# mul_seq_controller

mul_seq_controller/sizes.png
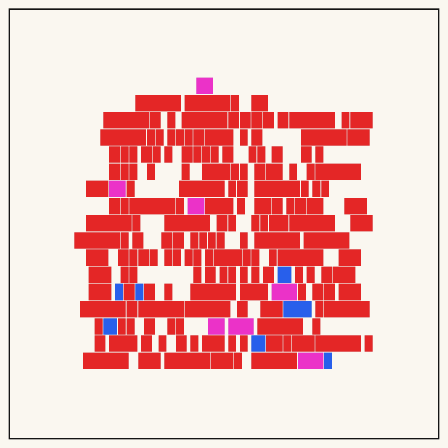

==> src/rtl/mul_seq_controller.sv <==
// Sequencing controller for a shift-and-add multiplier: one multiplier bit per clock, product
// presented on p with a one-cycle rdy pulse. Optional sign-magnitude mode: MUL_SIGNED_EN.
module mul_seq_controller #(
    parameter int X_WIDTH   = 3,
    parameter int Y_WIDTH   = 3,
    parameter int P_WIDTH   = X_WIDTH + Y_WIDTH,
    parameter int CNT_WIDTH = 2
) (
    input  logic               clk,
    input  logic               rst,
    input  logic [X_WIDTH-1:0] x,
    input  logic [Y_WIDTH-1:0] y,
    input  logic               start,
    output logic [P_WIDTH-1:0] p,
    output logic               s,
    output logic               rdy,
    output logic               busy
);

    // Handshake: start is accepted only on an edge where the controller is IDLE (busy=0, rdy=0).
    // x/y are captured on that edge only. The result is valid on p/s while rdy is high.
    // rdy stays high for exactly one cycle, and p/s hold their value until the next rdy.
    typedef enum logic [1:0] {
        IDLE = 2'd0,
        RUN  = 2'd1,
        DONE = 2'd2
    } state_t;

    localparam logic [CNT_WIDTH-1:0] LAST_STEP = CNT_WIDTH'(Y_WIDTH - 1);

    state_t               state, state_next;
    logic [P_WIDTH-1:0]   acc, acc_next;
    logic [P_WIDTH-1:0]   mcand, mcand_next;
    logic [Y_WIDTH-1:0]   mplier, mplier_next;
    logic [CNT_WIDTH-1:0] cnt, cnt_next;
    logic [P_WIDTH-1:0]   p_next;
    logic                 s_next;
    logic                 rdy_next;
    logic                 busy_next;
    logic [P_WIDTH-1:0]   step_sum;
    logic [X_WIDTH-1:0]   x_mag;
    logic [Y_WIDTH-1:0]   y_mag;

`ifdef MUL_SIGNED_EN
    logic sign_q, sign_next;

    // Sign bits are stripped at capture so the step count is the same as in the unsigned build.
    assign x_mag = {1'b0, x[X_WIDTH-2:0]};
    assign y_mag = {1'b0, y[Y_WIDTH-2:0]};
`else
    assign x_mag = x;
    assign y_mag = y;
`endif

    assign step_sum = acc + (mplier[0] ? mcand : '0);

    always_ff @(posedge clk) begin
        if (rst) begin
            state  <= IDLE;
            acc    <= '0;
            mcand  <= '0;
            mplier <= '0;
            cnt    <= '0;
            p      <= '0;
            s      <= 1'b0;
            rdy    <= 1'b0;
            busy   <= 1'b0;
`ifdef MUL_SIGNED_EN
            sign_q <= 1'b0;
`endif
        end else begin
            state  <= state_next;
            acc    <= acc_next;
            mcand  <= mcand_next;
            mplier <= mplier_next;
            cnt    <= cnt_next;
            p      <= p_next;
            s      <= s_next;
            rdy    <= rdy_next;
            busy   <= busy_next;
`ifdef MUL_SIGNED_EN
            sign_q <= sign_next;
`endif
        end
    end

    always_comb begin
        state_next  = state;
        acc_next    = acc;
        mcand_next  = mcand;
        mplier_next = mplier;
        cnt_next    = cnt;
        p_next      = p;
        s_next      = s;
        rdy_next    = 1'b0;
        busy_next   = busy;
`ifdef MUL_SIGNED_EN
        sign_next   = sign_q;
`endif

        case (state)
            IDLE: begin
                busy_next = 1'b0;
                if (start) begin
                    mcand_next  = P_WIDTH'(x_mag);
                    mplier_next = y_mag;
                    acc_next    = '0;
                    cnt_next    = '0;
                    busy_next   = 1'b1;
                    state_next  = RUN;
`ifdef MUL_SIGNED_EN
                    sign_next   = x[X_WIDTH-1] ^ y[Y_WIDTH-1];
`endif
                end
            end

            RUN: begin
                busy_next   = 1'b1;
                acc_next    = step_sum;
                mcand_next  = mcand << 1;
                mplier_next = mplier >> 1;
                cnt_next    = cnt + CNT_WIDTH'(1);
                // The last step publishes the sum including its own partial product.
                if (cnt == LAST_STEP) begin
                    p_next     = step_sum;
`ifdef MUL_SIGNED_EN
                    s_next     = sign_q & (|step_sum);
`else
                    s_next     = 1'b0;
`endif
                    rdy_next   = 1'b1;
                    state_next = DONE;
                end
            end

            DONE: begin
                busy_next  = 1'b0;
                state_next = IDLE;
            end

            default: begin
                busy_next  = 1'b0;
                state_next = IDLE;
            end
        endcase
    end

endmodule

==> config.mk <==
export PLATFORM = sky130hd
export DESIGN_NAME = mul_seq_controller
export DESIGN_NICKNAME = d
export VERILOG_FILES = /design/src/rtl/mul_seq_controller.sv
export SDC_FILE = /design/constraint.sdc
export NUM_CORES = 1
export LEC_CHECK = 0
export ABC_AREA = 1
export CAP_MARGIN = 25
export CORE_MARGIN = 10
export CORE_UTILIZATION = 57
export DETAILED_ROUTE_END_ITERATION = 10
export PLACE_DENSITY = 0.83
export SYNTH_ARGS = -nofsm -noshare
export SYNTH_HDL_FRONTEND = slang
export SYNTH_SLANG_ARGS = --single-unit
==> constraint.sdc <==
create_clock -name clk -period 3.4 [get_ports clk]
set_clock_uncertainty 0.05 [all_clocks]
set_input_delay 0.51 -clock clk [delete_from_list [all_inputs] [get_ports clk]]
set_output_delay 0.51 -clock clk [all_outputs]
set_load 0.02 [all_outputs]
# fractal_pixel_scheduler

$ cat config.mk
export PLATFORM = sky130hd
export DESIGN_NAME = fractal_pixel_scheduler
export DESIGN_NICKNAME = d
export VERILOG_FILES = /design/src/rtl/fractal_pixel_scheduler.sv
export SDC_FILE = /design/constraint.sdc
export NUM_CORES = 1
export LEC_CHECK = 0
export ABC_AREA = 1
export CAP_MARGIN = 20
export CORE_MARGIN = 1.5
export CORE_UTILIZATION = 40
export CTS_BUF_LIST = sky130_fd_sc_hd__clkbuf_8
export DETAILED_ROUTE_END_ITERATION = 10
export HOLD_SLACK_MARGIN = 0.05
export PLACE_DENSITY = 0.77
export SKIP_CTS_REPAIR_TIMING = 1
export SLEW_MARGIN = 20
export SYNTH_ARGS = -nofsm -noshare
export SYNTH_HDL_FRONTEND = slang
export SYNTH_SLANG_ARGS = --single-unit
$ cat constraint.sdc
create_clock -name out_stream_aclk -period 5.1 [get_ports out_stream_aclk]
set_clock_uncertainty 0.15 [all_clocks]
set_input_delay 1.02 -clock out_stream_aclk [delete_from_list [all_inputs] [get_ports out_stream_aclk]]
set_output_delay 1.02 -clock out_stream_aclk [all_outputs]
set_load 0.01 [all_outputs]
$ cat src/rtl/fractal_pixel_scheduler.sv
// Frame job sequencer: round-robin dispatch of 640x480 pixel jobs to iteration engines, raster-order retire.
// Optional frame cycle counter enabled by defining SCHED_PERF_CNT_EN.
module fractal_pixel_scheduler #(
  parameter int NUM_ENGINES = 4,
  parameter int X_SIZE      = 640,
  parameter int Y_SIZE      = 480,
  parameter int ITER_W      = 8
) (
  input  logic                          out_stream_aclk,
  input  logic                          periph_resetn,
  input  logic                          enable,
  output logic [NUM_ENGINES-1:0]        eng_start_valid,
  input  logic [NUM_ENGINES-1:0]        eng_start_ready,
  output logic [15:0]                   eng_x,
  output logic [15:0]                   eng_y,
  input  logic [NUM_ENGINES-1:0]        eng_done,
  input  logic [NUM_ENGINES*ITER_W-1:0] eng_iter,
  output logic [NUM_ENGINES-1:0]        eng_ack,
  output logic                          pix_valid,
  input  logic                          pix_ready,
  output logic [ITER_W-1:0]             pix_iter,
  output logic                          pix_sof,
  output logic                          pix_eol,
  output logic                          frame_done,
  output logic [31:0]                   frame_cycles
);

  localparam int PW = $clog2(NUM_ENGINES);
  localparam logic [15:0] X_LAST = 16'(X_SIZE - 1);
  localparam logic [15:0] Y_LAST = 16'(Y_SIZE - 1);

  typedef enum logic [1:0] {IDLE, RUN, DRAIN} state_t;

  state_t                 state;
  logic [PW-1:0]          dptr, rptr;
  logic [15:0]            dx, dy, rx, ry;
  logic [NUM_ENGINES-1:0] busy;
  logic                   dispatch_ok, retire_ok, last_disp, last_ret;

  // Dispatch looks at registered busy, so an engine retiring this cycle is never re-offered until next cycle.
  always_comb begin
    eng_start_valid       = '0;
    eng_start_valid[dptr] = (state == RUN) && !busy[dptr];
  end

  assign dispatch_ok = eng_start_valid[dptr] & eng_start_ready[dptr];
  assign eng_x       = dx;
  assign eng_y       = dy;

  assign pix_valid = busy[rptr] & eng_done[rptr];
  assign retire_ok = pix_valid & pix_ready;
  // Gated by pix_valid so every output reads 0 while nothing is retiring.
  assign pix_iter  = pix_valid ? eng_iter[int'(rptr)*ITER_W +: ITER_W] : '0;
  assign pix_sof   = pix_valid && (rx == '0) && (ry == '0);
  assign pix_eol   = pix_valid && (rx == X_LAST);

  always_comb begin
    eng_ack       = '0;
    eng_ack[rptr] = retire_ok;
  end

  assign last_disp = dispatch_ok && (dx == X_LAST) && (dy == Y_LAST);
  assign last_ret  = retire_ok && (rx == X_LAST) && (ry == Y_LAST);

  always_ff @(posedge out_stream_aclk or negedge periph_resetn) begin
    if (!periph_resetn) begin
      state      <= IDLE;
      dptr       <= '0;
      rptr       <= '0;
      dx         <= '0;
      dy         <= '0;
      rx         <= '0;
      ry         <= '0;
      busy       <= '0;
      frame_done <= 1'b0;
    end else begin
      frame_done <= last_ret;

      case (state)
        IDLE:    if (enable) state <= RUN;
        RUN:     if (last_disp) state <= DRAIN;
        DRAIN:   if (last_ret) state <= enable ? RUN : IDLE;
        default: state <= IDLE;
      endcase

      if (dispatch_ok) begin
        busy[dptr] <= 1'b1;
        dptr       <= dptr + PW'(1);
        if (dx == X_LAST) begin
          dx <= '0;
          dy <= (dy == Y_LAST) ? '0 : dy + 16'd1;
        end else begin
          dx <= dx + 16'd1;
        end
      end

      if (retire_ok) begin
        busy[rptr] <= 1'b0;
        rptr       <= rptr + PW'(1);
        if (rx == X_LAST) begin
          rx <= '0;
          ry <= (ry == Y_LAST) ? '0 : ry + 16'd1;
        end else begin
          rx <= rx + 16'd1;
        end
      end
    end
  end

`ifdef SCHED_PERF_CNT_EN
  logic [31:0] perf_cnt;

  // Counter restarts on the frame's first accepted job; value at frame_done spans first accept to final retire.
  always_ff @(posedge out_stream_aclk or negedge periph_resetn) begin
    if (!periph_resetn) begin
      perf_cnt     <= '0;
      frame_cycles <= '0;
    end else begin
      if (dispatch_ok && (dx == '0) && (dy == '0))
        perf_cnt <= '0;
      else
        perf_cnt <= perf_cnt + 32'd1;
      if (frame_done)
        frame_cycles <= perf_cnt;
    end
  end
`else
  assign frame_cycles = '0;
`endif

endmodule

# regfile_write_arbiter

[src/rtl/regfile_write_arbiter.sv]
// ============================================================================
//  Module   : regfile_write_arbiter
//  Brief    : Round-robin arbiter sharing the register-array write port
//             between two producers, with a pending-write scoreboard.
//  Revision : 1.0 - initial release
// ============================================================================
`default_nettype none

module regfile_write_arbiter #(
  parameter int BITS_DATA = 32,
  parameter int BITS_ADDR = 3
) (
  input  logic                      clk,
  input  logic                      rst,
  input  logic                      req0Valid,
  input  logic [BITS_ADDR-1:0]      req0Addr,
  input  logic [BITS_DATA-1:0]      req0Data,
  output logic                      req0Ready,
  input  logic                      req1Valid,
  input  logic [BITS_ADDR-1:0]      req1Addr,
  input  logic [BITS_DATA-1:0]      req1Data,
  output logic                      req1Ready,
  input  logic                      rsvValid,
  input  logic [BITS_ADDR-1:0]      rsvAddr,
  input  logic [BITS_ADDR-1:0]      rdAddr1,
  input  logic [BITS_ADDR-1:0]      rdAddr2,
  output logic                      readStall,
  output logic                      wrEnable,
  output logic [BITS_ADDR-1:0]      wrAddr,
  output logic [BITS_DATA-1:0]      wrData,
  output logic [2**BITS_ADDR-1:0]   busyMask,
  output logic                      lastGrant
);

  localparam int c_NUM_REGS = 2**BITS_ADDR;
  localparam logic [c_NUM_REGS-1:0] c_ONE = {{(c_NUM_REGS-1){1'b0}}, 1'b1};

  logic                   r_rrPtr;
  logic                   r_lastGrant;
  logic                   r_wrEnable;
  logic [BITS_ADDR-1:0]   r_wrAddr;
  logic [BITS_DATA-1:0]   r_wrData;
  logic [c_NUM_REGS-1:0]  r_busy;

  logic                   w_grant1;
  logic                   w_xfer;
  logic [BITS_ADDR-1:0]   w_addr;
  logic [BITS_DATA-1:0]   w_data;
  logic [c_NUM_REGS-1:0]  w_clrMask;
  logic [c_NUM_REGS-1:0]  w_setMask;

  // Requester 1 wins when it is alone or when the pointer favours it.
  always_comb begin
    w_grant1  = req1Valid & (~req0Valid | r_rrPtr);
    req0Ready = req0Valid & ~w_grant1 & ~rst;
    req1Ready = req1Valid &  w_grant1 & ~rst;
    w_xfer    = req0Ready | req1Ready;
    w_addr    = w_grant1 ? req1Addr : req0Addr;
    w_data    = w_grant1 ? req1Data : req0Data;
    w_clrMask = w_xfer   ? (c_ONE << w_addr)  : '0;
    w_setMask = rsvValid ? (c_ONE << rsvAddr) : '0;
  end

  always_ff @(posedge clk) begin
    if (rst) begin
      r_rrPtr     <= 1'b0;
      r_lastGrant <= 1'b0;
      r_wrEnable  <= 1'b0;
      r_wrAddr    <= '0;
      r_wrData    <= '0;
      r_busy      <= '0;
    end else begin
      r_wrEnable <= w_xfer;
      if (w_xfer) begin
        r_rrPtr     <= ~w_grant1;
        r_lastGrant <= w_grant1;
        r_wrAddr    <= w_addr;
        r_wrData    <= w_data;
      end
      // A reservation on the same edge belongs to a newer producer, so set wins.
      r_busy <= (r_busy & ~w_clrMask) | w_setMask;
    end
  end

  assign readStall = r_busy[rdAddr1] | r_busy[rdAddr2];
  assign wrEnable  = r_wrEnable;
  assign wrAddr    = r_wrAddr;
  assign wrData    = r_wrData;
  assign busyMask  = r_busy;
  assign lastGrant = r_lastGrant;

endmodule

`default_nettype wire
[config.mk]
export PLATFORM = sky130hd
export DESIGN_NAME = regfile_write_arbiter
export DESIGN_NICKNAME = d
export VERILOG_FILES = /design/src/rtl/regfile_write_arbiter.sv
export SDC_FILE = /design/constraint.sdc
export NUM_CORES = 1
export LEC_CHECK = 0
export CAP_MARGIN = 20
export CORE_MARGIN = 1
export CORE_UTILIZATION = 40
export DETAILED_ROUTE_END_ITERATION = 10
export PLACE_DENSITY_LB_ADDON = 0.1
export SETUP_SLACK_MARGIN = 0.15
export SLEW_MARGIN = 20
export SYNTH_ARGS = -nofsm -noshare
export SYNTH_HDL_FRONTEND = slang
export SYNTH_SLANG_ARGS = --single-unit
[constraint.sdc]
create_clock -name clk -period 3.15 [get_ports clk]
set_clock_uncertainty 0.1 [all_clocks]
set_input_delay 0.4725 -clock clk [delete_from_list [all_inputs] [get_ports clk]]
set_output_delay 0.4725 -clock clk [all_outputs]
set_load 0.005 [all_outputs]
# bus_slave_ctrl

<file path="src/rtl/bus_pkg.sv">
// bus_pkg: shared slave indices and controller state encoding for the system bus
package bus_pkg;
  localparam int NUM_SLAVES = 3;
  localparam logic [1:0] SLV0    = 2'b00;
  localparam logic [1:0] SLV1    = 2'b01;
  localparam logic [1:0] SLV2    = 2'b10;
  localparam logic [1:0] DEC_ERR = 2'b11;
  typedef enum logic [1:0] {IDLE = 2'd0, ACCESS = 2'd1, RESP = 2'd2} state_t;
endpackage

</file>
<file path="src/rtl/bus_rdata_mux3.sv">
// bus_rdata_mux3: 3-to-1 read-data select; the unused index 3 falls back to input 0
module bus_rdata_mux3
  import bus_pkg::*;
#(
  parameter int DATA_W = 32
) (
  input  logic [1:0]        i_sel,
  input  logic [DATA_W-1:0] i_d0,
  input  logic [DATA_W-1:0] i_d1,
  input  logic [DATA_W-1:0] i_d2,
  output logic [DATA_W-1:0] o_d
);
  assign o_d = (i_sel == SLV1) ? i_d1 : (i_sel == SLV2) ? i_d2 : i_d0;
endmodule

</file>
<file path="src/rtl/bus_slave_ctrl.sv">
// bus_slave_ctrl: single-master transaction controller with address decode, ready wait and timeout
module bus_slave_ctrl
  import bus_pkg::*;
#(
  parameter int ADDR_W  = 16,
  parameter int DATA_W  = 32,
  parameter int TIMEOUT = 15
) (
  input  logic                  i_clk,
  input  logic                  i_rst_n,
  input  logic                  i_m_req,
  input  logic                  i_m_we,
  input  logic [ADDR_W-1:0]     i_m_addr,
  input  logic [DATA_W-1:0]     i_m_wdata,
  output logic [DATA_W-1:0]     o_m_rdata,
  output logic                  o_m_done,
  output logic                  o_m_err,
  output logic                  o_busy,
  output logic [1:0]            o_s_sel,
  output logic [NUM_SLAVES-1:0] o_s_en,
  output logic                  o_s_we,
  output logic [ADDR_W-3:0]     o_s_addr,
  output logic [DATA_W-1:0]     o_s_wdata,
  input  logic [DATA_W-1:0]     i_s_rdata0,
  input  logic [DATA_W-1:0]     i_s_rdata1,
  input  logic [DATA_W-1:0]     i_s_rdata2,
  input  logic [NUM_SLAVES-1:0] i_s_ready
);
  localparam int CNT_W = (TIMEOUT < 2) ? 1 : $clog2(TIMEOUT);
  state_t             r_state;
  logic [1:0]         r_sel;
  logic               r_we;
  logic               r_err;
  logic [ADDR_W-3:0]  r_addr;
  logic [DATA_W-1:0]  r_wdata;
  logic [DATA_W-1:0]  r_rdata;
  logic [CNT_W-1:0]   r_cnt;
  logic [1:0]         w_idx;
  logic [3:0]         w_rdy4;
  logic               w_ready;
  logic               w_tmo;
  logic [DATA_W-1:0]  w_mux;
  assign w_idx   = i_m_addr[ADDR_W-1 -: 2];
  assign w_rdy4  = {1'b0, i_s_ready};
  assign w_ready = w_rdy4[r_sel];
  assign w_tmo   = (TIMEOUT != 0) && (r_cnt == CNT_W'(TIMEOUT - 1));
  bus_rdata_mux3 #(.DATA_W(DATA_W)) u_mux (
    .i_sel (r_sel),
    .i_d0  (i_s_rdata0),
    .i_d1  (i_s_rdata1),
    .i_d2  (i_s_rdata2),
    .o_d   (w_mux)
  );
  always_ff @(posedge i_clk) begin
    if (!i_rst_n) begin
      r_state <= IDLE;
      r_sel   <= SLV0;
      r_we    <= 1'b0;
      r_err   <= 1'b0;
      r_addr  <= '0;
      r_wdata <= '0;
      r_rdata <= '0;
      r_cnt   <= '0;
    end else begin
      case (r_state)
        IDLE: if (i_m_req) begin
          r_we    <= i_m_we;
          r_addr  <= i_m_addr[ADDR_W-3:0];
          r_wdata <= i_m_wdata;
          r_cnt   <= '0;
          if (w_idx == DEC_ERR) begin
            r_err   <= 1'b1;
            r_state <= RESP;
          end else begin
            r_sel   <= w_idx;
            r_state <= ACCESS;
          end
        end
        ACCESS: begin
          r_cnt <= r_cnt + 1'b1;
          // ready wins over a timeout landing in the same cycle
          if (w_ready) begin
            if (!r_we) r_rdata <= w_mux;
            r_err   <= 1'b0;
            r_state <= RESP;
          end else if (w_tmo) begin
            if (!r_we) r_rdata <= '0;
            r_err   <= 1'b1;
            r_state <= RESP;
          end
        end
        default: r_state <= IDLE;
      endcase
    end
  end
  assign o_m_rdata = r_rdata;
  assign o_m_done  = (r_state == RESP);
  assign o_m_err   = (r_state == RESP) && r_err;
  assign o_busy    = (r_state != IDLE);
  assign o_s_sel   = r_sel;
  assign o_s_en    = (r_state == ACCESS) ? (NUM_SLAVES'(1) << r_sel) : '0;
  assign o_s_we    = (r_state == ACCESS) && r_we;
  assign o_s_addr  = r_addr;
  assign o_s_wdata = r_wdata;
endmodule
</file>
<file path="config.mk">
export PLATFORM = sky130hd
export DESIGN_NAME = bus_slave_ctrl
export DESIGN_NICKNAME = d
export VERILOG_FILES = /design/src/rtl/bus_pkg.sv /design/src/rtl/bus_rdata_mux3.sv /design/src/rtl/bus_slave_ctrl.sv
export SDC_FILE = /design/constraint.sdc
export NUM_CORES = 1
export LEC_CHECK = 0
export CORE_UTILIZATION = 36
export CTS_CLUSTER_SIZE = 40
export DETAILED_ROUTE_END_ITERATION = 8
export GPL_TIMING_DRIVEN = 0
export PLACE_DENSITY = 0.77
export SETUP_SLACK_MARGIN = 0.05
export SLEW_MARGIN = 30
export SYNTH_ARGS = -nofsm -noshare
export SYNTH_HDL_FRONTEND = slang
export SYNTH_HIERARCHICAL = 1
export SYNTH_SLANG_ARGS = --single-unit
export TNS_END_PERCENT = 50
</file>
<file path="constraint.sdc">
create_clock -name i_clk -period 1.5 [get_ports i_clk]
set_input_delay 0.3 -clock i_clk [delete_from_list [all_inputs] [get_ports i_clk]]
set_output_delay 0.3 -clock i_clk [all_outputs]
set_load 0.01 [all_outputs]
</file>
# uart_tx_fifo

`src/rtl/uart_tx_fifo_pkg.sv`:
```
// ---------------------------------------------------------------------------
// uart_tx_fifo_pkg
//   Shared definitions for the UART transmit buffer: character width, default
//   FIFO geometry and the drain-FSM state encoding.
//
//   Drain state encoding (2 bits):
//     DRAIN_IDLE  = 2'd0
//     DRAIN_START = 2'd1
//     DRAIN_WAIT  = 2'd2
//     2'd3 is never produced. If it is ever seen, it is decoded as IDLE.
// ---------------------------------------------------------------------------
package uart_tx_fifo_pkg;

  localparam int UART_DATA_W     = 8;
  localparam int FIFO_DEPTH_DEF  = 16;
  localparam int FIFO_ADDR_W_DEF = 4;

  typedef enum logic [1:0] {
    DRAIN_IDLE  = 2'd0,
    DRAIN_START = 2'd1,
    DRAIN_WAIT  = 2'd2
  } drain_state_e;

  // The unused encoding is treated as IDLE, so it does not report busy.
  function automatic logic drain_busy(input drain_state_e s);
    return (s == DRAIN_START) || (s == DRAIN_WAIT);
  endfunction

endpackage

```
`src/rtl/uart_sync_fifo.sv`:
```
// ---------------------------------------------------------------------------
// uart_sync_fifo
//   Circular byte FIFO for the UART transmit path. It holds the storage array,
//   the read/write pointers, the occupancy count, full/empty and the sticky
//   overflow flag. The occupancy count is the only source of full and empty.
//
// Ports
//   clk_i       system clock
//   reset_i     synchronous, active-high; clears pointers, count and overflow
//   wr_en_i     push strobe; ignored (and flagged) when full
//   wr_data_i   byte to push
//   rd_en_i     pop strobe; ignored when empty
//   rd_data_o   byte at the head of the FIFO (combinational)
//   full_o      count == DEPTH
//   empty_o     count == 0
//   count_o     bytes currently held
//   overflow_o  sticky: a push was dropped while full
//   ovf_clr_i   clears overflow_o (a same-edge drop wins)
// ---------------------------------------------------------------------------
module uart_sync_fifo
  import uart_tx_fifo_pkg::*;
#(
  parameter int DEPTH  = FIFO_DEPTH_DEF,
  parameter int ADDR_W = FIFO_ADDR_W_DEF
) (
  input  logic                   clk_i,
  input  logic                   reset_i,
  input  logic                   wr_en_i,
  input  logic [UART_DATA_W-1:0] wr_data_i,
  input  logic                   rd_en_i,
  output logic [UART_DATA_W-1:0] rd_data_o,
  output logic                   full_o,
  output logic                   empty_o,
  output logic [ADDR_W:0]        count_o,
  output logic                   overflow_o,
  input  logic                   ovf_clr_i
);

  localparam logic [ADDR_W:0] FULL_CNT = (ADDR_W+1)'(DEPTH);

  logic [UART_DATA_W-1:0] mem_q [DEPTH];

  logic [ADDR_W-1:0] wr_ptr_q, wr_ptr_d;
  logic [ADDR_W-1:0] rd_ptr_q, rd_ptr_d;
  logic [ADDR_W:0]   count_q,  count_d;
  logic              overflow_q, overflow_d;

  logic full;
  logic empty;
  logic push;
  logic pop;

  // full/empty come from the registered count, so a push on the same edge as
  // a pop from a full FIFO is still rejected.
  assign full  = (count_q == FULL_CNT);
  assign empty = (count_q == '0);
  assign push  = wr_en_i & ~full;
  assign pop   = rd_en_i & ~empty;

  always_comb begin
    wr_ptr_d   = wr_ptr_q;
    rd_ptr_d   = rd_ptr_q;
    count_d    = count_q;
    overflow_d = overflow_q;

    // DEPTH is a power of two, so the pointers wrap by plain overflow.
    if (push) begin
      wr_ptr_d = wr_ptr_q + 1'b1;
    end
    if (pop) begin
      rd_ptr_d = rd_ptr_q + 1'b1;
    end

    case ({push, pop})
      2'b10:   count_d = count_q + 1'b1;
      2'b01:   count_d = count_q - 1'b1;
      default: count_d = count_q;
    endcase

    if (wr_en_i && full) begin
      overflow_d = 1'b1;
    end else if (ovf_clr_i) begin
      overflow_d = 1'b0;
    end
  end

  always_ff @(posedge clk_i) begin
    if (reset_i) begin
      wr_ptr_q   <= '0;
      rd_ptr_q   <= '0;
      count_q    <= '0;
      overflow_q <= 1'b0;
    end else begin
      wr_ptr_q   <= wr_ptr_d;
      rd_ptr_q   <= rd_ptr_d;
      count_q    <= count_d;
      overflow_q <= overflow_d;
    end
  end

  // Storage is not reset; stale entries are unreachable once the pointers
  // and count are cleared.
  always_ff @(posedge clk_i) begin
    if (push && !reset_i) begin
      mem_q[wr_ptr_q] <= wr_data_i;
    end
  end

  assign rd_data_o  = mem_q[rd_ptr_q];
  assign full_o     = full;
  assign empty_o    = empty;
  assign count_o    = count_q;
  assign overflow_o = overflow_q;

endmodule

```
`src/rtl/uart_tx_fifo.sv`:
```
// ---------------------------------------------------------------------------
// uart_tx_fifo
//   Transmit buffer and launcher that sits directly upstream of uart_tx. The
//   host pushes bytes into a circular FIFO. The drain FSM pops one byte,
//   presents it on tx_data_o and pulses tx_start_o for one cycle. It then
//   waits for tx_done_i before it launches the next byte.
//
//   state       | meaning
//   ------------+-----------------------------------------------------------
//   DRAIN_IDLE  | no frame in flight; pops and launches when FIFO non-empty
//   DRAIN_START | tx_start_o is high for this one cycle
//   DRAIN_WAIT  | frame in flight; leaves on tx_done_i (no timeout)
//
// Ports
//   clk_i       system clock
//   reset_i     synchronous, active-high; discards queued bytes, aborts FSM
//   wr_en_i     host write strobe, one byte per cycle
//   wr_data_i   host byte
//   full_o      FIFO holds DEPTH bytes
//   empty_o     FIFO holds no bytes
//   count_o     bytes held (the byte being transmitted is not counted)
//   overflow_o  sticky: a write was dropped while full
//   ovf_clr_i   clears overflow_o
//   busy_o      drain FSM not idle
//   tx_start_o  one-cycle launch pulse to uart_tx
//   tx_data_o   byte to uart_tx, stable from tx_start_o until tx_done_i
//   tx_done_i   one-cycle completion pulse from uart_tx
// ---------------------------------------------------------------------------
module uart_tx_fifo
  import uart_tx_fifo_pkg::*;
#(
  parameter int DEPTH  = FIFO_DEPTH_DEF,
  parameter int ADDR_W = FIFO_ADDR_W_DEF
) (
  input  logic                   clk_i,
  input  logic                   reset_i,
  input  logic                   wr_en_i,
  input  logic [UART_DATA_W-1:0] wr_data_i,
  output logic                   full_o,
  output logic                   empty_o,
  output logic [ADDR_W:0]        count_o,
  output logic                   overflow_o,
  input  logic                   ovf_clr_i,
  output logic                   busy_o,
  output logic                   tx_start_o,
  output logic [UART_DATA_W-1:0] tx_data_o,
  input  logic                   tx_done_i
);

  drain_state_e           state_q,    state_d;
  logic                   tx_start_q, tx_start_d;
  logic [UART_DATA_W-1:0] tx_data_q,  tx_data_d;

  logic                   pop;
  logic [UART_DATA_W-1:0] head_data;
  logic                   fifo_empty;

  uart_sync_fifo #(
    .DEPTH  (DEPTH),
    .ADDR_W (ADDR_W)
  ) u_fifo (
    .clk_i      (clk_i),
    .reset_i    (reset_i),
    .wr_en_i    (wr_en_i),
    .wr_data_i  (wr_data_i),
    .rd_en_i    (pop),
    .rd_data_o  (head_data),
    .full_o     (full_o),
    .empty_o    (fifo_empty),
    .count_o    (count_o),
    .overflow_o (overflow_o),
    .ovf_clr_i  (ovf_clr_i)
  );

  always_ff @(posedge clk_i) begin
    if (reset_i) begin
      state_q    <= DRAIN_IDLE;
      tx_start_q <= 1'b0;
      tx_data_q  <= '0;
    end else begin
      state_q    <= state_d;
      tx_start_q <= tx_start_d;
      tx_data_q  <= tx_data_d;
    end
  end

  always_comb begin
    state_d    = state_q;
    tx_start_d = 1'b0;
    tx_data_d  = tx_data_q;
    pop        = 1'b0;

    case (state_q)
      DRAIN_START: begin
        state_d = DRAIN_WAIT;
      end
      DRAIN_WAIT: begin
        if (tx_done_i) begin
          state_d = DRAIN_IDLE;
        end
      end
      default: begin
        // DRAIN_IDLE, and the unused encoding behaves the same way. tx_done_i
        // is deliberately not looked at here.
        if (!fifo_empty) begin
          pop        = 1'b1;
          tx_data_d  = head_data;
          tx_start_d = 1'b1;
          state_d    = DRAIN_START;
        end
      end
    endcase
  end

  assign empty_o    = fifo_empty;
  assign busy_o     = drain_busy(state_q);
  assign tx_start_o = tx_start_q;
  assign tx_data_o  = tx_data_q;

endmodule

```
`config.mk`:
```
export PLATFORM = sky130hd
export DESIGN_NAME = uart_tx_fifo
export DESIGN_NICKNAME = d
export VERILOG_FILES = /design/src/rtl/uart_tx_fifo_pkg.sv /design/src/rtl/uart_sync_fifo.sv /design/src/rtl/uart_tx_fifo.sv
export SDC_FILE = /design/constraint.sdc
export NUM_CORES = 1
export LEC_CHECK = 0
export ABC_AREA = 1
export CAP_MARGIN = 5
export CORE_ASPECT_RATIO = 1.4
export CORE_MARGIN = 8
export CORE_UTILIZATION = 29
export CTS_BUF_LIST = sky130_fd_sc_hd__clkbuf_16
export CTS_CLUSTER_DIAMETER = 100
export DETAILED_ROUTE_END_ITERATION = 10
export GPL_TIMING_DRIVEN = 0
export PLACE_DENSITY = 0.44
export SLEW_MARGIN = 30
export SYNTH_ARGS = -nofsm -noshare
export SYNTH_HDL_FRONTEND = slang
export SYNTH_HIERARCHICAL = 1
export SYNTH_SLANG_ARGS = --single-unit
```
`constraint.sdc`:
```
create_clock -name clk_i -period 2.8 [get_ports clk_i]
set_input_delay 0.7 -clock clk_i [delete_from_list [all_inputs] [get_ports clk_i]]
set_output_delay 0.7 -clock clk_i [all_outputs]
set_load 0.005 [all_outputs]
```
fractal_pixel_scheduler/io_fan.png
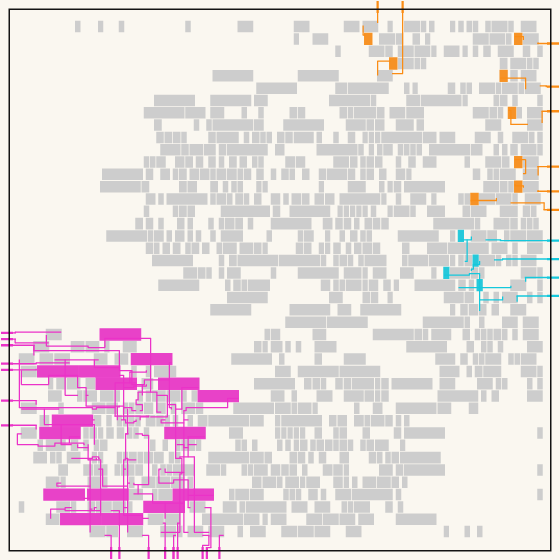
`eng_y` -> magenta  # direction output, end cells 16, buffers 16, wire 772 um
`pix_iter` -> orange  # direction output, end cells 8, buffers 8, wire 83.7 um
`eng_ack` -> cyan  # direction output, end cells 4, buffers 4, wire 85.9 um
I/O pin cnt: 128
PortBufs: 95

fractal_pixel_scheduler/congestion.png
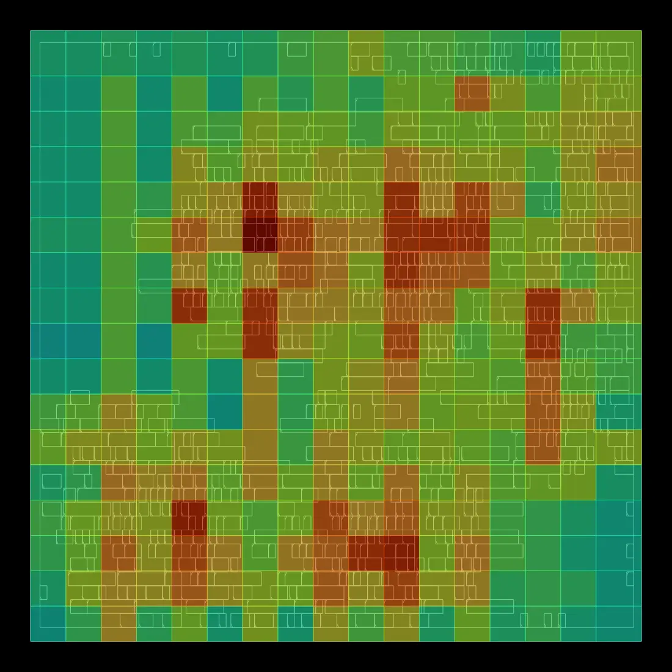
grt met1 use: 0.240
GRT Total Usage: 0.178
DR WL/cell: 12.4 um
met2 Usage GRT: 0.288
GRT busiest layer: met2

==> results.py, fractal_pixel_scheduler <==
# Metrics from the implementation run
metrics = {
    "critical_path": {
        "slowest_stage": "clkdlybuf4s50_1",
        "cp-endpoint": "pix_iter[4]",
        "cp-end-kind": "primary output",
    },
    "sta": {
        "setup_violations": 0,
        "setup_slack_ns": 1.04,
        "relSlewSlack": 0.348,
    },
    "power": {
        "leakagePower_nw": 2.94,
        "power_frac_seq": 0.400,
        "p_switching_w": 0.000680,
    },
    "cts": {
        "cts_tree": "done",
    },
    "routing": {
        "dr_total_vias": 4898,
        "drc": 0,
        "drt_pass1_iterations": 5,
    },
    "die": {
        "die_h_um": 119,
    },
    "final_layout": {
        "fin_nets": 867,
        "ff_count": 75,
        "comb_cells": 539,
    },
    "logic_synthesis": {
        "edf_count": 0,
    },
    "job": {
        "maxCapViolCount": 0,
    },
    "outcome": {
        "outcome": "completed",
    },
}
-- fractal_pixel_scheduler: cells by family after synthesis --
kind of cell / Yosys count / share of synthesized area
fa+ha+maj: 14 / 0.0324
flops: 75 / 0.347
simple gates: 360 / 0.319
compound gates: 93 / 0.102
other cells: 1 / 0.000694
buf+inv: 138 / 0.134
xor+xnor: 40 / 0.0648
-- fractal_pixel_scheduler: registers in the layout (all words and copies together) (netlist names) --
signal,flops
busy,4
dptr,2
eng_x,16
eng_y,16
frame_done,1
rptr,2
rx,16
ry,16
state,2
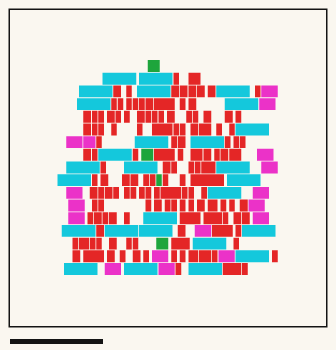
mul_seq_controller/placement_by_type.png
The bar under the picture is 20 um long.
remaining buffers and delay cells -> magenta  # cells 17, share of their area 12%
combinational and other logic -> red  # cells 142, share of their area 49%
sequential cells -> cyan  # cells 27, share of their area 37%
clock drivers and dummy loads -> green  # cells 4, share of their area 1.8%
utilization after layout: 0.677
flop share of the area: 0.365
area of the core: 0.00219 mm^2

Notes on mul_seq_controller/sizes.png above:
_2 cells -> blue  # cells 7
_0 and _1 cells -> red  # cells 176
_3 and _4 cells -> magenta  # cells 7
Final Cell Area: 0.00148 mm^2
non-clock buffer count: 17
area grow syn2layout: 13.9%

==> results.py, mul_seq_controller <==
# Metrics from the implementation run
metrics = {
    "worst_hold_path": {
        "hold_depth": 1,
    },
    "outcome": {
        "outcome": "completed",
    },
    "critical_path": {
        "cp-end-kind": "register",
        "cp_max_fo": 8,
        "ff2ff_path_depth": 9,
        "critical-path-max-stage-delay_ns": 0.49,
        "cp_data_required_time_ns": 3.61,
    },
    "routing": {
        "route.met2.wl_mm": 1.11,
        "dr_total_vias": 1102,
        "routedWlPerCell_um": 11.3,
    },
    "global_routing": {
        "grt_usage": 0.114,
        "grt_max_degree": 21,
    },
    "logic_synthesis": {
        "synth_area_per_cell_um2": 7.39,
        "ys_sh_adder": 0.0731,
        "ys_seq_share": 0.415,
        "netlist_instances": 176,
        "yosysTopAreaCellShare": 0.415,
    },
    "sta": {
        "relSlewSlack": 0.448,
        "tightest_slew_ns": 0.827,
    },
    "final_layout": {
        "lay_top_cells": "nand2_1, dfxtp_1, a21oi_1, inv_1, clkdlybuf4s50_1",
    },
    "power": {
        "pwr-share-clk": 0.254,
    },
    "job": {
        "warnings": 26,
    },
    "die": {
        "fp.dieW_um": 67.8,
    },
    "cts": {
        "cts_tree": "done",
    },
}
-- mul_seq_controller: registers in the layout, summed over array words and instances (netlist names) --
signal	flops
acc	6
mplier	3
p	6
rdy	1
state	2
mcand	6
busy	1
cnt	2
-- mul_seq_controller: area by class of cell --
class	instances	area, um^2
Inverter	24	90.1
Fill cell	190	708
Multi-Input combinational cell	118	623
Timing Repair Buffer	17	168
Sequential cell	27	541
Clock buffer	4	26.3
Tap cell	28	35.0
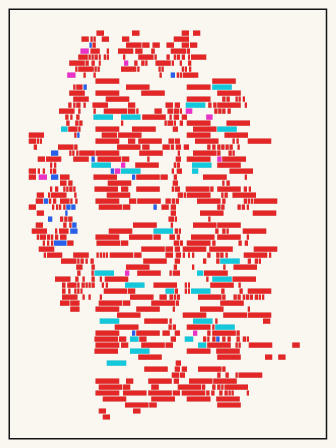
uart_tx_fifo/sizes.png
_3 and _4 cells -> magenta  # cells 11
_0 and _1 cells -> red  # cells 545
_2 cells -> blue  # cells 20
_6 and larger -> cyan  # cells 26
Setup WS post-layout: 0.214 ns
Final Cell Area: 0.00781 mm^2
non-clock buffer count: 53
area grow syn2layout: 18.8%

==> results.py, uart_tx_fifo <==
# Metrics from the implementation run
metrics = {
    "logic_synthesis": {
        "ys_seq_share": 0.673,
        "async_flop_share": 0,
        "common_cells": "edfxtp_1, inv_1, nor2_1, o21ai_0, a21oi_1",
        "synth-xor-area-share": 0.00914,
        "aoi_share": 0.112,
        "syn_area_mm2": 0.00657,
        "ys_warn_count": 6,
        "ys_sh_adder": 0.0190,
    },
    "global_routing": {
        "grt_usage": 0.125,
        "grt.overflow.total": 0,
        "grt_pass1_wl_mm": 25.4,
        "grt_use_met3": 0.0293,
    },
    "sta": {
        "final_hold_viol_count": 0,
        "relSlewSlack": 0.405,
    },
    "placed_design": {
        "dp_hpwl_mm": 12.0,
    },
    "critical_path": {
        "cp_max_fo": 6,
    },
    "routing": {
        "route.met2.wl_mm": 8.43,
    },
    "final_layout": {
        "nClkBuffers": 19,
    },
    "worst_hold_path": {
        "whs_endpoint": "u_fifo/overflow_o$_SDFFE_PP0P_",
    },
    "outcome": {
        "outcome": "completed",
    },
    "cts": {
        "cts_hold_buffers": 0,
        "clock_latency_ns": 0.43,
    },
}
uart_tx_fifo: critical path, stage by stage, from the launching register on:
cell             delay [ns]
dfxtp_1                0.38
nor2_2                 0.20
nand3_2                0.15
inv_1                  0.19
clkdlybuf4s50_1        0.54
uart_tx_fifo: through the flow:
stage	power (W)	TNS, ns	instance area [um^2]	std cells
after global placement	0.00496	-10.46	7250	871
after floorplan	0.00418	0	6570	540
final	0.00709	0	7810	903
after detailed placement	0.00499	-12.75	7250	871
after CTS	0.00715	0	7810	903
after global routing	0.00748	0	7810	903
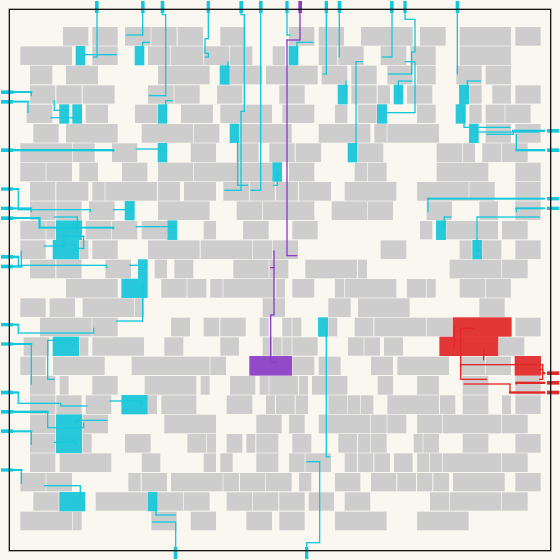
regfile_write_arbiter/io_fan.png
`req1Ready` -> purple  # direction output, end cells 1, buffers 1, wire 54.9 um
`rdAddr2` -> red  # direction input, end cells 3, buffers 3, wire 49.5 um
`req0Data` -> cyan  # direction input, end cells 32, buffers 32, wire 526 um
PortBufs: 131
I/O pin cnt: 132

regfile_write_arbiter/congestion.png
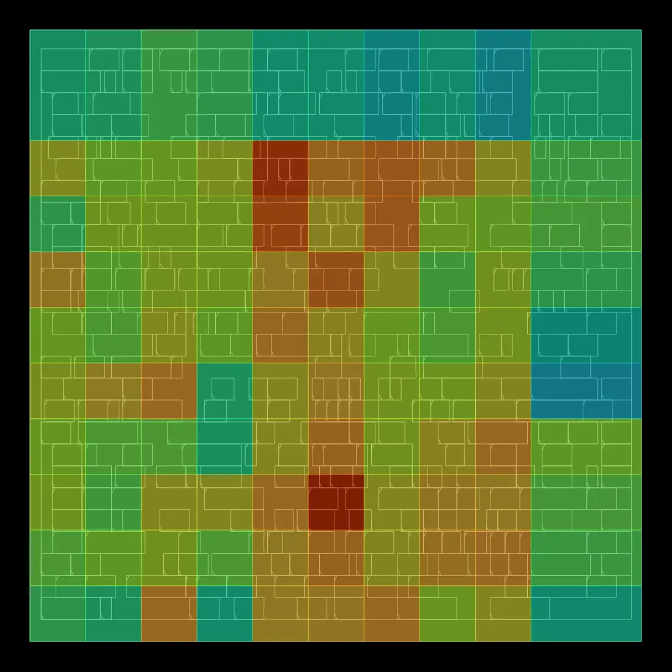
DR WL/cell: 14.4 um
grt met3 use: 0.0675
GRT Total Usage: 0.211
met2 Usage GRT: 0.379
grt met1 use: 0.239

==> results.py, regfile_write_arbiter <==
# Metrics from the implementation run
metrics = {
    "sta": {
        "relSlewSlack": 0.685,
        "max_clock_freq_ghz": 0.369,
        "slew_viol_final": 0,
        "finalSetupTns_ns": 0,
    },
    "final_layout": {
        "antennaDiodeCount": 0,
        "inverters": 3,
        "lay_top_cells": "clkdlybuf4s50_1, dfxtp_1, nand2_1, a21oi_1, nor2_1",
        "fillCellCount": 413,
        "final_util": 0.700,
        "layout-drive-gt1-share": 0.121,
        "final-nonclk-buf-share": 0.371,
        "sh_seq_area": 0.254,
    },
    "logic_synthesis": {
        "synth-seq-cells": 46,
        "yosysTopAreaCellShare": 0.423,
        "synth_area_per_cell_um2": 9.51,
        "syn_area_mm2": 0.00218,
        "edf_count": 0,
        "synth_nets": 313,
        "ys_seq_share": 0.423,
    },
    "critical_path": {
        "arrival_ns": 2.14,
        "r2r-end": "wrData[19]$_SDFFE_PP0P_",
        "start_kind": "primary input",
        "cp_data_required_time_ns": 2.58,
        "ff2ff_path_depth": 5,
        "cp-end-kind": "primary output",
        "cp_max_fo": 2,
        "cp_cell_sequence": "clkdlybuf4s50_1 > mux4_2 > mux2i_1 > nand2_1 > clkdlybuf4s50_1",
        "cp-endpoint": "readStall",
        "critPathBufInv": 2,
    },
    "cts": {
        "cts_hold_buffers": 0,
        "clock_latency_ns": 0.30,
        "clock_sinks": 46,
        "cts-root-buf": "clkbuf_8",
    },
    "worst_hold_path": {
        "hp-start": "lastGrant$_SDFFE_PP0P_",
        "whs_endpoint": "lastGrant$_SDFFE_PP0P_",
        "hold_class": "reg2reg",
    },
    "global_routing": {
        "grt.overflow.total": 0,
        "grt_pass1_wl_mm": 9.07,
        "antenna_found_initial": 0,
    },
    "outcome": {
        "outcome": "completed",
    },
    "routing": {
        "ant_nets": 0,
        "drt_iter0_markers": 131,
        "finalWirelength_mm": 6.12,
    },
    "die": {
        "die_h_um": 75.8,
        "initCoreUtil": 0.421,
    },
}
## regfile_write_arbiter: cell families after synthesis
family | Yosys count | share of synthesized area
buf+inv | 22 | 0.0626
flops | 46 | 0.423
simple gates | 65 | 0.143
compound gates | 89 | 0.317
mux | 7 | 0.0552
## regfile_write_arbiter: state kept, by name (all words and copies together), names as in the netlist
name	flops
busyMask	8
lastGrant	1
r_rrPtr	1
wrAddr	3
wrData	32
wrEnable	1
## regfile_write_arbiter: power by group
part,internal [W],total (W),switching [W]
clock network,0.000318,0.000526,0.000208
registers,0.000618,0.000641,0.0000222
logic,0.000216,0.000347,0.000131
bus_slave_ctrl/io_fan.png
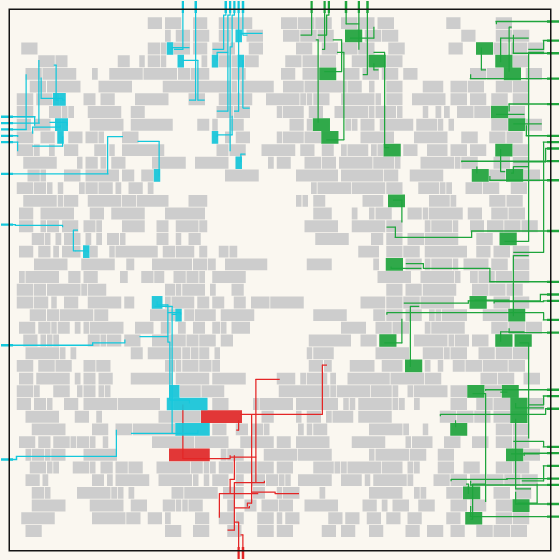
`o_s_sel` -> red  # direction output, end cells 2, buffers 3, wire 172 um
`i_m_addr` -> cyan  # direction input, end cells 20, buffers 16, wire 458 um
`i_s_rdata2` -> green  # direction input, end cells 32, buffers 32, wire 847 um
I/O pin cnt: 238
PortBufs: 236

==> results.py, bus_slave_ctrl <==
# Metrics from the implementation run
metrics = {
    "final_layout": {
        "lay_top_cells": "nand2_1, clkdlybuf4s50_1, mux2i_1, dfxtp_1, dlygate4sd2_1",
        "layout-drive-gt1-share": 0.160,
    },
    "critical_path": {
        "start_kind": "primary input",
        "slowest_stage": "clkdlybuf4s50_1",
        "r2r-end": "o_m_rdata[19]$_SDFFE_PN0P_",
        "r2r_slack_ns": -0.10,
        "critical-path-max-stage-delay_ns": 0.46,
    },
    "outcome": {
        "violations": "negative setup slack",
        "outcome": "complete, but fails checks",
    },
    "logic_synthesis": {
        "ys_sh_adder": 0.00538,
        "synth-xor-area-share": 0,
        "aoi_share": 0.178,
    },
    "sta": {
        "setup_slack_ns": -0.108,
        "setup_violations": 33,
    },
    "power": {
        "combinationalPower_w": 0.00181,
        "combinationalPowerShare": 0.272,
    },
    "job": {
        "maxCapViolCount": 0,
    },
    "cts": {
        "cts_setup_buffers": 10,
        "clock_latency_ns": 0.33,
        "htree_levels": 3,
    },
}
## bus_slave_ctrl: registers in the layout, summed over array words and instances (netlist names)
register	cells
r_err	1
r_state	2
o_s_addr	14
r_we	1
o_s_sel	2
o_s_wdata	32
o_m_rdata	32
r_cnt	4
## bus_slave_ctrl: metal layers
metal / track usage / vias to the layer above / part of all wire
met4: 0.0667 / 0 / 0.015
met3: 0.0821 / 20 / 0.097
met5: 0 / - / 0
met2: 0.432 / 183 / 0.52
met1: 0.231 / 2132 / 0.37
li1: - / 2302 / -

==> screenshots <==
Wiring heat map.
(a)
The bar under the picture is 20 um long. 15 x 15 tiles, from dark purple (low) to yellow (high), scaled to the fullest tile. Values are wire area over tile area, all layers added.
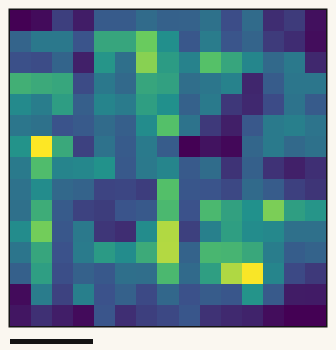
(b)
The bar under the picture is 20 um long. 14 x 14 tiles, from dark purple (low) to yellow (high), scaled to the fullest tile. Values are wire area over tile area, all layers added.
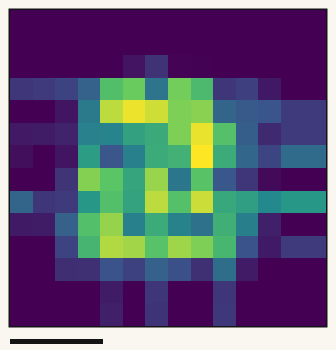
(c)
The bar under the picture is 20 um long. 23 x 23 tiles, from dark purple (low) to yellow (high), scaled to the fullest tile. Values are wire area over tile area, all layers added.
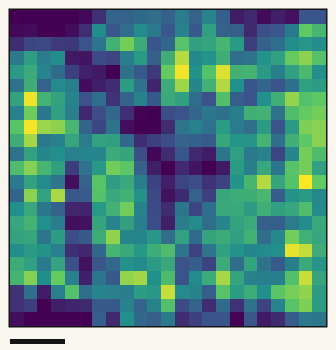
(d)
The bar under the picture is 50 um long. 29 x 39 tiles, from dark purple (low) to yellow (high), scaled to the fullest tile. Values are wire area over tile area, all layers added.
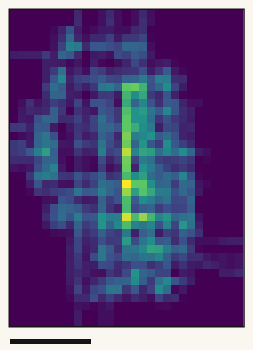
(e)
The bar under the picture is 20 um long. 24 x 24 tiles, from dark purple (low) to yellow (high), scaled to the fullest tile. Values are wire area over tile area, all layers added.
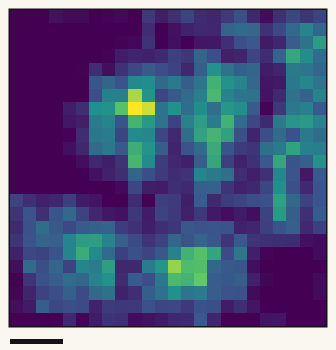
(c) -> bus_slave_ctrl
(d) -> uart_tx_fifo
(a) -> regfile_write_arbiter
(e) -> fractal_pixel_scheduler
(b) -> mul_seq_controller

Key to (c):
densest ninth of the die = east
fullest tile = 0.45
tiles over half the peak = 39%
nearly empty tiles = 4.2%
mean over tiles = 0.19


# capture_ctrl

==> src/rtl/capture_ctrl.sv <==
// Capture sequencer for the logic-analyzer sample RAM: fills pre-trigger history,
// arms the trigger logic, records trig_pos post-trigger samples, then reports done.
module capture_ctrl #(
    parameter int ADDR_W = 9
) (
    input  logic              clk,
    input  logic              rst,
    input  logic              start,
    input  logic              stop,
    input  logic              clr_done,
    input  logic              wrt_smpl,
    input  logic              triggered,
    input  logic [ADDR_W-1:0] trig_pos,
    output logic              we,
    output logic [ADDR_W-1:0] waddr,
    output logic              set_armed,
    output logic              busy,
    output logic              capture_done,
    output logic [ADDR_W-1:0] trace_end
);

    typedef enum logic [2:0] {IDLE, PRE, ARMED, POST, DONE} state_e;

    localparam logic [ADDR_W:0]   DEPTH_C = {1'b1, {ADDR_W{1'b0}}};
    localparam logic [ADDR_W:0]   ONE_C   = 1;
    localparam logic [ADDR_W-1:0] ONE_A   = 1;

    state_e            state_q, state_d;
    logic [ADDR_W-1:0] waddr_q, waddr_d;
    logic [ADDR_W:0]   pre_cnt_q, pre_cnt_d;
    logic [ADDR_W-1:0] post_cnt_q, post_cnt_d;
    logic [ADDR_W-1:0] trig_pos_q, trig_pos_d;
    logic [ADDR_W-1:0] trace_end_q, trace_end_d;

    always_ff @(posedge clk or posedge rst) begin
        if (rst) begin
            state_q     <= IDLE;
            waddr_q     <= '0;
            pre_cnt_q   <= '0;
            post_cnt_q  <= '0;
            trig_pos_q  <= '0;
            trace_end_q <= '0;
        end else begin
            state_q     <= state_d;
            waddr_q     <= waddr_d;
            pre_cnt_q   <= pre_cnt_d;
            post_cnt_q  <= post_cnt_d;
            trig_pos_q  <= trig_pos_d;
            trace_end_q <= trace_end_d;
        end
    end

    always_comb begin
        busy         = (state_q == PRE) || (state_q == ARMED) || (state_q == POST);
        set_armed    = (state_q == ARMED);
        capture_done = (state_q == DONE);
        we           = wrt_smpl & busy;
        waddr        = waddr_q;
        trace_end    = trace_end_q;
    end

    always_comb begin
        state_d     = state_q;
        waddr_d     = waddr_q;
        pre_cnt_d   = pre_cnt_q;
        post_cnt_d  = post_cnt_q;
        trig_pos_d  = trig_pos_q;
        trace_end_d = trace_end_q;

        // The write pointer follows every accepted write, including one in an abort cycle
        if (we) begin
            waddr_d = waddr_q + ONE_A;
        end

        if (stop) begin
            state_d = IDLE;
        end else begin
            case (state_q)
                IDLE: begin
                    if (start) begin
                        state_d    = PRE;
                        waddr_d    = '0;
                        pre_cnt_d  = '0;
                        trig_pos_d = trig_pos;
                    end
                end
                PRE: begin
                    if (we) begin
                        pre_cnt_d = pre_cnt_q + ONE_C;
                        if (pre_cnt_d == DEPTH_C - {1'b0, trig_pos_q}) begin
                            state_d = ARMED;
                        end
                    end
                end
                ARMED: begin
                    if (triggered) begin
                        state_d    = POST;
                        post_cnt_d = '0;
                    end
                end
                POST: begin
                    if (we) begin
                        post_cnt_d = post_cnt_q + ONE_A;
                        if ((trig_pos_q != '0) && (post_cnt_d == trig_pos_q)) begin
                            state_d     = DONE;
                            trace_end_d = waddr_q;
                        end
                    end else if (trig_pos_q == '0) begin
                        // No post-trigger samples wanted: the last pre-trigger write ends the trace
                        state_d     = DONE;
                        trace_end_d = waddr_q - ONE_A;
                    end
                end
                DONE: begin
                    if (clr_done) begin
                        state_d = IDLE;
                    end
                end
                default: state_d = IDLE;
            endcase
        end
    end

endmodule

==> config.mk <==
export PLATFORM = sky130hd
export DESIGN_NAME = capture_ctrl
export DESIGN_NICKNAME = d
export VERILOG_FILES = /design/src/rtl/capture_ctrl.sv
export SDC_FILE = /design/constraint.sdc
export NUM_CORES = 1
export LEC_CHECK = 0
export CAP_MARGIN = 10
export CORE_MARGIN = 2
export CORE_UTILIZATION = 56
export CTS_CLUSTER_DIAMETER = 80
export DETAILED_ROUTE_END_ITERATION = 10
export MAX_ROUTING_LAYER = met4
export PLACE_DENSITY_LB_ADDON = 0.05
export SLEW_MARGIN = 20
export SYNTH_ARGS = -nofsm -noshare
export SYNTH_HDL_FRONTEND = slang
export SYNTH_SLANG_ARGS = --single-unit
export TNS_END_PERCENT = 5
==> constraint.sdc <==
create_clock -name clk -period 3.8 [get_ports clk]
set_input_delay 1.14 -clock clk [delete_from_list [all_inputs] [get_ports clk]]
set_output_delay 1.14 -clock clk [all_outputs]
set_load 0.02 [all_outputs]
# i2s_rx_bram_writer

File: config.mk
export PLATFORM = sky130hd
export DESIGN_NAME = i2s_rx_bram_writer
export DESIGN_NICKNAME = d
export VERILOG_FILES = /design/src/rtl/i2s_rx_bram_writer.sv
export SDC_FILE = /design/constraint.sdc
export NUM_CORES = 1
export LEC_CHECK = 0
export CORE_MARGIN = 3
export CORE_UTILIZATION = 25
export CTS_CLUSTER_SIZE = 12
export DETAILED_ROUTE_END_ITERATION = 12
export PLACE_DENSITY = 0.49
export SKIP_LAST_GASP = 1
export SYNTH_ARGS = -nofsm -noshare
export SYNTH_HDL_FRONTEND = slang
export SYNTH_SLANG_ARGS = --single-unit
File: constraint.sdc
create_clock -name clk -period 3.85 [get_ports clk]
set_input_delay 1.155 -clock clk [delete_from_list [all_inputs] [get_ports clk]]
set_output_delay 1.155 -clock clk [all_outputs]
set_load 0.02 [all_outputs]
File: src/rtl/i2s_rx_bram_writer.sv
`timescale 1ns/1ps
// I2S capture receiver: oversamples bclk/lrc/dat on clk, deserialises left/right
// slots and writes packed {R,L} frames into a BRAM ring under PS start/stop control.
module i2s_rx_bram_writer #(
    parameter int unsigned SAMPLE_BITS = 16,
    parameter int unsigned CLIP_LEN    = 64,
    parameter int unsigned ADDR_INCR   = 1,
    parameter int unsigned BASE_ADDR   = 0
) (
    input  logic                        clk,
    input  logic                        rst,
    input  logic                        start,
    input  logic                        stop,
    input  logic                        continuous,
    input  logic                        audio_I2S_bclk,
    input  logic                        audio_I2S_reclrc,
    input  logic                        audio_I2S_recdat,
    output logic [31:0]                 BRAM_addr,
    output logic                        BRAM_clk,
    output logic [31:0]                 BRAM_din,
    input  logic [31:0]                 BRAM_dout,
    output logic                        BRAM_en,
    output logic                        BRAM_rst,
    output logic [3:0]                  BRAM_we,
    output logic [$clog2(CLIP_LEN)-1:0] wr_index,
    output logic                        busy,
    output logic                        done,
    output logic                        overrun
);
    localparam int unsigned IW = $clog2(CLIP_LEN);
    localparam int unsigned BW = $clog2(SAMPLE_BITS + 1);
    localparam logic [BW-1:0] BITS_FULL = BW'(SAMPLE_BITS);
    localparam logic [BW-1:0] BITS_LAST = BW'(SAMPLE_BITS - 1);
    localparam logic [IW-1:0] IDX_LAST  = IW'(CLIP_LEN - 1);

    typedef enum logic [2:0] {
        S_IDLE    = 3'd0,
        S_SYNC    = 3'd1,
        S_CAPTURE = 3'd2,
        S_WRITE   = 3'd3,
        S_DONE    = 3'd4
    } state_t;

    function automatic logic [15:0] ext16(input logic [SAMPLE_BITS-1:0] v);
        ext16 = 16'(v);
    endfunction

    logic bclk_s1_q, bclk_s2_q, bclk_d1_q;
    logic lrc_s1_q, lrc_s2_q, dat_s1_q, dat_s2_q;
    logic                   lrc_prev_q, lrc_prev_d;
    logic [BW-1:0]          bit_cnt_q, bit_cnt_d;
    logic [SAMPLE_BITS-1:0] shift_q, shift_d;
    logic [15:0]            left_q, left_d;
    logic                   left_ok_q, left_ok_d;
    logic [31:0]            frame_q, frame_d;
    logic                   frame_rdy_q, frame_rdy_d;
    logic                   frame_rdy_s;
    logic                   bclk_rise_s, lrc_chg_s, lrc_fall_s;
    logic [SAMPLE_BITS-1:0] shifted_s;

    state_t        state_q, state_d;
    logic [IW-1:0] wr_index_q, wr_index_d;
    logic          done_q, done_d;
    logic          overrun_q, overrun_d;
    logic          busy_q, busy_d;
    logic          en_q, en_d;
    logic [3:0]    we_q, we_d;
    logic [31:0]   addr_q, addr_d;
    logic [31:0]   din_q, din_d;
    logic          bram_rst_q;
    logic          unused_dout_s;

    assign frame_rdy_s   = frame_rdy_q;
    assign unused_dout_s = ^BRAM_dout;

    // Slot framing: the rise where lrc changes carries the previous slot's LSB.
    always_comb begin
        bclk_rise_s = bclk_s2_q & ~bclk_d1_q;
        lrc_chg_s   = lrc_s2_q ^ lrc_prev_q;
        lrc_fall_s  = bclk_rise_s & lrc_chg_s & ~lrc_s2_q;
        shifted_s   = (shift_q << 1'b1) | SAMPLE_BITS'(dat_s2_q);
        lrc_prev_d  = lrc_prev_q;
        bit_cnt_d   = bit_cnt_q;
        shift_d     = shift_q;
        left_d      = left_q;
        left_ok_d   = left_ok_q;
        frame_d     = frame_q;
        frame_rdy_d = 1'b0;
        if (bclk_rise_s) begin
            lrc_prev_d = lrc_s2_q;
            if (lrc_chg_s) begin
                bit_cnt_d = '0;
                if (!lrc_s2_q) begin
                    left_ok_d = 1'b0;
                end else begin
                    left_ok_d = left_ok_q;
                end
            end else if (bit_cnt_q < BITS_FULL) begin
                shift_d   = shifted_s;
                bit_cnt_d = bit_cnt_q + 1'b1;
                if (bit_cnt_q == BITS_LAST) begin
                    if (!lrc_s2_q) begin
                        left_d    = ext16(shifted_s);
                        left_ok_d = 1'b1;
                    end else if (left_ok_q) begin
                        frame_d     = {ext16(shifted_s), left_q};
                        frame_rdy_d = 1'b1;
                        left_ok_d   = 1'b0;
                    end else begin
                        left_ok_d = 1'b0;
                    end
                end else begin
                    left_ok_d = left_ok_q;
                end
            end else begin
                bit_cnt_d = bit_cnt_q;
            end
        end else begin
            lrc_prev_d = lrc_prev_q;
        end
    end

    // Input synchronisers and slot deserialiser state.
    always_ff @(posedge clk or negedge rst) begin
        if (!rst) begin
            bclk_s1_q   <= 1'b0;
            bclk_s2_q   <= 1'b0;
            bclk_d1_q   <= 1'b0;
            lrc_s1_q    <= 1'b0;
            lrc_s2_q    <= 1'b0;
            dat_s1_q    <= 1'b0;
            dat_s2_q    <= 1'b0;
            lrc_prev_q  <= 1'b0;
            bit_cnt_q   <= BITS_FULL;
            shift_q     <= '0;
            left_q      <= 16'h0000;
            left_ok_q   <= 1'b0;
            frame_q     <= 32'h0000_0000;
            frame_rdy_q <= 1'b0;
        end else begin
            bclk_s1_q   <= audio_I2S_bclk;
            bclk_s2_q   <= bclk_s1_q;
            bclk_d1_q   <= bclk_s2_q;
            lrc_s1_q    <= audio_I2S_reclrc;
            lrc_s2_q    <= lrc_s1_q;
            dat_s1_q    <= audio_I2S_recdat;
            dat_s2_q    <= dat_s1_q;
            lrc_prev_q  <= lrc_prev_d;
            bit_cnt_q   <= bit_cnt_d;
            shift_q     <= shift_d;
            left_q      <= left_d;
            left_ok_q   <= left_ok_d;
            frame_q     <= frame_d;
            frame_rdy_q <= frame_rdy_d;
        end
    end

    // Capture FSM next-state; stop beats start, and bus outputs are registered.
    always_comb begin
        state_d    = state_q;
        wr_index_d = wr_index_q;
        done_d     = done_q;
        overrun_d  = overrun_q;
        en_d       = 1'b0;
        we_d       = 4'h0;
        addr_d     = addr_q;
        din_d      = din_q;
        if (stop) begin
            state_d = S_IDLE;
            done_d  = 1'b0;
        end else if (start) begin
            state_d    = S_SYNC;
            wr_index_d = '0;
            done_d     = 1'b0;
            overrun_d  = 1'b0;
        end else begin
            case (state_q)
                S_IDLE: begin
                    state_d = S_IDLE;
                end
                S_SYNC: begin
                    if (lrc_fall_s) begin
                        state_d = S_CAPTURE;
                    end else begin
                        state_d = S_SYNC;
                    end
                end
                S_CAPTURE: begin
                    if (frame_rdy_s) begin
                        state_d = S_WRITE;
                        en_d    = 1'b1;
                        we_d    = 4'hF;
                        addr_d  = 32'(BASE_ADDR) + 32'(wr_index_q) * 32'(ADDR_INCR);
                        din_d   = frame_q;
                    end else begin
                        state_d = S_CAPTURE;
                    end
                end
                S_WRITE: begin
                    wr_index_d = wr_index_q + 1'b1;
                    if (frame_rdy_s) begin
                        overrun_d = 1'b1;
                    end else begin
                        overrun_d = overrun_q;
                    end
                    if (!continuous && (wr_index_q == IDX_LAST)) begin
                        state_d = S_DONE;
                        done_d  = 1'b1;
                    end else begin
                        state_d = S_CAPTURE;
                    end
                end
                S_DONE: begin
                    done_d = 1'b1;
                end
                default: begin
                    state_d = S_IDLE;
                end
            endcase
        end
        busy_d = (state_d == S_SYNC) || (state_d == S_CAPTURE) || (state_d == S_WRITE);
    end

    // FSM state and registered BRAM/status outputs.
    always_ff @(posedge clk or negedge rst) begin
        if (!rst) begin
            state_q    <= S_IDLE;
            wr_index_q <= '0;
            done_q     <= 1'b0;
            overrun_q  <= 1'b0;
            busy_q     <= 1'b0;
            en_q       <= 1'b0;
            we_q       <= 4'h0;
            addr_q     <= 32'(BASE_ADDR);
            din_q      <= 32'h0000_0000;
            bram_rst_q <= 1'b1;
        end else begin
            state_q    <= state_d;
            wr_index_q <= wr_index_d;
            done_q     <= done_d;
            overrun_q  <= overrun_d;
            busy_q     <= busy_d;
            en_q       <= en_d;
            we_q       <= we_d;
            addr_q     <= addr_d;
            din_q      <= din_d;
            bram_rst_q <= 1'b0;
        end
    end

    assign BRAM_clk  = clk;
    assign BRAM_addr = addr_q;
    assign BRAM_din  = din_q;
    assign BRAM_en   = en_q;
    assign BRAM_we   = we_q;
    assign BRAM_rst  = bram_rst_q;
    assign wr_index  = wr_index_q;
    assign busy      = busy_q;
    assign done      = done_q;
    assign overrun   = overrun_q;

endmodule

capture_ctrl/congestion.png
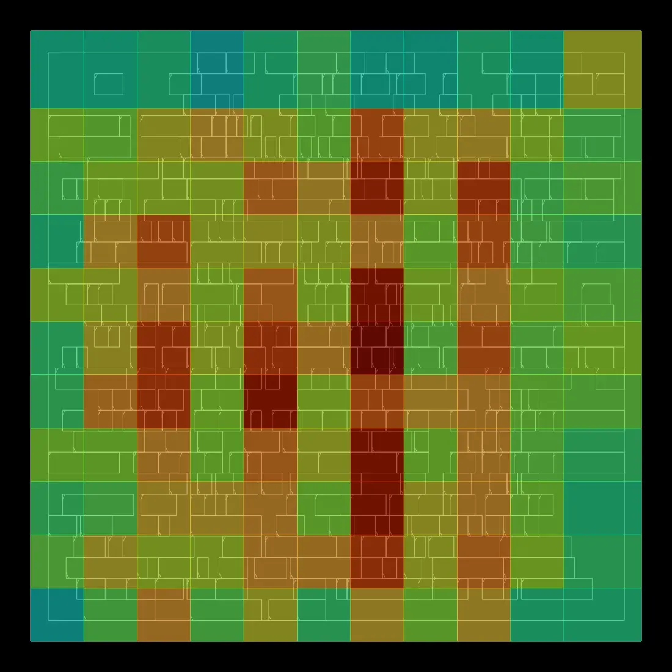
grt met3 use: 0.0352
DR WL/cell: 15.6 um
GRT busiest layer: met2

==> results.py, capture_ctrl <==
# Metrics from the implementation run
metrics = {
    "sta": {
        "finalSetupTns_ns": 0,
        "rsz0062_at_grt": "no",
        "setup_slack_ns": 0.103,
    },
    "routing": {
        "viasPerCell": 5.96,
    },
    "die": {
        "chipArea_mm2": 0.00624,
        "initCoreUtil": 0.576,
    },
    "cts": {
        "cts_setup_buffers": 0,
        "cts_hold_buffers": 0,
    },
    "logic_synthesis": {
        "synth_nets": 358,
        "synth-xor-area-share": 0.0988,
        "most_common_cell": "dfrtp_1",
        "ys_top_logic_family": "simple AND/OR/NAND/NOR gates",
        "aoi_share": 0.178,
        "area_leaders": "dfrtp_1, o21ai_0, mux2_2",
        "synth.distinct_cells": 54,
        "yosysTopAreaCellShare": 0.389,
        "edf_count": 0,
        "ys_sh_mux": 0.0603,
    },
    "worst_hold_path": {
        "hold_class": "reg2reg",
        "hold_depth": 1,
    },
    "power": {
        "p_sw_frac": 0.333,
        "power.internal_w": 0.00100,
    },
    "job": {
        "warnings": 27,
    },
    "final_layout": {
        "clock_area_frac": 0.0320,
        "final_util": 0.664,
    },
    "critical_path": {
        "r2r-start": "trig_pos_q[3]$_DFFE_PP0P_",
        "cp-end-kind": "primary output",
        "crit_top_cell": "clkdlybuf4s50_1",
        "cp_max_fo": 2,
        "cp-endpoint": "we",
    },
    "outcome": {
        "outcome": "completed",
    },
    "placed_design": {
        "gp_congestion": 0.894,
    },
    "global_routing": {
        "grt.overflow.total": 0,
        "grt_pass1_vias": 2557,
    },
}
-- capture_ctrl: worst reg2reg max path, delay by kind of cell (launching register included) --
family                     cells  cell delay, ns
AOI/OAI and AO/OA              3            0.68
xor gates and xnor gates       1            0.14
adders and majority gates      1            0.27
DFF                            1            0.49
and+or+nand+nor                4            1.44
-- capture_ctrl: routing by layer --
| metal | GRT usage | share of wire | vias to the layer above |
|---|---|---|---|
| met5 | - | 0 | - |
| met4 | 0.0776 | 0.018 | 0 |
| met3 | 0.0352 | 0.030 | 11 |
| met2 | 0.413 | 0.50 | 53 |
| met1 | 0.301 | 0.45 | 1270 |
| li1 | - | - | 1281 |
i2s_rx_bram_writer/metal_density.png
The bar under the picture is 50 um long. 30 x 30 tiles, from dark purple (low) to yellow (high), scaled to the fullest tile. Values are wire area over tile area, all layers added.
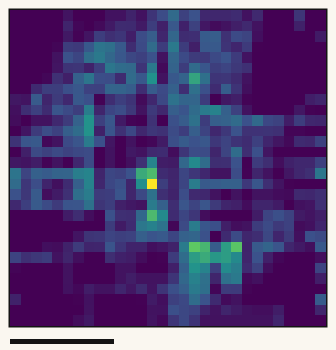
densest ninth of the die = north
tiles over half the peak = 1.9%
emptiest ninth of the die = south-west
fullest tile = 0.51
nearly empty tiles = 30%
mean over tiles = 0.068
DR WL/cell: 13.8 um
vias: 2946
GRT Total Usage: 0.0958
DRT Wirelength: 9.84 mm

==> results.py, i2s_rx_bram_writer <==
# Metrics from the implementation run
metrics = {
    "final_layout": {
        "sh_seq_area": 0.482,
        "buffers": 69,
        "inverters": 9,
        "final-nonclk-buf-share": 0.101,
        "ff_count": 130,
        "lay_top_count": "dfrtp_1",
        "layout-drive-gt1-share": 0.331,
    },
    "cts": {
        "cts_tree": "done",
        "cts_setup_buffers": 0,
        "cts_hold_buffers": 0,
    },
    "die": {
        "boundaryPins": 120,
        "tap_cells": 270,
        "initCoreUtil": 0.258,
    },
    "logic_synthesis": {
        "ys_area_mm2": 0.00528,
        "netlist.top_cell.by_area": "dfrtp_1",
        "yosysCellCount": 358,
        "area_leaders": "dfrtp_1, mux2_2, buf_4",
        "ys_sh_adder": 0.0118,
        "yosys.area_share.simple": 0.0441,
    },
    "critical_path": {
        "cp-end-kind": "primary output",
        "r2r-start": "lrc_s2_q$_DFF_PN0_",
        "crit_cells": 3,
        "critical-path-max-stage-delay_ns": 0.31,
        "start_kind": "clock port",
        "critPathBufInv": 3,
        "crit_top_cell": "clkbuf_16",
        "crit_path_start": "clk",
        "worstSetupPathType": "clk2out",
        "slowest_stage": "dlygate4sd2_1",
        "cp_cell_sequence": "clkbuf_16 > clkbuf_16 > dlygate4sd2_1",
    },
    "global_routing": {
        "grt_pass1_vias": 3283,
        "grt_max_degree": 73,
    },
    "sta": {
        "holdWs_ns": 0.346,
        "slew_viol_final": 0,
    },
    "routing": {
        "drt_iter0_markers": 86,
        "route.met2.wl_mm": 4.70,
        "ant_nets": 0,
    },
    "worst_hold_path": {
        "whs_endpoint": "bclk_s2_q$_DFF_PN0_",
        "hold_class": "reg2reg",
        "hp-start": "bclk_s1_q$_DFF_PN0_",
    },
    "power": {
        "p_sw_frac": 0.232,
        "p_switching_w": 0.000790,
        "total_power_w": 0.00341,
    },
    "outcome": {
        "outcome": "completed",
    },
}
[i2s_rx_bram_writer: Yosys cell counts (5+ instances only)]
| cell | count |
|---|---|
| nand2_1 | 7 |
| inv_1 | 9 |
| a21oi_1 | 5 |
| mux2_2 | 94 |
| ha_1 | 5 |
| dfrtp_1 | 128 |
| nor3_1 | 5 |
| buf_2 | 9 |
| buf_4 | 32 |
| o21ai_0 | 8 |
| mux2_1 | 9 |
| nor2_1 | 5 |

==> gallery <==
Wires at chosen ports, followed through buffers.
picture 1
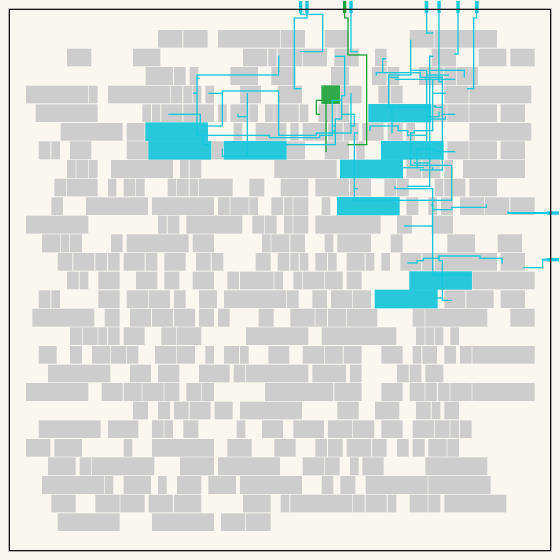
picture 2
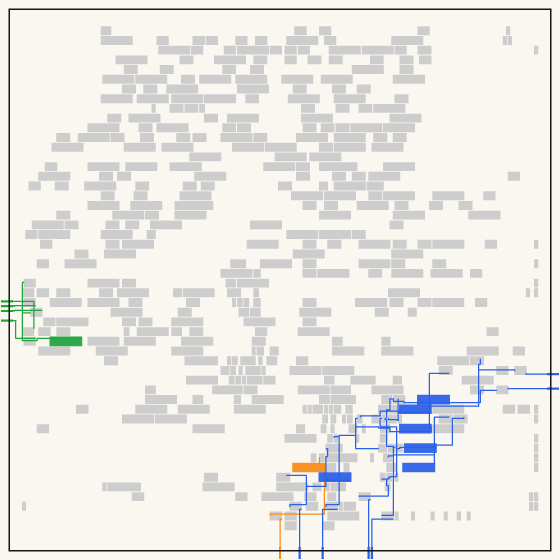
- most cells: picture 2
| picture | from |
|---|---|
| picture 1 | capture_ctrl |
| picture 2 | i2s_rx_bram_writer |


# store_narrow_buffer

store_narrow_buffer/io_fan.png
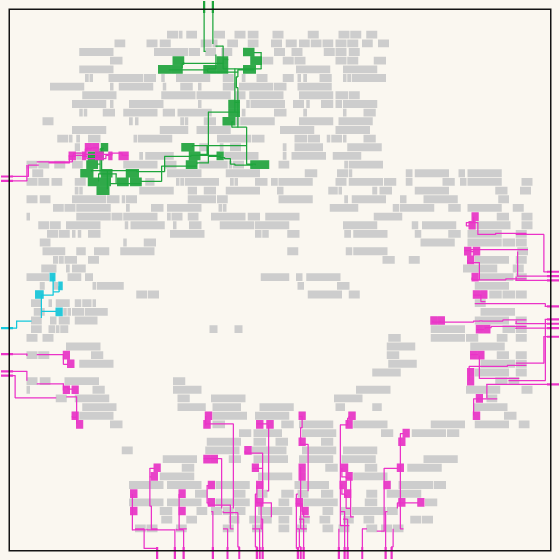

File: src/rtl/store_pkg.sv
// store_pkg: store type encodings, buffer entry layout and the register-to-lane narrowing helper.
package store_pkg;
  typedef enum logic [1:0] {ST_SW = 2'd0, ST_SH = 2'd1, ST_SB = 2'd2, ST_RSV = 2'd3} st_type_e;
  typedef struct packed {
    logic [3:0]  be;
    logic [31:0] data;
  } lane_t;
  typedef struct packed {
    logic [31:0] addr;
    logic [3:0]  be;
    logic [31:0] data;
  } entry_t;
  // Reserved type behaves as SW; misaligned low offset bits are ignored here.
  function automatic lane_t narrow(st_type_e t, logic [1:0] off, logic [31:0] wdata);
    lane_t r;
    r.be   = (t == ST_SB) ? 4'b0001 << off : (t == ST_SH) ? 4'b0011 << {off[1], 1'b0} : 4'b1111;
    r.data = (t == ST_SB) ? {4{wdata[7:0]}} : (t == ST_SH) ? {2{wdata[15:0]}} : wdata;
    return r;
  endfunction
endpackage

File: src/rtl/store_fifo.sv
// store_fifo: generic DEPTH x W synchronous FIFO with count/full/empty; head is presented combinationally.
module store_fifo #(
  parameter int DEPTH = 2,
  parameter int W     = 8
) (
  input  logic                   clk,
  input  logic                   reset,
  input  logic                   push,
  input  logic                   pop,
  input  logic [W-1:0]           din,
  output logic [W-1:0]           dout,
  output logic [$clog2(DEPTH):0] count,
  output logic                   full,
  output logic                   empty
);
  localparam int PW = $clog2(DEPTH);
  logic [W-1:0]  mem_q [DEPTH];
  logic [PW-1:0] rd_q, wr_q;
  logic [PW:0]   cnt_q, cnt_d;
  logic          do_push, do_pop;
  assign full    = cnt_q == (PW+1)'(DEPTH);
  assign empty   = cnt_q == '0;
  assign do_push = push && !full;
  assign do_pop  = pop && !empty;
  assign cnt_d   = cnt_q + (PW+1)'(do_push) - (PW+1)'(do_pop);
  assign count   = cnt_q;
  assign dout    = mem_q[rd_q];
  // Storage is cleared on reset so the head reads as zero until the first push.
  always_ff @(posedge clk) begin
    if (reset) begin
      rd_q  <= '0;
      wr_q  <= '0;
      cnt_q <= '0;
      for (int i = 0; i < DEPTH; i++) mem_q[i] <= '0;
    end else begin
      if (do_push) begin
        mem_q[wr_q] <= din;
        wr_q        <= wr_q + 1'b1;
      end
      if (do_pop) rd_q <= rd_q + 1'b1;
      cnt_q <= cnt_d;
    end
  end
endmodule

File: src/rtl/store_narrow_buffer.sv
// store_narrow_buffer: narrows SW/SH/SB stores to byte lanes and queues them toward data memory.
// Define STORE_MISALIGN_EXC_EN to reject misaligned SW/SH with an st_exc pulse instead of aligning them.
module store_narrow_buffer
  import store_pkg::*;
#(
  parameter int DEPTH = 2,
  parameter int AW    = 32
) (
  input  logic          clk,
  input  logic          reset,
  input  logic          st_valid,
  output logic          st_ready,
  input  logic [1:0]    st_type,
  input  logic [AW-1:0] st_addr,
  input  logic [31:0]   st_wdata,
  output logic          mem_valid,
  input  logic          mem_ready,
  output logic [AW-1:0] mem_addr,
  output logic [3:0]    mem_be,
  output logic [31:0]   mem_wdata,
  output logic          busy,
  output logic          st_exc
);
  localparam int W = AW + $bits(lane_t);
  st_type_e              typ;
  logic [1:0]            off;
  lane_t                 lane;
  logic                  mis, full, empty;
  logic [$clog2(DEPTH):0] count;
  logic [W-1:0]          din, head;
  assign typ  = st_type_e'(st_type);
  assign off  = st_addr[1:0];
  assign lane = narrow(typ, off, st_wdata);
  assign din  = {st_addr[AW-1:2], 2'b00, lane};
`ifdef STORE_MISALIGN_EXC_EN
  assign mis    = (typ == ST_SH) ? off[0] : (typ != ST_SB) && (off != 2'b00);
  assign st_exc = !reset && st_valid && st_ready && mis;
`else
  assign mis    = 1'b0;
  assign st_exc = 1'b0;
`endif
  store_fifo #(.DEPTH(DEPTH), .W(W)) u_fifo (
    .clk   (clk),
    .reset (reset),
    .push  (st_valid && !mis),
    .pop   (mem_ready),
    .din   (din),
    .dout  (head),
    .count (count),
    .full  (full),
    .empty (empty)
  );
  assign st_ready                      = !full;
  assign mem_valid                     = !empty;
  assign busy                          = count != '0;
  assign {mem_addr, mem_be, mem_wdata} = head;
endmodule

File: config.mk
export PLATFORM = sky130hd
export DESIGN_NAME = store_narrow_buffer
export DESIGN_NICKNAME = d
export VERILOG_FILES = /design/src/rtl/store_pkg.sv /design/src/rtl/store_fifo.sv /design/src/rtl/store_narrow_buffer.sv
export SDC_FILE = /design/constraint.sdc
export NUM_CORES = 1
export LEC_CHECK = 0
export CORE_MARGIN = 5
export CORE_UTILIZATION = 25
export DETAILED_ROUTE_END_ITERATION = 8
export HOLD_SLACK_MARGIN = 0.02
export SLEW_MARGIN = 20
export SYNTH_ARGS = -nofsm -noshare
export SYNTH_HDL_FRONTEND = slang
export SYNTH_SLANG_ARGS = --single-unit
File: constraint.sdc
create_clock -name clk -period 7.33 [get_ports clk]
set_input_delay 1.8325 -clock clk [delete_from_list [all_inputs] [get_ports clk]]
set_output_delay 1.8325 -clock clk [all_outputs]
set_load 0.02 [all_outputs]
# fm_sweep_controller

### config.mk
export PLATFORM = sky130hd
export DESIGN_NAME = fm_sweep_controller
export DESIGN_NICKNAME = d
export VERILOG_FILES = /design/src/rtl/fm_ctrl_pkg.sv /design/src/rtl/dwell_timer.sv /design/src/rtl/fm_sweep_controller.sv
export SDC_FILE = /design/constraint.sdc
export NUM_CORES = 1
export LEC_CHECK = 0
export ABC_AREA = 0
export CAP_MARGIN = 0
export CORE_MARGIN = 2
export CORE_UTILIZATION = 54
export DETAILED_ROUTE_END_ITERATION = 10
export PLACE_DENSITY = 0.88
export SYNTH_ARGS = -nofsm -noshare
export SYNTH_HDL_FRONTEND = slang
export SYNTH_SLANG_ARGS = --single-unit
### constraint.sdc
create_clock -name aclk -period 7.5 [get_ports aclk]
set_input_delay 1.125 -clock aclk [delete_from_list [all_inputs] [get_ports aclk]]
set_output_delay 1.125 -clock aclk [all_outputs]
set_load 0.01 [all_outputs]
### src/rtl/fm_ctrl_pkg.sv
// Shared types and default widths for the FM carrier sweep controller.
package fm_ctrl_pkg;

  localparam int DEF_PINC_WIDTH  = 32;
  localparam int DEF_DWELL_WIDTH = 16;

  typedef enum logic [1:0] {
    IDLE  = 2'd0,
    DWELL = 2'd1,
    FM    = 2'd2
  } state_t;

endpackage

### src/rtl/dwell_timer.sv
// Loadable down-counter that flags the last cycle of a dwell period.
// A load value of zero is treated as one so every step lasts at least a cycle.
module dwell_timer
  import fm_ctrl_pkg::*;
#(
  parameter int DWELL_WIDTH = DEF_DWELL_WIDTH
) (
  input  logic                   i_clk,
  input  logic                   i_rst_n,
  input  logic                   i_load,
  input  logic                   i_en,
  input  logic [DWELL_WIDTH-1:0] i_load_val,
  output logic                   o_last
);

  logic [DWELL_WIDTH-1:0] r_count;
  logic [DWELL_WIDTH-1:0] w_load_val;

  // Clamp the load value to a minimum of one cycle.
  always_comb begin
    w_load_val = i_load_val;
    if (i_load_val == '0) begin
      w_load_val = DWELL_WIDTH'(1);
    end
  end

  // Load has priority so a reload on the last cycle starts a fresh period.
  always_ff @(posedge i_clk) begin
    if (!i_rst_n) begin
      r_count <= '0;
    end else if (i_load) begin
      r_count <= w_load_val;
    end else if (i_en && (r_count != '0)) begin
      r_count <= r_count - DWELL_WIDTH'(1);
    end
  end

  assign o_last = (r_count == DWELL_WIDTH'(1));

endmodule

### src/rtl/fm_sweep_controller.sv
// Stepped-frequency sweep sequencer for the FM carrier path, arbitrating
// between timed sweeps of the carrier phase increment and external FM mode.
module fm_sweep_controller
  import fm_ctrl_pkg::*;
#(
  parameter int CARRIER_PINC_WIDTH = DEF_PINC_WIDTH,
  parameter int DWELL_WIDTH        = DEF_DWELL_WIDTH
) (
  input  logic                          aclk,
  input  logic                          aresetn,
  input  logic                          start,
  input  logic                          abort,
  input  logic                          fm_request,
  input  logic                          continuous,
  input  logic [CARRIER_PINC_WIDTH-1:0] pinc_start,
  input  logic [CARRIER_PINC_WIDTH-1:0] pinc_stop,
  input  logic [CARRIER_PINC_WIDTH-1:0] pinc_step,
  input  logic [DWELL_WIDTH-1:0]        dwell_cycles,
  output logic                          fm_enable,
  output logic [CARRIER_PINC_WIDTH-1:0] phase_carrier,
  output logic                          busy,
  output logic                          done,
  output logic                          cfg_err
);

  localparam int W = CARRIER_PINC_WIDTH;

  state_t r_state;
  state_t w_next_state;

  logic [W-1:0]           r_phase;
  logic [W-1:0]           r_start;
  logic [W-1:0]           r_stop;
  logic [W-1:0]           r_step;
  logic [DWELL_WIDTH-1:0] r_dwell;
  logic                   r_cont;
  logic                   r_busy;
  logic                   r_fm_enable;
  logic                   r_done;
  logic                   r_cfg_err;

  logic [W-1:0]           w_next_phase;
  logic [W:0]             w_sum;
  logic [W-1:0]           w_stepped;
  logic                   w_next_done;
  logic                   w_next_cfg_err;
  logic                   w_latch;
  logic                   w_load;
  logic                   w_last;
  logic [DWELL_WIDTH-1:0] w_load_val;

  // The first period takes its length from the live input; reloads use the latched copy.
  assign w_load_val = (r_state == IDLE) ? dwell_cycles : r_dwell;

  dwell_timer #(
    .DWELL_WIDTH(DWELL_WIDTH)
  ) u_dwell_timer (
    .i_clk     (aclk),
    .i_rst_n   (aresetn),
    .i_load    (w_load),
    .i_en      (r_state == DWELL),
    .i_load_val(w_load_val),
    .o_last    (w_last)
  );

  // Next step value, summed one bit wider so a step past the top saturates at stop instead of wrapping.
  always_comb begin
    w_sum     = {1'b0, r_phase} + {1'b0, r_step};
    w_stepped = w_sum[W-1:0];
    if (w_sum > {1'b0, r_stop}) begin
      w_stepped = r_stop;
    end
  end

  // Next-state and next-output decode; FM requests win in IDLE, sweeps are not preempted.
  always_comb begin
    w_next_state   = r_state;
    w_next_phase   = r_phase;
    w_next_done    = 1'b0;
    w_next_cfg_err = 1'b0;
    w_latch        = 1'b0;
    w_load         = 1'b0;
    case (r_state)
      IDLE: begin
        if (fm_request) begin
          w_next_state = FM;
        end else if (start) begin
          if ((pinc_step == '0) || (pinc_stop < pinc_start)) begin
            w_next_cfg_err = 1'b1;
          end else begin
            w_latch      = 1'b1;
            w_load       = 1'b1;
            w_next_phase = pinc_start;
            w_next_state = DWELL;
          end
        end
      end
      DWELL: begin
        if (abort) begin
          w_next_state = IDLE;
        end else if (w_last) begin
          if (r_phase == r_stop) begin
            if (r_cont) begin
              w_next_phase = r_start;
              w_load       = 1'b1;
            end else begin
              w_next_state = IDLE;
              w_next_done  = 1'b1;
            end
          end else begin
            w_next_phase = w_stepped;
            w_load       = 1'b1;
          end
        end
      end
      FM: begin
        if (!fm_request) begin
          w_next_state = IDLE;
        end
      end
      default: begin
        w_next_state = IDLE;
      end
    endcase
  end

  // State, registered outputs and the sweep configuration captured at start.
  always_ff @(posedge aclk) begin
    if (!aresetn) begin
      r_state     <= IDLE;
      r_phase     <= '0;
      r_start     <= '0;
      r_stop      <= '0;
      r_step      <= '0;
      r_dwell     <= '0;
      r_cont      <= 1'b0;
      r_busy      <= 1'b0;
      r_fm_enable <= 1'b0;
      r_done      <= 1'b0;
      r_cfg_err   <= 1'b0;
    end else begin
      r_state     <= w_next_state;
      r_phase     <= w_next_phase;
      r_busy      <= (w_next_state == DWELL);
      r_fm_enable <= (w_next_state == FM);
      r_done      <= w_next_done;
      r_cfg_err   <= w_next_cfg_err;
      if (w_latch) begin
        r_start <= pinc_start;
        r_stop  <= pinc_stop;
        r_step  <= pinc_step;
        r_dwell <= dwell_cycles;
        r_cont  <= continuous;
      end
    end
  end

  assign fm_enable     = r_fm_enable;
  assign phase_carrier = r_phase;
  assign busy          = r_busy;
  assign done          = r_done;
  assign cfg_err       = r_cfg_err;

endmodule

# camera_capture

**src/rtl/camera_capture.sv**
```systemverilog
// Parallel camera bus capture: synchronises pclk/vsync/href/data into the system clock domain
// and assembles RGB565 byte pairs into pixels with x/y coordinates and frame pulses.
module camera_capture #(
  parameter int unsigned H_ACTIVE    = 640,
  parameter int unsigned V_ACTIVE    = 480,
  parameter int unsigned SYNC_STAGES = 2
) (
  input  logic        clk,
  input  logic        rst,
  input  logic        cfg_done,
  input  logic        cam_pclk,
  input  logic        cam_vsync,
  input  logic        cam_href,
  input  logic [7:0]  cam_data,
  output logic [15:0] pix_data,
  output logic [9:0]  pix_x,
  output logic [9:0]  pix_y,
  output logic        pix_valid,
  output logic        frame_start,
  output logic        frame_done,
  output logic [7:0]  frame_count
);

  typedef enum logic [1:0] {StWaitCfg, StWaitVsync, StCapture} state_e;

  // {pclk, vsync, href, data} shifted together so all fields see the same delay
  logic [SYNC_STAGES-1:0][10:0] cam_sync_q;
  logic                         pclk_s, vsync_s, href_s;
  logic [7:0]                   data_s;
  logic                         pclk_prev_q, vsync_prev_q, href_prev_q;
  logic                         pclk_rise, vsync_rise, vsync_fall, href_fall;

  state_e      state_q, state_d;
  logic        phase_q, phase_d;
  logic [7:0]  hi_q, hi_d;
  logic [9:0]  x_q, x_d, y_q, y_d;
  logic [15:0] pix_data_q, pix_data_d;
  logic [9:0]  pix_x_q, pix_x_d, pix_y_q, pix_y_d;
  logic        pix_valid_q, pix_valid_d;
  logic        frame_start_q, frame_start_d;
  logic        frame_done_q, frame_done_d;
  logic [7:0]  frame_count_q, frame_count_d;

  assign {pclk_s, vsync_s, href_s, data_s} = cam_sync_q[SYNC_STAGES-1];

  assign pclk_rise  = pclk_s & ~pclk_prev_q;
  assign vsync_rise = vsync_s & ~vsync_prev_q;
  assign vsync_fall = ~vsync_s & vsync_prev_q;
  assign href_fall  = ~href_s & href_prev_q;

  always_comb begin
    state_d       = state_q;
    phase_d       = phase_q;
    hi_d          = hi_q;
    x_d           = x_q;
    y_d           = y_q;
    pix_data_d    = pix_data_q;
    pix_x_d       = pix_x_q;
    pix_y_d       = pix_y_q;
    pix_valid_d   = 1'b0;
    frame_start_d = 1'b0;
    frame_done_d  = 1'b0;
    frame_count_d = frame_count_q;

    if (!cfg_done) begin
      state_d = StWaitCfg;
    end else begin
      unique case (state_q)
        StWaitCfg: state_d = StWaitVsync;
        StWaitVsync: begin
          if (vsync_fall) begin
            frame_start_d = 1'b1;
            x_d           = '0;
            y_d           = '0;
            phase_d       = 1'b0;
            state_d       = StCapture;
          end
        end
        StCapture: begin
          if (pclk_rise && href_s) begin
            if (!phase_q) begin
              hi_d    = data_s;
              phase_d = 1'b1;
            end else begin
              phase_d = 1'b0;
              if (({22'd0, x_q} < H_ACTIVE) && ({22'd0, y_q} < V_ACTIVE)) begin
                pix_valid_d = 1'b1;
                pix_data_d  = {hi_q, data_s};
                pix_x_d     = x_q;
                pix_y_d     = y_q;
              end
              x_d = (x_q == 10'h3FF) ? x_q : x_q + 10'd1;
            end
          end
          // Empty lines do not advance y; an unpaired trailing byte is dropped
          if (href_fall) begin
            if (x_q != '0) y_d = (y_q == 10'h3FF) ? y_q : y_q + 10'd1;
            x_d     = '0;
            phase_d = 1'b0;
          end
          if (vsync_rise) begin
            frame_done_d  = 1'b1;
            frame_count_d = frame_count_q + 8'd1;
            state_d       = StWaitVsync;
          end
        end
        default: state_d = StWaitCfg;
      endcase
    end
  end

  always_ff @(posedge clk) begin
    if (rst) begin
      cam_sync_q    <= '0;
      pclk_prev_q   <= 1'b0;
      vsync_prev_q  <= 1'b0;
      href_prev_q   <= 1'b0;
      state_q       <= StWaitCfg;
      phase_q       <= 1'b0;
      hi_q          <= '0;
      x_q           <= '0;
      y_q           <= '0;
      pix_data_q    <= '0;
      pix_x_q       <= '0;
      pix_y_q       <= '0;
      pix_valid_q   <= 1'b0;
      frame_start_q <= 1'b0;
      frame_done_q  <= 1'b0;
      frame_count_q <= '0;
    end else begin
      cam_sync_q    <= {cam_sync_q[SYNC_STAGES-2:0], {cam_pclk, cam_vsync, cam_href, cam_data}};
      pclk_prev_q   <= pclk_s;
      vsync_prev_q  <= vsync_s;
      href_prev_q   <= href_s;
      state_q       <= state_d;
      phase_q       <= phase_d;
      hi_q          <= hi_d;
      x_q           <= x_d;
      y_q           <= y_d;
      pix_data_q    <= pix_data_d;
      pix_x_q       <= pix_x_d;
      pix_y_q       <= pix_y_d;
      pix_valid_q   <= pix_valid_d;
      frame_start_q <= frame_start_d;
      frame_done_q  <= frame_done_d;
      frame_count_q <= frame_count_d;
    end
  end

  assign pix_data    = pix_data_q;
  assign pix_x       = pix_x_q;
  assign pix_y       = pix_y_q;
  assign pix_valid   = pix_valid_q;
  assign frame_start = frame_start_q;
  assign frame_done  = frame_done_q;
  assign frame_count = frame_count_q;

endmodule

```
**config.mk**
```make
export PLATFORM = sky130hd
export DESIGN_NAME = camera_capture
export DESIGN_NICKNAME = d
export VERILOG_FILES = /design/src/rtl/camera_capture.sv
export SDC_FILE = /design/constraint.sdc
export NUM_CORES = 1
export LEC_CHECK = 0
export CORE_MARGIN = 1.5
export CORE_UTILIZATION = 35
export CTS_BUF_LIST = sky130_fd_sc_hd__clkbuf_8
export DETAILED_ROUTE_END_ITERATION = 10
export GPL_TIMING_DRIVEN = 0
export PLACE_DENSITY = 0.58
export SKIP_CTS_REPAIR_TIMING = 1
export SLEW_MARGIN = 30
export SYNTH_ARGS = -nofsm -noshare
export SYNTH_HDL_FRONTEND = slang
export SYNTH_SLANG_ARGS = --single-unit
```
**constraint.sdc**
```tcl
create_clock -name clk -period 1.82 [get_ports clk]
set_input_delay 0.182 -clock clk [delete_from_list [all_inputs] [get_ports clk]]
set_output_delay 0.182 -clock clk [all_outputs]
set_load 0.02 [all_outputs]
```
# lif_spike_scheduler_flat

**src/rtl/lif_sched_pkg.sv**
```systemverilog
// Shared types, default synaptic weights and width helpers for the LIF spike scheduler.
package lif_sched_pkg;

    typedef enum logic [1:0] {
        IDLE  = 2'd0,
        ACCUM = 2'd1,
        FLUSH = 2'd2
    } state_e;

    localparam int DEF_W0 = 5;
    localparam int DEF_W1 = 4;
    localparam int DEF_W2 = 3;
    localparam int DEF_W3 = 0;

    // Two guard bits above the current width so one more weight never wraps before the clamp.
    function automatic int acc_width(input int w_width);
        return w_width + 2;
    endfunction

    function automatic int def_weight(input int idx);
        case (idx)
            0:       return DEF_W0;
            1:       return DEF_W1;
            2:       return DEF_W2;
            default: return DEF_W3;
        endcase
    endfunction

endpackage

```
**src/rtl/lif_sched_if.sv**
```systemverilog
// Spike, weight-config and current bus between the scheduler (slave) and its environment (master).
interface lif_sched_if #(
    parameter int N_SRC   = 3,
    parameter int W_WIDTH = 4
);
    logic [N_SRC-1:0]   spike_in;
    logic               cfg_we;
    logic [1:0]         cfg_addr;
    logic [W_WIDTH-1:0] cfg_wdata;
    logic [N_SRC-1:0]   grant;
    logic [W_WIDTH-1:0] current_out;
    logic               current_valid;
    logic               busy;
    logic               drop_sticky;

    modport master (
        output spike_in, cfg_we, cfg_addr, cfg_wdata,
        input  grant, current_out, current_valid, busy, drop_sticky
    );

    modport slave (
        input  spike_in, cfg_we, cfg_addr, cfg_wdata,
        output grant, current_out, current_valid, busy, drop_sticky
    );
endinterface

```
**src/rtl/lif_rr_arbiter.sv**
```systemverilog
// Round-robin pick of one pending source starting at rr_ptr; returns the one-hot grant and next pointer.
module lif_rr_arbiter #(
    parameter int N_SRC = 3
) (
    input  logic             en,
    input  logic [N_SRC-1:0] pending,
    input  logic [1:0]       rr_ptr,
    output logic [N_SRC-1:0] grant,
    output logic [1:0]       grant_idx,
    output logic             grant_vld,
    output logic [1:0]       rr_ptr_nxt
);

    logic [1:0] idx;

    // NOTE: every output gets a default before any branch so no path leaves a latch behind.
    always_comb begin
        grant      = '0;
        grant_idx  = '0;
        grant_vld  = 1'b0;
        rr_ptr_nxt = rr_ptr;
        idx        = '0;
        for (int off = 0; off < N_SRC; off++) begin
            idx = 2'((int'(rr_ptr) + off) % N_SRC);
            if (en && !grant_vld && pending[idx]) begin
                grant[idx] = 1'b1;
                grant_idx  = idx;
                grant_vld  = 1'b1;
                rr_ptr_nxt = 2'((int'(idx) + 1) % N_SRC);
            end
        end
    end

endmodule

```
**src/rtl/lif_spike_scheduler.sv**
```systemverilog
// Time-multiplexed synaptic integrator: pending spikes are granted one per cycle into a saturating
// window accumulator. Define LIF_SCHED_CFG_EN for writable weights; otherwise weights are constants.
module lif_spike_scheduler
    import lif_sched_pkg::*;
#(
    parameter int N_SRC   = 3,
    parameter int W_WIDTH = 4,
    parameter int WINDOW  = 4
) (
    input  logic        clk,
    input  logic        reset,
    lif_sched_if.slave  bus
);

    localparam int                 ACC_W    = acc_width(W_WIDTH);
    localparam logic [ACC_W-1:0]   ACC_MAX  = ACC_W'((1 << W_WIDTH) - 1);
    localparam logic [3:0]         WIN_LAST = 4'(WINDOW - 1);

    state_e             state_q, state_d;
    logic [3:0]         win_cnt_q, win_cnt_d;
    logic [ACC_W-1:0]   acc_q, acc_d, acc_sum;
    logic [1:0]         rr_ptr_q, rr_ptr_d, rr_ptr_nxt;
    logic [N_SRC-1:0]   pending_q, pending_d, grant;
    logic [W_WIDTH-1:0] current_out_q, current_out_d;
    logic               current_valid_q, current_valid_d;
    logic               drop_sticky_q, drop_sticky_d;
    logic [1:0]         grant_idx;
    logic               grant_vld;
    logic [W_WIDTH-1:0] weight [N_SRC];

`ifdef LIF_SCHED_CFG_EN
    logic [W_WIDTH-1:0] weight_q [N_SRC];
    logic [W_WIDTH-1:0] weight_d [N_SRC];

    always_comb begin
        weight_d = weight_q;
        if (bus.cfg_we && int'(bus.cfg_addr) < N_SRC)
            weight_d[bus.cfg_addr] = bus.cfg_wdata;
    end

    // NOTE: the weight file is small and must come up with usable synapses, so it is reset like logic.
    always_ff @(posedge clk or negedge reset) begin
        if (!reset) begin
            for (int i = 0; i < N_SRC; i++)
                weight_q[i] <= W_WIDTH'(def_weight(i));
        end else begin
            weight_q <= weight_d;
        end
    end

    assign weight = weight_q;
`else
    logic cfg_unused;
    assign cfg_unused = ^{bus.cfg_we, bus.cfg_addr, bus.cfg_wdata};

    always_comb begin
        for (int i = 0; i < N_SRC; i++)
            weight[i] = W_WIDTH'(def_weight(i));
    end
`endif

    lif_rr_arbiter #(.N_SRC(N_SRC)) u_arb (
        .en        (state_q == ACCUM),
        .pending   (pending_q),
        .rr_ptr    (rr_ptr_q),
        .grant     (grant),
        .grant_idx (grant_idx),
        .grant_vld (grant_vld),
        .rr_ptr_nxt(rr_ptr_nxt)
    );

    // A spike on the grant edge re-arms the flag; a spike onto an ungranted pending flag is lost.
    assign pending_d     = bus.spike_in | (pending_q & ~grant);
    assign drop_sticky_d = drop_sticky_q | (|(bus.spike_in & pending_q & ~grant));
    assign rr_ptr_d      = rr_ptr_nxt;
    assign acc_sum       = acc_q + ACC_W'(weight[grant_idx]);

    always_comb begin
        state_d         = state_q;
        win_cnt_d       = win_cnt_q;
        acc_d           = acc_q;
        current_out_d   = current_out_q;
        current_valid_d = 1'b0;
        case (state_q)
            IDLE: begin
                if (|pending_q) begin
                    state_d   = ACCUM;
                    win_cnt_d = '0;
                    acc_d     = '0;
                end
            end
            ACCUM: begin
                win_cnt_d = win_cnt_q + 4'd1;
                if (grant_vld)
                    acc_d = (acc_sum > ACC_MAX) ? ACC_MAX : acc_sum;
                if (win_cnt_q == WIN_LAST)
                    state_d = FLUSH;
            end
            FLUSH: begin
                current_out_d   = W_WIDTH'((acc_q > ACC_MAX) ? ACC_MAX : acc_q);
                current_valid_d = 1'b1;
                acc_d           = '0;
                win_cnt_d       = '0;
                state_d         = (|pending_q) ? ACCUM : IDLE;
            end
            default: state_d = IDLE;
        endcase
    end

    // NOTE: state registers use non-blocking assignments so every flop samples pre-edge values.
    always_ff @(posedge clk or negedge reset) begin
        if (!reset) begin
            state_q         <= IDLE;
            win_cnt_q       <= '0;
            acc_q           <= '0;
            rr_ptr_q        <= '0;
            pending_q       <= '0;
            current_out_q   <= '0;
            current_valid_q <= 1'b0;
            drop_sticky_q   <= 1'b0;
        end else begin
            state_q         <= state_d;
            win_cnt_q       <= win_cnt_d;
            acc_q           <= acc_d;
            rr_ptr_q        <= rr_ptr_d;
            pending_q       <= pending_d;
            current_out_q   <= current_out_d;
            current_valid_q <= current_valid_d;
            drop_sticky_q   <= drop_sticky_d;
        end
    end

    assign bus.grant         = grant;
    assign bus.current_out   = current_out_q;
    assign bus.current_valid = current_valid_q;
    assign bus.busy          = (state_q != IDLE);
    assign bus.drop_sticky   = drop_sticky_q;

endmodule

```
**src/flat_wrapper.sv**
```systemverilog
// flat-port wrapper written by rule: the top's interface ports become plain ports
module lif_spike_scheduler_flat import lif_sched_pkg::*;
#(
    parameter int N_SRC   = 3,
    parameter int W_WIDTH = 4,
    parameter int WINDOW  = 4
)
  (clk, reset, bus_spike_in, bus_cfg_we, bus_cfg_addr, bus_cfg_wdata, bus_grant, bus_current_out, bus_current_valid, bus_busy, bus_drop_sticky);
  lif_sched_if #(.N_SRC(N_SRC), .W_WIDTH(W_WIDTH)) bus_i ();
  input  logic clk;
  input  logic reset;
  input wire logic [$bits(bus_i.spike_in)-1:0] bus_spike_in;
  input wire logic [$bits(bus_i.cfg_we)-1:0] bus_cfg_we;
  input wire logic [$bits(bus_i.cfg_addr)-1:0] bus_cfg_addr;
  input wire logic [$bits(bus_i.cfg_wdata)-1:0] bus_cfg_wdata;
  output wire logic [$bits(bus_i.grant)-1:0] bus_grant;
  output wire logic [$bits(bus_i.current_out)-1:0] bus_current_out;
  output wire logic [$bits(bus_i.current_valid)-1:0] bus_current_valid;
  output wire logic [$bits(bus_i.busy)-1:0] bus_busy;
  output wire logic [$bits(bus_i.drop_sticky)-1:0] bus_drop_sticky;
  assign bus_i.spike_in = bus_spike_in;
  assign bus_i.cfg_we = bus_cfg_we;
  assign bus_i.cfg_addr = bus_cfg_addr;
  assign bus_i.cfg_wdata = bus_cfg_wdata;
  assign bus_grant = bus_i.grant;
  assign bus_current_out = bus_i.current_out;
  assign bus_current_valid = bus_i.current_valid;
  assign bus_busy = bus_i.busy;
  assign bus_drop_sticky = bus_i.drop_sticky;
  lif_spike_scheduler #(.N_SRC(N_SRC), .W_WIDTH(W_WIDTH), .WINDOW(WINDOW)) u_core (.clk(clk), .reset(reset), .bus(bus_i));
endmodule
```
**config.mk**
```make
export PLATFORM = sky130hd
export DESIGN_NAME = lif_spike_scheduler_flat
export DESIGN_NICKNAME = d
export VERILOG_FILES = /design/src/rtl/lif_sched_pkg.sv /design/src/rtl/lif_sched_if.sv /design/src/rtl/lif_rr_arbiter.sv /design/src/rtl/lif_spike_scheduler.sv /design/src/flat_wrapper.sv
export SDC_FILE = /design/constraint.sdc
export NUM_CORES = 1
export LEC_CHECK = 0
export CORE_ASPECT_RATIO = 1.25
export CORE_MARGIN = 4
export CORE_UTILIZATION = 50
export DETAILED_ROUTE_END_ITERATION = 8
export PLACE_DENSITY_LB_ADDON = 0.12
export SLEW_MARGIN = 25
export SYNTH_ARGS = -nofsm -noshare
export SYNTH_HDL_FRONTEND = slang
export SYNTH_SLANG_ARGS = --single-unit
```
**constraint.sdc**
```tcl
create_clock -name clk -period 3.35 [get_ports clk]
set_input_delay 0.8375 -clock clk [delete_from_list [all_inputs] [get_ports clk]]
set_output_delay 0.8375 -clock clk [all_outputs]
set_load 0.02 [all_outputs]
```

==> layout pictures side by side <==
Track usage over the die.
panel A
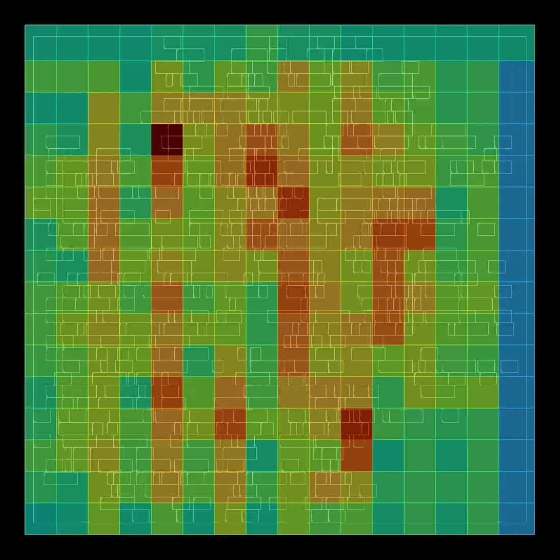
panel B
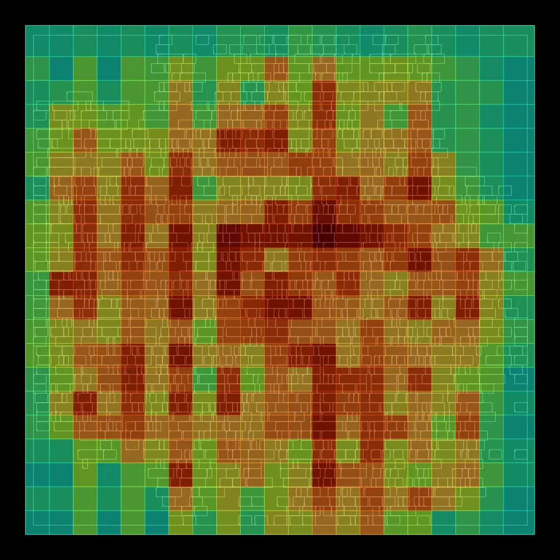
panel C
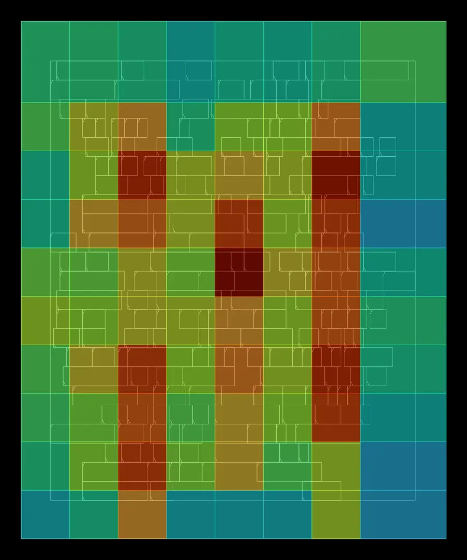
panel D
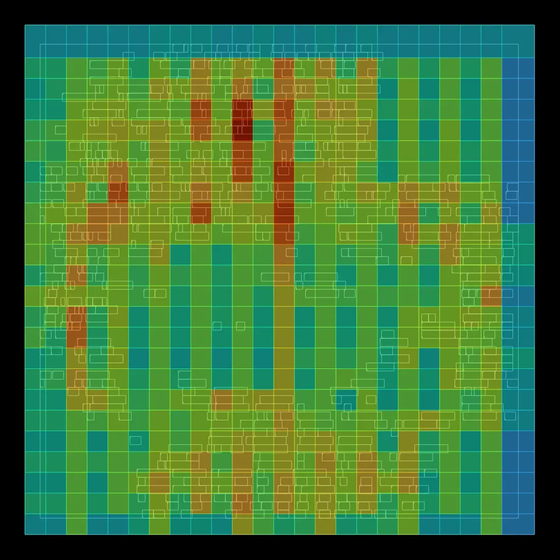
Of these, highest track usage: panel B
Of these, lowest track usage: panel D
lif_spike_scheduler_flat -> panel C
camera_capture -> panel A
store_narrow_buffer -> panel D
fm_sweep_controller -> panel B

camera_capture/metal_density.png
The bar under the picture is 20 um long. 22 x 22 tiles, from dark purple (low) to yellow (high), scaled to the fullest tile. Values are wire area over tile area, all layers added.
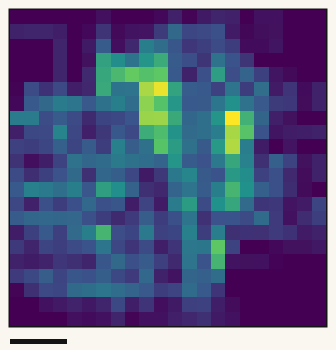
tiles over half the peak = 9.1%
fullest tile = 0.54
mean over tiles = 0.12
nearly empty tiles = 18%
emptiest ninth of the die = south-east
DR WL/cell: 14.3 um
DRT Wirelength: 9.17 mm

==> results.py, camera_capture <==
# Metrics from the implementation run
metrics = {
    "logic_synthesis": {
        "edf_count": 0,
    },
    "cts": {
        "cts-root-buf": "clkbuf_8",
        "clkSlewWorstSetupHoldPaths_ns": 0.11,
        "cts_tree": "done",
        "clock_latency_ns": 0.37,
    },
    "routing": {
        "drt_iter0_markers": 170,
        "drc": 0,
    },
    "power": {
        "power_frac_seq": 0.578,
        "total_power_w": 0.00396,
        "p_sw_frac": 0.239,
        "p_switching_w": 0.000945,
        "power.internal_w": 0.00302,
    },
    "final_layout": {
        "largest_reg_flops": 22,
        "lay_top_count": "dfxtp_1",
        "instances_no_fill": 642,
        "logic_area_mm2": 0.00190,
        "fillCellCount": 1125,
    },
    "worst_hold_path": {
        "whs_endpoint": "cam_sync_q[6]$_SDFF_PP0_",
        "hold_depth": 2,
    },
    "placed_design": {
        "dp_worst_setup_slack_ns": -0.597,
        "post_dp_cell_area_mm2": 0.00488,
    },
    "die": {
        "boundaryPins": 61,
    },
    "global_routing": {
        "grt_pass1_wl_mm": 15.5,
        "antenna_found_initial": 0,
    },
    "critical_path": {
        "r2r-start": "y_q[0]$_SDFFE_PP0P_",
        "cp_max_fo": 6,
        "r2r_slack_ns": 0.06,
    },
    "outcome": {
        "outcome": "completed",
    },
    "job": {
        "warnings": 28,
    },
}
-- camera_capture: worst max-delay path, cell delays in order (launching register included) --
cell and delay, ns:
dfxtp_1 0.42, and3_1 0.22, and3_1 0.16, clkbuf_1 0.23
a31oi_1 0.12, o311ai_0 0.36, o41ai_1 0.13
-- camera_capture: kinds of logic after synthesis --
family,synth area share
xor+xnor,0.0149
mux,0.110
flops,0.502
simple gates,0.216
fa+ha+maj,0.0122
buf+inv,0.0488
compound gates,0.0954
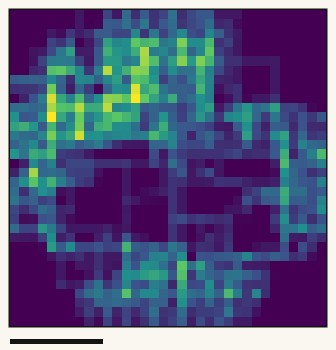
store_narrow_buffer/metal_density.png
The bar under the picture is 50 um long. 34 x 34 tiles, from dark purple (low) to yellow (high), scaled to the fullest tile. Values are wire area over tile area, all layers added.
emptiest ninth of the die = north-east
fullest tile = 0.39
nearly empty tiles = 28%
tiles over half the peak = 10%
mean over tiles = 0.083
densest ninth of the die = north
DR WL/cell: 16.6 um
DRT Wirelength: 15.4 mm

Notes on store_narrow_buffer/io_fan.png above:
`st_addr` -> magenta  # direction input, end cells 67, buffers 32, wire 1120 um
`st_type` -> green  # direction input, end cells 29, buffers 2, wire 348 um
`st_valid` -> cyan  # direction input, end cells 4, buffers 1, wire 33.2 um
I/O pin cnt: 142
PortBufs: 138

==> results.py, store_narrow_buffer <==
# Metrics from the implementation run
metrics = {
    "critical_path": {
        "slowest_stage": "dfxtp_4",
        "worstSetupPathType": "reg2out",
        "cp_cell_sequence": "mux2_2 > clkdlybuf4s50_1",
        "cp_max_fo": 66,
        "arrival_ns": 2.46,
        "crit_family": "flip-flops",
    },
    "final_layout": {
        "layout.area.top_class": "sequential cells",
        "instances_no_fill": 923,
        "inverters": 4,
        "buffers": 141,
        "fin_nets": 651,
        "final-nonclk-buf-share": 0.163,
        "final_util": 0.343,
    },
    "placed_design": {
        "dp_cells": 891,
        "dp_worst_setup_slack_ns": 2.75,
        "dp_hpwl_mm": 9.72,
        "gp_congestion": 0.693,
    },
    "power": {
        "leakagePower_nw": 3.21,
        "power_leader": "registers",
        "power_clock_w": 0.000830,
        "power.internal_w": 0.00190,
        "combinationalPowerShare": 0.311,
        "seq-power_w": 0.00108,
        "power_frac_seq": 0.390,
    },
    "global_routing": {
        "met2_usage": 0.183,
        "antenna_found_initial": 0,
        "grt_max_degree": 67,
    },
    "logic_synthesis": {
        "synth-seq-cells": 137,
        "async_flop_share": 0,
        "netlist.top_cell.by_area": "edfxtp_1",
        "syn_area_mm2": 0.00637,
        "area_leaders": "edfxtp_1, mux2_2, and2_1",
        "synth.distinct_cells": 34,
        "yosysTopAreaCellShare": 0.623,
    },
    "cts": {
        "cts_hold_buffers": 0,
        "post_cts_resize_count": 0,
        "clock_sinks": 137,
    },
    "die": {
        "die_h_um": 170,
        "tap_cells": 330,
    },
    "sta": {
        "skew_ns": 0.0179,
        "slew_viol_final": 0,
        "setup_violations": 0,
    },
    "outcome": {
        "outcome": "completed",
    },
    "routing": {
        "viasPerCell": 4.23,
    },
}
-- store_narrow_buffer: registers in the layout, indices dropped and copies added (netlist names), named ones only --
signal and cells:
u_fifo.wr_q 1, u_fifo.count 2, u_fifo.rd_q 1, u_fifo.mem_q 132
-- store_narrow_buffer: metal layers --
layer	wire, um	up-vias
met5	0	-
met4	155	0
met1	6500	1937
met3	890	10
met2	7820	100
li1	-	1861
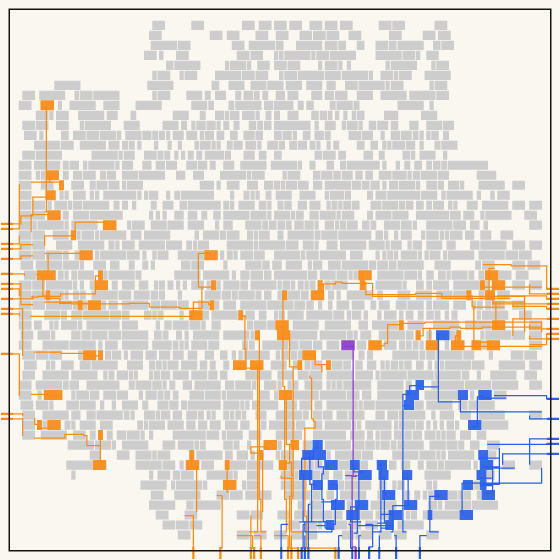
fm_sweep_controller/io_fan.png
`pinc_start` -> orange  # direction input, end cells 66, buffers 32, wire 1370 um
`continuous` -> purple  # direction input, end cells 1, buffers 1, wire 61.6 um
`dwell_cycles` -> blue  # direction input, end cells 36, buffers 16, wire 568 um
I/O pin cnt: 154
PortBufs: 153

==> results.py, fm_sweep_controller <==
# Metrics from the implementation run
metrics = {
    "sta": {
        "period_needed_ns": 6.07,
        "max_clock_freq_ghz": 0.165,
        "rsz0062_at_grt": "no",
        "setup_violations": 0,
    },
    "placed_design": {
        "dp_hpwl_mm": 24.6,
    },
    "final_layout": {
        "fillCellCount": 1627,
        "regArea_mm2": 0.00334,
        "fin_nets": 1645,
        "logic_area_mm2": 0.00710,
    },
    "logic_synthesis": {
        "yosysTopAreaCellShare": 0.303,
        "common_cells": "nor2_1, dfxtp_1, mux2i_1, ha_1, nand2_1",
        "syn_area_mm2": 0.0110,
        "ys_sh_adder": 0.112,
        "yosysCellCount": 1314,
    },
    "worst_hold_path": {
        "hp-start": "r_start[10]$_SDFFE_PN0P_",
    },
    "die": {
        "core-area_mm2": 0.0202,
    },
    "routing": {
        "ant_nets": 0,
        "routedWlPerCell_um": 19.3,
        "wl_met3_mm": 2.83,
    },
    "global_routing": {
        "antenna_found_initial": 0,
        "met2_usage": 0.502,
        "grt_pass1_wl_mm": 52.1,
    },
    "critical_path": {
        "crit_family": "simple AND/OR/NAND/NOR gates",
        "critical-path-max-stage-delay_ns": 0.90,
    },
    "cts": {
        "clockBufferDepth": 2,
    },
    "job": {
        "maxCapViolCount": 0,
        "warnings": 27,
    },
    "outcome": {
        "outcome": "completed",
    },
}
fm_sweep_controller: layout make-up:
| cell class | instances | share of cell area |
|---|---|---|
| Clock buffer | 18 | 0.0331 |
| Clock inverter | 13 | 0.0104 |
| Inverter | 77 | 0.0220 |
| Multi-Input combinational cell | 1003 | 0.536 |
| Sequential cell | 167 | 0.252 |
| Tap cell | 270 | 0.0255 |
| Timing Repair Buffer | 163 | 0.121 |
fm_sweep_controller: power by group:
group	total (W)	internal, W	switching, W	leakage [nW]
clock network	0.000881	0.000476	0.000405	0.284
logic	0.000638	0.000266	0.000372	3.88
registers	0.000963	0.000923	0.0000398	1.36
lif_spike_scheduler_flat/sizes.png
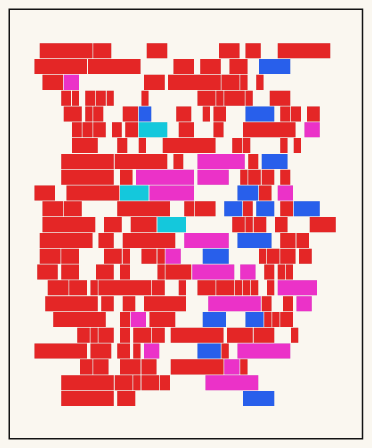
_6 and larger -> cyan  # cells 3
_3 and _4 cells -> magenta  # cells 19
_2 cells -> blue  # cells 14
_0 and _1 cells -> red  # cells 158
Setup WS post-layout: 0.135 ns
Final Cell Area: 0.00202 mm^2
non-clock buffer count: 23
area grow syn2layout: 16.9%

==> results.py, lif_spike_scheduler_flat <==
# Metrics from the implementation run
metrics = {
    "outcome": {
        "outcome": "completed",
    },
    "sta": {
        "period_needed_ns": 3.21,
        "fin_crit_sh": 0.960,
    },
    "cts": {
        "cts_hold_buffers": 0,
        "clockBufferDepth": 2,
        "post_cts_resize_count": 4,
        "cts_made_buffers": 3,
        "clock_sinks": 23,
    },
    "critical_path": {
        "crit_family": "AND-OR/OR-AND gates",
        "cp-endpoint": "u_core.acc_q[2]$_DFFE_PN0P_",
    },
    "logic_synthesis": {
        "most_common_cell": "dfrtp_1",
        "synth_nets": 199,
        "synth.distinct_cells": 53,
    },
    "global_routing": {
        "grt_pass1_wl_mm": 6.35,
        "met2_usage": 0.339,
    },
    "routing": {
        "dr_total_vias": 1408,
    },
    "placed_design": {
        "post_dp_cell_area_mm2": 0.00191,
    },
    "die": {
        "fp.dieW_um": 60.5,
    },
    "power": {
        "pwr-share-clk": 0.068,
    },
    "final_layout": {
        "comb_area_frac": 0.545,
    },
}
lif_spike_scheduler_flat: logic make-up after synthesis:
family,Yosys count,synth area share
compound gates,61,0.300
simple gates,54,0.173
flops,23,0.334
buf+inv,21,0.0653
fa+ha+maj,10,0.0769
mux,7,0.0464
xor+xnor,1,0.00508
lif_spike_scheduler_flat: through the flow:
| stage | utilization | std cells |
|---|---|---|
| 2_1_floorplan | - | 177 |
| 3_3_place_gp | 0.586 | 227 |
| 3_5_place_dp | 0.586 | 227 |
| 5_1_grt | 0.620 | 231 |
| 4_1_cts | 0.603 | 231 |
| 6_report | 0.620 | 231 |

# mul_byte_seq

mul_byte_seq/metal_density.png
The bar under the picture is 20 um long. 13 x 13 tiles, from dark purple (low) to yellow (high), scaled to the fullest tile. Values are wire area over tile area, all layers added.
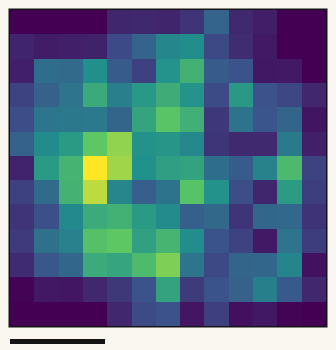

==> src/rtl/mul_byte_pkg.sv <==
// Shared definitions for the sequential byte multiplier.
//   mul_state_t : FSM state encoding (IDLE, CALC, DONE)
//   MUL_WIDTH   : operand width
//   MUL_ITERS   : shift-add iterations per product
//   MUL_CNT_W   : width of the iteration counter
package mul_byte_pkg;

  localparam int unsigned MUL_WIDTH = 8;
  localparam int unsigned MUL_ITERS = 8;
  localparam int unsigned MUL_CNT_W = 3;

  typedef enum logic [1:0] {
    IDLE = 2'd0,
    CALC = 2'd1,
    DONE = 2'd2
  } mul_state_t;

endpackage

==> src/rtl/mul_byte_seq.sv <==
// Sequential 8x8 shift-add multiplier with valid/ready handshakes on both sides.
// One multiplier bit is retired per clock; a product takes 8 CALC cycles after accept
// and is held in DONE until the consumer takes it.
//
// Optional feature: define MUL_BYTE_SIGNED_EN to add the is_signed port and
// two's-complement operand handling (magnitudes multiplied, result negated if needed).
//
// Ports:
//   clk, reset_n          : clock, asynchronous active-low reset
//   in_valid / in_ready   : operand handshake (a, b, and is_signed when enabled)
//   out_valid / out_ready : product handshake (product_hi, product_lo)
//   busy                  : high while a product is being computed or held
module mul_byte_seq
  import mul_byte_pkg::*;
#(
  parameter int unsigned WIDTH = MUL_WIDTH
) (
  input  logic             clk,
  input  logic             reset_n,
  input  logic             in_valid,
  output logic             in_ready,
  input  logic [WIDTH-1:0] a,
  input  logic [WIDTH-1:0] b,
`ifdef MUL_BYTE_SIGNED_EN
  input  logic             is_signed,
`endif
  output logic             out_valid,
  input  logic             out_ready,
  output logic [WIDTH-1:0] product_hi,
  output logic [WIDTH-1:0] product_lo,
  output logic             busy
);

  localparam logic [MUL_CNT_W-1:0] LastCnt = MUL_CNT_W'(MUL_ITERS - 1);

  mul_state_t             state_q, state_d;
  logic [WIDTH-1:0]       mcand_q, mcand_d;
  logic [WIDTH-1:0]       mplier_q, mplier_d;
  logic [2*WIDTH-1:0]     acc_q, acc_d;
  logic [MUL_CNT_W-1:0]   cnt_q, cnt_d;

  logic [WIDTH-1:0]       a_mag, b_mag;
  logic [WIDTH:0]         sum;
  logic [2*WIDTH-1:0]     acc_shift;
  logic [2*WIDTH-1:0]     acc_final;

`ifdef MUL_BYTE_SIGNED_EN
  logic neg_q, neg_d;

  always_comb begin
    a_mag = (is_signed && a[WIDTH-1]) ? (~a + WIDTH'(1)) : a;
    b_mag = (is_signed && b[WIDTH-1]) ? (~b + WIDTH'(1)) : b;
  end

  always_comb begin
    acc_final = neg_q ? (~acc_shift + (2*WIDTH)'(1)) : acc_shift;
  end
`else
  assign a_mag     = a;
  assign b_mag     = b;
  assign acc_final = acc_shift;
`endif

  // One shift-add step: add into the upper half with carry, then shift
  // {carry, acc, mplier} right by one.
  always_comb begin
    sum       = {1'b0, acc_q[2*WIDTH-1:WIDTH]} + {1'b0, (mplier_q[0] ? mcand_q : '0)};
    acc_shift = {sum, acc_q[WIDTH-1:1]};
  end

  always_comb begin
    state_d  = state_q;
    mcand_d  = mcand_q;
    mplier_d = mplier_q;
    acc_d    = acc_q;
    cnt_d    = cnt_q;
`ifdef MUL_BYTE_SIGNED_EN
    neg_d    = neg_q;
`endif
    case (state_q)
      IDLE: begin
        if (in_valid) begin
          mcand_d  = a_mag;
          mplier_d = b_mag;
          acc_d    = '0;
          cnt_d    = '0;
`ifdef MUL_BYTE_SIGNED_EN
          neg_d    = is_signed & (a[WIDTH-1] ^ b[WIDTH-1]);
`endif
          state_d  = CALC;
        end
      end
      CALC: begin
        mplier_d = {acc_q[0], mplier_q[WIDTH-1:1]};
        cnt_d    = cnt_q + MUL_CNT_W'(1);
        if (cnt_q == LastCnt) begin
          acc_d   = acc_final;
          state_d = DONE;
        end else begin
          acc_d   = acc_shift;
        end
      end
      DONE: begin
        if (out_ready) state_d = IDLE;
      end
      default: state_d = IDLE;
    endcase
  end

  always_ff @(posedge clk or negedge reset_n) begin
    if (!reset_n) begin
      state_q  <= IDLE;
      mcand_q  <= '0;
      mplier_q <= '0;
      acc_q    <= '0;
      cnt_q    <= '0;
`ifdef MUL_BYTE_SIGNED_EN
      neg_q    <= 1'b0;
`endif
    end else begin
      state_q  <= state_d;
      mcand_q  <= mcand_d;
      mplier_q <= mplier_d;
      acc_q    <= acc_d;
      cnt_q    <= cnt_d;
`ifdef MUL_BYTE_SIGNED_EN
      neg_q    <= neg_d;
`endif
    end
  end

  assign in_ready   = (state_q == IDLE);
  assign out_valid  = (state_q == DONE);
  assign busy       = (state_q == CALC) || (state_q == DONE);
  assign product_hi = acc_q[2*WIDTH-1:WIDTH];
  assign product_lo = acc_q[WIDTH-1:0];

endmodule

==> config.mk <==
export PLATFORM = sky130hd
export DESIGN_NAME = mul_byte_seq
export DESIGN_NICKNAME = d
export VERILOG_FILES = /design/src/rtl/mul_byte_pkg.sv /design/src/rtl/mul_byte_seq.sv
export SDC_FILE = /design/constraint.sdc
export NUM_CORES = 1
export LEC_CHECK = 0
export CAP_MARGIN = 20
export CORE_UTILIZATION = 45
export CTS_CLUSTER_DIAMETER = 100
export DETAILED_ROUTE_END_ITERATION = 12
export GPL_ROUTABILITY_DRIVEN = 0
export HOLD_SLACK_MARGIN = 0.15
export PLACE_DENSITY_LB_ADDON = 0.2
export SETUP_SLACK_MARGIN = 0.3
export SKIP_LAST_GASP = 1
export SLEW_MARGIN = 10
export SYNTH_ARGS = -nofsm -noshare
export SYNTH_HDL_FRONTEND = slang
export SYNTH_SLANG_ARGS = --single-unit
==> constraint.sdc <==
create_clock -name clk -period 2.2 [get_ports clk]
set_clock_uncertainty 0.1 [all_clocks]
set_input_delay 0.44 -clock clk [delete_from_list [all_inputs] [get_ports clk]]
set_output_delay 0.44 -clock clk [all_outputs]
set_load 0.05 [all_outputs]
# pc_next_stage

### src/rtl/pc_next_stage.sv
// Program-counter stage: holds the fetch PC, picks jump/branch/sequential next PC,
// and offers it to fetch over a valid/ready handshake with a saturating accept counter.
module pc_next_stage #(
  parameter int               WIDTH    = 32,
  parameter logic [WIDTH-1:0] RESET_PC = '0,
  parameter int               CNT_W    = 16
) (
  input  logic             clk,
  input  logic             rst_n,
  input  logic             stall,
  input  logic             br_valid,
  input  logic [WIDTH-1:0] br_target,
  input  logic             jmp_valid,
  input  logic [WIDTH-1:0] jmp_target,
  input  logic             out_ready,
  output logic             out_valid,
  output logic [WIDTH-1:0] pc,
  output logic             misalign,
  output logic [CNT_W-1:0] fetch_cnt
);

  typedef enum logic [1:0] {
    BOOT  = 2'd0,
    RUN   = 2'd1,
    STALL = 2'd2
  } state_t;

  localparam logic [WIDTH-1:0] PC_STEP = WIDTH'(4);
  localparam logic [CNT_W-1:0] CNT_MAX = '1;

  state_t           state;
  logic             fire;
  logic             redirect;
  logic [WIDTH-1:0] sel_target;
  logic [WIDTH-1:0] aligned_target;

  // Jump outranks branch; only the selected target feeds pc and misalign.
  always_comb begin
    fire           = out_valid & out_ready;
    redirect       = jmp_valid | br_valid;
    sel_target     = jmp_valid ? jmp_target : br_target;
    aligned_target = {sel_target[WIDTH-1:2], 2'b00};
  end

  always_ff @(posedge clk or negedge rst_n) begin
    if (!rst_n) begin
      state     <= BOOT;
      pc        <= RESET_PC;
      out_valid <= 1'b0;
      misalign  <= 1'b0;
      fetch_cnt <= '0;
    end else begin
      misalign <= redirect && (sel_target[1:0] != 2'b00);

      if (fire && (fetch_cnt != CNT_MAX))
        fetch_cnt <= fetch_cnt + CNT_W'(1);

      // A redirect replaces the offered PC even if fetch never took it.
      if (redirect)
        pc <= aligned_target;
      else if (fire)
        pc <= pc + PC_STEP;

      case (state)
        BOOT, RUN: begin
          if (stall) begin
            state     <= STALL;
            out_valid <= 1'b0;
          end else begin
            state     <= RUN;
            out_valid <= 1'b1;
          end
        end
        STALL: begin
          if (!stall) begin
            state     <= RUN;
            out_valid <= 1'b1;
          end
        end
        default: begin
          state     <= BOOT;
          out_valid <= 1'b0;
        end
      endcase
    end
  end

endmodule

### config.mk
export PLATFORM = sky130hd
export DESIGN_NAME = pc_next_stage
export DESIGN_NICKNAME = d
export VERILOG_FILES = /design/src/rtl/pc_next_stage.sv
export SDC_FILE = /design/constraint.sdc
export NUM_CORES = 1
export LEC_CHECK = 0
export CAP_MARGIN = 25
export CORE_UTILIZATION = 30
export DETAILED_ROUTE_END_ITERATION = 10
export DONT_BUFFER_PORTS = 1
export HOLD_SLACK_MARGIN = 0.1
export PLACE_DENSITY = 0.46
export RECOVER_POWER = 100
export SETUP_SLACK_MARGIN = 0.5
export SLEW_MARGIN = 20
export SYNTH_ARGS = -nofsm -noshare
export SYNTH_HDL_FRONTEND = slang
export SYNTH_SLANG_ARGS = --single-unit
### constraint.sdc
create_clock -name clk -period 2.03 [get_ports clk]
set_input_delay 0.406 -clock clk [delete_from_list [all_inputs] [get_ports clk]]
set_output_delay 0.406 -clock clk [all_outputs]
set_load 0.01 [all_outputs]
# pipelined_rc_adder

File: config.mk
export PLATFORM = sky130hd
export DESIGN_NAME = pipelined_rc_adder
export DESIGN_NICKNAME = d
export VERILOG_FILES = /design/src/rtl/pipelined_rc_adder.sv
export SDC_FILE = /design/constraint.sdc
export NUM_CORES = 1
export LEC_CHECK = 0
export CAP_MARGIN = 20
export CORE_MARGIN = 2
export CORE_UTILIZATION = 50
export CTS_CLUSTER_SIZE = 12
export DETAILED_ROUTE_END_ITERATION = 8
export PLACE_DENSITY = 0.74
export SLEW_MARGIN = 0
export SYNTH_ARGS = -nofsm -noshare
export SYNTH_HDL_FRONTEND = slang
export SYNTH_SLANG_ARGS = --single-unit
export TNS_END_PERCENT = 20
File: constraint.sdc
create_clock -name clk_i -period 5.67 [get_ports clk_i]
set_input_delay 1.134 -clock clk_i [delete_from_list [all_inputs] [get_ports clk_i]]
set_output_delay 1.134 -clock clk_i [all_outputs]
set_load 0.02 [all_outputs]
File: src/rtl/pipelined_rc_adder.sv
// Pipelined ripple-carry adder/subtractor: WIDTH bits split into STAGES register-separated
// chunks, valid/ready on both sides with a single global stall.
module pipelined_rc_adder #(
    parameter int unsigned WIDTH  = 16,
    parameter int unsigned STAGES = 4
) (
    input  logic             clk_i,
    input  logic             rst_i,
    input  logic             in_valid_i,
    output logic             in_ready_o,
    input  logic [WIDTH-1:0] a_i,
    input  logic [WIDTH-1:0] b_i,
    input  logic             cin_i,
    input  logic             sub_i,
    output logic             out_valid_o,
    input  logic             out_ready_i,
    output logic [WIDTH-1:0] sum_o,
    output logic             cout_o,
    output logic             ovf_o
);

    if (WIDTH < 1 || STAGES < 1 || STAGES > WIDTH || (WIDTH % STAGES) != 0) begin : g_bad_params
        $error("pipelined_rc_adder: WIDTH must be a non-zero multiple of STAGES");
    end

    localparam int unsigned ChunkW = WIDTH / STAGES;

    logic [STAGES-1:0]            v_q, v_d;
    logic [STAGES-1:0]            c_q, c_d;
    logic [STAGES-1:0][WIDTH-1:0] a_q, a_d;
    logic [STAGES-1:0][WIDTH-1:0] b_q, b_d;
    logic [STAGES-1:0][WIDTH-1:0] s_q, s_d;
    logic                         ovf_q, ovf_d;
    logic                         en;

    // One enable for every stage: the pipe only moves when the output slot can drain.
    assign en         = ~v_q[STAGES-1] | out_ready_i;
    assign in_ready_o = en;

    for (genvar k = 0; k < STAGES; k++) begin : g_stage
        logic [WIDTH-1:0]  pa, pb, ps;
        logic              pc, pv;
        logic [ChunkW:0]   carry;
        logic [ChunkW-1:0] chunk_sum;

        if (k == 0) begin : g_head
            assign pa = a_i;
            assign pb = sub_i ? ~b_i : b_i;
            assign ps = '0;
            assign pc = sub_i | cin_i;
            assign pv = in_valid_i;
        end else begin : g_body
            assign pa = a_q[k-1];
            assign pb = b_q[k-1];
            assign ps = s_q[k-1];
            assign pc = c_q[k-1];
            assign pv = v_q[k-1];
        end

        assign carry[0] = pc;
        for (genvar i = 0; i < ChunkW; i++) begin : g_fa
            localparam int unsigned Bit = k * ChunkW + i;
            assign chunk_sum[i] = pa[Bit] ^ pb[Bit] ^ carry[i];
            assign carry[i+1]   = (pa[Bit] & pb[Bit]) | (carry[i] & (pa[Bit] ^ pb[Bit]));
        end

        for (genvar j = 0; j < WIDTH; j++) begin : g_sum
            if (j / ChunkW == k) begin : g_new
                assign s_d[k][j] = chunk_sum[j-k*ChunkW];
            end else begin : g_keep
                assign s_d[k][j] = ps[j];
            end
        end

        assign a_d[k] = pa;
        assign b_d[k] = pb;
        assign c_d[k] = carry[ChunkW];
        assign v_d[k] = pv;

        if (k == STAGES - 1) begin : g_ovf
            assign ovf_d = carry[ChunkW] ^ carry[ChunkW-1];
        end
    end

    always_ff @(posedge clk_i) begin
        if (rst_i) begin
            v_q   <= '0;
            c_q   <= '0;
            a_q   <= '0;
            b_q   <= '0;
            s_q   <= '0;
            ovf_q <= 1'b0;
        end else if (en) begin
            v_q   <= v_d;
            c_q   <= c_d;
            a_q   <= a_d;
            b_q   <= b_d;
            s_q   <= s_d;
            ovf_q <= ovf_d;
        end
    end

    assign out_valid_o = v_q[STAGES-1];
    assign sum_o       = s_q[STAGES-1];
    assign cout_o      = c_q[STAGES-1];
    assign ovf_o       = ovf_q;

    // Operands are fully consumed by the last stage.
    logic unused_ops;
    assign unused_ops = ^{a_q[STAGES-1], b_q[STAGES-1]};

endmodule

# pulse_channel_gen

`src/rtl/pulse_channel_gen.sv`:
```
// Phase-accumulator pulse voice: duty select, linear-decay envelope, length gate.
// One clock from phase register to o_output; no backpressure. Optional sweep: PULSE_CHANNEL_SWEEP_EN.
module pulse_channel_gen #(
    parameter int PHASE_WIDTH = 32,
    parameter int OUT_WIDTH   = 9,
    parameter int TIMER_WIDTH = 8
) (
    input  logic                   i_clk,
    input  logic                   i_rst,
    input  logic                   i_tick_stb,
    input  logic                   i_note_stb,
    input  logic [PHASE_WIDTH-1:0] i_phase_delta,
    input  logic [1:0]             i_duty,
    input  logic [OUT_WIDTH-1:0]   i_volume,
    input  logic [TIMER_WIDTH-1:0] i_decay_period,
    input  logic [TIMER_WIDTH-1:0] i_length,
`ifdef PULSE_CHANNEL_SWEEP_EN
    input  logic [3:0]             i_sweep,
`endif
    output logic [OUT_WIDTH-1:0]   o_output,
    output logic                   o_frame_pulse,
    output logic                   o_active
);

    typedef enum logic {
        S_IDLE   = 1'b0,
        S_ACTIVE = 1'b1
    } state_t;

    state_t                 state_q, state_d;
    logic [PHASE_WIDTH-1:0] phase_q, phase_d;
    logic [PHASE_WIDTH-1:0] delta_q, delta_d;
    logic [1:0]             duty_q, duty_d;
    logic [OUT_WIDTH-1:0]   env_q, env_d;
    logic [OUT_WIDTH-1:0]   out_q, out_d;
    logic [TIMER_WIDTH-1:0] decay_per_q, decay_per_d;
    logic [TIMER_WIDTH-1:0] decay_cnt_q, decay_cnt_d;
    logic [TIMER_WIDTH-1:0] len_q, len_d;
    logic [TIMER_WIDTH-1:0] len_cnt_q, len_cnt_d;

    logic [2:0]             phase_top;
    logic                   wave_high;
    logic                   note_end;

`ifdef PULSE_CHANNEL_SWEEP_EN
    logic [3:0]             sweep_q, sweep_d;
    logic [PHASE_WIDTH-1:0] delta_shr;
    logic [PHASE_WIDTH:0]   sweep_sum;
    logic [PHASE_WIDTH-1:0] sweep_diff;

    always_comb begin
        delta_shr  = delta_q >> sweep_q[2:0];
        sweep_sum  = {1'b0, delta_q} + {1'b0, delta_shr};
        sweep_diff = delta_q - delta_shr;
    end
`endif

    // Top three phase bits select the eighth of the period we are in.
    always_comb begin
        phase_top = phase_q[PHASE_WIDTH-1 -: 3];
        wave_high = 1'b0;
        case (duty_q)
            2'd0:    wave_high = (phase_top < 3'd1);
            2'd1:    wave_high = (phase_top < 3'd2);
            2'd2:    wave_high = (phase_top < 3'd4);
            default: wave_high = (phase_top < 3'd6);
        endcase
    end

    always_comb begin
        state_d     = state_q;
        phase_d     = phase_q;
        delta_d     = delta_q;
        duty_d      = duty_q;
        env_d       = env_q;
        decay_per_d = decay_per_q;
        decay_cnt_d = decay_cnt_q;
        len_d       = len_q;
        len_cnt_d   = len_cnt_q;
        note_end    = 1'b0;
`ifdef PULSE_CHANNEL_SWEEP_EN
        sweep_d     = sweep_q;
`endif
        out_d = (state_q == S_ACTIVE && wave_high) ? env_q : '0;

        if (i_note_stb) begin
            state_d     = S_ACTIVE;
            phase_d     = '0;
            delta_d     = i_phase_delta;
            duty_d      = i_duty;
            env_d       = i_volume;
            decay_per_d = i_decay_period;
            decay_cnt_d = '0;
            len_d       = i_length;
            len_cnt_d   = i_length;
`ifdef PULSE_CHANNEL_SWEEP_EN
            sweep_d     = i_sweep;
`endif
        end else if (state_q == S_ACTIVE) begin
            phase_d = phase_q + delta_q;
            if (i_tick_stb) begin
                if (decay_per_q != '0) begin
                    if (decay_cnt_q == decay_per_q - TIMER_WIDTH'(1)) begin
                        decay_cnt_d = '0;
                        if (env_q != '0)
                            env_d = env_q - OUT_WIDTH'(1);
                    end else begin
                        decay_cnt_d = decay_cnt_q + TIMER_WIDTH'(1);
                    end
                end
                if (len_q != '0) begin
                    len_cnt_d = len_cnt_q - TIMER_WIDTH'(1);
                    if (len_cnt_q == TIMER_WIDTH'(1))
                        note_end = 1'b1;
                end
`ifdef PULSE_CHANNEL_SWEEP_EN
                // An up-sweep past full scale kills the note and keeps the old delta.
                if (sweep_q[2:0] != 3'd0) begin
                    if (sweep_q[3])
                        delta_d = sweep_diff;
                    else if (sweep_sum[PHASE_WIDTH])
                        note_end = 1'b1;
                    else
                        delta_d = sweep_sum[PHASE_WIDTH-1:0];
                end
`endif
            end
            if (note_end) begin
                state_d = S_IDLE;
                phase_d = '0;
            end
        end else begin
            phase_d = '0;
        end
    end

    always_ff @(posedge i_clk) begin
        if (i_rst) begin
            state_q     <= S_IDLE;
            phase_q     <= '0;
            delta_q     <= '0;
            duty_q      <= '0;
            env_q       <= '0;
            out_q       <= '0;
            decay_per_q <= '0;
            decay_cnt_q <= '0;
            len_q       <= '0;
            len_cnt_q   <= '0;
`ifdef PULSE_CHANNEL_SWEEP_EN
            sweep_q     <= '0;
`endif
        end else begin
            state_q     <= state_d;
            phase_q     <= phase_d;
            delta_q     <= delta_d;
            duty_q      <= duty_d;
            env_q       <= env_d;
            out_q       <= out_d;
            decay_per_q <= decay_per_d;
            decay_cnt_q <= decay_cnt_d;
            len_q       <= len_d;
            len_cnt_q   <= len_cnt_d;
`ifdef PULSE_CHANNEL_SWEEP_EN
            sweep_q     <= sweep_d;
`endif
        end
    end

    assign o_output      = out_q;
    assign o_frame_pulse = phase_q[PHASE_WIDTH-1];
    assign o_active      = (state_q == S_ACTIVE);

endmodule

```
`config.mk`:
```
export PLATFORM = sky130hd
export DESIGN_NAME = pulse_channel_gen
export DESIGN_NICKNAME = d
export VERILOG_FILES = /design/src/rtl/pulse_channel_gen.sv
export SDC_FILE = /design/constraint.sdc
export NUM_CORES = 1
export LEC_CHECK = 0
export ABC_AREA = 1
export CAP_MARGIN = 20
export CORE_AREA = 2 2 114 116
export CTS_BUF_LIST = sky130_fd_sc_hd__clkbuf_4 sky130_fd_sc_hd__clkbuf_8
export CTS_CLUSTER_SIZE = 14
export DETAILED_ROUTE_END_ITERATION = 8
export DIE_AREA = 0 0 116 118
export PLACE_DENSITY = 0.81
export SETUP_SLACK_MARGIN = 0.15
export SLEW_MARGIN = 20
export SYNTH_ARGS = -nofsm -noshare
export SYNTH_HDL_FRONTEND = slang
export SYNTH_SLANG_ARGS = --single-unit
```
`constraint.sdc`:
```
create_clock -name i_clk -period 1.8 [get_ports i_clk]
set_input_delay 0.18 -clock i_clk [delete_from_list [all_inputs] [get_ports i_clk]]
set_output_delay 0.18 -clock i_clk [all_outputs]
set_load 0.005 [all_outputs]
```
# mem_stage

<file path="config.mk">
export PLATFORM = sky130hd
export DESIGN_NAME = mem_stage
export DESIGN_NICKNAME = d
export VERILOG_FILES = /design/src/rtl/mem_stage.sv
export SDC_FILE = /design/constraint.sdc
export NUM_CORES = 2
export LEC_CHECK = 0
export CAP_MARGIN = 15
export CORE_MARGIN = 2
export CORE_UTILIZATION = 55
export DETAILED_ROUTE_END_ITERATION = 8
export HOLD_SLACK_MARGIN = 0.03
export PLACE_DENSITY = 0.72
export SYNTH_ARGS = -nofsm -noshare
export SYNTH_HDL_FRONTEND = slang
export SYNTH_SLANG_ARGS = --single-unit
</file>
<file path="constraint.sdc">
create_clock -name clk -period 6.35 [get_ports clk]
set_input_delay 1.905 -clock clk [delete_from_list [all_inputs] [get_ports clk]]
set_output_delay 1.905 -clock clk [all_outputs]
set_load 0.01 [all_outputs]
</file>
<file path="src/rtl/mem_stage.sv">
// MIPS memory stage: word-addressed data memory with fixed wait states,
// stall generation toward upstream stages, and the MEM/WB output register.
module mem_stage #(
    parameter int DEPTH_WORDS = 64,
    parameter int WAIT_CYCLES = 2,
    parameter int BASE_ADDR   = 1024
) (
    input  logic        clk,
    input  logic        rst,
    input  logic        WB_EN_in,
    input  logic        MEM_R_EN_in,
    input  logic        MEM_W_EN_in,
    input  logic [31:0] PC_in,
    input  logic [31:0] ALU_result_in,
    input  logic [31:0] ST_val_in,
    input  logic [4:0]  Dest_in,
    output logic        freeze,
    output logic        WB_EN,
    output logic        MEM_R_EN,
    output logic [31:0] PC,
    output logic [31:0] ALU_result,
    output logic [31:0] MEM_result,
    output logic [4:0]  Dest,
    output logic        addr_err
);
    localparam int          IDX_W     = $clog2(DEPTH_WORDS);
    localparam logic [31:0] BASE      = 32'(BASE_ADDR);
    localparam logic [29:0] BASE_WORD = 30'(BASE_ADDR >> 2);
    localparam logic [29:0] DEPTH_LIM = 30'(DEPTH_WORDS);
    localparam logic [3:0]  CNT_INIT  = 4'((WAIT_CYCLES > 0) ? WAIT_CYCLES - 1 : 0);
    localparam logic        HAS_WAIT  = (WAIT_CYCLES > 0);

    localparam logic [0:0] IDLE = 1'b0;
    localparam logic [0:0] WAIT = 1'b1;

    logic [31:0]      mem [DEPTH_WORDS];
    logic [0:0]       state;
    logic [3:0]       cnt;
    logic             mem_op;
    logic [29:0]      word_off;
    logic [IDX_W-1:0] idx;
    logic             fault;
    logic             start_wait;
    logic             complete;
    logic             pass;
    logic [31:0]      rd_word;

    // Base is word aligned, so the word offset is the byte offset >> 2;
    // a below-base address wraps to a huge offset and also trips the range test.
    function automatic logic addr_fault(input logic [31:0] addr, input logic [29:0] off);
        return (addr[1:0] != 2'b00) || (addr < BASE) || (off >= DEPTH_LIM);
    endfunction

    always_comb begin
        mem_op     = MEM_R_EN_in | MEM_W_EN_in;
        word_off   = ALU_result_in[31:2] - BASE_WORD;
        idx        = word_off[IDX_W-1:0];
        fault      = addr_fault(ALU_result_in, word_off);
        start_wait = (state == IDLE) && mem_op && HAS_WAIT;
        complete   = ((state == IDLE) && mem_op && !HAS_WAIT) ||
                     ((state == WAIT) && (cnt == 4'd0));
        pass       = (state == IDLE) && !mem_op;
        freeze     = !rst && (start_wait || ((state == WAIT) && (cnt != 4'd0)));
        rd_word    = mem[idx];
    end

    always_ff @(posedge clk) begin
        if (rst) begin
            state <= IDLE;
            cnt   <= 4'd0;
        end else begin
            case (state)
                IDLE: begin
                    if (start_wait) begin
                        state <= WAIT;
                        cnt   <= CNT_INIT;
                    end
                end
                default: begin
                    if (cnt != 4'd0) begin
                        cnt <= cnt - 4'd1;
                    end else begin
                        state <= IDLE;
                    end
                end
            endcase
        end
    end

    // Array is deliberately not cleared by reset; an aborted access never commits.
    always_ff @(posedge clk) begin
        if (!rst && complete && MEM_W_EN_in && !fault) begin
            mem[idx] <= ST_val_in;
        end
    end

    // MEM/WB boundary: stalled non-completion cycles emit a bubble.
    always_ff @(posedge clk) begin
        if (rst || !(complete || pass)) begin
            WB_EN      <= 1'b0;
            MEM_R_EN   <= 1'b0;
            PC         <= 32'd0;
            ALU_result <= 32'd0;
            MEM_result <= 32'd0;
            Dest       <= 5'd0;
            addr_err   <= 1'b0;
        end else begin
            WB_EN      <= WB_EN_in;
            MEM_R_EN   <= MEM_R_EN_in;
            PC         <= PC_in;
            ALU_result <= ALU_result_in;
            MEM_result <= (complete && MEM_R_EN_in && !fault) ? rd_word : 32'd0;
            Dest       <= Dest_in;
            addr_err   <= complete && fault;
        end
    end
endmodule

</file>
mem_stage/io_fan.png
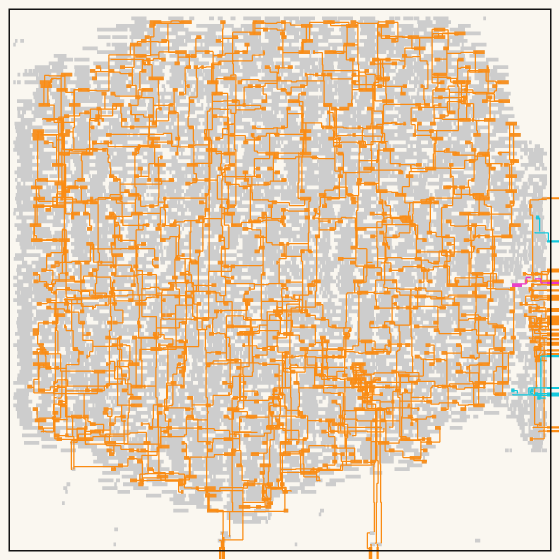
`addr_err` -> magenta  # direction output, end cells 1, buffers 1, wire 24.4 um
`Dest_in` -> cyan  # direction input, end cells 5, buffers 5, wire 142 um
`ALU_result_in` -> orange  # direction input, end cells 1080, buffers 84, wire 23.8 mm
I/O pin cnt: 211
PortBufs: 210

==> results.py, mem_stage <==
# Metrics from the implementation run
metrics = {
    "routing": {
        "drt_pass1_iterations": 7,
        "routedWlPerCell_um": 38.4,
        "drt_iter0_markers": 8983,
        "dr_total_vias": 48922,
    },
    "logic_synthesis": {
        "netlist.top_cell.by_area": "edfxtp_1",
        "ys_top_logic_family": "multiplexers",
        "syn_area_mm2": 0.0823,
        "synth-xor-area-share": 0.000213,
        "yosysTopAreaCellShare": 0.747,
        "edf_count": 2048,
        "yosysCellCount": 4405,
    },
    "sta": {
        "max_clock_freq_ghz": 0.190,
        "skew_ns": 0.0462,
        "holdWs_ns": 0.533,
        "relSlewSlack": 0.162,
    },
    "final_layout": {
        "nClkBuffers": 274,
        "fillCellCount": 9915,
        "comb_area_frac": 0.182,
        "lay_top_cells": "edfxtp_1, mux2i_1, buf_4, clkbuf_16, clkdlybuf4s50_1",
    },
    "job": {
        "warnings": 28,
        "maxCapViolCount": 0,
    },
    "power": {
        "combinationalPower_w": 0.00179,
        "seq-power_w": 0.0156,
        "leakagePower_nw": 30.9,
        "power.internal_w": 0.0229,
    },
    "global_routing": {
        "grt_use_met3": 0.119,
        "antenna_found_initial": 22,
    },
    "critical_path": {
        "cp-endpoint": "freeze",
        "crit_cells": 5,
        "r2r-start": "cnt[0]$_SDFFE_PP0P_",
        "cp-end-kind": "primary output",
    },
    "die": {
        "fp.dieW_um": 391,
        "tap_cells": 1930,
    },
    "worst_hold_path": {
        "hold_depth": 2,
    },
    "outcome": {
        "outcome": "completed",
    },
}
==> mem_stage: Yosys cell counts, types with 13 or more instances <==
master and n:
a21oi_1 141, o21ai_0 90, a31oi_1 64, and2_1 72
o22ai_1 103, buf_2 96, a22o_1 19, nand3_1 47
a221oi_1 151, buf_4 62, a22oi_1 124, mux2_2 114
nor3_1 13, buf_6 51, nand2_1 118, dfxtp_1 109
clkbuf_1 55, a211oi_1 20, mux2i_1 339, mux4_2 154
buf_1 16, a221o_1 23, nor2_1 159, a222oi_1 15
edfxtp_1 2048
pulse_channel_gen/sizes.png
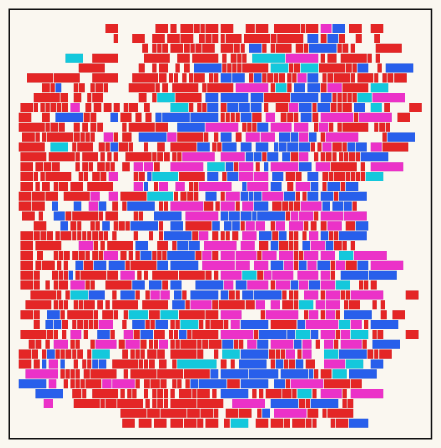
_2 cells -> blue  # cells 190
_3 and _4 cells -> magenta  # cells 142
_6 and larger -> cyan  # cells 34
_0 and _1 cells -> red  # cells 713
Final Cell Area: 0.00944 mm^2
non-clock buffer count: 132
Setup WS post-layout: -0.222 ns

pulse_channel_gen/placement_by_type.png
The bar under the picture is 20 um long.
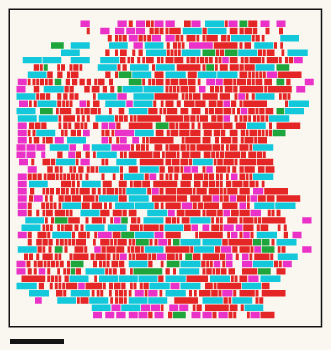
combinational and other logic -> red  # cells 798, share of their area 56%
sequential cells -> cyan  # cells 117, share of their area 26%
remaining buffers and delay cells -> magenta  # cells 132, share of their area 14%
clock drivers and dummy loads -> green  # cells 32, share of their area 4.0%
utilization after layout: 0.761
area of the core: 0.0124 mm^2
site row count: 41
flop share of the area: 0.254

==> results.py, pulse_channel_gen <==
# Metrics from the implementation run
metrics = {
    "outcome": {
        "outcome": "complete, but fails checks",
        "violations": "design-rule violations, negative setup slack",
    },
    "logic_synthesis": {
        "aoi_share": 0.137,
        "async_flop_share": 0,
        "synth_nets": 1039,
        "ys_sh_adder": 0.0732,
        "ys_sh_mux": 0,
    },
    "die": {
        "initCoreUtil": 0.518,
        "die_h_um": 118,
    },
    "sta": {
        "setup_violations": 10,
        "rsz0062_at_grt": "yes",
        "holdWs_ns": 0.0926,
        "setup_slack_ns": -0.222,
        "period_needed_ns": 2.02,
        "final_hold_viol_count": 0,
    },
    "routing": {
        "dr_total_vias": 7254,
        "drt_pass1_iterations": 9,
        "route.met2.wl_mm": 11.1,
        "drc": 2,
        "wl_met1_mm": 8.17,
    },
    "final_layout": {
        "comb_cells": 695,
        "comb_area_frac": 0.510,
        "layout.area.top_class": "multi-input combinational cells",
        "clock_area_frac": 0.0392,
    },
    "placed_design": {
        "gp_congestion": 0.951,
    },
    "worst_hold_path": {
        "hold_depth": 4,
        "whs_endpoint": "decay_cnt_q[5]$_SDFFE_PP0P_",
    },
    "power": {
        "combinationalPowerShare": 0.180,
        "seq-power_w": 0.00282,
        "power_frac_seq": 0.448,
        "power_density_mw_per_mm2": 667,
    },
    "global_routing": {
        "busiest_layer": "met2",
        "grt_usage": 0.263,
    },
    "critical_path": {
        "cp_data_required_time_ns": 2.17,
        "r2r_slack_ns": -0.22,
        "r2r-start": "phase_q[29]$_SDFF_PP0_",
    },
    "job": {
        "warnings": 30,
    },
    "cts": {
        "cts_made_buffers": 17,
        "htree_levels": 4,
    },
}
## pulse_channel_gen: state kept, by name, summed over array words and instances, names as in the netlist
name and cells:
decay_cnt_q 8, decay_per_q 8, delta_q 32, duty_q 2
env_q 9, len_cnt_q 8, len_q 8, o_active 1
o_output 9, phase_q 32
## pulse_channel_gen: Yosys cell counts (6+ instances only)
cell type	instances
nand4_1	7
buf_2	6
nand2_1	223
nor3_1	14
xor2_1	14
nor2_1	117
inv_1	100
dfxtp_1	117
a21o_1	9
o22ai_1	9
a21oi_1	66
o21ai_0	54
nand3_1	84
clkbuf_1	14
nand3_2	7
nor2_2	8
ha_1	36
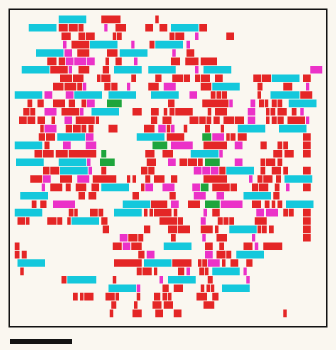
pc_next_stage/placement_by_type.png
The bar under the picture is 20 um long.
clock drivers and dummy loads -> green  # cells 8, share of their area 2.3%
sequential cells -> cyan  # cells 49, share of their area 31%
combinational and other logic -> red  # cells 284, share of their area 53%
remaining buffers and delay cells -> magenta  # cells 78, share of their area 14%
site row count: 36
Final Cell Area: 0.00415 mm^2
area of the core: 0.00977 mm^2
flop share of the area: 0.296

==> results.py, pc_next_stage <==
# Metrics from the implementation run
metrics = {
    "logic_synthesis": {
        "ys_seq_share": 0.406,
        "synth_area_per_cell_um2": 8.63,
        "async_flop_share": 1.00,
        "netlist_instances": 350,
    },
    "critical_path": {
        "cp_cell_sequence": "clkbuf_1 > nand3_4 > nor3_1 > buf_4 > nand4_1 > a21oi_1 > a2bb2oi_1",
        "critPathBufInv": 2,
    },
    "sta": {
        "setup_violations": 0,
        "holdWs_ns": -0.223,
        "final_hold_viol_count": 49,
    },
    "job": {
        "maxCapViolCount": 0,
        "warnings": 31,
    },
    "die": {
        "fp.dieW_um": 102,
    },
    "final_layout": {
        "regArea_mm2": 0.00123,
        "clock_area_frac": 0.0217,
        "final-nonclk-buf-share": 0.131,
    },
    "routing": {
        "ant_nets": 0,
        "viasPerCell": 5.68,
    },
    "power": {
        "peakVddDrop_uv": 480,
        "power_frac_seq": 0.484,
    },
    "outcome": {
        "outcome": "complete, but fails checks",
        "violations": "negative hold slack",
    },
    "global_routing": {
        "grt_max_degree": 50,
    },
    "placed_design": {
        "dp_cells": 513,
    },
    "cts": {
        "htree_levels": 2,
    },
}
pc_next_stage: cells in the mapped netlist, types with 7 or more instances:
| library cell | count |
|---|---|
| a22oi_1 | 18 |
| a2bb2oi_1 | 7 |
| nor2_1 | 23 |
| a21oi_1 | 37 |
| clkbuf_1 | 14 |
| dfrtp_1 | 49 |
| and3_1 | 8 |
| nand3_1 | 26 |
| nor3_1 | 8 |
| nand2_1 | 28 |
| nand4_1 | 11 |
| o21a_1 | 7 |
| o21ai_0 | 30 |
pc_next_stage: sequential cells by signal (all words and copies together) (netlist names):
signal / cells
pc: 30
fetch_cnt: 16
state: 2
misalign: 1
pipelined_rc_adder/io_fan.png
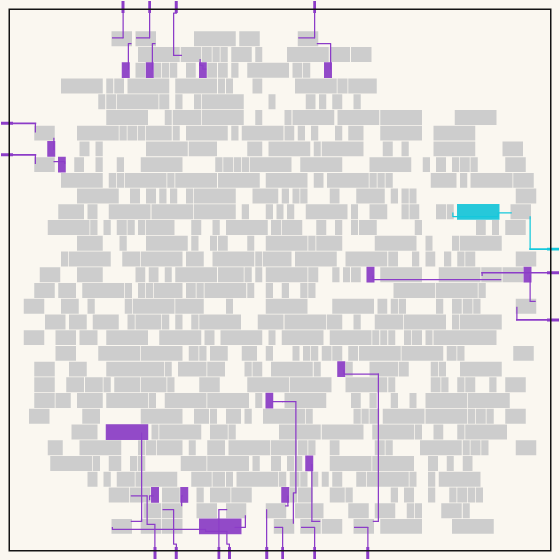
`ovf_o` -> cyan  # direction output, end cells 1, buffers 1, wire 20.1 um
`a_i` -> purple  # direction input, end cells 16, buffers 16, wire 285 um
PortBufs: 57
I/O pin cnt: 58

==> results.py, pipelined_rc_adder <==
# Metrics from the implementation run
metrics = {
    "outcome": {
        "outcome": "completed",
    },
    "cts": {
        "cts_tree": "done",
        "clockBufferDepth": 2,
    },
    "critical_path": {
        "ff2ff_path_depth": 8,
        "start_kind": "primary input",
        "cp_data_required_time_ns": 5.86,
    },
    "routing": {
        "viasPerCell": 4.83,
        "ant_nets": 0,
        "routedWlPerCell_um": 12.0,
        "wl_met1_mm": 3.61,
    },
    "logic_synthesis": {
        "synth_area_per_cell_um2": 8.70,
        "synth.distinct_cells": 17,
        "synth-seq-cells": 97,
        "ys_area_mm2": 0.00399,
    },
    "final_layout": {
        "stdcell_area_mm2": 0.00476,
    },
    "global_routing": {
        "grt_pass1_vias": 2758,
        "met1_usage": 0.247,
    },
    "worst_hold_path": {
        "hold_class": "reg2reg",
    },
    "power": {
        "power_leader": "registers",
        "power.internal_w": 0.00103,
    },
}
## pipelined_rc_adder: cells by family (layout without fill, tap and decap cells)
kind of cell	Yosys count	after routing	share of synthesized area
adders and majority gates	16	16	0.0802
buffers and inverters	60	103	0.0733
AOI/OAI and AO/OA	96	96	0.157
xor gates and xnor gates	17	17	0.0373
DFF	97	97	0.486
and+or+nand+nor	173	173	0.166
## pipelined_rc_adder: cell usage after synthesis (all sizes together)
library cell    n
a211oi         23
a21oi          73
buf            20
clkbuf         14
dfxtp          97
fa             16
inv            26
nand2         146
nor2           25
nor2b           1
or2             1
xnor2          13
xor2            4
mul_byte_seq/sizes.png
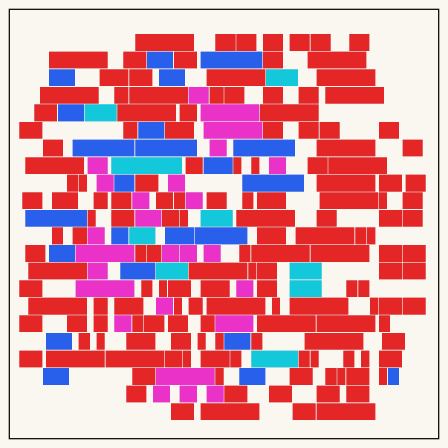
_3 and _4 cells -> magenta  # cells 26
_6 and larger -> cyan  # cells 9
_2 cells -> blue  # cells 23
_0 and _1 cells -> red  # cells 156
area grow syn2layout: 39.7%
Setup WS post-layout: -0.0323 ns
non-clock buffer count: 52

mul_byte_seq/congestion.png
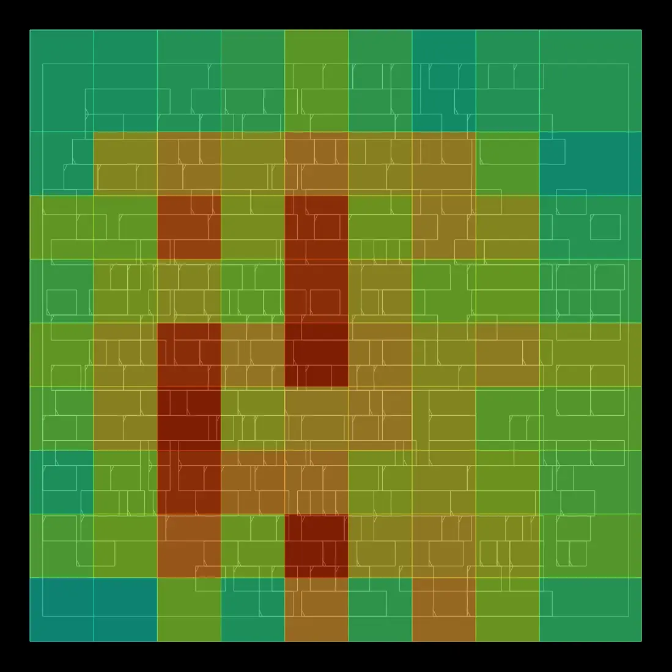
met2 Usage GRT: 0.388
GRT Total Usage: 0.220

About mul_byte_seq/metal_density.png:
nearly empty tiles = 9.5%
tiles over half the peak = 24%
emptiest ninth of the die = north-east
mean over tiles = 0.15
fullest tile = 0.47
vias: 1448
DRT Wirelength: 4.18 mm
DR WL/cell: 16.0 um

==> results.py, mul_byte_seq <==
# Metrics from the implementation run
metrics = {
    "final_layout": {
        "antennaDiodeCount": 0,
        "final-nonclk-buf-share": 0.181,
        "stdcell_area_mm2": 0.00259,
        "regMostFlops": "acc_q",
        "sh_seq_area": 0.360,
        "fin_nets": 247,
    },
    "logic_synthesis": {
        "most_common_cell": "dfrtp_1",
        "synth-seq-cells": 37,
        "yosysTopAreaCellShare": 0.499,
        "ff_type": "dfrtp_1",
        "synth_area_per_cell_um2": 11.5,
        "netlist.top_cell.by_area": "dfrtp_1",
        "ys_warn_count": 0,
    },
    "global_routing": {
        "grt_pass1_vias": 1502,
        "grt_use_met3": 0.0586,
    },
    "cts": {
        "cts_tree": "done",
        "htree_levels": 2,
        "clkSlewWorstSetupHoldPaths_ns": 0.08,
    },
    "outcome": {
        "outcome": "complete, but fails checks",
        "violations": "negative setup slack",
    },
    "power": {
        "pwr-share-clk": 0.162,
        "combinationalPowerShare": 0.537,
        "power_frac_seq": 0.301,
        "seq-power_w": 0.00114,
        "p_sw_frac": 0.429,
    },
    "critical_path": {
        "worstSetupPathType": "reg2reg",
        "r2r_slack_ns": -0.03,
        "cp_data_required_time_ns": 2.28,
        "crit_path_start": "mplier_q[0]$_DFFE_PN0P_",
        "r2r-end": "acc_q[13]$_DFFE_PN0P_",
        "cp-endpoint": "acc_q[13]$_DFFE_PN0P_",
        "cp_max_fo": 7,
    },
    "sta": {
        "max_clock_freq_ghz": 0.448,
        "setup_slack_ns": -0.0323,
        "setup_violations": 1,
        "finalSetupTns_ns": -0.0323,
    },
    "die": {
        "die_h_um": 66.2,
        "core-area_mm2": 0.00380,
    },
    "routing": {
        "viasPerCell": 5.53,
        "drt_pass1_iterations": 4,
        "wl_met1_mm": 1.81,
    },
}
-- mul_byte_seq: cell families (layout without fill, tap and decap cells) --
logic type,after synthesis,in the layout,synth area share
buf+inv,12,65,0.0249
simple gates,35,35,0.0970
flops,37,37,0.499
mux,18,18,0.104
fa+ha+maj,14,14,0.0984
compound gates,43,43,0.168
xor+xnor,2,2,0.00944
-- mul_byte_seq: critical path: stages (launching register included) --
cell and delay (ns):
dfrtp_2 0.44, and2_4 0.18, ha_4 0.16, fa_2 0.34, a21o_1 0.18, and3_4 0.18
or3_1 0.31, a32o_1 0.25

==> layout pictures side by side <==
Wiring heat map.
image #1
The bar under the picture is 20 um long. 20 x 20 tiles, from dark purple (low) to yellow (high), scaled to the fullest tile. Values are wire area over tile area, all layers added.
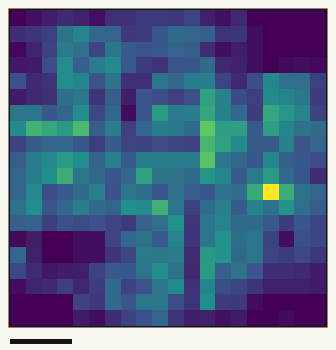
image #2
The bar under the picture is 20 um long. 19 x 19 tiles, from dark purple (low) to yellow (high), scaled to the fullest tile. Values are wire area over tile area, all layers added.
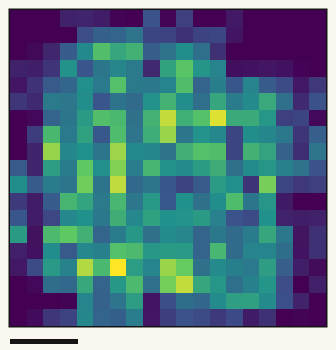
image #3
The bar under the picture is 100 um long. 39 x 39 tiles, from dark purple (low) to yellow (high), scaled to the fullest tile. Values are wire area over tile area, all layers added.
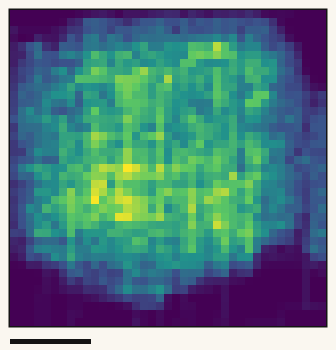
image #4
The bar under the picture is 20 um long. 23 x 24 tiles, from dark purple (low) to yellow (high), scaled to the fullest tile. Values are wire area over tile area, all layers added.
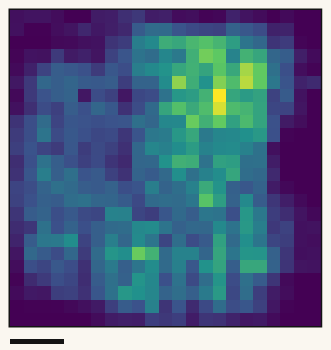
- pipelined_rc_adder = image #2
- pc_next_stage = image #1
- mem_stage = image #3
- pulse_channel_gen = image #4
Of these, largest die: image #3

Key to image #4:
fullest tile = 1.0
nearly empty tiles = 10%
mean over tiles = 0.28
tiles over half the peak = 14%
emptiest ninth of the die = north-west


# acc_stream_source_flat

--- config.mk ---
export PLATFORM = sky130hd
export DESIGN_NAME = acc_stream_source_flat
export DESIGN_NICKNAME = d
export VERILOG_FILES = /design/src/rtl/acc_pkg.sv /design/src/rtl/handshake_if.sv /design/src/rtl/acc_timeout_counter.sv /design/src/rtl/acc_stream_source.sv /design/src/flat_wrapper.sv
export SDC_FILE = /design/constraint.sdc
export NUM_CORES = 1
export LEC_CHECK = 0
export CORE_MARGIN = 2
export CORE_UTILIZATION = 53
export DETAILED_ROUTE_END_ITERATION = 10
export PLACE_DENSITY_LB_ADDON = 0.25
export SETUP_SLACK_MARGIN = 0.4
export SYNTH_ARGS = -nofsm -noshare
export SYNTH_HDL_FRONTEND = slang
export SYNTH_SLANG_ARGS = --single-unit
export TNS_END_PERCENT = 100
--- constraint.sdc ---
create_clock -name clk -period 3.6 [get_ports clk]
set_input_delay 0.72 -clock clk [delete_from_list [all_inputs] [get_ports clk]]
set_output_delay 0.72 -clock clk [all_outputs]
set_load 0.01 [all_outputs]
--- src/rtl/acc_pkg.sv ---
// Shared types for the accumulator stream source: FSM state encoding and
// timeout counter sizing.
package acc_pkg;

   typedef enum logic [1:0] {
      ST_IDLE    = 2'd0,
      ST_SEND    = 2'd1,
      ST_COLLECT = 2'd2,
      ST_DONE    = 2'd3
   } acc_state_e;

   // Wide enough to hold TIMEOUT_CYCLES itself; never below one bit.
   function automatic int timeout_cnt_width(input int cycles);
      return (cycles < 2) ? 1 : $clog2(cycles + 1);
   endfunction

endpackage

--- src/rtl/handshake_if.sv ---
// Valid/ready stream with a single data word; a transfer happens only
// when valid and ready are both high.
interface handshake_if #(
   parameter int DATA_WIDTH = 32
);
   logic                  valid;
   logic                  ready;
   logic [DATA_WIDTH-1:0] data;

   modport sender   (output valid, output data, input  ready);
   modport receiver (input  valid, input  data, output ready);
endinterface

--- src/rtl/acc_timeout_counter.sv ---
// Down-counter that flags expiry during the TIMEOUT_CYCLES-th enabled cycle
// after a clear.
module acc_timeout_counter
   import acc_pkg::*;
#(
   parameter int TIMEOUT_CYCLES = 1024
) (
   input  logic clk,
   input  logic rst_n,
   input  logic i_enable,
   input  logic i_clear,
   output logic o_expired
);

   localparam int CW = timeout_cnt_width(TIMEOUT_CYCLES);
   localparam logic [CW-1:0] LOAD_VAL = CW'(TIMEOUT_CYCLES - 1);

   logic [CW-1:0] cnt_q;
   logic [CW-1:0] cnt_d;

   always_comb begin
      cnt_d = cnt_q;
      if (i_clear) begin
         cnt_d = LOAD_VAL;
      end else if (i_enable && (cnt_q != '0)) begin
         cnt_d = cnt_q - 1'b1;
      end
   end

   always_ff @(posedge clk or negedge rst_n) begin
      if (!rst_n) begin
         cnt_q <= '0;
      end else begin
         cnt_q <= cnt_d;
      end
   end

   assign o_expired = i_enable && (cnt_q == '0);

endmodule

--- src/rtl/acc_stream_source.sv ---
// Streams an arithmetic operand sequence to an accumulator and checks the
// returned sum against a locally computed expected value.
//
//  state      | meaning
//  -----------+-----------------------------------------------------------
//  ST_IDLE    | waiting for i_start with a non-zero count
//  ST_SEND    | offering operands on tx_if until the last one is acked
//  ST_COLLECT | rx_if.ready high, waiting for the result or timeout
//  ST_DONE    | one-cycle completion pulse, then back to ST_IDLE
module acc_stream_source
   import acc_pkg::*;
#(
   parameter int DATA_WIDTH     = 32,
   parameter int COUNT_WIDTH    = 16,
   parameter int TIMEOUT_CYCLES = 1024
) (
   input  logic                   clk,
   input  logic                   rst_n,
   input  logic                   i_start,
   input  logic [DATA_WIDTH-1:0]  i_base,
   input  logic [DATA_WIDTH-1:0]  i_step,
   input  logic [COUNT_WIDTH-1:0] i_count,
   input  logic [DATA_WIDTH-1:0]  i_acc_init,
   handshake_if.sender            tx_if,
   handshake_if.receiver          rx_if,
   output logic                   o_busy,
   output logic                   o_done,
   output logic                   o_pass,
   output logic                   o_timeout,
   output logic [DATA_WIDTH-1:0]  o_sum
);

   acc_state_e             state_q,     state_d;
   logic [DATA_WIDTH-1:0]  operand_q,   operand_d;
   logic [DATA_WIDTH-1:0]  step_q,      step_d;
   logic [COUNT_WIDTH-1:0] remaining_q, remaining_d;
   logic [DATA_WIDTH-1:0]  expected_q,  expected_d;
   logic                   pass_q,      pass_d;
   logic                   timeout_q,   timeout_d;
   logic [DATA_WIDTH-1:0]  sum_q,       sum_d;

   logic tx_ack;
   logic rx_ack;
   logic expired;

   assign tx_ack = (state_q == ST_SEND)    && tx_if.ready;
   assign rx_ack = (state_q == ST_COLLECT) && rx_if.valid;

   acc_timeout_counter #(
      .TIMEOUT_CYCLES (TIMEOUT_CYCLES)
   ) u_timeout (
      .clk       (clk),
      .rst_n     (rst_n),
      .i_enable  (state_q == ST_COLLECT),
      .i_clear   (state_q != ST_COLLECT),
      .o_expired (expired)
   );

   always_comb begin
      state_d     = state_q;
      operand_d   = operand_q;
      step_d      = step_q;
      remaining_d = remaining_q;
      expected_d  = expected_q;
      pass_d      = pass_q;
      timeout_d   = timeout_q;
      sum_d       = sum_q;

      case (state_q)
         ST_IDLE: begin
            if (i_start && (i_count != '0)) begin
               operand_d   = i_base;
               step_d      = i_step;
               remaining_d = i_count;
               expected_d  = i_acc_init;
               pass_d      = 1'b0;
               timeout_d   = 1'b0;
               sum_d       = '0;
               state_d     = ST_SEND;
            end
         end
         ST_SEND: begin
            if (tx_ack) begin
               operand_d   = operand_q + step_q;
               expected_d  = expected_q + operand_q;
               remaining_d = remaining_q - 1'b1;
               if (remaining_q == COUNT_WIDTH'(1)) begin
                  state_d = ST_COLLECT;
               end
            end
         end
         ST_COLLECT: begin
            // A result arriving in the expiry cycle still counts as a result.
            if (rx_ack) begin
               sum_d   = rx_if.data;
               pass_d  = (rx_if.data == expected_q);
               state_d = ST_DONE;
            end else if (expired) begin
               timeout_d = 1'b1;
               pass_d    = 1'b0;
               state_d   = ST_DONE;
            end
         end
         default: begin
            state_d = ST_IDLE;
         end
      endcase
   end

   always_ff @(posedge clk or negedge rst_n) begin
      if (!rst_n) begin
         state_q     <= ST_IDLE;
         operand_q   <= '0;
         step_q      <= '0;
         remaining_q <= '0;
         expected_q  <= '0;
         pass_q      <= 1'b0;
         timeout_q   <= 1'b0;
         sum_q       <= '0;
      end else begin
         state_q     <= state_d;
         operand_q   <= operand_d;
         step_q      <= step_d;
         remaining_q <= remaining_d;
         expected_q  <= expected_d;
         pass_q      <= pass_d;
         timeout_q   <= timeout_d;
         sum_q       <= sum_d;
      end
   end

   assign tx_if.valid = (state_q == ST_SEND);
   assign tx_if.data  = operand_q;
   assign rx_if.ready = (state_q == ST_COLLECT);
   assign o_busy      = (state_q != ST_IDLE);
   assign o_done      = (state_q == ST_DONE);
   assign o_pass      = pass_q;
   assign o_timeout   = timeout_q;
   assign o_sum       = sum_q;

endmodule

--- src/flat_wrapper.sv ---
// flat-port wrapper written by rule: the top's interface ports become plain ports
module acc_stream_source_flat import acc_pkg::*;
#(
   parameter int DATA_WIDTH     = 32,
   parameter int COUNT_WIDTH    = 16,
   parameter int TIMEOUT_CYCLES = 1024
)
  (clk, rst_n, i_start, i_base, i_step, i_count, i_acc_init, o_busy, o_done, o_pass, o_timeout, o_sum, tx_if_valid, tx_if_data, tx_if_ready, rx_if_valid, rx_if_data, rx_if_ready);
  handshake_if #(.DATA_WIDTH(DATA_WIDTH)) tx_if_i ();
  handshake_if #(.DATA_WIDTH(DATA_WIDTH)) rx_if_i ();
  input  logic clk;
  input  logic rst_n;
  input  logic i_start;
  input  logic [DATA_WIDTH-1:0] i_base;
  input  logic [DATA_WIDTH-1:0] i_step;
  input  logic [COUNT_WIDTH-1:0] i_count;
  input  logic [DATA_WIDTH-1:0] i_acc_init;
  output logic o_busy;
  output logic o_done;
  output logic o_pass;
  output logic o_timeout;
  output logic [DATA_WIDTH-1:0] o_sum;
  output wire logic [$bits(tx_if_i.valid)-1:0] tx_if_valid;
  output wire logic [$bits(tx_if_i.data)-1:0] tx_if_data;
  input wire logic [$bits(tx_if_i.ready)-1:0] tx_if_ready;
  input wire logic [$bits(rx_if_i.valid)-1:0] rx_if_valid;
  input wire logic [$bits(rx_if_i.data)-1:0] rx_if_data;
  output wire logic [$bits(rx_if_i.ready)-1:0] rx_if_ready;
  assign tx_if_valid = tx_if_i.valid;
  assign tx_if_data = tx_if_i.data;
  assign tx_if_i.ready = tx_if_ready;
  assign rx_if_i.valid = rx_if_valid;
  assign rx_if_i.data = rx_if_data;
  assign rx_if_ready = rx_if_i.ready;
  acc_stream_source #(.DATA_WIDTH(DATA_WIDTH), .COUNT_WIDTH(COUNT_WIDTH), .TIMEOUT_CYCLES(TIMEOUT_CYCLES)) u_core (.clk(clk), .rst_n(rst_n), .i_start(i_start), .i_base(i_base), .i_step(i_step), .i_count(i_count), .i_acc_init(i_acc_init), .tx_if(tx_if_i), .rx_if(rx_if_i), .o_busy(o_busy), .o_done(o_done), .o_pass(o_pass), .o_timeout(o_timeout), .o_sum(o_sum));
endmodule
# rx_recv

**src/rtl/rx_recv.sv**
```systemverilog
// rx_recv: receive-side parser for the Metis host protocol.
// It decodes data frames (EF FE 01 <ep> <seq32> <payload>) into FIFO writes.
// It decodes start/stop frames (EF FE 04 <cmd>) into run / wide_spectrum.
// It turns discovery frames (EF FE 02) into a held request for the sender.
// Optional build macro RX_SEQ_CHECK_EN enables data-frame sequence checking,
// which drives seq_err_count; without it seq_err_count is tied to 0.
module rx_recv #(
  parameter int          PAYLOAD_BYTES = 1024,
  parameter logic [7:0]  DATA_EP       = 8'h02
) (
  input  logic       rx_clock,
  input  logic       Rx_reset,
  input  logic       udp_rx_active,
  input  logic [7:0] udp_rx_data,
  input  logic       fifo_full,
  output logic       fifo_wrreq,
  output logic [7:0] fifo_wrdata,
  output logic       run,
  output logic       wide_spectrum,
  output logic       discovery,
  input  logic       discovery_ack,
  output logic       fifo_overflow,
  output logic       runt_pkt,
  output logic [7:0] seq_err_count
);

  typedef enum logic [2:0] {
    IDLE, HDR_FE, TYPE, EP_CMD, SEQ, PAYLOAD, DRAIN
  } state_t;

  localparam logic [10:0] LAST_BYTE = 11'(PAYLOAD_BYTES - 1);

  state_t      state_reg;
  logic        is_data_reg;
  logic [10:0] byte_cnt_reg;
  // Set by reset so that a datagram already in flight is drained, not parsed
  logic        post_reset_reg;

  logic disc_set;
  logic cmd_take;
  logic run_next;
  logic run_rise;

  assign disc_set = (state_reg == TYPE) && udp_rx_active && (udp_rx_data == 8'h02);
  assign cmd_take = (state_reg == EP_CMD) && udp_rx_active && !is_data_reg;
  assign run_next = cmd_take ? udp_rx_data[0] : run;
  assign run_rise = run_next && !run;

  // Frame parser, FIFO write path, command latches and error flags
  always_ff @(posedge rx_clock or posedge Rx_reset) begin
    if (Rx_reset) begin
      state_reg      <= IDLE;
      is_data_reg    <= 1'b0;
      byte_cnt_reg   <= 11'd0;
      post_reset_reg <= 1'b1;
      fifo_wrreq     <= 1'b0;
      fifo_wrdata    <= 8'd0;
      run            <= 1'b0;
      wide_spectrum  <= 1'b0;
      fifo_overflow  <= 1'b0;
      runt_pkt       <= 1'b0;
    end else begin
      fifo_wrreq     <= 1'b0;
      runt_pkt       <= 1'b0;
      post_reset_reg <= 1'b0;
      if (!udp_rx_active) begin
        // End of datagram always resynchronises; a short data frame is flagged
        state_reg <= IDLE;
        if (state_reg == SEQ || state_reg == PAYLOAD) begin
          runt_pkt <= 1'b1;
        end
      end else begin
        case (state_reg)
          IDLE: begin
            if (!post_reset_reg && udp_rx_data == 8'hEF) begin
              state_reg <= HDR_FE;
            end else begin
              state_reg <= DRAIN;
            end
          end
          HDR_FE: begin
            state_reg <= (udp_rx_data == 8'hFE) ? TYPE : DRAIN;
          end
          TYPE: begin
            case (udp_rx_data)
              8'h01: begin
                is_data_reg <= 1'b1;
                state_reg   <= EP_CMD;
              end
              8'h04: begin
                is_data_reg <= 1'b0;
                state_reg   <= EP_CMD;
              end
              default: state_reg <= DRAIN;
            endcase
          end
          EP_CMD: begin
            if (is_data_reg) begin
              if (udp_rx_data == DATA_EP) begin
                byte_cnt_reg <= 11'd0;
                state_reg    <= SEQ;
              end else begin
                state_reg <= DRAIN;
              end
            end else begin
              run           <= udp_rx_data[0];
              wide_spectrum <= udp_rx_data[1];
              if (run_rise) begin
                fifo_overflow <= 1'b0;
              end
              state_reg <= DRAIN;
            end
          end
          SEQ: begin
            if (byte_cnt_reg == 11'd3) begin
              byte_cnt_reg <= 11'd0;
              state_reg    <= PAYLOAD;
            end else begin
              byte_cnt_reg <= byte_cnt_reg + 11'd1;
            end
          end
          PAYLOAD: begin
            if (!fifo_full) begin
              fifo_wrreq  <= 1'b1;
              fifo_wrdata <= udp_rx_data;
            end else begin
              fifo_overflow <= 1'b1;
            end
            if (byte_cnt_reg == LAST_BYTE) begin
              state_reg <= DRAIN;
            end else begin
              byte_cnt_reg <= byte_cnt_reg + 11'd1;
            end
          end
          default: state_reg <= DRAIN;  // DRAIN: wait for end of datagram
        endcase
      end
    end
  end

  // Held discovery request; a new request wins over a same-cycle acknowledge
  always_ff @(posedge rx_clock or posedge Rx_reset) begin
    if (Rx_reset) begin
      discovery <= 1'b0;
    end else if (disc_set) begin
      discovery <= 1'b1;
    end else if (discovery_ack) begin
      discovery <= 1'b0;
    end
  end

`ifdef RX_SEQ_CHECK_EN
  logic [23:0] seq_shift_reg;
  logic [31:0] seq_expected_reg;
  logic        seq_valid_reg;
  logic [7:0]  seq_err_reg;
  logic [31:0] seq_received;
  logic        seq_done;
  logic        run_fall;

  assign seq_received = {seq_shift_reg, udp_rx_data};
  assign seq_done     = (state_reg == SEQ) && udp_rx_active && (byte_cnt_reg == 11'd3);
  assign run_fall     = !run_next && run;

  // Sequence tracker: compare against received+1 of the previous frame
  always_ff @(posedge rx_clock or posedge Rx_reset) begin
    if (Rx_reset) begin
      seq_shift_reg    <= 24'd0;
      seq_expected_reg <= 32'd0;
      seq_valid_reg    <= 1'b0;
      seq_err_reg      <= 8'd0;
    end else begin
      if (state_reg == SEQ && udp_rx_active) begin
        seq_shift_reg <= seq_received[23:0];
      end
      if (run_rise || run_fall) begin
        seq_valid_reg <= 1'b0;
      end else if (seq_done) begin
        if (seq_valid_reg && seq_received != seq_expected_reg && seq_err_reg != 8'hFF) begin
          seq_err_reg <= seq_err_reg + 8'd1;
        end
        seq_expected_reg <= seq_received + 32'd1;
        seq_valid_reg    <= 1'b1;
      end
    end
  end

  assign seq_err_count = seq_err_reg;
`else
  assign seq_err_count = 8'd0;
`endif

endmodule
```
**config.mk**
```make
export PLATFORM = sky130hd
export DESIGN_NAME = rx_recv
export DESIGN_NICKNAME = d
export VERILOG_FILES = /design/src/rtl/rx_recv.sv
export SDC_FILE = /design/constraint.sdc
export NUM_CORES = 1
export LEC_CHECK = 0
export ABC_AREA = 1
export CAP_MARGIN = 0
export CORE_ASPECT_RATIO = 1.5
export CORE_MARGIN = 5
export CORE_UTILIZATION = 39
export CTS_CLUSTER_SIZE = 16
export DETAILED_ROUTE_END_ITERATION = 6
export PLACE_DENSITY = 0.69
export SLEW_MARGIN = 25
export SYNTH_ARGS = -nofsm -noshare
export SYNTH_HDL_FRONTEND = slang
export SYNTH_SLANG_ARGS = --single-unit
```
**constraint.sdc**
```tcl
create_clock -name rx_clock -period 3.74 [get_ports rx_clock]
set_clock_uncertainty 0.2 [all_clocks]
set_input_delay 0.374 -clock rx_clock [delete_from_list [all_inputs] [get_ports rx_clock]]
set_output_delay 0.374 -clock rx_clock [all_outputs]
set_load 0.005 [all_outputs]
```
# memory_arbiter_flat

--- src/rtl/memory_arbiter_pkg.sv ---
// Shared widths, memory codes and owner encoding
// for the two-port memory arbiter slice.
package memory_arbiter_pkg;

  localparam int ADDR_W      = 32;
  localparam int WORD_W      = 32;
  localparam int MEM_COUNT_W = 2;
  localparam int MEM_CODE_W  = 3;
  localparam int WORD_COUNT  = 64;

  localparam logic [MEM_COUNT_W-1:0] MEM_COUNT_NONE = 2'd0;
  localparam logic [MEM_COUNT_W-1:0] MEM_COUNT_BYTE = 2'd1;
  localparam logic [MEM_COUNT_W-1:0] MEM_COUNT_HALF = 2'd2;
  localparam logic [MEM_COUNT_W-1:0] MEM_COUNT_WORD = 2'd3;

  localparam logic [MEM_CODE_W-1:0] MEM_CODE_INVALID       = 3'd0;
  localparam logic [MEM_CODE_W-1:0] MEM_CODE_READ          = 3'd1;
  localparam logic [MEM_CODE_W-1:0] MEM_CODE_WRITE         = 3'd2;
  localparam logic [MEM_CODE_W-1:0] MEM_CODE_MISALIGNED    = 3'd3;
  localparam logic [MEM_CODE_W-1:0] MEM_CODE_OUT_OF_BOUNDS = 3'd4;

  localparam int DEF_STARVE_LIMIT = 4;
  localparam int DEF_STARVE_W     = 3;

  // Move to a shared header if a third requester appears.
  typedef enum logic [1:0] {
    OWN_NONE = 2'd0,
    OWN_F    = 2'd1,
    OWN_D    = 2'd2
  } owner_e;

  function automatic logic is_err_code(
    input logic [MEM_CODE_W-1:0] c
  );
    return (c == MEM_CODE_MISALIGNED) ||
           (c == MEM_CODE_OUT_OF_BOUNDS);
  endfunction

endpackage

--- src/rtl/memory_arbiter_if.sv ---
// Core-side F/D ports and memory request bus.
// slave = arbiter view, master = environment view.
interface memory_arbiter_if;
  import memory_arbiter_pkg::*;

  logic                   i_f_req;
  logic [ADDR_W-1:0]      i_f_addr;
  logic [MEM_COUNT_W-1:0] i_f_count;
  logic                   o_f_gnt;
  logic                   o_f_rsp_valid;
  logic [WORD_W-1:0]      o_f_rd_data;
  logic [MEM_CODE_W-1:0]  o_f_code;

  logic                   i_d_req;
  logic [ADDR_W-1:0]      i_d_addr;
  logic [WORD_W-1:0]      i_d_wr_data;
  logic                   i_d_wr_en;
  logic [MEM_COUNT_W-1:0] i_d_count;
  logic                   o_d_gnt;
  logic                   o_d_rsp_valid;
  logic [WORD_W-1:0]      o_d_rd_data;
  logic [MEM_CODE_W-1:0]  o_d_code;

  logic [ADDR_W-1:0]      o_mem_addr;
  logic [WORD_W-1:0]      o_mem_wr_data;
  logic                   o_mem_wr_en;
  logic [MEM_COUNT_W-1:0] o_mem_count;
  logic [WORD_W-1:0]      i_mem_rd_data;
  logic [MEM_CODE_W-1:0]  i_mem_code;

  modport slave (
    input  i_f_req, i_f_addr, i_f_count,
    output o_f_gnt, o_f_rsp_valid,
    output o_f_rd_data, o_f_code,
    input  i_d_req, i_d_addr, i_d_wr_data,
    input  i_d_wr_en, i_d_count,
    output o_d_gnt, o_d_rsp_valid,
    output o_d_rd_data, o_d_code,
    output o_mem_addr, o_mem_wr_data,
    output o_mem_wr_en, o_mem_count,
    input  i_mem_rd_data, i_mem_code
  );

  modport master (
    output i_f_req, i_f_addr, i_f_count,
    input  o_f_gnt, o_f_rsp_valid,
    input  o_f_rd_data, o_f_code,
    output i_d_req, i_d_addr, i_d_wr_data,
    output i_d_wr_en, i_d_count,
    input  o_d_gnt, o_d_rsp_valid,
    input  o_d_rd_data, o_d_code,
    input  o_mem_addr, o_mem_wr_data,
    input  o_mem_wr_en, o_mem_count,
    output i_mem_rd_data, i_mem_code
  );

endinterface

--- src/rtl/memory_arbiter.sv ---
// Shares one memory between fetch (F) and load/store (D).
// D has priority; F wins once starved STARVE_LIMIT cycles.
module memory_arbiter
  import memory_arbiter_pkg::*;
#(
  parameter int STARVE_LIMIT = DEF_STARVE_LIMIT,
  parameter int STARVE_W     = DEF_STARVE_W
) (
  input  logic                  clk,
  input  logic                  aresetn,
  memory_arbiter_if.slave       bus,
  output logic [1:0]            o_err_sticky,
  input  logic                  i_err_clr
);

  localparam logic [STARVE_W-1:0] LIM =
    STARVE_W'(STARVE_LIMIT);

  logic                f_win;
  logic                d_win;
  logic [STARVE_W-1:0] starve_q, starve_d;
  owner_e              owner_q, owner_d;
  logic [1:0]          err_q, err_d;
  logic                f_own;
  logic                d_own;

  // Pick the winner; F only beats D when starved.
  always_comb begin
    f_win = bus.i_f_req &&
            (!bus.i_d_req || starve_q == LIM);
    d_win = bus.i_d_req && !f_win;
  end

  assign bus.o_f_gnt = f_win;
  assign bus.o_d_gnt = d_win;

  // Drive the memory bus from the winner or idle.
  always_comb begin
    bus.o_mem_addr    = '0;
    bus.o_mem_wr_data = '0;
    bus.o_mem_wr_en   = 1'b0;
    bus.o_mem_count   = MEM_COUNT_NONE;
    unique case (1'b1)
      f_win: begin
        bus.o_mem_addr  = bus.i_f_addr;
        bus.o_mem_count = bus.i_f_count;
      end
      d_win: begin
        bus.o_mem_addr    = bus.i_d_addr;
        bus.o_mem_wr_data = bus.i_d_wr_data;
        bus.o_mem_wr_en   = bus.i_d_wr_en;
        bus.o_mem_count   = bus.i_d_count;
      end
      default: ;
    endcase
  end

  // Next owner, starvation count and sticky errors.
  always_comb begin
    owner_d = OWN_NONE;
    if (f_win)      owner_d = OWN_F;
    else if (d_win) owner_d = OWN_D;

    starve_d = starve_q;
    if (!bus.i_f_req || f_win)
      starve_d = '0;
    else if (starve_q != LIM)
      starve_d = starve_q + 1'b1;

    err_d = err_q;
    if (i_err_clr) err_d = 2'b00;
    if (is_err_code(bus.i_mem_code)) begin
      if (owner_q == OWN_F) err_d[0] = 1'b1;
      if (owner_q == OWN_D) err_d[1] = 1'b1;
    end
  end

  // State registers; reset drops any in-flight reply.
  always_ff @(posedge clk or negedge aresetn) begin
    if (!aresetn) begin
      owner_q  <= OWN_NONE;
      starve_q <= '0;
      err_q    <= 2'b00;
    end else begin
      owner_q  <= owner_d;
      starve_q <= starve_d;
      err_q    <= err_d;
    end
  end

  assign f_own        = (owner_q == OWN_F);
  assign d_own        = (owner_q == OWN_D);
  assign o_err_sticky = err_q;

  // Steer the registered memory reply to its owner.
  always_comb begin
    bus.o_f_rsp_valid = f_own;
    bus.o_f_rd_data   = f_own ? bus.i_mem_rd_data : '0;
    bus.o_f_code      = f_own ? bus.i_mem_code
                              : MEM_CODE_INVALID;
    bus.o_d_rsp_valid = d_own;
    bus.o_d_rd_data   = d_own ? bus.i_mem_rd_data : '0;
    bus.o_d_code      = d_own ? bus.i_mem_code
                              : MEM_CODE_INVALID;
  end

endmodule

--- src/flat_wrapper.sv ---
// flat-port wrapper written by rule: the top's interface ports become plain ports
module memory_arbiter_flat import memory_arbiter_pkg::*;
#(
  parameter int STARVE_LIMIT = DEF_STARVE_LIMIT,
  parameter int STARVE_W     = DEF_STARVE_W
)
  (clk, aresetn, o_err_sticky, i_err_clr, bus_i_f_req, bus_i_f_addr, bus_i_f_count, bus_o_f_gnt, bus_o_f_rsp_valid, bus_o_f_rd_data, bus_o_f_code, bus_i_d_req, bus_i_d_addr, bus_i_d_wr_data, bus_i_d_wr_en, bus_i_d_count, bus_o_d_gnt, bus_o_d_rsp_valid, bus_o_d_rd_data, bus_o_d_code, bus_o_mem_addr, bus_o_mem_wr_data, bus_o_mem_wr_en, bus_o_mem_count, bus_i_mem_rd_data, bus_i_mem_code);
  memory_arbiter_if bus_i ();
  input  logic clk;
  input  logic aresetn;
  output logic [1:0] o_err_sticky;
  input  logic i_err_clr;
  input wire logic [$bits(bus_i.i_f_req)-1:0] bus_i_f_req;
  input wire logic [$bits(bus_i.i_f_addr)-1:0] bus_i_f_addr;
  input wire logic [$bits(bus_i.i_f_count)-1:0] bus_i_f_count;
  output wire logic [$bits(bus_i.o_f_gnt)-1:0] bus_o_f_gnt;
  output wire logic [$bits(bus_i.o_f_rsp_valid)-1:0] bus_o_f_rsp_valid;
  output wire logic [$bits(bus_i.o_f_rd_data)-1:0] bus_o_f_rd_data;
  output wire logic [$bits(bus_i.o_f_code)-1:0] bus_o_f_code;
  input wire logic [$bits(bus_i.i_d_req)-1:0] bus_i_d_req;
  input wire logic [$bits(bus_i.i_d_addr)-1:0] bus_i_d_addr;
  input wire logic [$bits(bus_i.i_d_wr_data)-1:0] bus_i_d_wr_data;
  input wire logic [$bits(bus_i.i_d_wr_en)-1:0] bus_i_d_wr_en;
  input wire logic [$bits(bus_i.i_d_count)-1:0] bus_i_d_count;
  output wire logic [$bits(bus_i.o_d_gnt)-1:0] bus_o_d_gnt;
  output wire logic [$bits(bus_i.o_d_rsp_valid)-1:0] bus_o_d_rsp_valid;
  output wire logic [$bits(bus_i.o_d_rd_data)-1:0] bus_o_d_rd_data;
  output wire logic [$bits(bus_i.o_d_code)-1:0] bus_o_d_code;
  output wire logic [$bits(bus_i.o_mem_addr)-1:0] bus_o_mem_addr;
  output wire logic [$bits(bus_i.o_mem_wr_data)-1:0] bus_o_mem_wr_data;
  output wire logic [$bits(bus_i.o_mem_wr_en)-1:0] bus_o_mem_wr_en;
  output wire logic [$bits(bus_i.o_mem_count)-1:0] bus_o_mem_count;
  input wire logic [$bits(bus_i.i_mem_rd_data)-1:0] bus_i_mem_rd_data;
  input wire logic [$bits(bus_i.i_mem_code)-1:0] bus_i_mem_code;
  assign bus_i.i_f_req = bus_i_f_req;
  assign bus_i.i_f_addr = bus_i_f_addr;
  assign bus_i.i_f_count = bus_i_f_count;
  assign bus_o_f_gnt = bus_i.o_f_gnt;
  assign bus_o_f_rsp_valid = bus_i.o_f_rsp_valid;
  assign bus_o_f_rd_data = bus_i.o_f_rd_data;
  assign bus_o_f_code = bus_i.o_f_code;
  assign bus_i.i_d_req = bus_i_d_req;
  assign bus_i.i_d_addr = bus_i_d_addr;
  assign bus_i.i_d_wr_data = bus_i_d_wr_data;
  assign bus_i.i_d_wr_en = bus_i_d_wr_en;
  assign bus_i.i_d_count = bus_i_d_count;
  assign bus_o_d_gnt = bus_i.o_d_gnt;
  assign bus_o_d_rsp_valid = bus_i.o_d_rsp_valid;
  assign bus_o_d_rd_data = bus_i.o_d_rd_data;
  assign bus_o_d_code = bus_i.o_d_code;
  assign bus_o_mem_addr = bus_i.o_mem_addr;
  assign bus_o_mem_wr_data = bus_i.o_mem_wr_data;
  assign bus_o_mem_wr_en = bus_i.o_mem_wr_en;
  assign bus_o_mem_count = bus_i.o_mem_count;
  assign bus_i.i_mem_rd_data = bus_i_mem_rd_data;
  assign bus_i.i_mem_code = bus_i_mem_code;
  memory_arbiter #(.STARVE_LIMIT(STARVE_LIMIT), .STARVE_W(STARVE_W)) u_core (.clk(clk), .aresetn(aresetn), .bus(bus_i), .o_err_sticky(o_err_sticky), .i_err_clr(i_err_clr));
endmodule
--- config.mk ---
export PLATFORM = sky130hd
export DESIGN_NAME = memory_arbiter_flat
export DESIGN_NICKNAME = d
export VERILOG_FILES = /design/src/rtl/memory_arbiter_pkg.sv /design/src/rtl/memory_arbiter_if.sv /design/src/rtl/memory_arbiter.sv /design/src/flat_wrapper.sv
export SDC_FILE = /design/constraint.sdc
export NUM_CORES = 1
export LEC_CHECK = 0
export CORE_AREA = 5 5 106 108
export CTS_BUF_LIST = sky130_fd_sc_hd__clkbuf_4
export CTS_CLUSTER_SIZE = 30
export DETAILED_ROUTE_END_ITERATION = 10
export DIE_AREA = 0 0 111 113
export GPL_TIMING_DRIVEN = 0
export SYNTH_ARGS = -nofsm -noshare
export SYNTH_HDL_FRONTEND = slang
export SYNTH_SLANG_ARGS = --single-unit
export TNS_END_PERCENT = 50
--- constraint.sdc ---
create_clock -name clk -period 1.6 [get_ports clk]
set_clock_uncertainty 0.2 [all_clocks]
set_input_delay 0.24 -clock clk [delete_from_list [all_inputs] [get_ports clk]]
set_output_delay 0.24 -clock clk [all_outputs]
set_load 0.01 [all_outputs]

==> screenshots <==
Wiring heat map.
shot_01.png
The bar under the picture is 20 um long. 22 x 23 tiles, from dark purple (low) to yellow (high), scaled to the fullest tile. Values are wire area over tile area, all layers added.
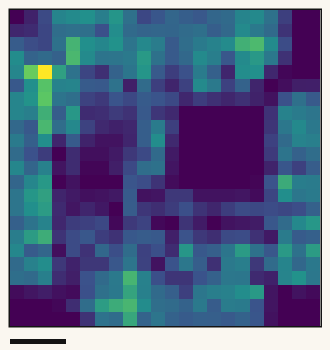
shot_02.png
The bar under the picture is 50 um long. 29 x 29 tiles, from dark purple (low) to yellow (high), scaled to the fullest tile. Values are wire area over tile area, all layers added.
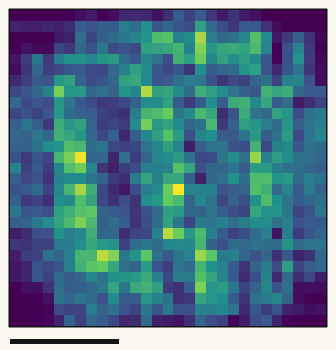
shot_03.png
The bar under the picture is 20 um long. 13 x 19 tiles, from dark purple (low) to yellow (high), scaled to the fullest tile. Values are wire area over tile area, all layers added.
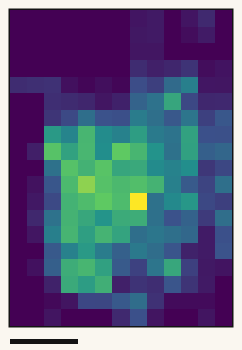
Of these, smallest die: shot_03.png
acc_stream_source_flat is shot_02.png.
memory_arbiter_flat is shot_01.png.
rx_recv is shot_03.png.

Key to shot_02.png:
fullest tile = 0.64
nearly empty tiles = 5.2%
tiles over half the peak = 20%
emptiest ninth of the die = north-west

memory_arbiter_flat/sizes.png
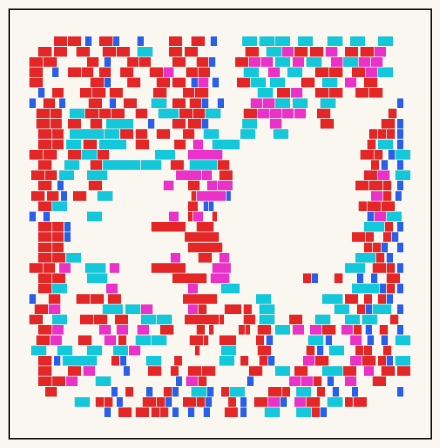
_3 and _4 cells -> magenta  # cells 68
_2 cells -> blue  # cells 85
_0 and _1 cells -> red  # cells 254
_6 and larger -> cyan  # cells 99
non-clock buffer count: 333
area grow syn2layout: 243%

==> results.py, memory_arbiter_flat <==
# Metrics from the implementation run
metrics = {
    "critical_path": {
        "arrival_ns": 1.69,
        "cp_data_required_time_ns": 1.16,
        "ff2ff_path_depth": 7,
    },
    "sta": {
        "holdWs_ns": 0.0500,
        "setup_violations": 141,
        "tightest_slew_ns": 0.311,
        "setup_slack_ns": -0.528,
    },
    "routing": {
        "dr_total_vias": 2549,
        "highest_layer": "met4",
        "ant_nets": 0,
        "wl_met1_mm": 3.65,
        "route.met2.wl_mm": 5.77,
        "viasPerCell": 3.97,
    },
    "logic_synthesis": {
        "ys_warn_count": 0,
        "async_flop_share": 1.00,
        "most_common_cell": "and2_1",
        "synth.distinct_cells": 21,
        "edf_count": 0,
        "ys_seq_share": 0.125,
    },
    "cts": {
        "cts_tree": "done",
        "cts_made_buffers": 3,
        "clkSlewWorstSetupHoldPaths_ns": 0.05,
    },
    "final_layout": {
        "final-nonclk-buf-share": 0.657,
        "fillCellCount": 1006,
        "nClkBuffers": 4,
    },
    "die": {
        "initCoreUtil": 0.138,
        "fp.dieW_um": 111,
    },
    "outcome": {
        "violations": "negative setup slack",
        "outcome": "complete, but fails checks",
    },
    "global_routing": {
        "grt_pass1_vias": 2736,
        "met2_usage": 0.288,
    },
    "placed_design": {
        "portBuffers": 283,
        "post_dp_cell_area_mm2": 0.00444,
    },
    "job": {
        "warnings": 30,
        "maxCapViolCount": 0,
    },
}
==> memory_arbiter_flat: kinds of logic (layout without fill, tap and decap cells) <==
group | Yosys count | count (layout) | share of synthesized area
AND-OR/OR-AND | 39 | 39 | 0.254
adder cells (fa/ha/maj) | 2 | 2 | 0.0179
buffers and inverters | 25 | 344 | 0.0964
flip-flops | 7 | 7 | 0.125
multiplexers | 1 | 1 | 0.00714
AND/OR/NAND/NOR | 113 | 113 | 0.500
==> memory_arbiter_flat: power breakdown <==
part	switching [W]	internal, W
Combinational	0.000421	0.000824
Sequential	0.00000585	0.000185
Clock	0.0000617	0.000112
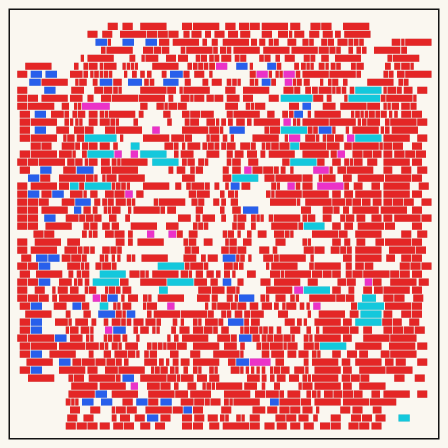
acc_stream_source_flat/sizes.png
_0 and _1 cells -> red  # cells 1220
_6 and larger -> cyan  # cells 29
_2 cells -> blue  # cells 61
_3 and _4 cells -> magenta  # cells 27
area grow syn2layout: 29.0%
Setup WS post-layout: 0.538 ns
non-clock buffer count: 233
Final Cell Area: 0.0137 mm^2

==> results.py, acc_stream_source_flat <==
# Metrics from the implementation run
metrics = {
    "outcome": {
        "outcome": "completed",
    },
    "cts": {
        "htree_levels": 4,
        "cts_tree": "done",
        "cts_hold_buffers": 0,
    },
    "critical_path": {
        "start_kind": "register",
        "cp_max_fo": 6,
        "cp-end-kind": "register",
    },
    "logic_synthesis": {
        "ys_area_mm2": 0.0106,
        "edf_count": 0,
        "yosysCellCount": 1128,
        "netlist_instances": 1128,
        "synth.distinct_cells": 75,
        "ys_top_logic_family": "AND-OR/OR-AND gates",
        "ys_seq_share": 0.374,
        "aoi_share": 0.209,
        "yosysTopAreaCellShare": 0.374,
    },
    "die": {
        "die_h_um": 146,
        "initCoreUtil": 0.543,
        "chipArea_mm2": 0.0212,
        "core-area_mm2": 0.0196,
    },
    "final_layout": {
        "antennaDiodeCount": 1,
        "comb_cells": 889,
    },
    "sta": {
        "fin_crit_sh": 0.851,
        "final_hold_viol_count": 0,
    },
    "power": {
        "power_density_mw_per_mm2": 1070,
    },
    "placed_design": {
        "portBuffers": 218,
    },
    "global_routing": {
        "grt_max_degree": 80,
    },
    "routing": {
        "ant_nets": 0,
    },
}
[acc_stream_source_flat: metrics by stage]
| stage | power, W | std cells |
|---|---|---|
| floorplan | 0.00990 | 1128 |
| detailed placement | 0.0126 | 1569 |
| finish | 0.0146 | 1603 |
| global route | 0.0158 | 1603 |
| global placement | 0.0124 | 1569 |
| CTS | 0.0145 | 1601 |
[acc_stream_source_flat: routing by layer]
layer | up-vias | GRT usage | wire (um)
met5 | - | 0 | 0
met3 | 50 | 0.0511 | 1780
met2 | 318 | 0.428 | 13000
met4 | 0 | 0.0887 | 786
met1 | 4449 | 0.387 | 13300
li1 | 4563 | - | -
rx_recv/sizes.png
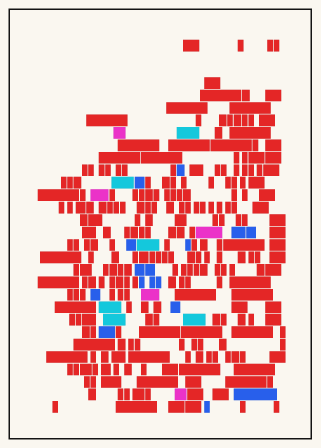
_2 cells -> blue  # cells 16
_3 and _4 cells -> magenta  # cells 5
_6 and larger -> cyan  # cells 6
_0 and _1 cells -> red  # cells 254
non-clock buffer count: 27
area grow syn2layout: 18.8%
Setup WS post-layout: 1.73 ns

rx_recv/placement_by_type.png
The bar under the picture is 20 um long.
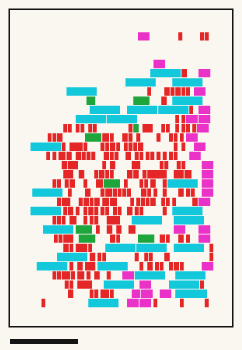
sequential cells -> cyan  # cells 30, share of their area 36%
remaining buffers and delay cells -> magenta  # cells 27, share of their area 13%
combinational and other logic -> red  # cells 216, share of their area 47%
clock drivers and dummy loads -> green  # cells 8, share of their area 4.5%
flop share of the area: 0.349
Final Cell Area: 0.00215 mm^2

==> results.py, rx_recv <==
# Metrics from the implementation run
metrics = {
    "outcome": {
        "outcome": "completed",
    },
    "global_routing": {
        "antenna_found_initial": 0,
        "grt_pass1_vias": 1513,
    },
    "final_layout": {
        "instances_no_fill": 329,
        "antennaDiodeCount": 0,
        "logic_area_um2": 846,
        "final-nonclk-buf-share": 0.124,
        "inverters": 35,
        "comb_cells": 181,
    },
    "die": {
        "core-area_mm2": 0.00450,
        "die_h_um": 93.5,
        "chipArea_mm2": 0.00614,
    },
    "routing": {
        "highest_layer": "met4",
        "wl_met1_mm": 1.60,
        "finalWirelength_mm": 3.98,
        "viasPerCell": 4.76,
        "drt_pass1_iterations": 4,
    },
    "critical_path": {
        "arrival_ns": 2.02,
        "crit_cells": 6,
        "cp_cell_sequence": "clkdlybuf4s50_1 > buf_4 > inv_1 > nor3_4 > nor2_1 > a21oi_1",
        "crit_path_start": "udp_rx_active",
        "cp-endpoint": "fifo_wrdata[4]$_DFFE_PP0P_",
    },
    "job": {
        "warnings": 26,
        "maxCapViolCount": 0,
    },
    "power": {
        "combinationalPower_w": 0.000450,
        "p_switching_w": 0.000439,
        "p_sw_frac": 0.363,
    },
    "placed_design": {
        "gp_congestion": 0.787,
        "dp_hpwl_mm": 2.99,
        "dp_worst_setup_slack_ns": 1.45,
    },
    "sta": {
        "slew_viol_final": 0,
        "holdWs_ns": 0.283,
        "period_needed_ns": 2.01,
    },
    "cts": {
        "clockBufferDepth": 2,
        "cts_made_buffers": 5,
        "clock_sinks": 30,
    },
}
-- rx_recv: Yosys cell counts, drive strengths merged --
master,instances,area [um^2]
o21ai,6,30.0
xor2,3,26.3
dfstp,1,26.3
nor3,4,31.3
nand4,3,18.8
nand2,75,292
inv,35,131
a21oi,11,58.8
o32ai,1,8.76
ha,1,12.5
nand3,25,130
buf,13,109
nor2,38,165
dfrtp,29,726
clkbuf,1,3.75
nand3b,3,22.5
xnor2,1,8.76
nor3b,1,7.51
conb,1,3.75

# comm_byte_fifo_flat

comm_byte_fifo_flat/io_fan.png
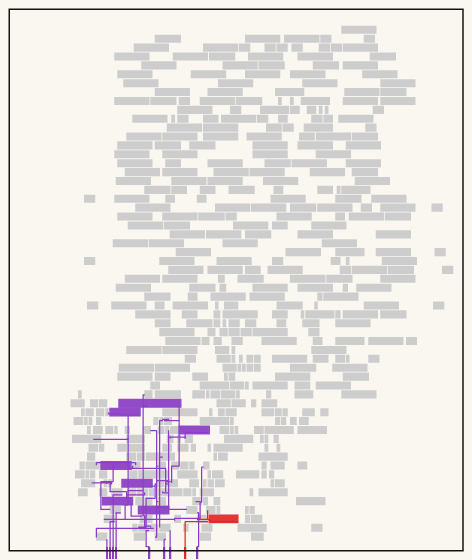

==> src/rtl/comm_byte_fifo_if.sv <==
// Byte FIFO push/pop/status bundle. The master drives requests, the FIFO (slave)
// returns read data, occupancy and sticky error flags.
interface comm_byte_fifo_if #(
  parameter int BYTE_W = 8
) ();
  logic              clr;
  logic              wr_en;
  logic [BYTE_W-1:0] wr_data;
  logic              rd_en;
  logic [BYTE_W-1:0] rd_data;
  logic              rd_valid;
  logic              full;
  logic              empty;
  logic [BYTE_W-1:0] fifo_count;
  logic              overflow;
  logic              underflow;

  modport master (
    output clr, wr_en, wr_data, rd_en,
    input  rd_data, rd_valid, full, empty, fifo_count, overflow, underflow
  );

  modport slave (
    input  clr, wr_en, wr_data, rd_en,
    output rd_data, rd_valid, full, empty, fifo_count, overflow, underflow
  );
endinterface

==> src/rtl/comm_byte_fifo.sv <==
// Synchronous byte FIFO with registered read port, occupancy count and sticky
// overflow/underflow flags; simultaneous push+pop is accepted even when full.
module comm_byte_fifo #(
  parameter int BYTE_W     = 8,
  parameter int DEPTH_BITS = 4
) (
  input logic             sys_clk,
  input logic             sys_rst_n,
  comm_byte_fifo_if.slave bus
);
  localparam int                DEPTH     = 1 << DEPTH_BITS;
  localparam logic [BYTE_W-1:0] DEPTH_CNT = BYTE_W'(DEPTH);

  logic [BYTE_W-1:0]     mem_q [DEPTH];
  logic [DEPTH_BITS-1:0] wr_ptr_q, wr_ptr_d;
  logic [DEPTH_BITS-1:0] rd_ptr_q, rd_ptr_d;
  logic [BYTE_W-1:0]     count_q, count_d;
  logic [BYTE_W-1:0]     rd_data_q, rd_data_d;
  logic                  rd_valid_q, rd_valid_d;
  logic                  overflow_q, overflow_d;
  logic                  underflow_q, underflow_d;

  logic full, empty, push_acc, pop_acc;

  assign full  = (count_q == DEPTH_CNT);
  assign empty = (count_q == '0);

  // A pop frees a slot in the same edge, so a full FIFO still takes a push alongside it.
  assign pop_acc  = bus.rd_en & ~empty;
  assign push_acc = bus.wr_en & (~full | pop_acc);

  always_comb begin
    wr_ptr_d    = wr_ptr_q;
    rd_ptr_d    = rd_ptr_q;
    count_d     = count_q;
    rd_data_d   = rd_data_q;
    rd_valid_d  = 1'b0;
    overflow_d  = overflow_q;
    underflow_d = underflow_q;
    if (bus.clr) begin
      wr_ptr_d    = '0;
      rd_ptr_d    = '0;
      count_d     = '0;
      overflow_d  = 1'b0;
      underflow_d = 1'b0;
    end else begin
      if (push_acc) begin
        wr_ptr_d = wr_ptr_q + DEPTH_BITS'(1);
      end
      if (pop_acc) begin
        rd_data_d  = mem_q[rd_ptr_q];
        rd_valid_d = 1'b1;
        rd_ptr_d   = rd_ptr_q + DEPTH_BITS'(1);
      end
      case ({push_acc, pop_acc})
        2'b10:   count_d = count_q + BYTE_W'(1);
        2'b01:   count_d = count_q - BYTE_W'(1);
        default: count_d = count_q;
      endcase
      if (bus.wr_en & full & ~pop_acc) overflow_d = 1'b1;
      if (bus.rd_en & empty)           underflow_d = 1'b1;
    end
  end

  always_ff @(posedge sys_clk or negedge sys_rst_n) begin
    if (!sys_rst_n) begin
      wr_ptr_q    <= '0;
      rd_ptr_q    <= '0;
      count_q     <= '0;
      rd_data_q   <= '0;
      rd_valid_q  <= 1'b0;
      overflow_q  <= 1'b0;
      underflow_q <= 1'b0;
    end else begin
      wr_ptr_q    <= wr_ptr_d;
      rd_ptr_q    <= rd_ptr_d;
      count_q     <= count_d;
      rd_data_q   <= rd_data_d;
      rd_valid_q  <= rd_valid_d;
      overflow_q  <= overflow_d;
      underflow_q <= underflow_d;
    end
  end

  // Storage is data-only: no reset, contents are don't-care until written.
  always_ff @(posedge sys_clk) begin
    if (push_acc && !bus.clr) begin
      mem_q[wr_ptr_q] <= bus.wr_data;
    end
  end

  assign bus.rd_data    = rd_data_q;
  assign bus.rd_valid   = rd_valid_q;
  assign bus.full       = full;
  assign bus.empty      = empty;
  assign bus.fifo_count = count_q;
  assign bus.overflow   = overflow_q;
  assign bus.underflow  = underflow_q;
endmodule

==> src/flat_wrapper.sv <==
// flat-port wrapper written by rule: the top's interface ports become plain ports
module comm_byte_fifo_flat 
#(
  parameter int BYTE_W     = 8,
  parameter int DEPTH_BITS = 4
)
  (sys_clk, sys_rst_n, bus_clr, bus_wr_en, bus_wr_data, bus_rd_en, bus_rd_data, bus_rd_valid, bus_full, bus_empty, bus_fifo_count, bus_overflow, bus_underflow);
  comm_byte_fifo_if #(.BYTE_W(BYTE_W)) bus_i ();
  input logic sys_clk;
  input logic sys_rst_n;
  input wire logic [$bits(bus_i.clr)-1:0] bus_clr;
  input wire logic [$bits(bus_i.wr_en)-1:0] bus_wr_en;
  input wire logic [$bits(bus_i.wr_data)-1:0] bus_wr_data;
  input wire logic [$bits(bus_i.rd_en)-1:0] bus_rd_en;
  output wire logic [$bits(bus_i.rd_data)-1:0] bus_rd_data;
  output wire logic [$bits(bus_i.rd_valid)-1:0] bus_rd_valid;
  output wire logic [$bits(bus_i.full)-1:0] bus_full;
  output wire logic [$bits(bus_i.empty)-1:0] bus_empty;
  output wire logic [$bits(bus_i.fifo_count)-1:0] bus_fifo_count;
  output wire logic [$bits(bus_i.overflow)-1:0] bus_overflow;
  output wire logic [$bits(bus_i.underflow)-1:0] bus_underflow;
  assign bus_i.clr = bus_clr;
  assign bus_i.wr_en = bus_wr_en;
  assign bus_i.wr_data = bus_wr_data;
  assign bus_i.rd_en = bus_rd_en;
  assign bus_rd_data = bus_i.rd_data;
  assign bus_rd_valid = bus_i.rd_valid;
  assign bus_full = bus_i.full;
  assign bus_empty = bus_i.empty;
  assign bus_fifo_count = bus_i.fifo_count;
  assign bus_overflow = bus_i.overflow;
  assign bus_underflow = bus_i.underflow;
  comm_byte_fifo #(.BYTE_W(BYTE_W), .DEPTH_BITS(DEPTH_BITS)) u_core (.sys_clk(sys_clk), .sys_rst_n(sys_rst_n), .bus(bus_i));
endmodule
==> config.mk <==
export PLATFORM = sky130hd
export DESIGN_NAME = comm_byte_fifo_flat
export DESIGN_NICKNAME = d
export VERILOG_FILES = /design/src/rtl/comm_byte_fifo_if.sv /design/src/rtl/comm_byte_fifo.sv /design/src/flat_wrapper.sv
export SDC_FILE = /design/constraint.sdc
export NUM_CORES = 1
export LEC_CHECK = 0
export CORE_ASPECT_RATIO = 1.2
export CORE_MARGIN = 2
export CORE_UTILIZATION = 30
export CTS_BUF_LIST = sky130_fd_sc_hd__clkbuf_8
export CTS_CLUSTER_DIAMETER = 40
export DETAILED_ROUTE_END_ITERATION = 6
export GPL_TIMING_DRIVEN = 0
export MAX_ROUTING_LAYER = met4
export PLACE_DENSITY = 0.54
export SLEW_MARGIN = 5
export SYNTH_ARGS = -nofsm -noshare
export SYNTH_HDL_FRONTEND = slang
export SYNTH_SLANG_ARGS = --single-unit
export TNS_END_PERCENT = 5
==> constraint.sdc <==
create_clock -name sys_clk -period 2.52 [get_ports sys_clk]
set_input_delay 0.252 -clock sys_clk [delete_from_list [all_inputs] [get_ports sys_clk]]
set_output_delay 0.252 -clock sys_clk [all_outputs]
set_load 0.05 [all_outputs]
# systolic_feeder

$ cat src/rtl/systolic_feeder_pkg.sv
// Shared definitions for the systolic_feeder block.
//   MAT_DIM  : operand matrix dimension (2x2)
//   NUM_OPS  : operand bytes per job (A then B, row-major)
//   NUM_RES  : result bytes per job
//   DATA_W   : byte width of every data path
//   FEED_LEN : cycles needed to push skewed rows/columns into the array
//   state_t  : sequencer states
//   op_slot  : operand buffer slot of A[row][col] (is_b=0) or B[row][col] (is_b=1)
package systolic_feeder_pkg;

    localparam int MAT_DIM  = 2;
    localparam int NUM_OPS  = 8;
    localparam int NUM_RES  = 4;
    localparam int DATA_W   = 8;
    localparam int FEED_LEN = 2 * MAT_DIM - 1;

    typedef enum logic [2:0] {
        ST_LOAD,
        ST_FEED,
        ST_FLUSH,
        ST_DRAIN,
        ST_EMIT
    } state_t;

    function automatic logic [2:0] op_slot(input logic is_b, input logic row, input logic col);
        return {is_b, row, col};
    endfunction

endpackage

$ cat src/rtl/systolic_feeder_operand_skew.sv
// operand_skew: registered mux that places the skewed A rows and B columns onto
// the array inputs. Driven with the sequencer's next state/count so that the
// registered outputs line up with the FEED cycles themselves.
// Ports:
//   clk, rst_n       : clock, synchronous active-low reset
//   st, t            : next sequencer state and FEED cycle index
//   ops              : 8-byte operand buffer (A00,A01,A10,A11,B00,B01,B10,B11)
//   arr_a0 / arr_a1  : row streams into the array
//   arr_b0 / arr_b1  : column streams into the array
module operand_skew
    import systolic_feeder_pkg::*;
#(
    parameter int CNT_W = 3
) (
    input  logic                             clk,
    input  logic                             rst_n,
    input  state_t                           st,
    input  logic [CNT_W-1:0]                 t,
    input  logic [NUM_OPS-1:0][DATA_W-1:0]   ops,
    output logic [DATA_W-1:0]                arr_a0,
    output logic [DATA_W-1:0]                arr_a1,
    output logic [DATA_W-1:0]                arr_b0,
    output logic [DATA_W-1:0]                arr_b1
);

    always_ff @(posedge clk) begin
        if (!rst_n) begin
            arr_a0 <= '0;
            arr_a1 <= '0;
            arr_b0 <= '0;
            arr_b1 <= '0;
        end else begin
            arr_a0 <= '0;
            arr_a1 <= '0;
            arr_b0 <= '0;
            arr_b1 <= '0;
            if (st == ST_FEED) begin
                // Row/column 1 lag row/column 0 by one cycle; every slot outside
                // the diagonal band stays zero.
                if (t == CNT_W'(0)) begin
                    arr_a0 <= ops[op_slot(1'b0, 1'b0, 1'b0)];
                    arr_b0 <= ops[op_slot(1'b1, 1'b0, 1'b0)];
                end else if (t == CNT_W'(1)) begin
                    arr_a0 <= ops[op_slot(1'b0, 1'b0, 1'b1)];
                    arr_a1 <= ops[op_slot(1'b0, 1'b1, 1'b0)];
                    arr_b0 <= ops[op_slot(1'b1, 1'b1, 1'b0)];
                    arr_b1 <= ops[op_slot(1'b1, 1'b0, 1'b1)];
                end else if (t == CNT_W'(2)) begin
                    arr_a1 <= ops[op_slot(1'b0, 1'b1, 1'b1)];
                    arr_b1 <= ops[op_slot(1'b1, 1'b1, 1'b1)];
                end
            end
        end
    end

endmodule

$ cat src/rtl/systolic_feeder.sv
// systolic_feeder: sequencer in front of the 2x2 systolic_array.
// Loads 8 operand bytes from the host, streams them skewed into the array,
// flushes with zeros, shifts the 4 results out of the array chain and re-emits
// them to the host over a valid/ready port.
// Ports:
//   clk, rst_n            : clock, synchronous active-low reset
//   in_valid/in_ready/in_data    : host operand byte stream (accepted in LOAD only)
//   arr_a0/arr_a1/arr_b0/arr_b1  : skewed operand streams to the array
//   chain_en / chain_out         : result chain control and data from the array
//   out_valid/out_ready/out_data : host result byte stream
//   busy                         : high whenever not in LOAD
module systolic_feeder
    import systolic_feeder_pkg::*;
#(
    parameter int FLUSH_CYCLES = 2,
    parameter int CHAIN_LAT    = 1
) (
    input  logic              clk,
    input  logic              rst_n,
    input  logic              in_valid,
    output logic              in_ready,
    input  logic [DATA_W-1:0] in_data,
    output logic [DATA_W-1:0] arr_a0,
    output logic [DATA_W-1:0] arr_a1,
    output logic [DATA_W-1:0] arr_b0,
    output logic [DATA_W-1:0] arr_b1,
    output logic              chain_en,
    input  logic [DATA_W-1:0] chain_out,
    output logic              out_valid,
    input  logic              out_ready,
    output logic [DATA_W-1:0] out_data,
    output logic              busy
);

    localparam int DRAIN_LEN = CHAIN_LAT + NUM_RES;
    localparam int MAX_A     = (NUM_OPS > FLUSH_CYCLES) ? NUM_OPS : FLUSH_CYCLES;
    localparam int CNT_MAX   = (MAX_A > DRAIN_LEN) ? MAX_A : DRAIN_LEN;
    localparam int CNT_W     = $clog2(CNT_MAX);

    state_t                         st, st_n;
    logic [CNT_W-1:0]               cnt, cnt_n;
    logic [NUM_OPS-1:0][DATA_W-1:0] ops;
    logic [NUM_RES-1:0][DATA_W-1:0] res;
    logic [DATA_W-1:0]              out_sel;

    // Next-state/count logic. The single shared counter reaches its terminal
    // value only on the cycle that leaves the state, where it wraps to 0.
    always_comb begin
        st_n  = st;
        cnt_n = cnt;
        case (st)
            ST_LOAD: begin
                if (in_valid && in_ready) begin
                    if (cnt == CNT_W'(NUM_OPS - 1)) begin
                        st_n  = ST_FEED;
                        cnt_n = '0;
                    end else begin
                        cnt_n = cnt + CNT_W'(1);
                    end
                end
            end
            ST_FEED: begin
                if (cnt == CNT_W'(FEED_LEN - 1)) begin
                    st_n  = ST_FLUSH;
                    cnt_n = '0;
                end else begin
                    cnt_n = cnt + CNT_W'(1);
                end
            end
            ST_FLUSH: begin
                if (cnt == CNT_W'(FLUSH_CYCLES - 1)) begin
                    st_n  = ST_DRAIN;
                    cnt_n = '0;
                end else begin
                    cnt_n = cnt + CNT_W'(1);
                end
            end
            ST_DRAIN: begin
                if (cnt == CNT_W'(DRAIN_LEN - 1)) begin
                    st_n  = ST_EMIT;
                    cnt_n = '0;
                end else begin
                    cnt_n = cnt + CNT_W'(1);
                end
            end
            ST_EMIT: begin
                if (out_valid && out_ready) begin
                    if (cnt == CNT_W'(NUM_RES - 1)) begin
                        st_n  = ST_LOAD;
                        cnt_n = '0;
                    end else begin
                        cnt_n = cnt + CNT_W'(1);
                    end
                end
            end
            default: begin
                st_n  = ST_LOAD;
                cnt_n = '0;
            end
        endcase
    end

    // Result byte for the next EMIT index.
    always_comb begin
        out_sel = '0;
        for (int unsigned k = 0; k < NUM_RES; k++) begin
            if (cnt_n == CNT_W'(k)) out_sel = res[k];
        end
    end

    // State and registered outputs; outputs are derived from the next state so
    // they are valid during the cycle the state is occupied.
    always_ff @(posedge clk) begin
        if (!rst_n) begin
            st        <= ST_LOAD;
            cnt       <= '0;
            in_ready  <= 1'b1;
            busy      <= 1'b0;
            chain_en  <= 1'b0;
            out_valid <= 1'b0;
            out_data  <= '0;
        end else begin
            st        <= st_n;
            cnt       <= cnt_n;
            in_ready  <= (st_n == ST_LOAD);
            busy      <= (st_n != ST_LOAD);
            chain_en  <= (st_n == ST_DRAIN) && (cnt_n < CNT_W'(NUM_RES));
            out_valid <= (st_n == ST_EMIT);
            if (st_n == ST_EMIT) out_data <= out_sel;
        end
    end

    // Operand and result buffers carry no reset: they are only ever read after
    // being rewritten by the current job.
    always_ff @(posedge clk) begin
        if (rst_n && st == ST_LOAD && in_valid && in_ready) begin
            for (int unsigned k = 0; k < NUM_OPS; k++) begin
                if (cnt == CNT_W'(k)) ops[k] <= in_data;
            end
        end
        if (rst_n && st == ST_DRAIN) begin
            for (int unsigned k = 0; k < NUM_RES; k++) begin
                if (cnt == CNT_W'(CHAIN_LAT + k)) res[k] <= chain_out;
            end
        end
    end

    operand_skew #(
        .CNT_W (CNT_W)
    ) u_skew (
        .clk    (clk),
        .rst_n  (rst_n),
        .st     (st_n),
        .t      (cnt_n),
        .ops    (ops),
        .arr_a0 (arr_a0),
        .arr_a1 (arr_a1),
        .arr_b0 (arr_b0),
        .arr_b1 (arr_b1)
    );

endmodule

$ cat config.mk
export PLATFORM = sky130hd
export DESIGN_NAME = systolic_feeder
export DESIGN_NICKNAME = d
export VERILOG_FILES = /design/src/rtl/systolic_feeder_pkg.sv /design/src/rtl/systolic_feeder_operand_skew.sv /design/src/rtl/systolic_feeder.sv
export SDC_FILE = /design/constraint.sdc
export NUM_CORES = 1
export LEC_CHECK = 0
export ABC_AREA = 1
export CORE_UTILIZATION = 25
export DETAILED_ROUTE_END_ITERATION = 6
export GPL_TIMING_DRIVEN = 0
export MAX_ROUTING_LAYER = met4
export PLACE_DENSITY = 0.52
export RECOVER_POWER = 100
export SYNTH_ARGS = -nofsm -noshare
export SYNTH_HDL_FRONTEND = slang
export SYNTH_SLANG_ARGS = --single-unit
$ cat constraint.sdc
create_clock -name clk -period 7.23 [get_ports clk]
set_input_delay 2.169 -clock clk [delete_from_list [all_inputs] [get_ports clk]]
set_output_delay 2.169 -clock clk [all_outputs]
set_load 0.03 [all_outputs]
# pe_traffic_gen

--- src/rtl/pe_traffic_gen.sv ---
// pe_traffic_gen
// ---------------------------------------------------------------------------
// Traffic generator and sink for one Hoplite torus PE. It injects NUM_PKTS
// packets towards the switch, paced by a token bucket. The bucket gains one
// token every RATE cycles and holds at most MAX_TOKEN tokens. On the receive
// side it counts every packet delivered by the switch South exit, and counts
// separately the packets whose destination is not this PE.
//
// Packet layout, LSB first:
//   dst_x[X_AW] | dst_y[Y_AW] | src_x[X_AW] | src_y[Y_AW] | seq[SEQ_W]
//   where SEQ_W = P_W - 2*(X_AW+Y_AW)
//
// Ports
//   clk       in   clock, all state updates on the rising edge
//   rst       in   synchronous active-high reset
//   in_pkt    in   [P_W]   packet delivered by the switch South exit
//   in_vld    in   in_pkt valid (the sink never stalls)
//   sw_rdy    in   switch accepts an injection this cycle
//   out_pkt   out  [P_W]   injected packet
//   out_vld   out  out_pkt valid
//   sent_cnt  out  [CNT_W] packets accepted by the switch (saturating)
//   recv_cnt  out  [CNT_W] packets received (saturating)
//   err_cnt   out  [CNT_W] received packets with wrong destination (saturating)
//   done      out  all NUM_PKTS injected
//
// Injection handshake: a transfer happens in any cycle where out_vld and
// sw_rdy are both high. out_vld does not depend on sw_rdy. Once out_vld rises,
// out_pkt stays stable and out_vld stays high until the transfer happens.
// ---------------------------------------------------------------------------
module pe_traffic_gen #(
    parameter int          P_W       = 16,
    parameter int          X_AW      = 2,
    parameter int          Y_AW      = 2,
    parameter int          X_POS     = 0,
    parameter int          Y_POS     = 0,
    parameter int          MODE      = 0,
    parameter int          FIX_X     = 1,
    parameter int          FIX_Y     = 0,
    parameter int          RATE      = 1,
    parameter int          MAX_TOKEN = 1,
    parameter int          NUM_PKTS  = 16,
    parameter int          START_DLY = 0,
    parameter logic [15:0] LFSR_SEED = 16'hACE1,
    parameter int          CNT_W     = 16
) (
    input  logic             clk,
    input  logic             rst,
    input  logic [P_W-1:0]   in_pkt,
    input  logic             in_vld,
    input  logic             sw_rdy,
    output logic [P_W-1:0]   out_pkt,
    output logic             out_vld,
    output logic [CNT_W-1:0] sent_cnt,
    output logic [CNT_W-1:0] recv_cnt,
    output logic [CNT_W-1:0] err_cnt,
    output logic             done
);

    localparam int A_W    = X_AW + Y_AW;
    localparam int SEQ_W  = P_W - 2 * A_W;
    localparam int RATE_W = (RATE > 1) ? $clog2(RATE) : 1;
    localparam int TOK_W  = $clog2(MAX_TOKEN + 1);
    localparam int DLY_W  = (START_DLY > 1) ? $clog2(START_DLY) : 1;

    localparam logic [15:0]      LFSR_TAPS = 16'hB400;
    localparam logic [CNT_W-1:0] CNT_MAX   = '1;

    typedef enum logic [1:0] {
        ST_WAIT = 2'd0,
        ST_RUN  = 2'd1,
        ST_DONE = 2'd2
    } state_e;

    state_e            state_q, state_d;
    logic [DLY_W-1:0]  wait_cnt_q, wait_cnt_d;
    logic [RATE_W-1:0] rate_cnt_q, rate_cnt_d;
    logic [TOK_W-1:0]  tok_cnt_q, tok_cnt_d;
    logic [15:0]       lfsr_q, lfsr_d;
    logic [SEQ_W-1:0]  seq_q, seq_d;
    logic [CNT_W-1:0]  sent_cnt_q, sent_cnt_d;
    logic [CNT_W-1:0]  recv_cnt_q, recv_cnt_d;
    logic [CNT_W-1:0]  err_cnt_q, err_cnt_d;

    logic              accept;
    logic              rate_wrap;
    logic [X_AW-1:0]   dst_x;
    logic [Y_AW-1:0]   dst_y;
    logic [X_AW-1:0]   rx_dst_x;
    logic [Y_AW-1:0]   rx_dst_y;
    logic              rx_unused;

    // -----------------------------------------------------------------------
    // FSM: next state and the outputs that depend only on registered state
    // -----------------------------------------------------------------------
    always_comb begin
        state_d    = state_q;
        wait_cnt_d = wait_cnt_q;
        out_vld    = 1'b0;
        done       = 1'b0;
        accept     = 1'b0;

        case (state_q)
            ST_WAIT: begin
                // WAIT always lasts at least the first cycle after reset.
                // START_DLY=0 and START_DLY=1 both reach RUN after one cycle.
                // START_DLY=N (N>1) reaches RUN after N cycles.
                if ((32'(wait_cnt_q) + 32'd1) >= 32'(START_DLY)) begin
                    state_d = ST_RUN;
                end else begin
                    wait_cnt_d = wait_cnt_q + 1'b1;
                end
            end
            ST_RUN: begin
                out_vld = (tok_cnt_q != '0);
                accept  = out_vld & sw_rdy;
                if (accept && ((32'(sent_cnt_q) + 32'd1) == 32'(NUM_PKTS))) begin
                    state_d = ST_DONE;
                end
            end
            ST_DONE: begin
                done = 1'b1;
            end
            default: begin
                state_d = ST_WAIT;
            end
        endcase
    end

    // -----------------------------------------------------------------------
    // Destination selection for the packet currently on offer
    // -----------------------------------------------------------------------
    always_comb begin
        dst_x = '0;
        dst_y = '0;
        if (MODE == 0) begin
            dst_x = lfsr_q[X_AW-1:0];
            dst_y = lfsr_q[A_W-1:X_AW];
            // A random draw that lands on this PE is redirected one column
            // over, so no packet is ever addressed to its own source.
            if ((dst_x == X_AW'(X_POS)) && (dst_y == Y_AW'(Y_POS))) begin
                dst_x = X_AW'(X_POS + 1);
            end
        end else if (MODE == 1) begin
            dst_x = X_AW'(FIX_X);
            dst_y = Y_AW'(FIX_Y);
        end else begin
            dst_x = X_AW'(Y_POS);
            dst_y = Y_AW'(X_POS);
        end
    end

    // seq and lfsr change only on accept, so out_pkt stays stable while stalled.
    assign out_pkt = {seq_q, Y_AW'(Y_POS), X_AW'(X_POS), dst_y, dst_x};

    // -----------------------------------------------------------------------
    // Receive-side field extraction; only the destination is checked
    // -----------------------------------------------------------------------
    assign rx_dst_x  = in_pkt[X_AW-1:0];
    assign rx_dst_y  = in_pkt[A_W-1:X_AW];
    assign rx_unused = ^in_pkt[P_W-1:A_W];

    // -----------------------------------------------------------------------
    // Datapath next-state: token bucket, sequence/LFSR, statistics
    // -----------------------------------------------------------------------
    always_comb begin
        rate_cnt_d = rate_cnt_q;
        tok_cnt_d  = tok_cnt_q;
        lfsr_d     = lfsr_q;
        seq_d      = seq_q;
        sent_cnt_d = sent_cnt_q;
        recv_cnt_d = recv_cnt_q;
        err_cnt_d  = err_cnt_q;

        // The refill timer runs in every state, including WAIT and DONE.
        rate_wrap  = (rate_cnt_q == RATE_W'(RATE - 1));
        rate_cnt_d = rate_wrap ? '0 : rate_cnt_q + 1'b1;

        // If a refill and a consume happen in the same cycle, they cancel.
        // The bucket stays unchanged, even when it is full.
        case ({rate_wrap, accept})
            2'b10: begin
                if (tok_cnt_q != TOK_W'(MAX_TOKEN)) begin
                    tok_cnt_d = tok_cnt_q + 1'b1;
                end
            end
            2'b01: begin
                tok_cnt_d = tok_cnt_q - 1'b1;
            end
            default: begin
                tok_cnt_d = tok_cnt_q;
            end
        endcase

        if (accept) begin
            seq_d  = seq_q + 1'b1;
            lfsr_d = lfsr_q[0] ? ((lfsr_q >> 1) ^ LFSR_TAPS) : (lfsr_q >> 1);
            if (sent_cnt_q != CNT_MAX) begin
                sent_cnt_d = sent_cnt_q + 1'b1;
            end
        end

        if (in_vld) begin
            if (recv_cnt_q != CNT_MAX) begin
                recv_cnt_d = recv_cnt_q + 1'b1;
            end
            if ((rx_dst_x != X_AW'(X_POS)) || (rx_dst_y != Y_AW'(Y_POS))) begin
                if (err_cnt_q != CNT_MAX) begin
                    err_cnt_d = err_cnt_q + 1'b1;
                end
            end
        end
    end

    // -----------------------------------------------------------------------
    // State registers
    // -----------------------------------------------------------------------
    always_ff @(posedge clk) begin
        if (rst) begin
            state_q    <= ST_WAIT;
            wait_cnt_q <= '0;
            rate_cnt_q <= '0;
            tok_cnt_q  <= TOK_W'(MAX_TOKEN);
            lfsr_q     <= LFSR_SEED;
            seq_q      <= '0;
            sent_cnt_q <= '0;
            recv_cnt_q <= '0;
            err_cnt_q  <= '0;
        end else begin
            state_q    <= state_d;
            wait_cnt_q <= wait_cnt_d;
            rate_cnt_q <= rate_cnt_d;
            tok_cnt_q  <= tok_cnt_d;
            lfsr_q     <= lfsr_d;
            seq_q      <= seq_d;
            sent_cnt_q <= sent_cnt_d;
            recv_cnt_q <= recv_cnt_d;
            err_cnt_q  <= err_cnt_d;
        end
    end

    assign sent_cnt = sent_cnt_q;
    assign recv_cnt = recv_cnt_q;
    assign err_cnt  = err_cnt_q;

endmodule

--- config.mk ---
export PLATFORM = sky130hd
export DESIGN_NAME = pe_traffic_gen
export DESIGN_NICKNAME = d
export VERILOG_FILES = /design/src/rtl/pe_traffic_gen.sv
export SDC_FILE = /design/constraint.sdc
export NUM_CORES = 1
export LEC_CHECK = 0
export ABC_AREA = 1
export CORE_AREA = 2 2 102 104
export DETAILED_ROUTE_END_ITERATION = 12
export DIE_AREA = 0 0 104 106
export PLACE_DENSITY = 0.7
export REMOVE_ABC_BUFFERS = 1
export SLEW_MARGIN = 30
export SYNTH_ARGS = -nofsm -noshare
export SYNTH_HDL_FRONTEND = slang
export SYNTH_SLANG_ARGS = --single-unit
--- constraint.sdc ---
create_clock -name clk -period 2 [get_ports clk]
set_input_delay 0.6 -clock clk [delete_from_list [all_inputs] [get_ports clk]]
set_output_delay 0.6 -clock clk [all_outputs]
set_load 0.01 [all_outputs]
# pll_reconfig_ctrl

`src/rtl/pll_reconfig_ctrl.sv`:
```
// Runtime reconfiguration sequencer for NumPlls clock generators: gate, settle, program, wait lock, ungate, respond.
// Optional IDLE-time lock-loss monitor is compiled in when PLL_RECONFIG_LOCK_MONITOR_EN is defined.
module pll_reconfig_ctrl #(
    parameter int NumPlls      = 3,
    parameter int MultWidth    = 16,
    parameter int DivWidth     = 4,
    parameter int SettleCycles = 4,
    parameter int LockTimeout  = 1024,
    parameter int IdxWidth     = (NumPlls > 1) ? $clog2(NumPlls) : 1
) (
    input  logic                 clk_i,
    input  logic                 rst_i,
    input  logic                 req_valid_i,
    output logic                 req_ready_o,
    input  logic [IdxWidth-1:0]  req_pll_i,
    input  logic [MultWidth-1:0] req_mult_i,
    input  logic [DivWidth-1:0]  req_div_i,
    output logic                 rsp_valid_o,
    input  logic                 rsp_ready_i,
    output logic                 rsp_err_o,
    output logic [NumPlls-1:0]   pll_cfg_we_o,
    output logic [MultWidth-1:0] pll_mult_o,
    output logic [DivWidth-1:0]  pll_div_o,
    input  logic [NumPlls-1:0]   pll_lock_i,
    output logic [NumPlls-1:0]   clk_gate_en_o,
    output logic                 busy_o,
    output logic [NumPlls-1:0]   lock_lost_o,
    input  logic [NumPlls-1:0]   lock_lost_clr_i
);

    localparam int CntMax   = (LockTimeout > SettleCycles) ? LockTimeout : SettleCycles;
    localparam int CntWidth = $clog2(CntMax + 1);
    localparam logic [CntWidth-1:0] SettleLast = CntWidth'(SettleCycles - 1);
    localparam logic [CntWidth-1:0] LockLast   = CntWidth'(LockTimeout - 1);

    typedef enum logic [2:0] {
        ST_IDLE,
        ST_GATE,
        ST_SETTLE,
        ST_PROGRAM,
        ST_WAIT_LOCK,
        ST_UNGATE,
        ST_RESP
    } state_e;

    state_e               state_q, state_d;
    logic [IdxWidth-1:0]  idx_q, idx_d;
    logic [MultWidth-1:0] mult_q, mult_d;
    logic [DivWidth-1:0]  div_q, div_d;
    logic [CntWidth-1:0]  cnt_q, cnt_d;
    logic                 lock_prev_q, lock_prev_d;
    logic                 rsp_valid_q, rsp_valid_d;
    logic                 rsp_err_q, rsp_err_d;
    logic                 busy_q, busy_d;
    logic [NumPlls-1:0]   cfg_we_q, cfg_we_d;
    logic [MultWidth-1:0] pll_mult_q, pll_mult_d;
    logic [DivWidth-1:0]  pll_div_q, pll_div_d;
    logic [NumPlls-1:0]   gate_q, gate_d;

    logic [NumPlls-1:0]   sel;
    logic [NumPlls-1:0]   req_sel;
    logic                 req_bad;
    logic                 lock_sel;

    // One-hot decodes of the latched and incoming PLL index; out-of-range indices decode to zero.
    generate
        for (genvar gi = 0; gi < NumPlls; gi++) begin : g_sel
            assign sel[gi]     = (idx_q == IdxWidth'(gi));
            assign req_sel[gi] = (req_pll_i == IdxWidth'(gi));
        end
    endgenerate

    assign req_bad  = (32'(req_pll_i) >= NumPlls) || (req_div_i == '0);
    assign lock_sel = |(pll_lock_i & sel);

`ifdef PLL_RECONFIG_LOCK_MONITOR_EN
    logic [NumPlls-1:0] lost_q, lost_d;
    logic [NumPlls-1:0] mon_prev_q;
    logic [NumPlls-1:0] lock_fall;

    assign lock_fall = mon_prev_q & ~pll_lock_i & gate_q;

    always_ff @(posedge clk_i or posedge rst_i) begin
        if (rst_i) begin
            lost_q     <= '0;
            mon_prev_q <= '0;
        end else begin
            lost_q     <= lost_d;
            mon_prev_q <= pll_lock_i;
        end
    end

    assign lock_lost_o = lost_q;
`else
    logic lock_clr_unused;
    assign lock_clr_unused = |lock_lost_clr_i;
    assign lock_lost_o     = '0;
`endif

    always_comb begin
        state_d     = state_q;
        idx_d       = idx_q;
        mult_d      = mult_q;
        div_d       = div_q;
        cnt_d       = cnt_q;
        lock_prev_d = 1'b0;
        rsp_valid_d = rsp_valid_q;
        rsp_err_d   = rsp_err_q;
        cfg_we_d    = '0;
        pll_mult_d  = pll_mult_q;
        pll_div_d   = pll_div_q;
        gate_d      = gate_q;
`ifdef PLL_RECONFIG_LOCK_MONITOR_EN
        lost_d      = lost_q & ~lock_lost_clr_i;
`endif

        unique case (state_q)
            ST_IDLE: begin
                if (req_valid_i) begin
                    idx_d  = req_pll_i;
                    mult_d = req_mult_i;
                    div_d  = req_div_i;
                    if (req_bad) begin
                        state_d     = ST_RESP;
                        rsp_valid_d = 1'b1;
                        rsp_err_d   = 1'b1;
                    end else begin
                        // Gate is dropped on the accept edge so it is already off during GATE.
                        state_d = ST_GATE;
                        gate_d  = gate_q & ~req_sel;
                    end
                end
            end
            ST_GATE: begin
                cnt_d   = '0;
                state_d = ST_SETTLE;
            end
            ST_SETTLE: begin
                if (cnt_q == SettleLast) begin
                    cnt_d      = '0;
                    state_d    = ST_PROGRAM;
                    cfg_we_d   = sel;
                    pll_mult_d = mult_q;
                    pll_div_d  = div_q;
                end else begin
                    cnt_d = cnt_q + 1'b1;
                end
            end
            ST_PROGRAM: begin
                cnt_d   = '0;
                state_d = ST_WAIT_LOCK;
            end
            ST_WAIT_LOCK: begin
                lock_prev_d = lock_sel;
                // Two consecutive lock samples take priority over an expiring timeout.
                if (lock_sel && lock_prev_q) begin
                    cnt_d   = '0;
                    state_d = ST_UNGATE;
                end else if (cnt_q == LockLast) begin
                    cnt_d       = '0;
                    state_d     = ST_RESP;
                    rsp_valid_d = 1'b1;
                    rsp_err_d   = 1'b1;
                end else begin
                    cnt_d = cnt_q + 1'b1;
                end
            end
            ST_UNGATE: begin
                gate_d      = gate_q | sel;
                state_d     = ST_RESP;
                rsp_valid_d = 1'b1;
                rsp_err_d   = 1'b0;
`ifdef PLL_RECONFIG_LOCK_MONITOR_EN
                lost_d      = lost_d & ~sel;
`endif
            end
            ST_RESP: begin
                if (rsp_ready_i) begin
                    state_d     = ST_IDLE;
                    rsp_valid_d = 1'b0;
                    rsp_err_d   = 1'b0;
                end
            end
            default: begin
                state_d = ST_IDLE;
            end
        endcase

`ifdef PLL_RECONFIG_LOCK_MONITOR_EN
        if (state_q == ST_IDLE) begin
            lost_d = lost_d | lock_fall;
            gate_d = gate_d & ~lock_fall;
        end
`endif

        busy_d = (state_d != ST_IDLE);
    end

    always_ff @(posedge clk_i or posedge rst_i) begin
        if (rst_i) begin
            state_q     <= ST_IDLE;
            idx_q       <= '0;
            mult_q      <= '0;
            div_q       <= '0;
            cnt_q       <= '0;
            lock_prev_q <= 1'b0;
            rsp_valid_q <= 1'b0;
            rsp_err_q   <= 1'b0;
            busy_q      <= 1'b0;
            cfg_we_q    <= '0;
            pll_mult_q  <= '0;
            pll_div_q   <= '0;
            gate_q      <= '1;
        end else begin
            state_q     <= state_d;
            idx_q       <= idx_d;
            mult_q      <= mult_d;
            div_q       <= div_d;
            cnt_q       <= cnt_d;
            lock_prev_q <= lock_prev_d;
            rsp_valid_q <= rsp_valid_d;
            rsp_err_q   <= rsp_err_d;
            busy_q      <= busy_d;
            cfg_we_q    <= cfg_we_d;
            pll_mult_q  <= pll_mult_d;
            pll_div_q   <= pll_div_d;
            gate_q      <= gate_d;
        end
    end

    assign req_ready_o   = (state_q == ST_IDLE);
    assign rsp_valid_o   = rsp_valid_q;
    assign rsp_err_o     = rsp_err_q;
    assign busy_o        = busy_q;
    assign pll_cfg_we_o  = cfg_we_q;
    assign pll_mult_o    = pll_mult_q;
    assign pll_div_o     = pll_div_q;
    assign clk_gate_en_o = gate_q;

endmodule

```
`config.mk`:
```
export PLATFORM = sky130hd
export DESIGN_NAME = pll_reconfig_ctrl
export DESIGN_NICKNAME = d
export VERILOG_FILES = /design/src/rtl/pll_reconfig_ctrl.sv
export SDC_FILE = /design/constraint.sdc
export NUM_CORES = 1
export LEC_CHECK = 0
export CORE_MARGIN = 1
export CORE_UTILIZATION = 40
export DETAILED_ROUTE_END_ITERATION = 10
export GPL_ROUTABILITY_DRIVEN = 0
export GPL_TIMING_DRIVEN = 1
export HOLD_SLACK_MARGIN = 0.05
export PLACE_DENSITY = 0.69
export SLEW_MARGIN = 0
export SYNTH_ARGS = -nofsm -noshare
export SYNTH_HDL_FRONTEND = slang
export SYNTH_SLANG_ARGS = --single-unit
```
`constraint.sdc`:
```
create_clock -name clk_i -period 4.4 [get_ports clk_i]
set_clock_uncertainty 0.1 [all_clocks]
set_input_delay 0.66 -clock clk_i [delete_from_list [all_inputs] [get_ports clk_i]]
set_output_delay 0.66 -clock clk_i [all_outputs]
set_load 0.005 [all_outputs]
```
systolic_feeder/placement_by_type.png
The bar under the picture is 50 um long.
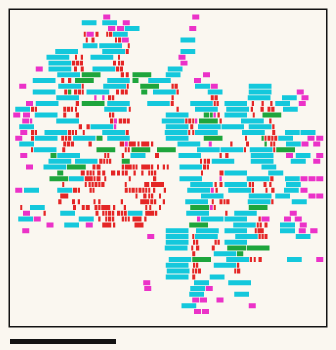
clock drivers and dummy loads -> green  # cells 32, share of their area 9.2%
sequential cells -> cyan  # cells 146, share of their area 59%
remaining buffers and delay cells -> magenta  # cells 76, share of their area 11%
combinational and other logic -> red  # cells 292, share of their area 21%
Final Cell Area: 0.00688 mm^2
flop share of the area: 0.564

systolic_feeder/metal_density.png
The bar under the picture is 50 um long. 30 x 30 tiles, from dark purple (low) to yellow (high), scaled to the fullest tile. Values are wire area over tile area, all layers added.
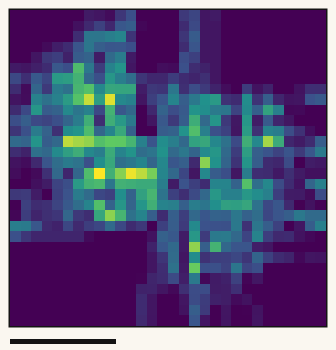
densest ninth of the die = centre
tiles over half the peak = 10%
mean over tiles = 0.083
fullest tile = 0.43
nearly empty tiles = 34%
emptiest ninth of the die = south-west
DR WL/cell: 14.4 um
vias: 3489
GRT Total Usage: 0.116
DRT Wirelength: 11.8 mm

==> results.py, systolic_feeder <==
# Metrics from the implementation run
metrics = {
    "die": {
        "placementRows": 53,
        "fp.dieW_um": 149,
    },
    "global_routing": {
        "met2_usage": 0.179,
        "grt_pass1_vias": 3465,
        "grt_use_met3": 0.0361,
        "met1_usage": 0.142,
    },
    "final_layout": {
        "layout.area.top_class": "sequential cells",
        "lay_top_cells": "nand2_1, edfxtp_1, dlygate4sd3_1, nand3_1, dfxtp_1",
        "comb_area_frac": 0.187,
        "layout-drive-gt1-share": 0.0916,
    },
    "critical_path": {
        "crit_path_start": "in_valid",
        "ff2ff_path_depth": 14,
        "r2r-start": "cnt[2]$_SDFF_PN0_",
    },
    "routing": {
        "viasPerCell": 4.25,
        "drt_pass1_iterations": 4,
    },
    "logic_synthesis": {
        "ys_top_logic_family": "simple AND/OR/NAND/NOR gates",
        "yosys.area_share.simple": 0.179,
        "synth_area_per_cell_um2": 11.9,
        "ys_seq_share": 0.721,
        "async_flop_share": 0,
    },
    "cts": {
        "cts_hold_buffers": 0,
        "cts-root-buf": "clkbuf_16",
        "clock_sinks": 146,
    },
    "power": {
        "pwr-share-clk": 0.466,
        "power.internal_w": 0.00146,
        "p_sw_frac": 0.228,
        "seq-power_w": 0.000901,
        "power_clock_w": 0.000882,
        "power_density_mw_per_mm2": 275,
        "combinationalPowerShare": 0.058,
        "power_frac_seq": 0.476,
    },
    "job": {
        "warnings": 31,
    },
    "worst_hold_path": {
        "hold_depth": 2,
    },
    "sta": {
        "max_clock_freq_ghz": 0.194,
        "skew_ns": 0.00590,
        "slew_viol_final": 0,
        "setup_violations": 0,
        "fin_crit_sh": 0.714,
    },
    "outcome": {
        "outcome": "completed",
    },
}
-- systolic_feeder: sequential cells by signal, indices dropped and copies added (netlist names), 3 cells and up --
name           flops
u_skew.arr_a0      8
u_skew.arr_a1      8
u_skew.arr_b0      8
res               32
u_skew.arr_b1      8
st                 3
out_data           8
ops               64
cnt                3
-- systolic_feeder: worst max-delay path, cell delays in order --
cell and delay (ns):
dlygate4sd3_1 0.52, nand2_1 0.14, o21ai_0 0.20, nor2_1 0.06, nor2_1 0.12, nand2_1 0.17, nor2_1 0.56, clkinv_1 0.27
nor2_1 0.53, or2_1 0.18, clkbuf_1 0.29, buf_6 0.20, a21oi_1 0.06
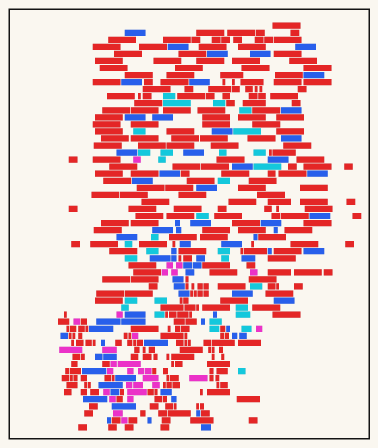
comm_byte_fifo_flat/sizes.png
_0 and _1 cells -> red  # cells 318
_3 and _4 cells -> magenta  # cells 29
_6 and larger -> cyan  # cells 31
_2 cells -> blue  # cells 73
Final Cell Area: 0.00785 mm^2
Setup WS post-layout: -0.0775 ns
area grow syn2layout: 20.8%

comm_byte_fifo_flat/metal_density.png
The bar under the picture is 50 um long. 28 x 33 tiles, from dark purple (low) to yellow (high), scaled to the fullest tile. Values are wire area over tile area, all layers added.
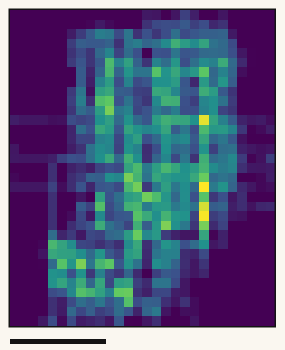
fullest tile = 0.42
densest ninth of the die = centre
emptiest ninth of the die = south-east
DRT Wirelength: 13.7 mm
vias: 3462

## Picture notes: comm_byte_fifo_flat/io_fan.png
`bus_fifo_count` -> purple  # direction output, end cells 8, buffers 11, wire 507 um
`bus_overflow` -> red  # direction output, end cells 1, buffers 1, wire 31.1 um
I/O pin cnt: 34
PortBufs: 32

==> results.py, comm_byte_fifo_flat <==
# Metrics from the implementation run
metrics = {
    "outcome": {
        "outcome": "complete, but fails checks",
        "violations": "negative setup slack",
    },
    "power": {
        "leakagePower_nw": 2.61,
        "total_power_w": 0.00755,
        "power_leader": "registers",
    },
    "logic_synthesis": {
        "most_common_cell": "edfxtp_1",
        "yosysCellCount": 369,
        "common_cells": "edfxtp_1, mux4_2, dfrtp_1, nand2_1, mux2i_1",
        "yosysTopAreaCellShare": 0.592,
        "ys_warn_count": 0,
    },
    "critical_path": {
        "critPathBufInv": 0,
        "crit_family": "AND-OR/OR-AND gates",
        "critical-path-max-stage-delay_ns": 0.55,
    },
    "worst_hold_path": {
        "hp-start": "bus_rd_en",
    },
    "cts": {
        "cts_setup_buffers": 6,
        "cts_made_buffers": 17,
        "cts_hold_buffers": 1,
        "cts_tree": "done",
    },
    "global_routing": {
        "met1_usage": 0.153,
    },
    "sta": {
        "setup_violations": 2,
        "setup_slack_ns": -0.0775,
    },
    "routing": {
        "highest_layer": "met4",
        "drc": 0,
    },
    "final_layout": {
        "nClkBuffers": 17,
        "inverters": 11,
    },
    "die": {
        "initCoreUtil": 0.308,
    },
}
[comm_byte_fifo_flat: registers in the layout (all words and copies together), names as in the netlist]
register / flops
u_core.mem_q: 128
u_core.bus.fifo_count: 8
u_core.bus.rd_data: 8
u_core.rd_ptr_q: 4
u_core.wr_ptr_q: 4
u_core.bus.overflow: 1
u_core.bus.rd_valid: 1
u_core.bus.underflow: 1
[comm_byte_fifo_flat: per-stage QoR]
step,cells,util
after floorplan,369,-
after global placement,671,0.340
after detailed placement,675,0.344
after CTS,714,0.368
after global routing,721,0.371
final,721,0.371
pll_reconfig_ctrl/congestion.png
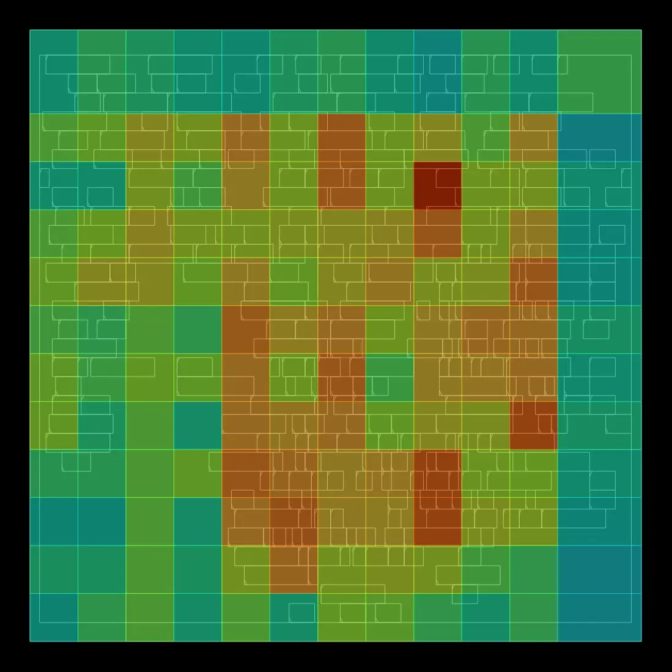
utilization after layout: 0.549
GRT busiest layer: met2
GRT Total Usage: 0.162

==> results.py, pll_reconfig_ctrl <==
# Metrics from the implementation run
metrics = {
    "critical_path": {
        "r2r_slack_ns": 2.00,
        "worstSetupPathType": "reg2out",
        "r2r-start": "cnt_q[2]$_DFFE_PP0P_",
        "cp-end-kind": "primary output",
        "start_kind": "register",
    },
    "routing": {
        "finalWirelength_mm": 5.69,
        "dr_total_vias": 2017,
        "routedWlPerCell_um": 14.4,
    },
    "power": {
        "combinationalPowerShare": 0.361,
        "power_frac_seq": 0.417,
        "pwr-share-clk": 0.222,
    },
    "sta": {
        "setup_slack_ns": 1.79,
        "max_clock_freq_ghz": 0.383,
        "relSlewSlack": 0.347,
        "setup_violations": 0,
    },
    "worst_hold_path": {
        "whs_endpoint": "pll_mult_o[12]$_DFFE_PP0P_",
        "hold_class": "reg2reg",
    },
    "global_routing": {
        "grt.overflow.total": 0,
    },
    "final_layout": {
        "fillCellCount": 606,
        "fin_nets": 327,
        "instances_no_fill": 394,
    },
    "logic_synthesis": {
        "aoi_share": 0.0695,
        "ff_type": "dfrtp_1",
        "yosysCellCount": 234,
    },
    "job": {
        "maxCapViolCount": 0,
    },
    "die": {
        "placementRows": 30,
        "die_h_um": 87.9,
    },
    "outcome": {
        "outcome": "completed",
    },
}
==> pll_reconfig_ctrl: critical path: cells and delay by family, from the launching register on <==
kind	cells	cell delay, ns
buffers and inverters	1	0.59
DFF	1	0.48
and+or+nand+nor	1	0.45
==> pll_reconfig_ctrl: registers in the layout, indices dropped and copies added, names as in the netlist, 2 cells and up <==
signal	flops
cnt_q	11
pll_mult_o	16
idx_q	2
clk_gate_en_o	3
mult_q	16
state_q	3
pll_div_o	4
div_q	4
pll_cfg_we_o	3
pe_traffic_gen/placement_by_type.png
The bar under the picture is 20 um long.
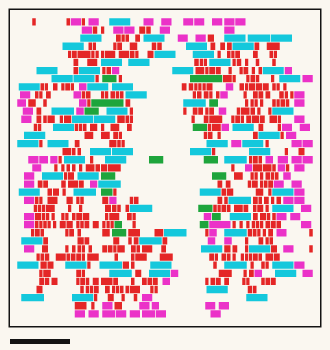
combinational and other logic -> red  # cells 447, share of their area 45%
sequential cells -> cyan  # cells 76, share of their area 32%
remaining buffers and delay cells -> magenta  # cells 95, share of their area 18%
clock drivers and dummy loads -> green  # cells 16, share of their area 4.7%
site row count: 37
utilization after layout: 0.504

pe_traffic_gen/metal_density.png
The bar under the picture is 20 um long. 21 x 21 tiles, from dark purple (low) to yellow (high), scaled to the fullest tile. Values are wire area over tile area, all layers added.
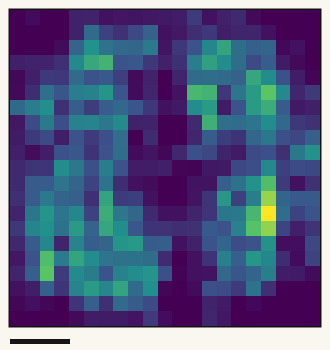
nearly empty tiles = 14%
emptiest ninth of the die = centre
tiles over half the peak = 9.1%
mean over tiles = 0.13
densest ninth of the die = east
fullest tile = 0.57
DRT Wirelength: 9.00 mm
DR WL/cell: 11.7 um
vias: 3787
GRT Total Usage: 0.162

==> results.py, pe_traffic_gen <==
# Metrics from the implementation run
metrics = {
    "power": {
        "combinationalPower_w": 0.000405,
        "peakVddDrop_uv": 345,
        "power_leader": "registers",
    },
    "die": {
        "boundaryPins": 86,
        "chipArea_mm2": 0.0110,
    },
    "worst_hold_path": {
        "hp-start": "lfsr_q[12]$_SDFFE_PP0P_",
        "hold_class": "reg2reg",
        "hold_depth": 2,
    },
    "final_layout": {
        "final-nonclk-buf-share": 0.179,
        "nClkBuffers": 9,
        "logic_area_mm2": 0.00199,
        "ff_count": 76,
        "clock_area_frac": 0.0454,
    },
    "placed_design": {
        "gp_congestion": 0.917,
    },
    "cts": {
        "clock_sinks": 76,
        "post_cts_resize_count": 6,
    },
    "critical_path": {
        "crit_cells": 1,
        "ff2ff_path_depth": 9,
        "critical-path-max-stage-delay_ns": 0.58,
    },
    "routing": {
        "highest_layer": "met4",
        "wl_met3_um": 367,
    },
    "logic_synthesis": {
        "ys_top_logic_family": "simple AND/OR/NAND/NOR gates",
        "ff_type": "dfxtp_1",
        "ys_area_mm2": 0.00384,
        "netlist.top_cell.by_area": "dfxtp_1",
        "syn_area_mm2": 0.00384,
    },
    "global_routing": {
        "grt_use_met3": 0.0294,
        "busiest_layer": "met2",
        "grt_max_degree": 42,
    },
    "sta": {
        "max_clock_freq_ghz": 0.508,
    },
    "outcome": {
        "outcome": "completed",
    },
}
## pe_traffic_gen: per-stage QoR
step,TNS (ns),power [W],std cells,util,setup WS (ns)
3_5_place_dp,-1.33,0.00208,754,0.479,-0.143
2_1_floorplan,0,0.00187,523,-,0.0583
5_1_grt,0,0.00354,770,0.504,0.000844
6_report,0,0.00339,770,0.504,0.0312
4_1_cts,0,0.00344,770,0.502,0.00579
3_3_place_gp,-1.22,0.00207,754,0.479,-0.155

## Gallery

Wires at chosen ports, followed through buffers.
Plate I
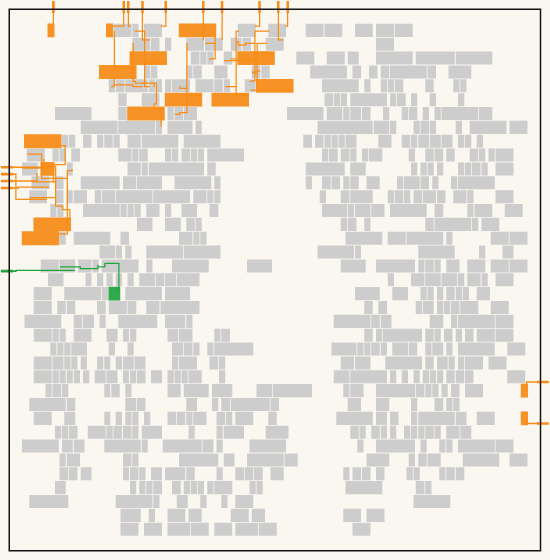
Plate II
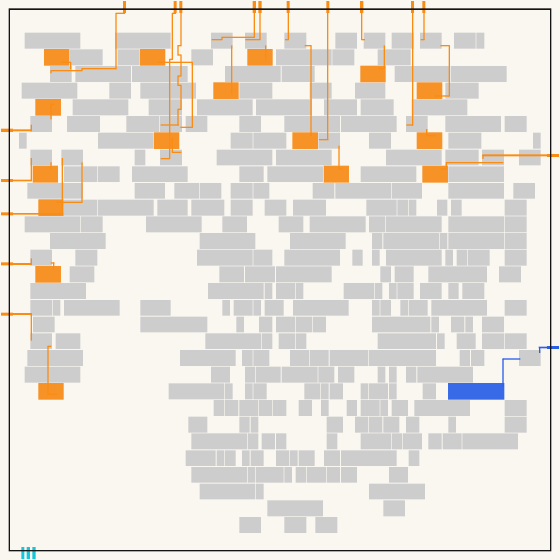
Plate III
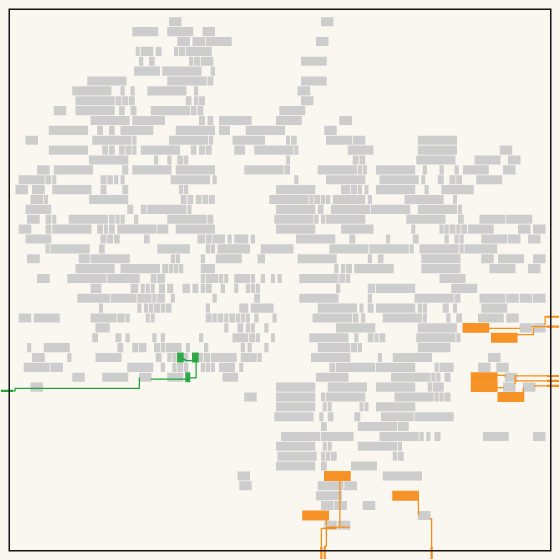
For pe_traffic_gen, see Plate I.
For systolic_feeder, see Plate III.
For pll_reconfig_ctrl, see Plate II.

Key to Plate II:
`req_mult_i` -> orange  # direction input, end cells 16, buffers 16, wire 306 um
`lock_lost_clr_i` -> cyan  # direction input, end cells 0, buffers 0
`busy_o` -> blue  # direction output, end cells 1, buffers 1, wire 9.30 um


# soft_cpu_control_matrix

$ cat src/rtl/soft_cpu_control_matrix.sv
// Single-cycle 8-bit soft-CPU core: 16 x 8-bit register file, 16-bit instruction pointer,
// ALU ops, conditional/unconditional jumps and LOAD/STORE to an external data memory.
module soft_cpu_control_matrix (
    input  logic        clock,
    input  logic        resetN,
    input  logic [25:0] instruction,
    output logic [15:0] instructionPointer,
    input  logic [15:0] addressIn,
    input  logic [7:0]  valueIn,
    output logic [15:0] addressOut,
    output logic [7:0]  valueOut
);

    localparam logic [3:0] OP_ADD   = 4'b0001;
    localparam logic [3:0] OP_INV   = 4'b0010;
    localparam logic [3:0] OP_SUB   = 4'b0011;
    localparam logic [3:0] OP_JFL   = 4'b0101;
    localparam logic [3:0] OP_JFE   = 4'b0110;
    localparam logic [3:0] OP_JFG   = 4'b0111;
    localparam logic [3:0] OP_LOAD  = 4'b1000;
    localparam logic [3:0] OP_STORE = 4'b1001;
    localparam logic [3:0] OP_JMP   = 4'b1010;

    logic [7:0]  regFile [16];
    logic [15:0] ip;

    logic [3:0]  opcode;
    logic        sel1;
    logic        sel2;
    logic [7:0]  val1;
    logic [7:0]  val2;
    logic [3:0]  dest;
    logic [3:0]  memReg;
    logic [15:0] memAddr;

    logic [7:0]  op1;
    logic [7:0]  op2;
    logic [7:0]  regVal;

    logic        writeEn;
    logic [3:0]  writeIdx;
    logic [7:0]  writeData;
    logic        jumpTaken;

    // The data-memory read address input has no role in this core.
    logic        unusedAddressIn;
    assign unusedAddressIn = ^addressIn;

    assign opcode  = instruction[25:22];
    assign sel1    = instruction[21];
    assign val1    = instruction[20:13];
    assign sel2    = instruction[12];
    assign val2    = instruction[11:4];
    assign dest    = instruction[3:0];
    assign memReg  = instruction[21:18];
    assign memAddr = instruction[17:2];

    // Operands read the pre-edge register value, so a register may be source and destination.
    assign op1    = sel1 ? regFile[val1[3:0]] : val1;
    assign op2    = sel2 ? regFile[val2[3:0]] : val2;
    assign regVal = regFile[memReg];

    always_comb begin
        // NOTE: every output of this block gets a default first so no latch is inferred.
        writeEn    = 1'b0;
        writeIdx   = dest;
        writeData  = 8'h00;
        jumpTaken  = 1'b0;
        addressOut = 16'h0000;
        valueOut   = 8'h00;
        case (opcode)
            OP_ADD: begin
                writeEn   = 1'b1;
                writeData = op1 + op2;
            end
            OP_SUB: begin
                writeEn   = 1'b1;
                writeData = op1 - op2;
            end
            OP_INV: begin
                writeEn   = 1'b1;
                writeData = ~op1;
            end
            OP_JFL:   jumpTaken = regVal[7];
            OP_JFE:   jumpTaken = (regVal == 8'h00);
            OP_JFG:   jumpTaken = !regVal[7] && (regVal != 8'h00);
            OP_JMP:   jumpTaken = 1'b1;
            OP_LOAD: begin
                writeEn    = 1'b1;
                writeIdx   = memReg;
                writeData  = valueIn;
                addressOut = memAddr;
            end
            OP_STORE: begin
                addressOut = memAddr;
                valueOut   = regVal;
            end
            default: ;
        endcase
    end

    always_ff @(posedge clock or negedge resetN) begin
        if (!resetN) begin
            ip <= 16'h0000;
            // NOTE: the register file is flops, not a RAM, and must read zero straight out of reset.
            for (int i = 0; i < 16; i++) begin
                regFile[i] <= 8'h00;
            end
        end else begin
            // NOTE: non-blocking updates keep every read this cycle on the pre-edge state.
            ip <= jumpTaken ? memAddr : ip + 16'd1;
            if (writeEn) begin
                regFile[writeIdx] <= writeData;
            end
        end
    end

    assign instructionPointer = ip;

endmodule

$ cat config.mk
export PLATFORM = sky130hd
export DESIGN_NAME = soft_cpu_control_matrix
export DESIGN_NICKNAME = d
export VERILOG_FILES = /design/src/rtl/soft_cpu_control_matrix.sv
export SDC_FILE = /design/constraint.sdc
export NUM_CORES = 1
export LEC_CHECK = 0
export CAP_MARGIN = 40
export CORE_MARGIN = 4
export CORE_UTILIZATION = 60
export CTS_BUF_LIST = sky130_fd_sc_hd__clkbuf_4 sky130_fd_sc_hd__clkbuf_8
export DETAILED_ROUTE_END_ITERATION = 12
export GPL_ROUTABILITY_DRIVEN = 0
export PLACE_DENSITY = 0.83
export SYNTH_ARGS = -nofsm -noshare
export SYNTH_HDL_FRONTEND = slang
export SYNTH_SLANG_ARGS = --single-unit
export TNS_END_PERCENT = 1
$ cat constraint.sdc
create_clock -name clock -period 5.3 [get_ports clock]
set_input_delay 1.06 -clock clock [delete_from_list [all_inputs] [get_ports clock]]
set_output_delay 1.06 -clock clock [all_outputs]
set_load 0.05 [all_outputs]
soft_cpu_control_matrix/sizes.png
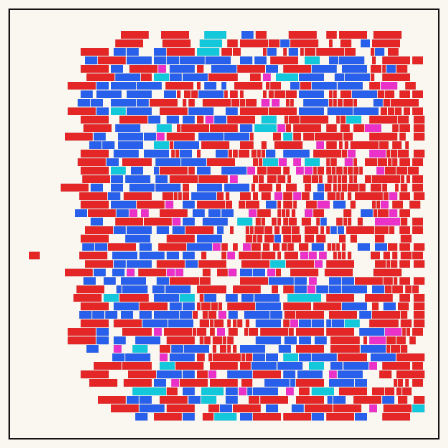
_2 cells -> blue  # cells 247
_6 and larger -> cyan  # cells 32
_0 and _1 cells -> red  # cells 536
_3 and _4 cells -> magenta  # cells 62
non-clock buffer count: 127
area grow syn2layout: 15.2%
Final Cell Area: 0.0115 mm^2
Setup WS post-layout: 0.281 ns

==> results.py <==
# Metrics from the implementation run
metrics = {
    "outcome": {
        "outcome": "completed",
    },
    "logic_synthesis": {
        "ys_top_logic_family": "multiplexers",
        "synth-xor-area-share": 0.0243,
        "yosysTopAreaCellShare": 0.360,
        "ff_type": "dfrtp_1",
        "ys_seq_share": 0.360,
        "ys_sh_adder": 0.0133,
        "yosysCellCount": 778,
    },
    "critical_path": {
        "cp-end-kind": "register",
        "cp_max_fo": 10,
        "crit_family": "buffers and inverters",
        "cp_data_required_time_ns": 5.69,
        "critical-path-max-stage-delay_ns": 0.62,
    },
    "global_routing": {
        "grt_pass1_vias": 7923,
        "grt_pass1_wl_mm": 45.9,
        "grt_max_degree": 94,
        "met2_usage": 0.516,
        "grt_use_met3": 0.0926,
    },
    "cts": {
        "htree_levels": 4,
        "cts_hold_buffers": 0,
    },
    "die": {
        "core-area_mm2": 0.0161,
        "initCoreUtil": 0.621,
    },
    "final_layout": {
        "instances_no_fill": 1093,
        "antennaDiodeCount": 0,
        "lay_top_cells": "dfrtp_1, mux2_2, mux4_2, nand2_1, clkdlybuf4s50_1",
    },
    "routing": {
        "highest_layer": "met4",
    },
    "sta": {
        "max_clock_freq_ghz": 0.199,
        "setup_violations": 0,
        "slew_viol_final": 0,
    },
    "placed_design": {
        "dp_hpwl_mm": 21.1,
        "portBuffers": 75,
    },
    "job": {
        "warnings": 42,
    },
    "power": {
        "leakagePower_nw": 5.02,
        "combinationalPowerShare": 0.338,
        "power.internal_w": 0.00227,
    },
}
soft_cpu_control_matrix/congestion.png
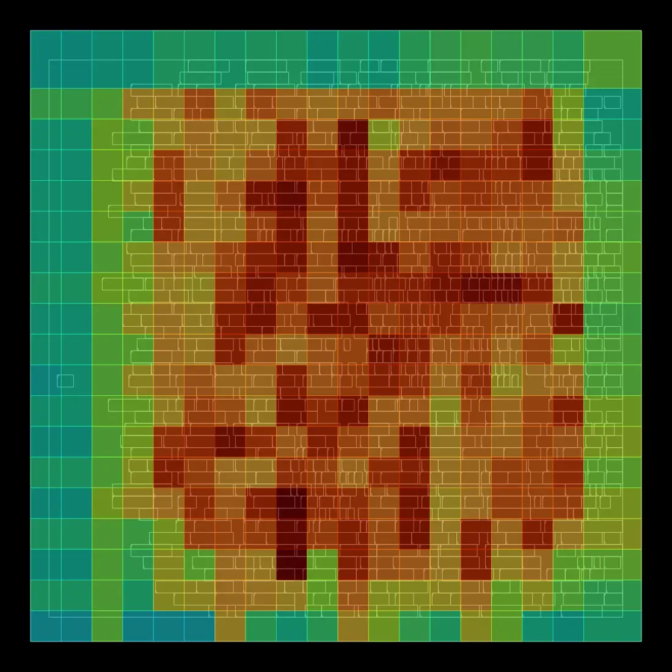
DR WL/cell: 27.3 um
utilization after layout: 0.715
GRT busiest layer: met2
grt met1 use: 0.415

==> final cells by class <==
cell class | count | area, um^2
Multi-Input combinational cell | 566 | 6020
Fill cell | 1021 | 4590
Sequential cell | 144 | 3600
Timing Repair Buffer | 127 | 1210
Clock buffer | 20 | 275
Tap cell | 216 | 270
Clock inverter | 10 | 111
Inverter | 10 | 37.5
==> registers in the layout, summed over array words and instances, names as in the netlist <==
name and count:
instructionPointer 16, regFile 128


==> notes/layouts.md <==
Pictures saved along the way, in no particular order.

Wiring heat map.
(a)
The bar under the picture is 20 um long. 12 x 15 tiles, from dark purple (low) to yellow (high), scaled to the fullest tile. Values are wire area over tile area, all layers added.
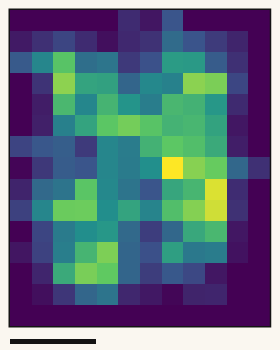
(b)
The bar under the picture is 20 um long. 18 x 18 tiles, from dark purple (low) to yellow (high), scaled to the fullest tile. Values are wire area over tile area, all layers added.
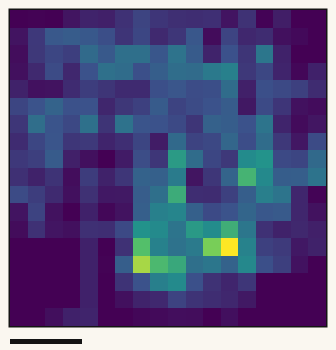
(c)
The bar under the picture is 20 um long. 16 x 16 tiles, from dark purple (low) to yellow (high), scaled to the fullest tile. Values are wire area over tile area, all layers added.
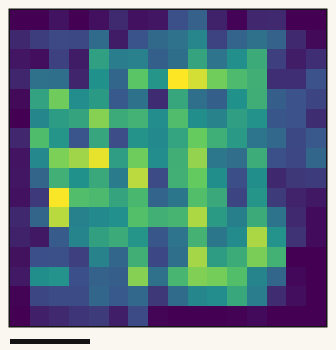
(d)
The bar under the picture is 50 um long. 27 x 27 tiles, from dark purple (low) to yellow (high), scaled to the fullest tile. Values are wire area over tile area, all layers added.
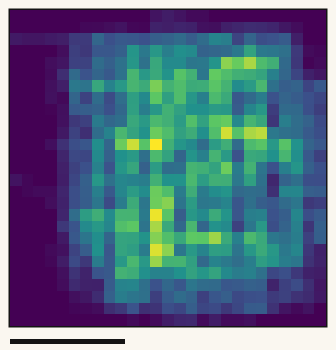
(e)
The bar under the picture is 50 um long. 29 x 29 tiles, from dark purple (low) to yellow (high), scaled to the fullest tile. Values are wire area over tile area, all layers added.
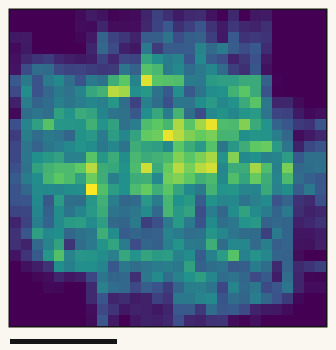
soft_cpu_control_matrix: (d)
lif_spike_scheduler_flat: (a)
pll_reconfig_ctrl: (b)
capture_ctrl: (c)
fm_sweep_controller: (e)
The one with the smallest die is (a).


==> notes/layouts.md <==
Pictures saved along the way, in no particular order.

Track usage over the die.
picture 1
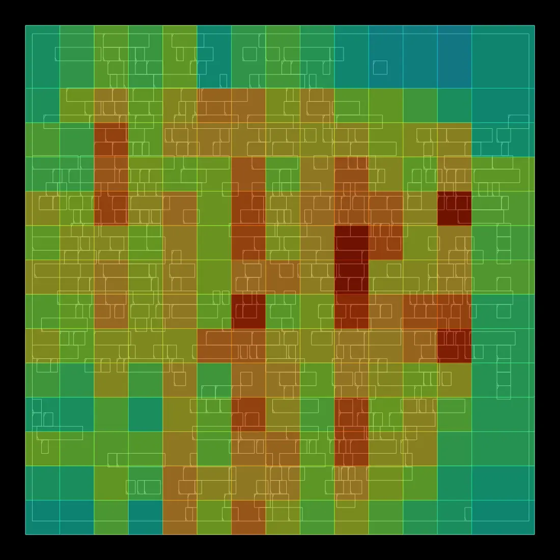
picture 2
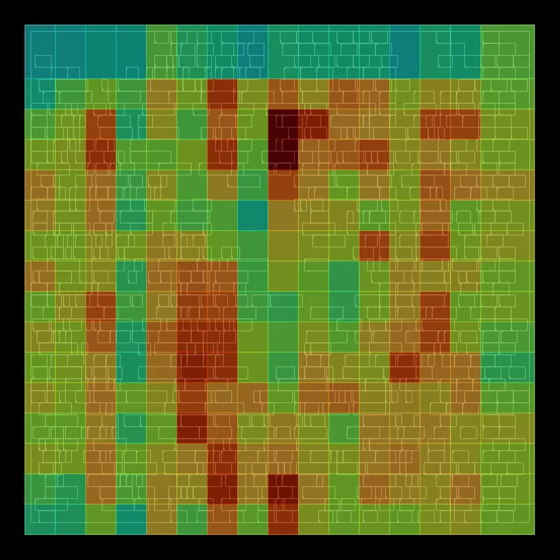
picture 3
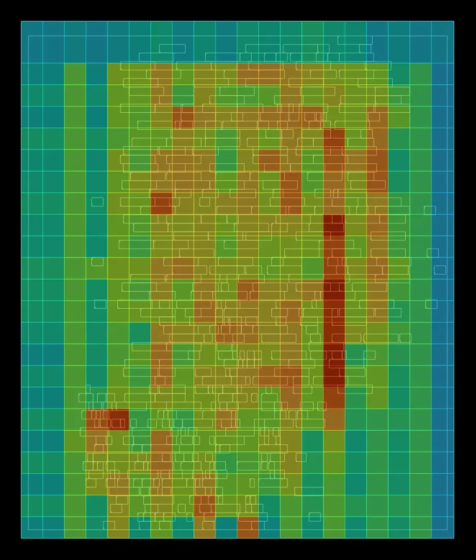
picture 4
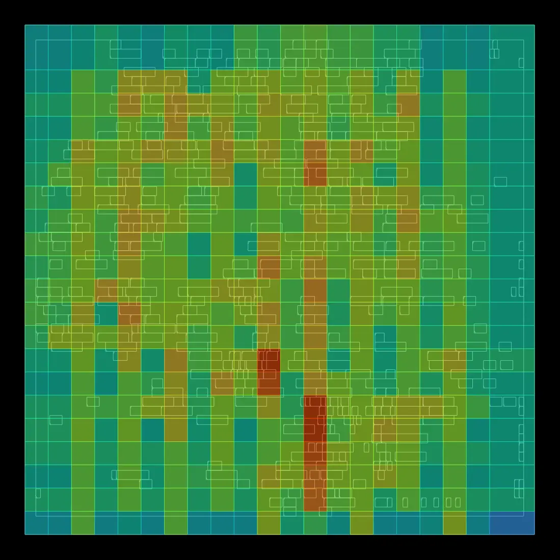
picture 5
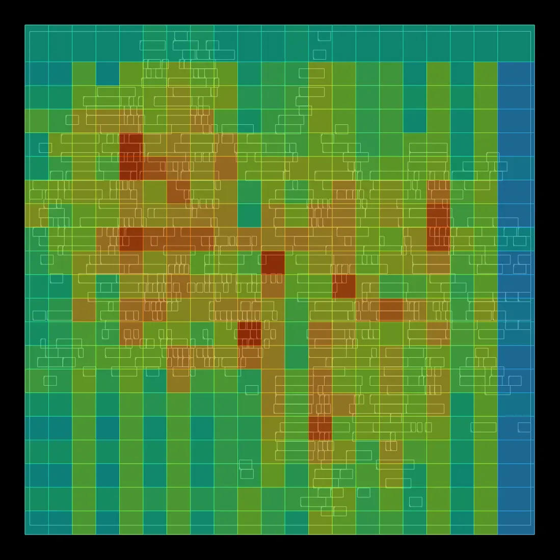
picture 6
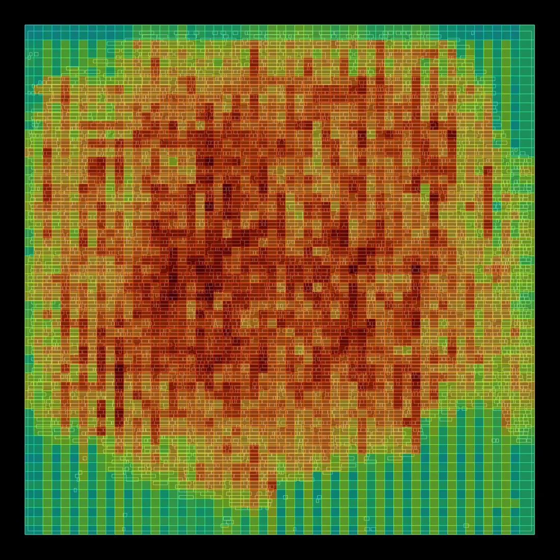
picture 4 -> i2s_rx_bram_writer
picture 3 -> comm_byte_fifo_flat
picture 2 -> bus_slave_ctrl
picture 6 -> mem_stage
picture 5 -> systolic_feeder
picture 1 -> pc_next_stage

Power and IR drop assume default switching activity.
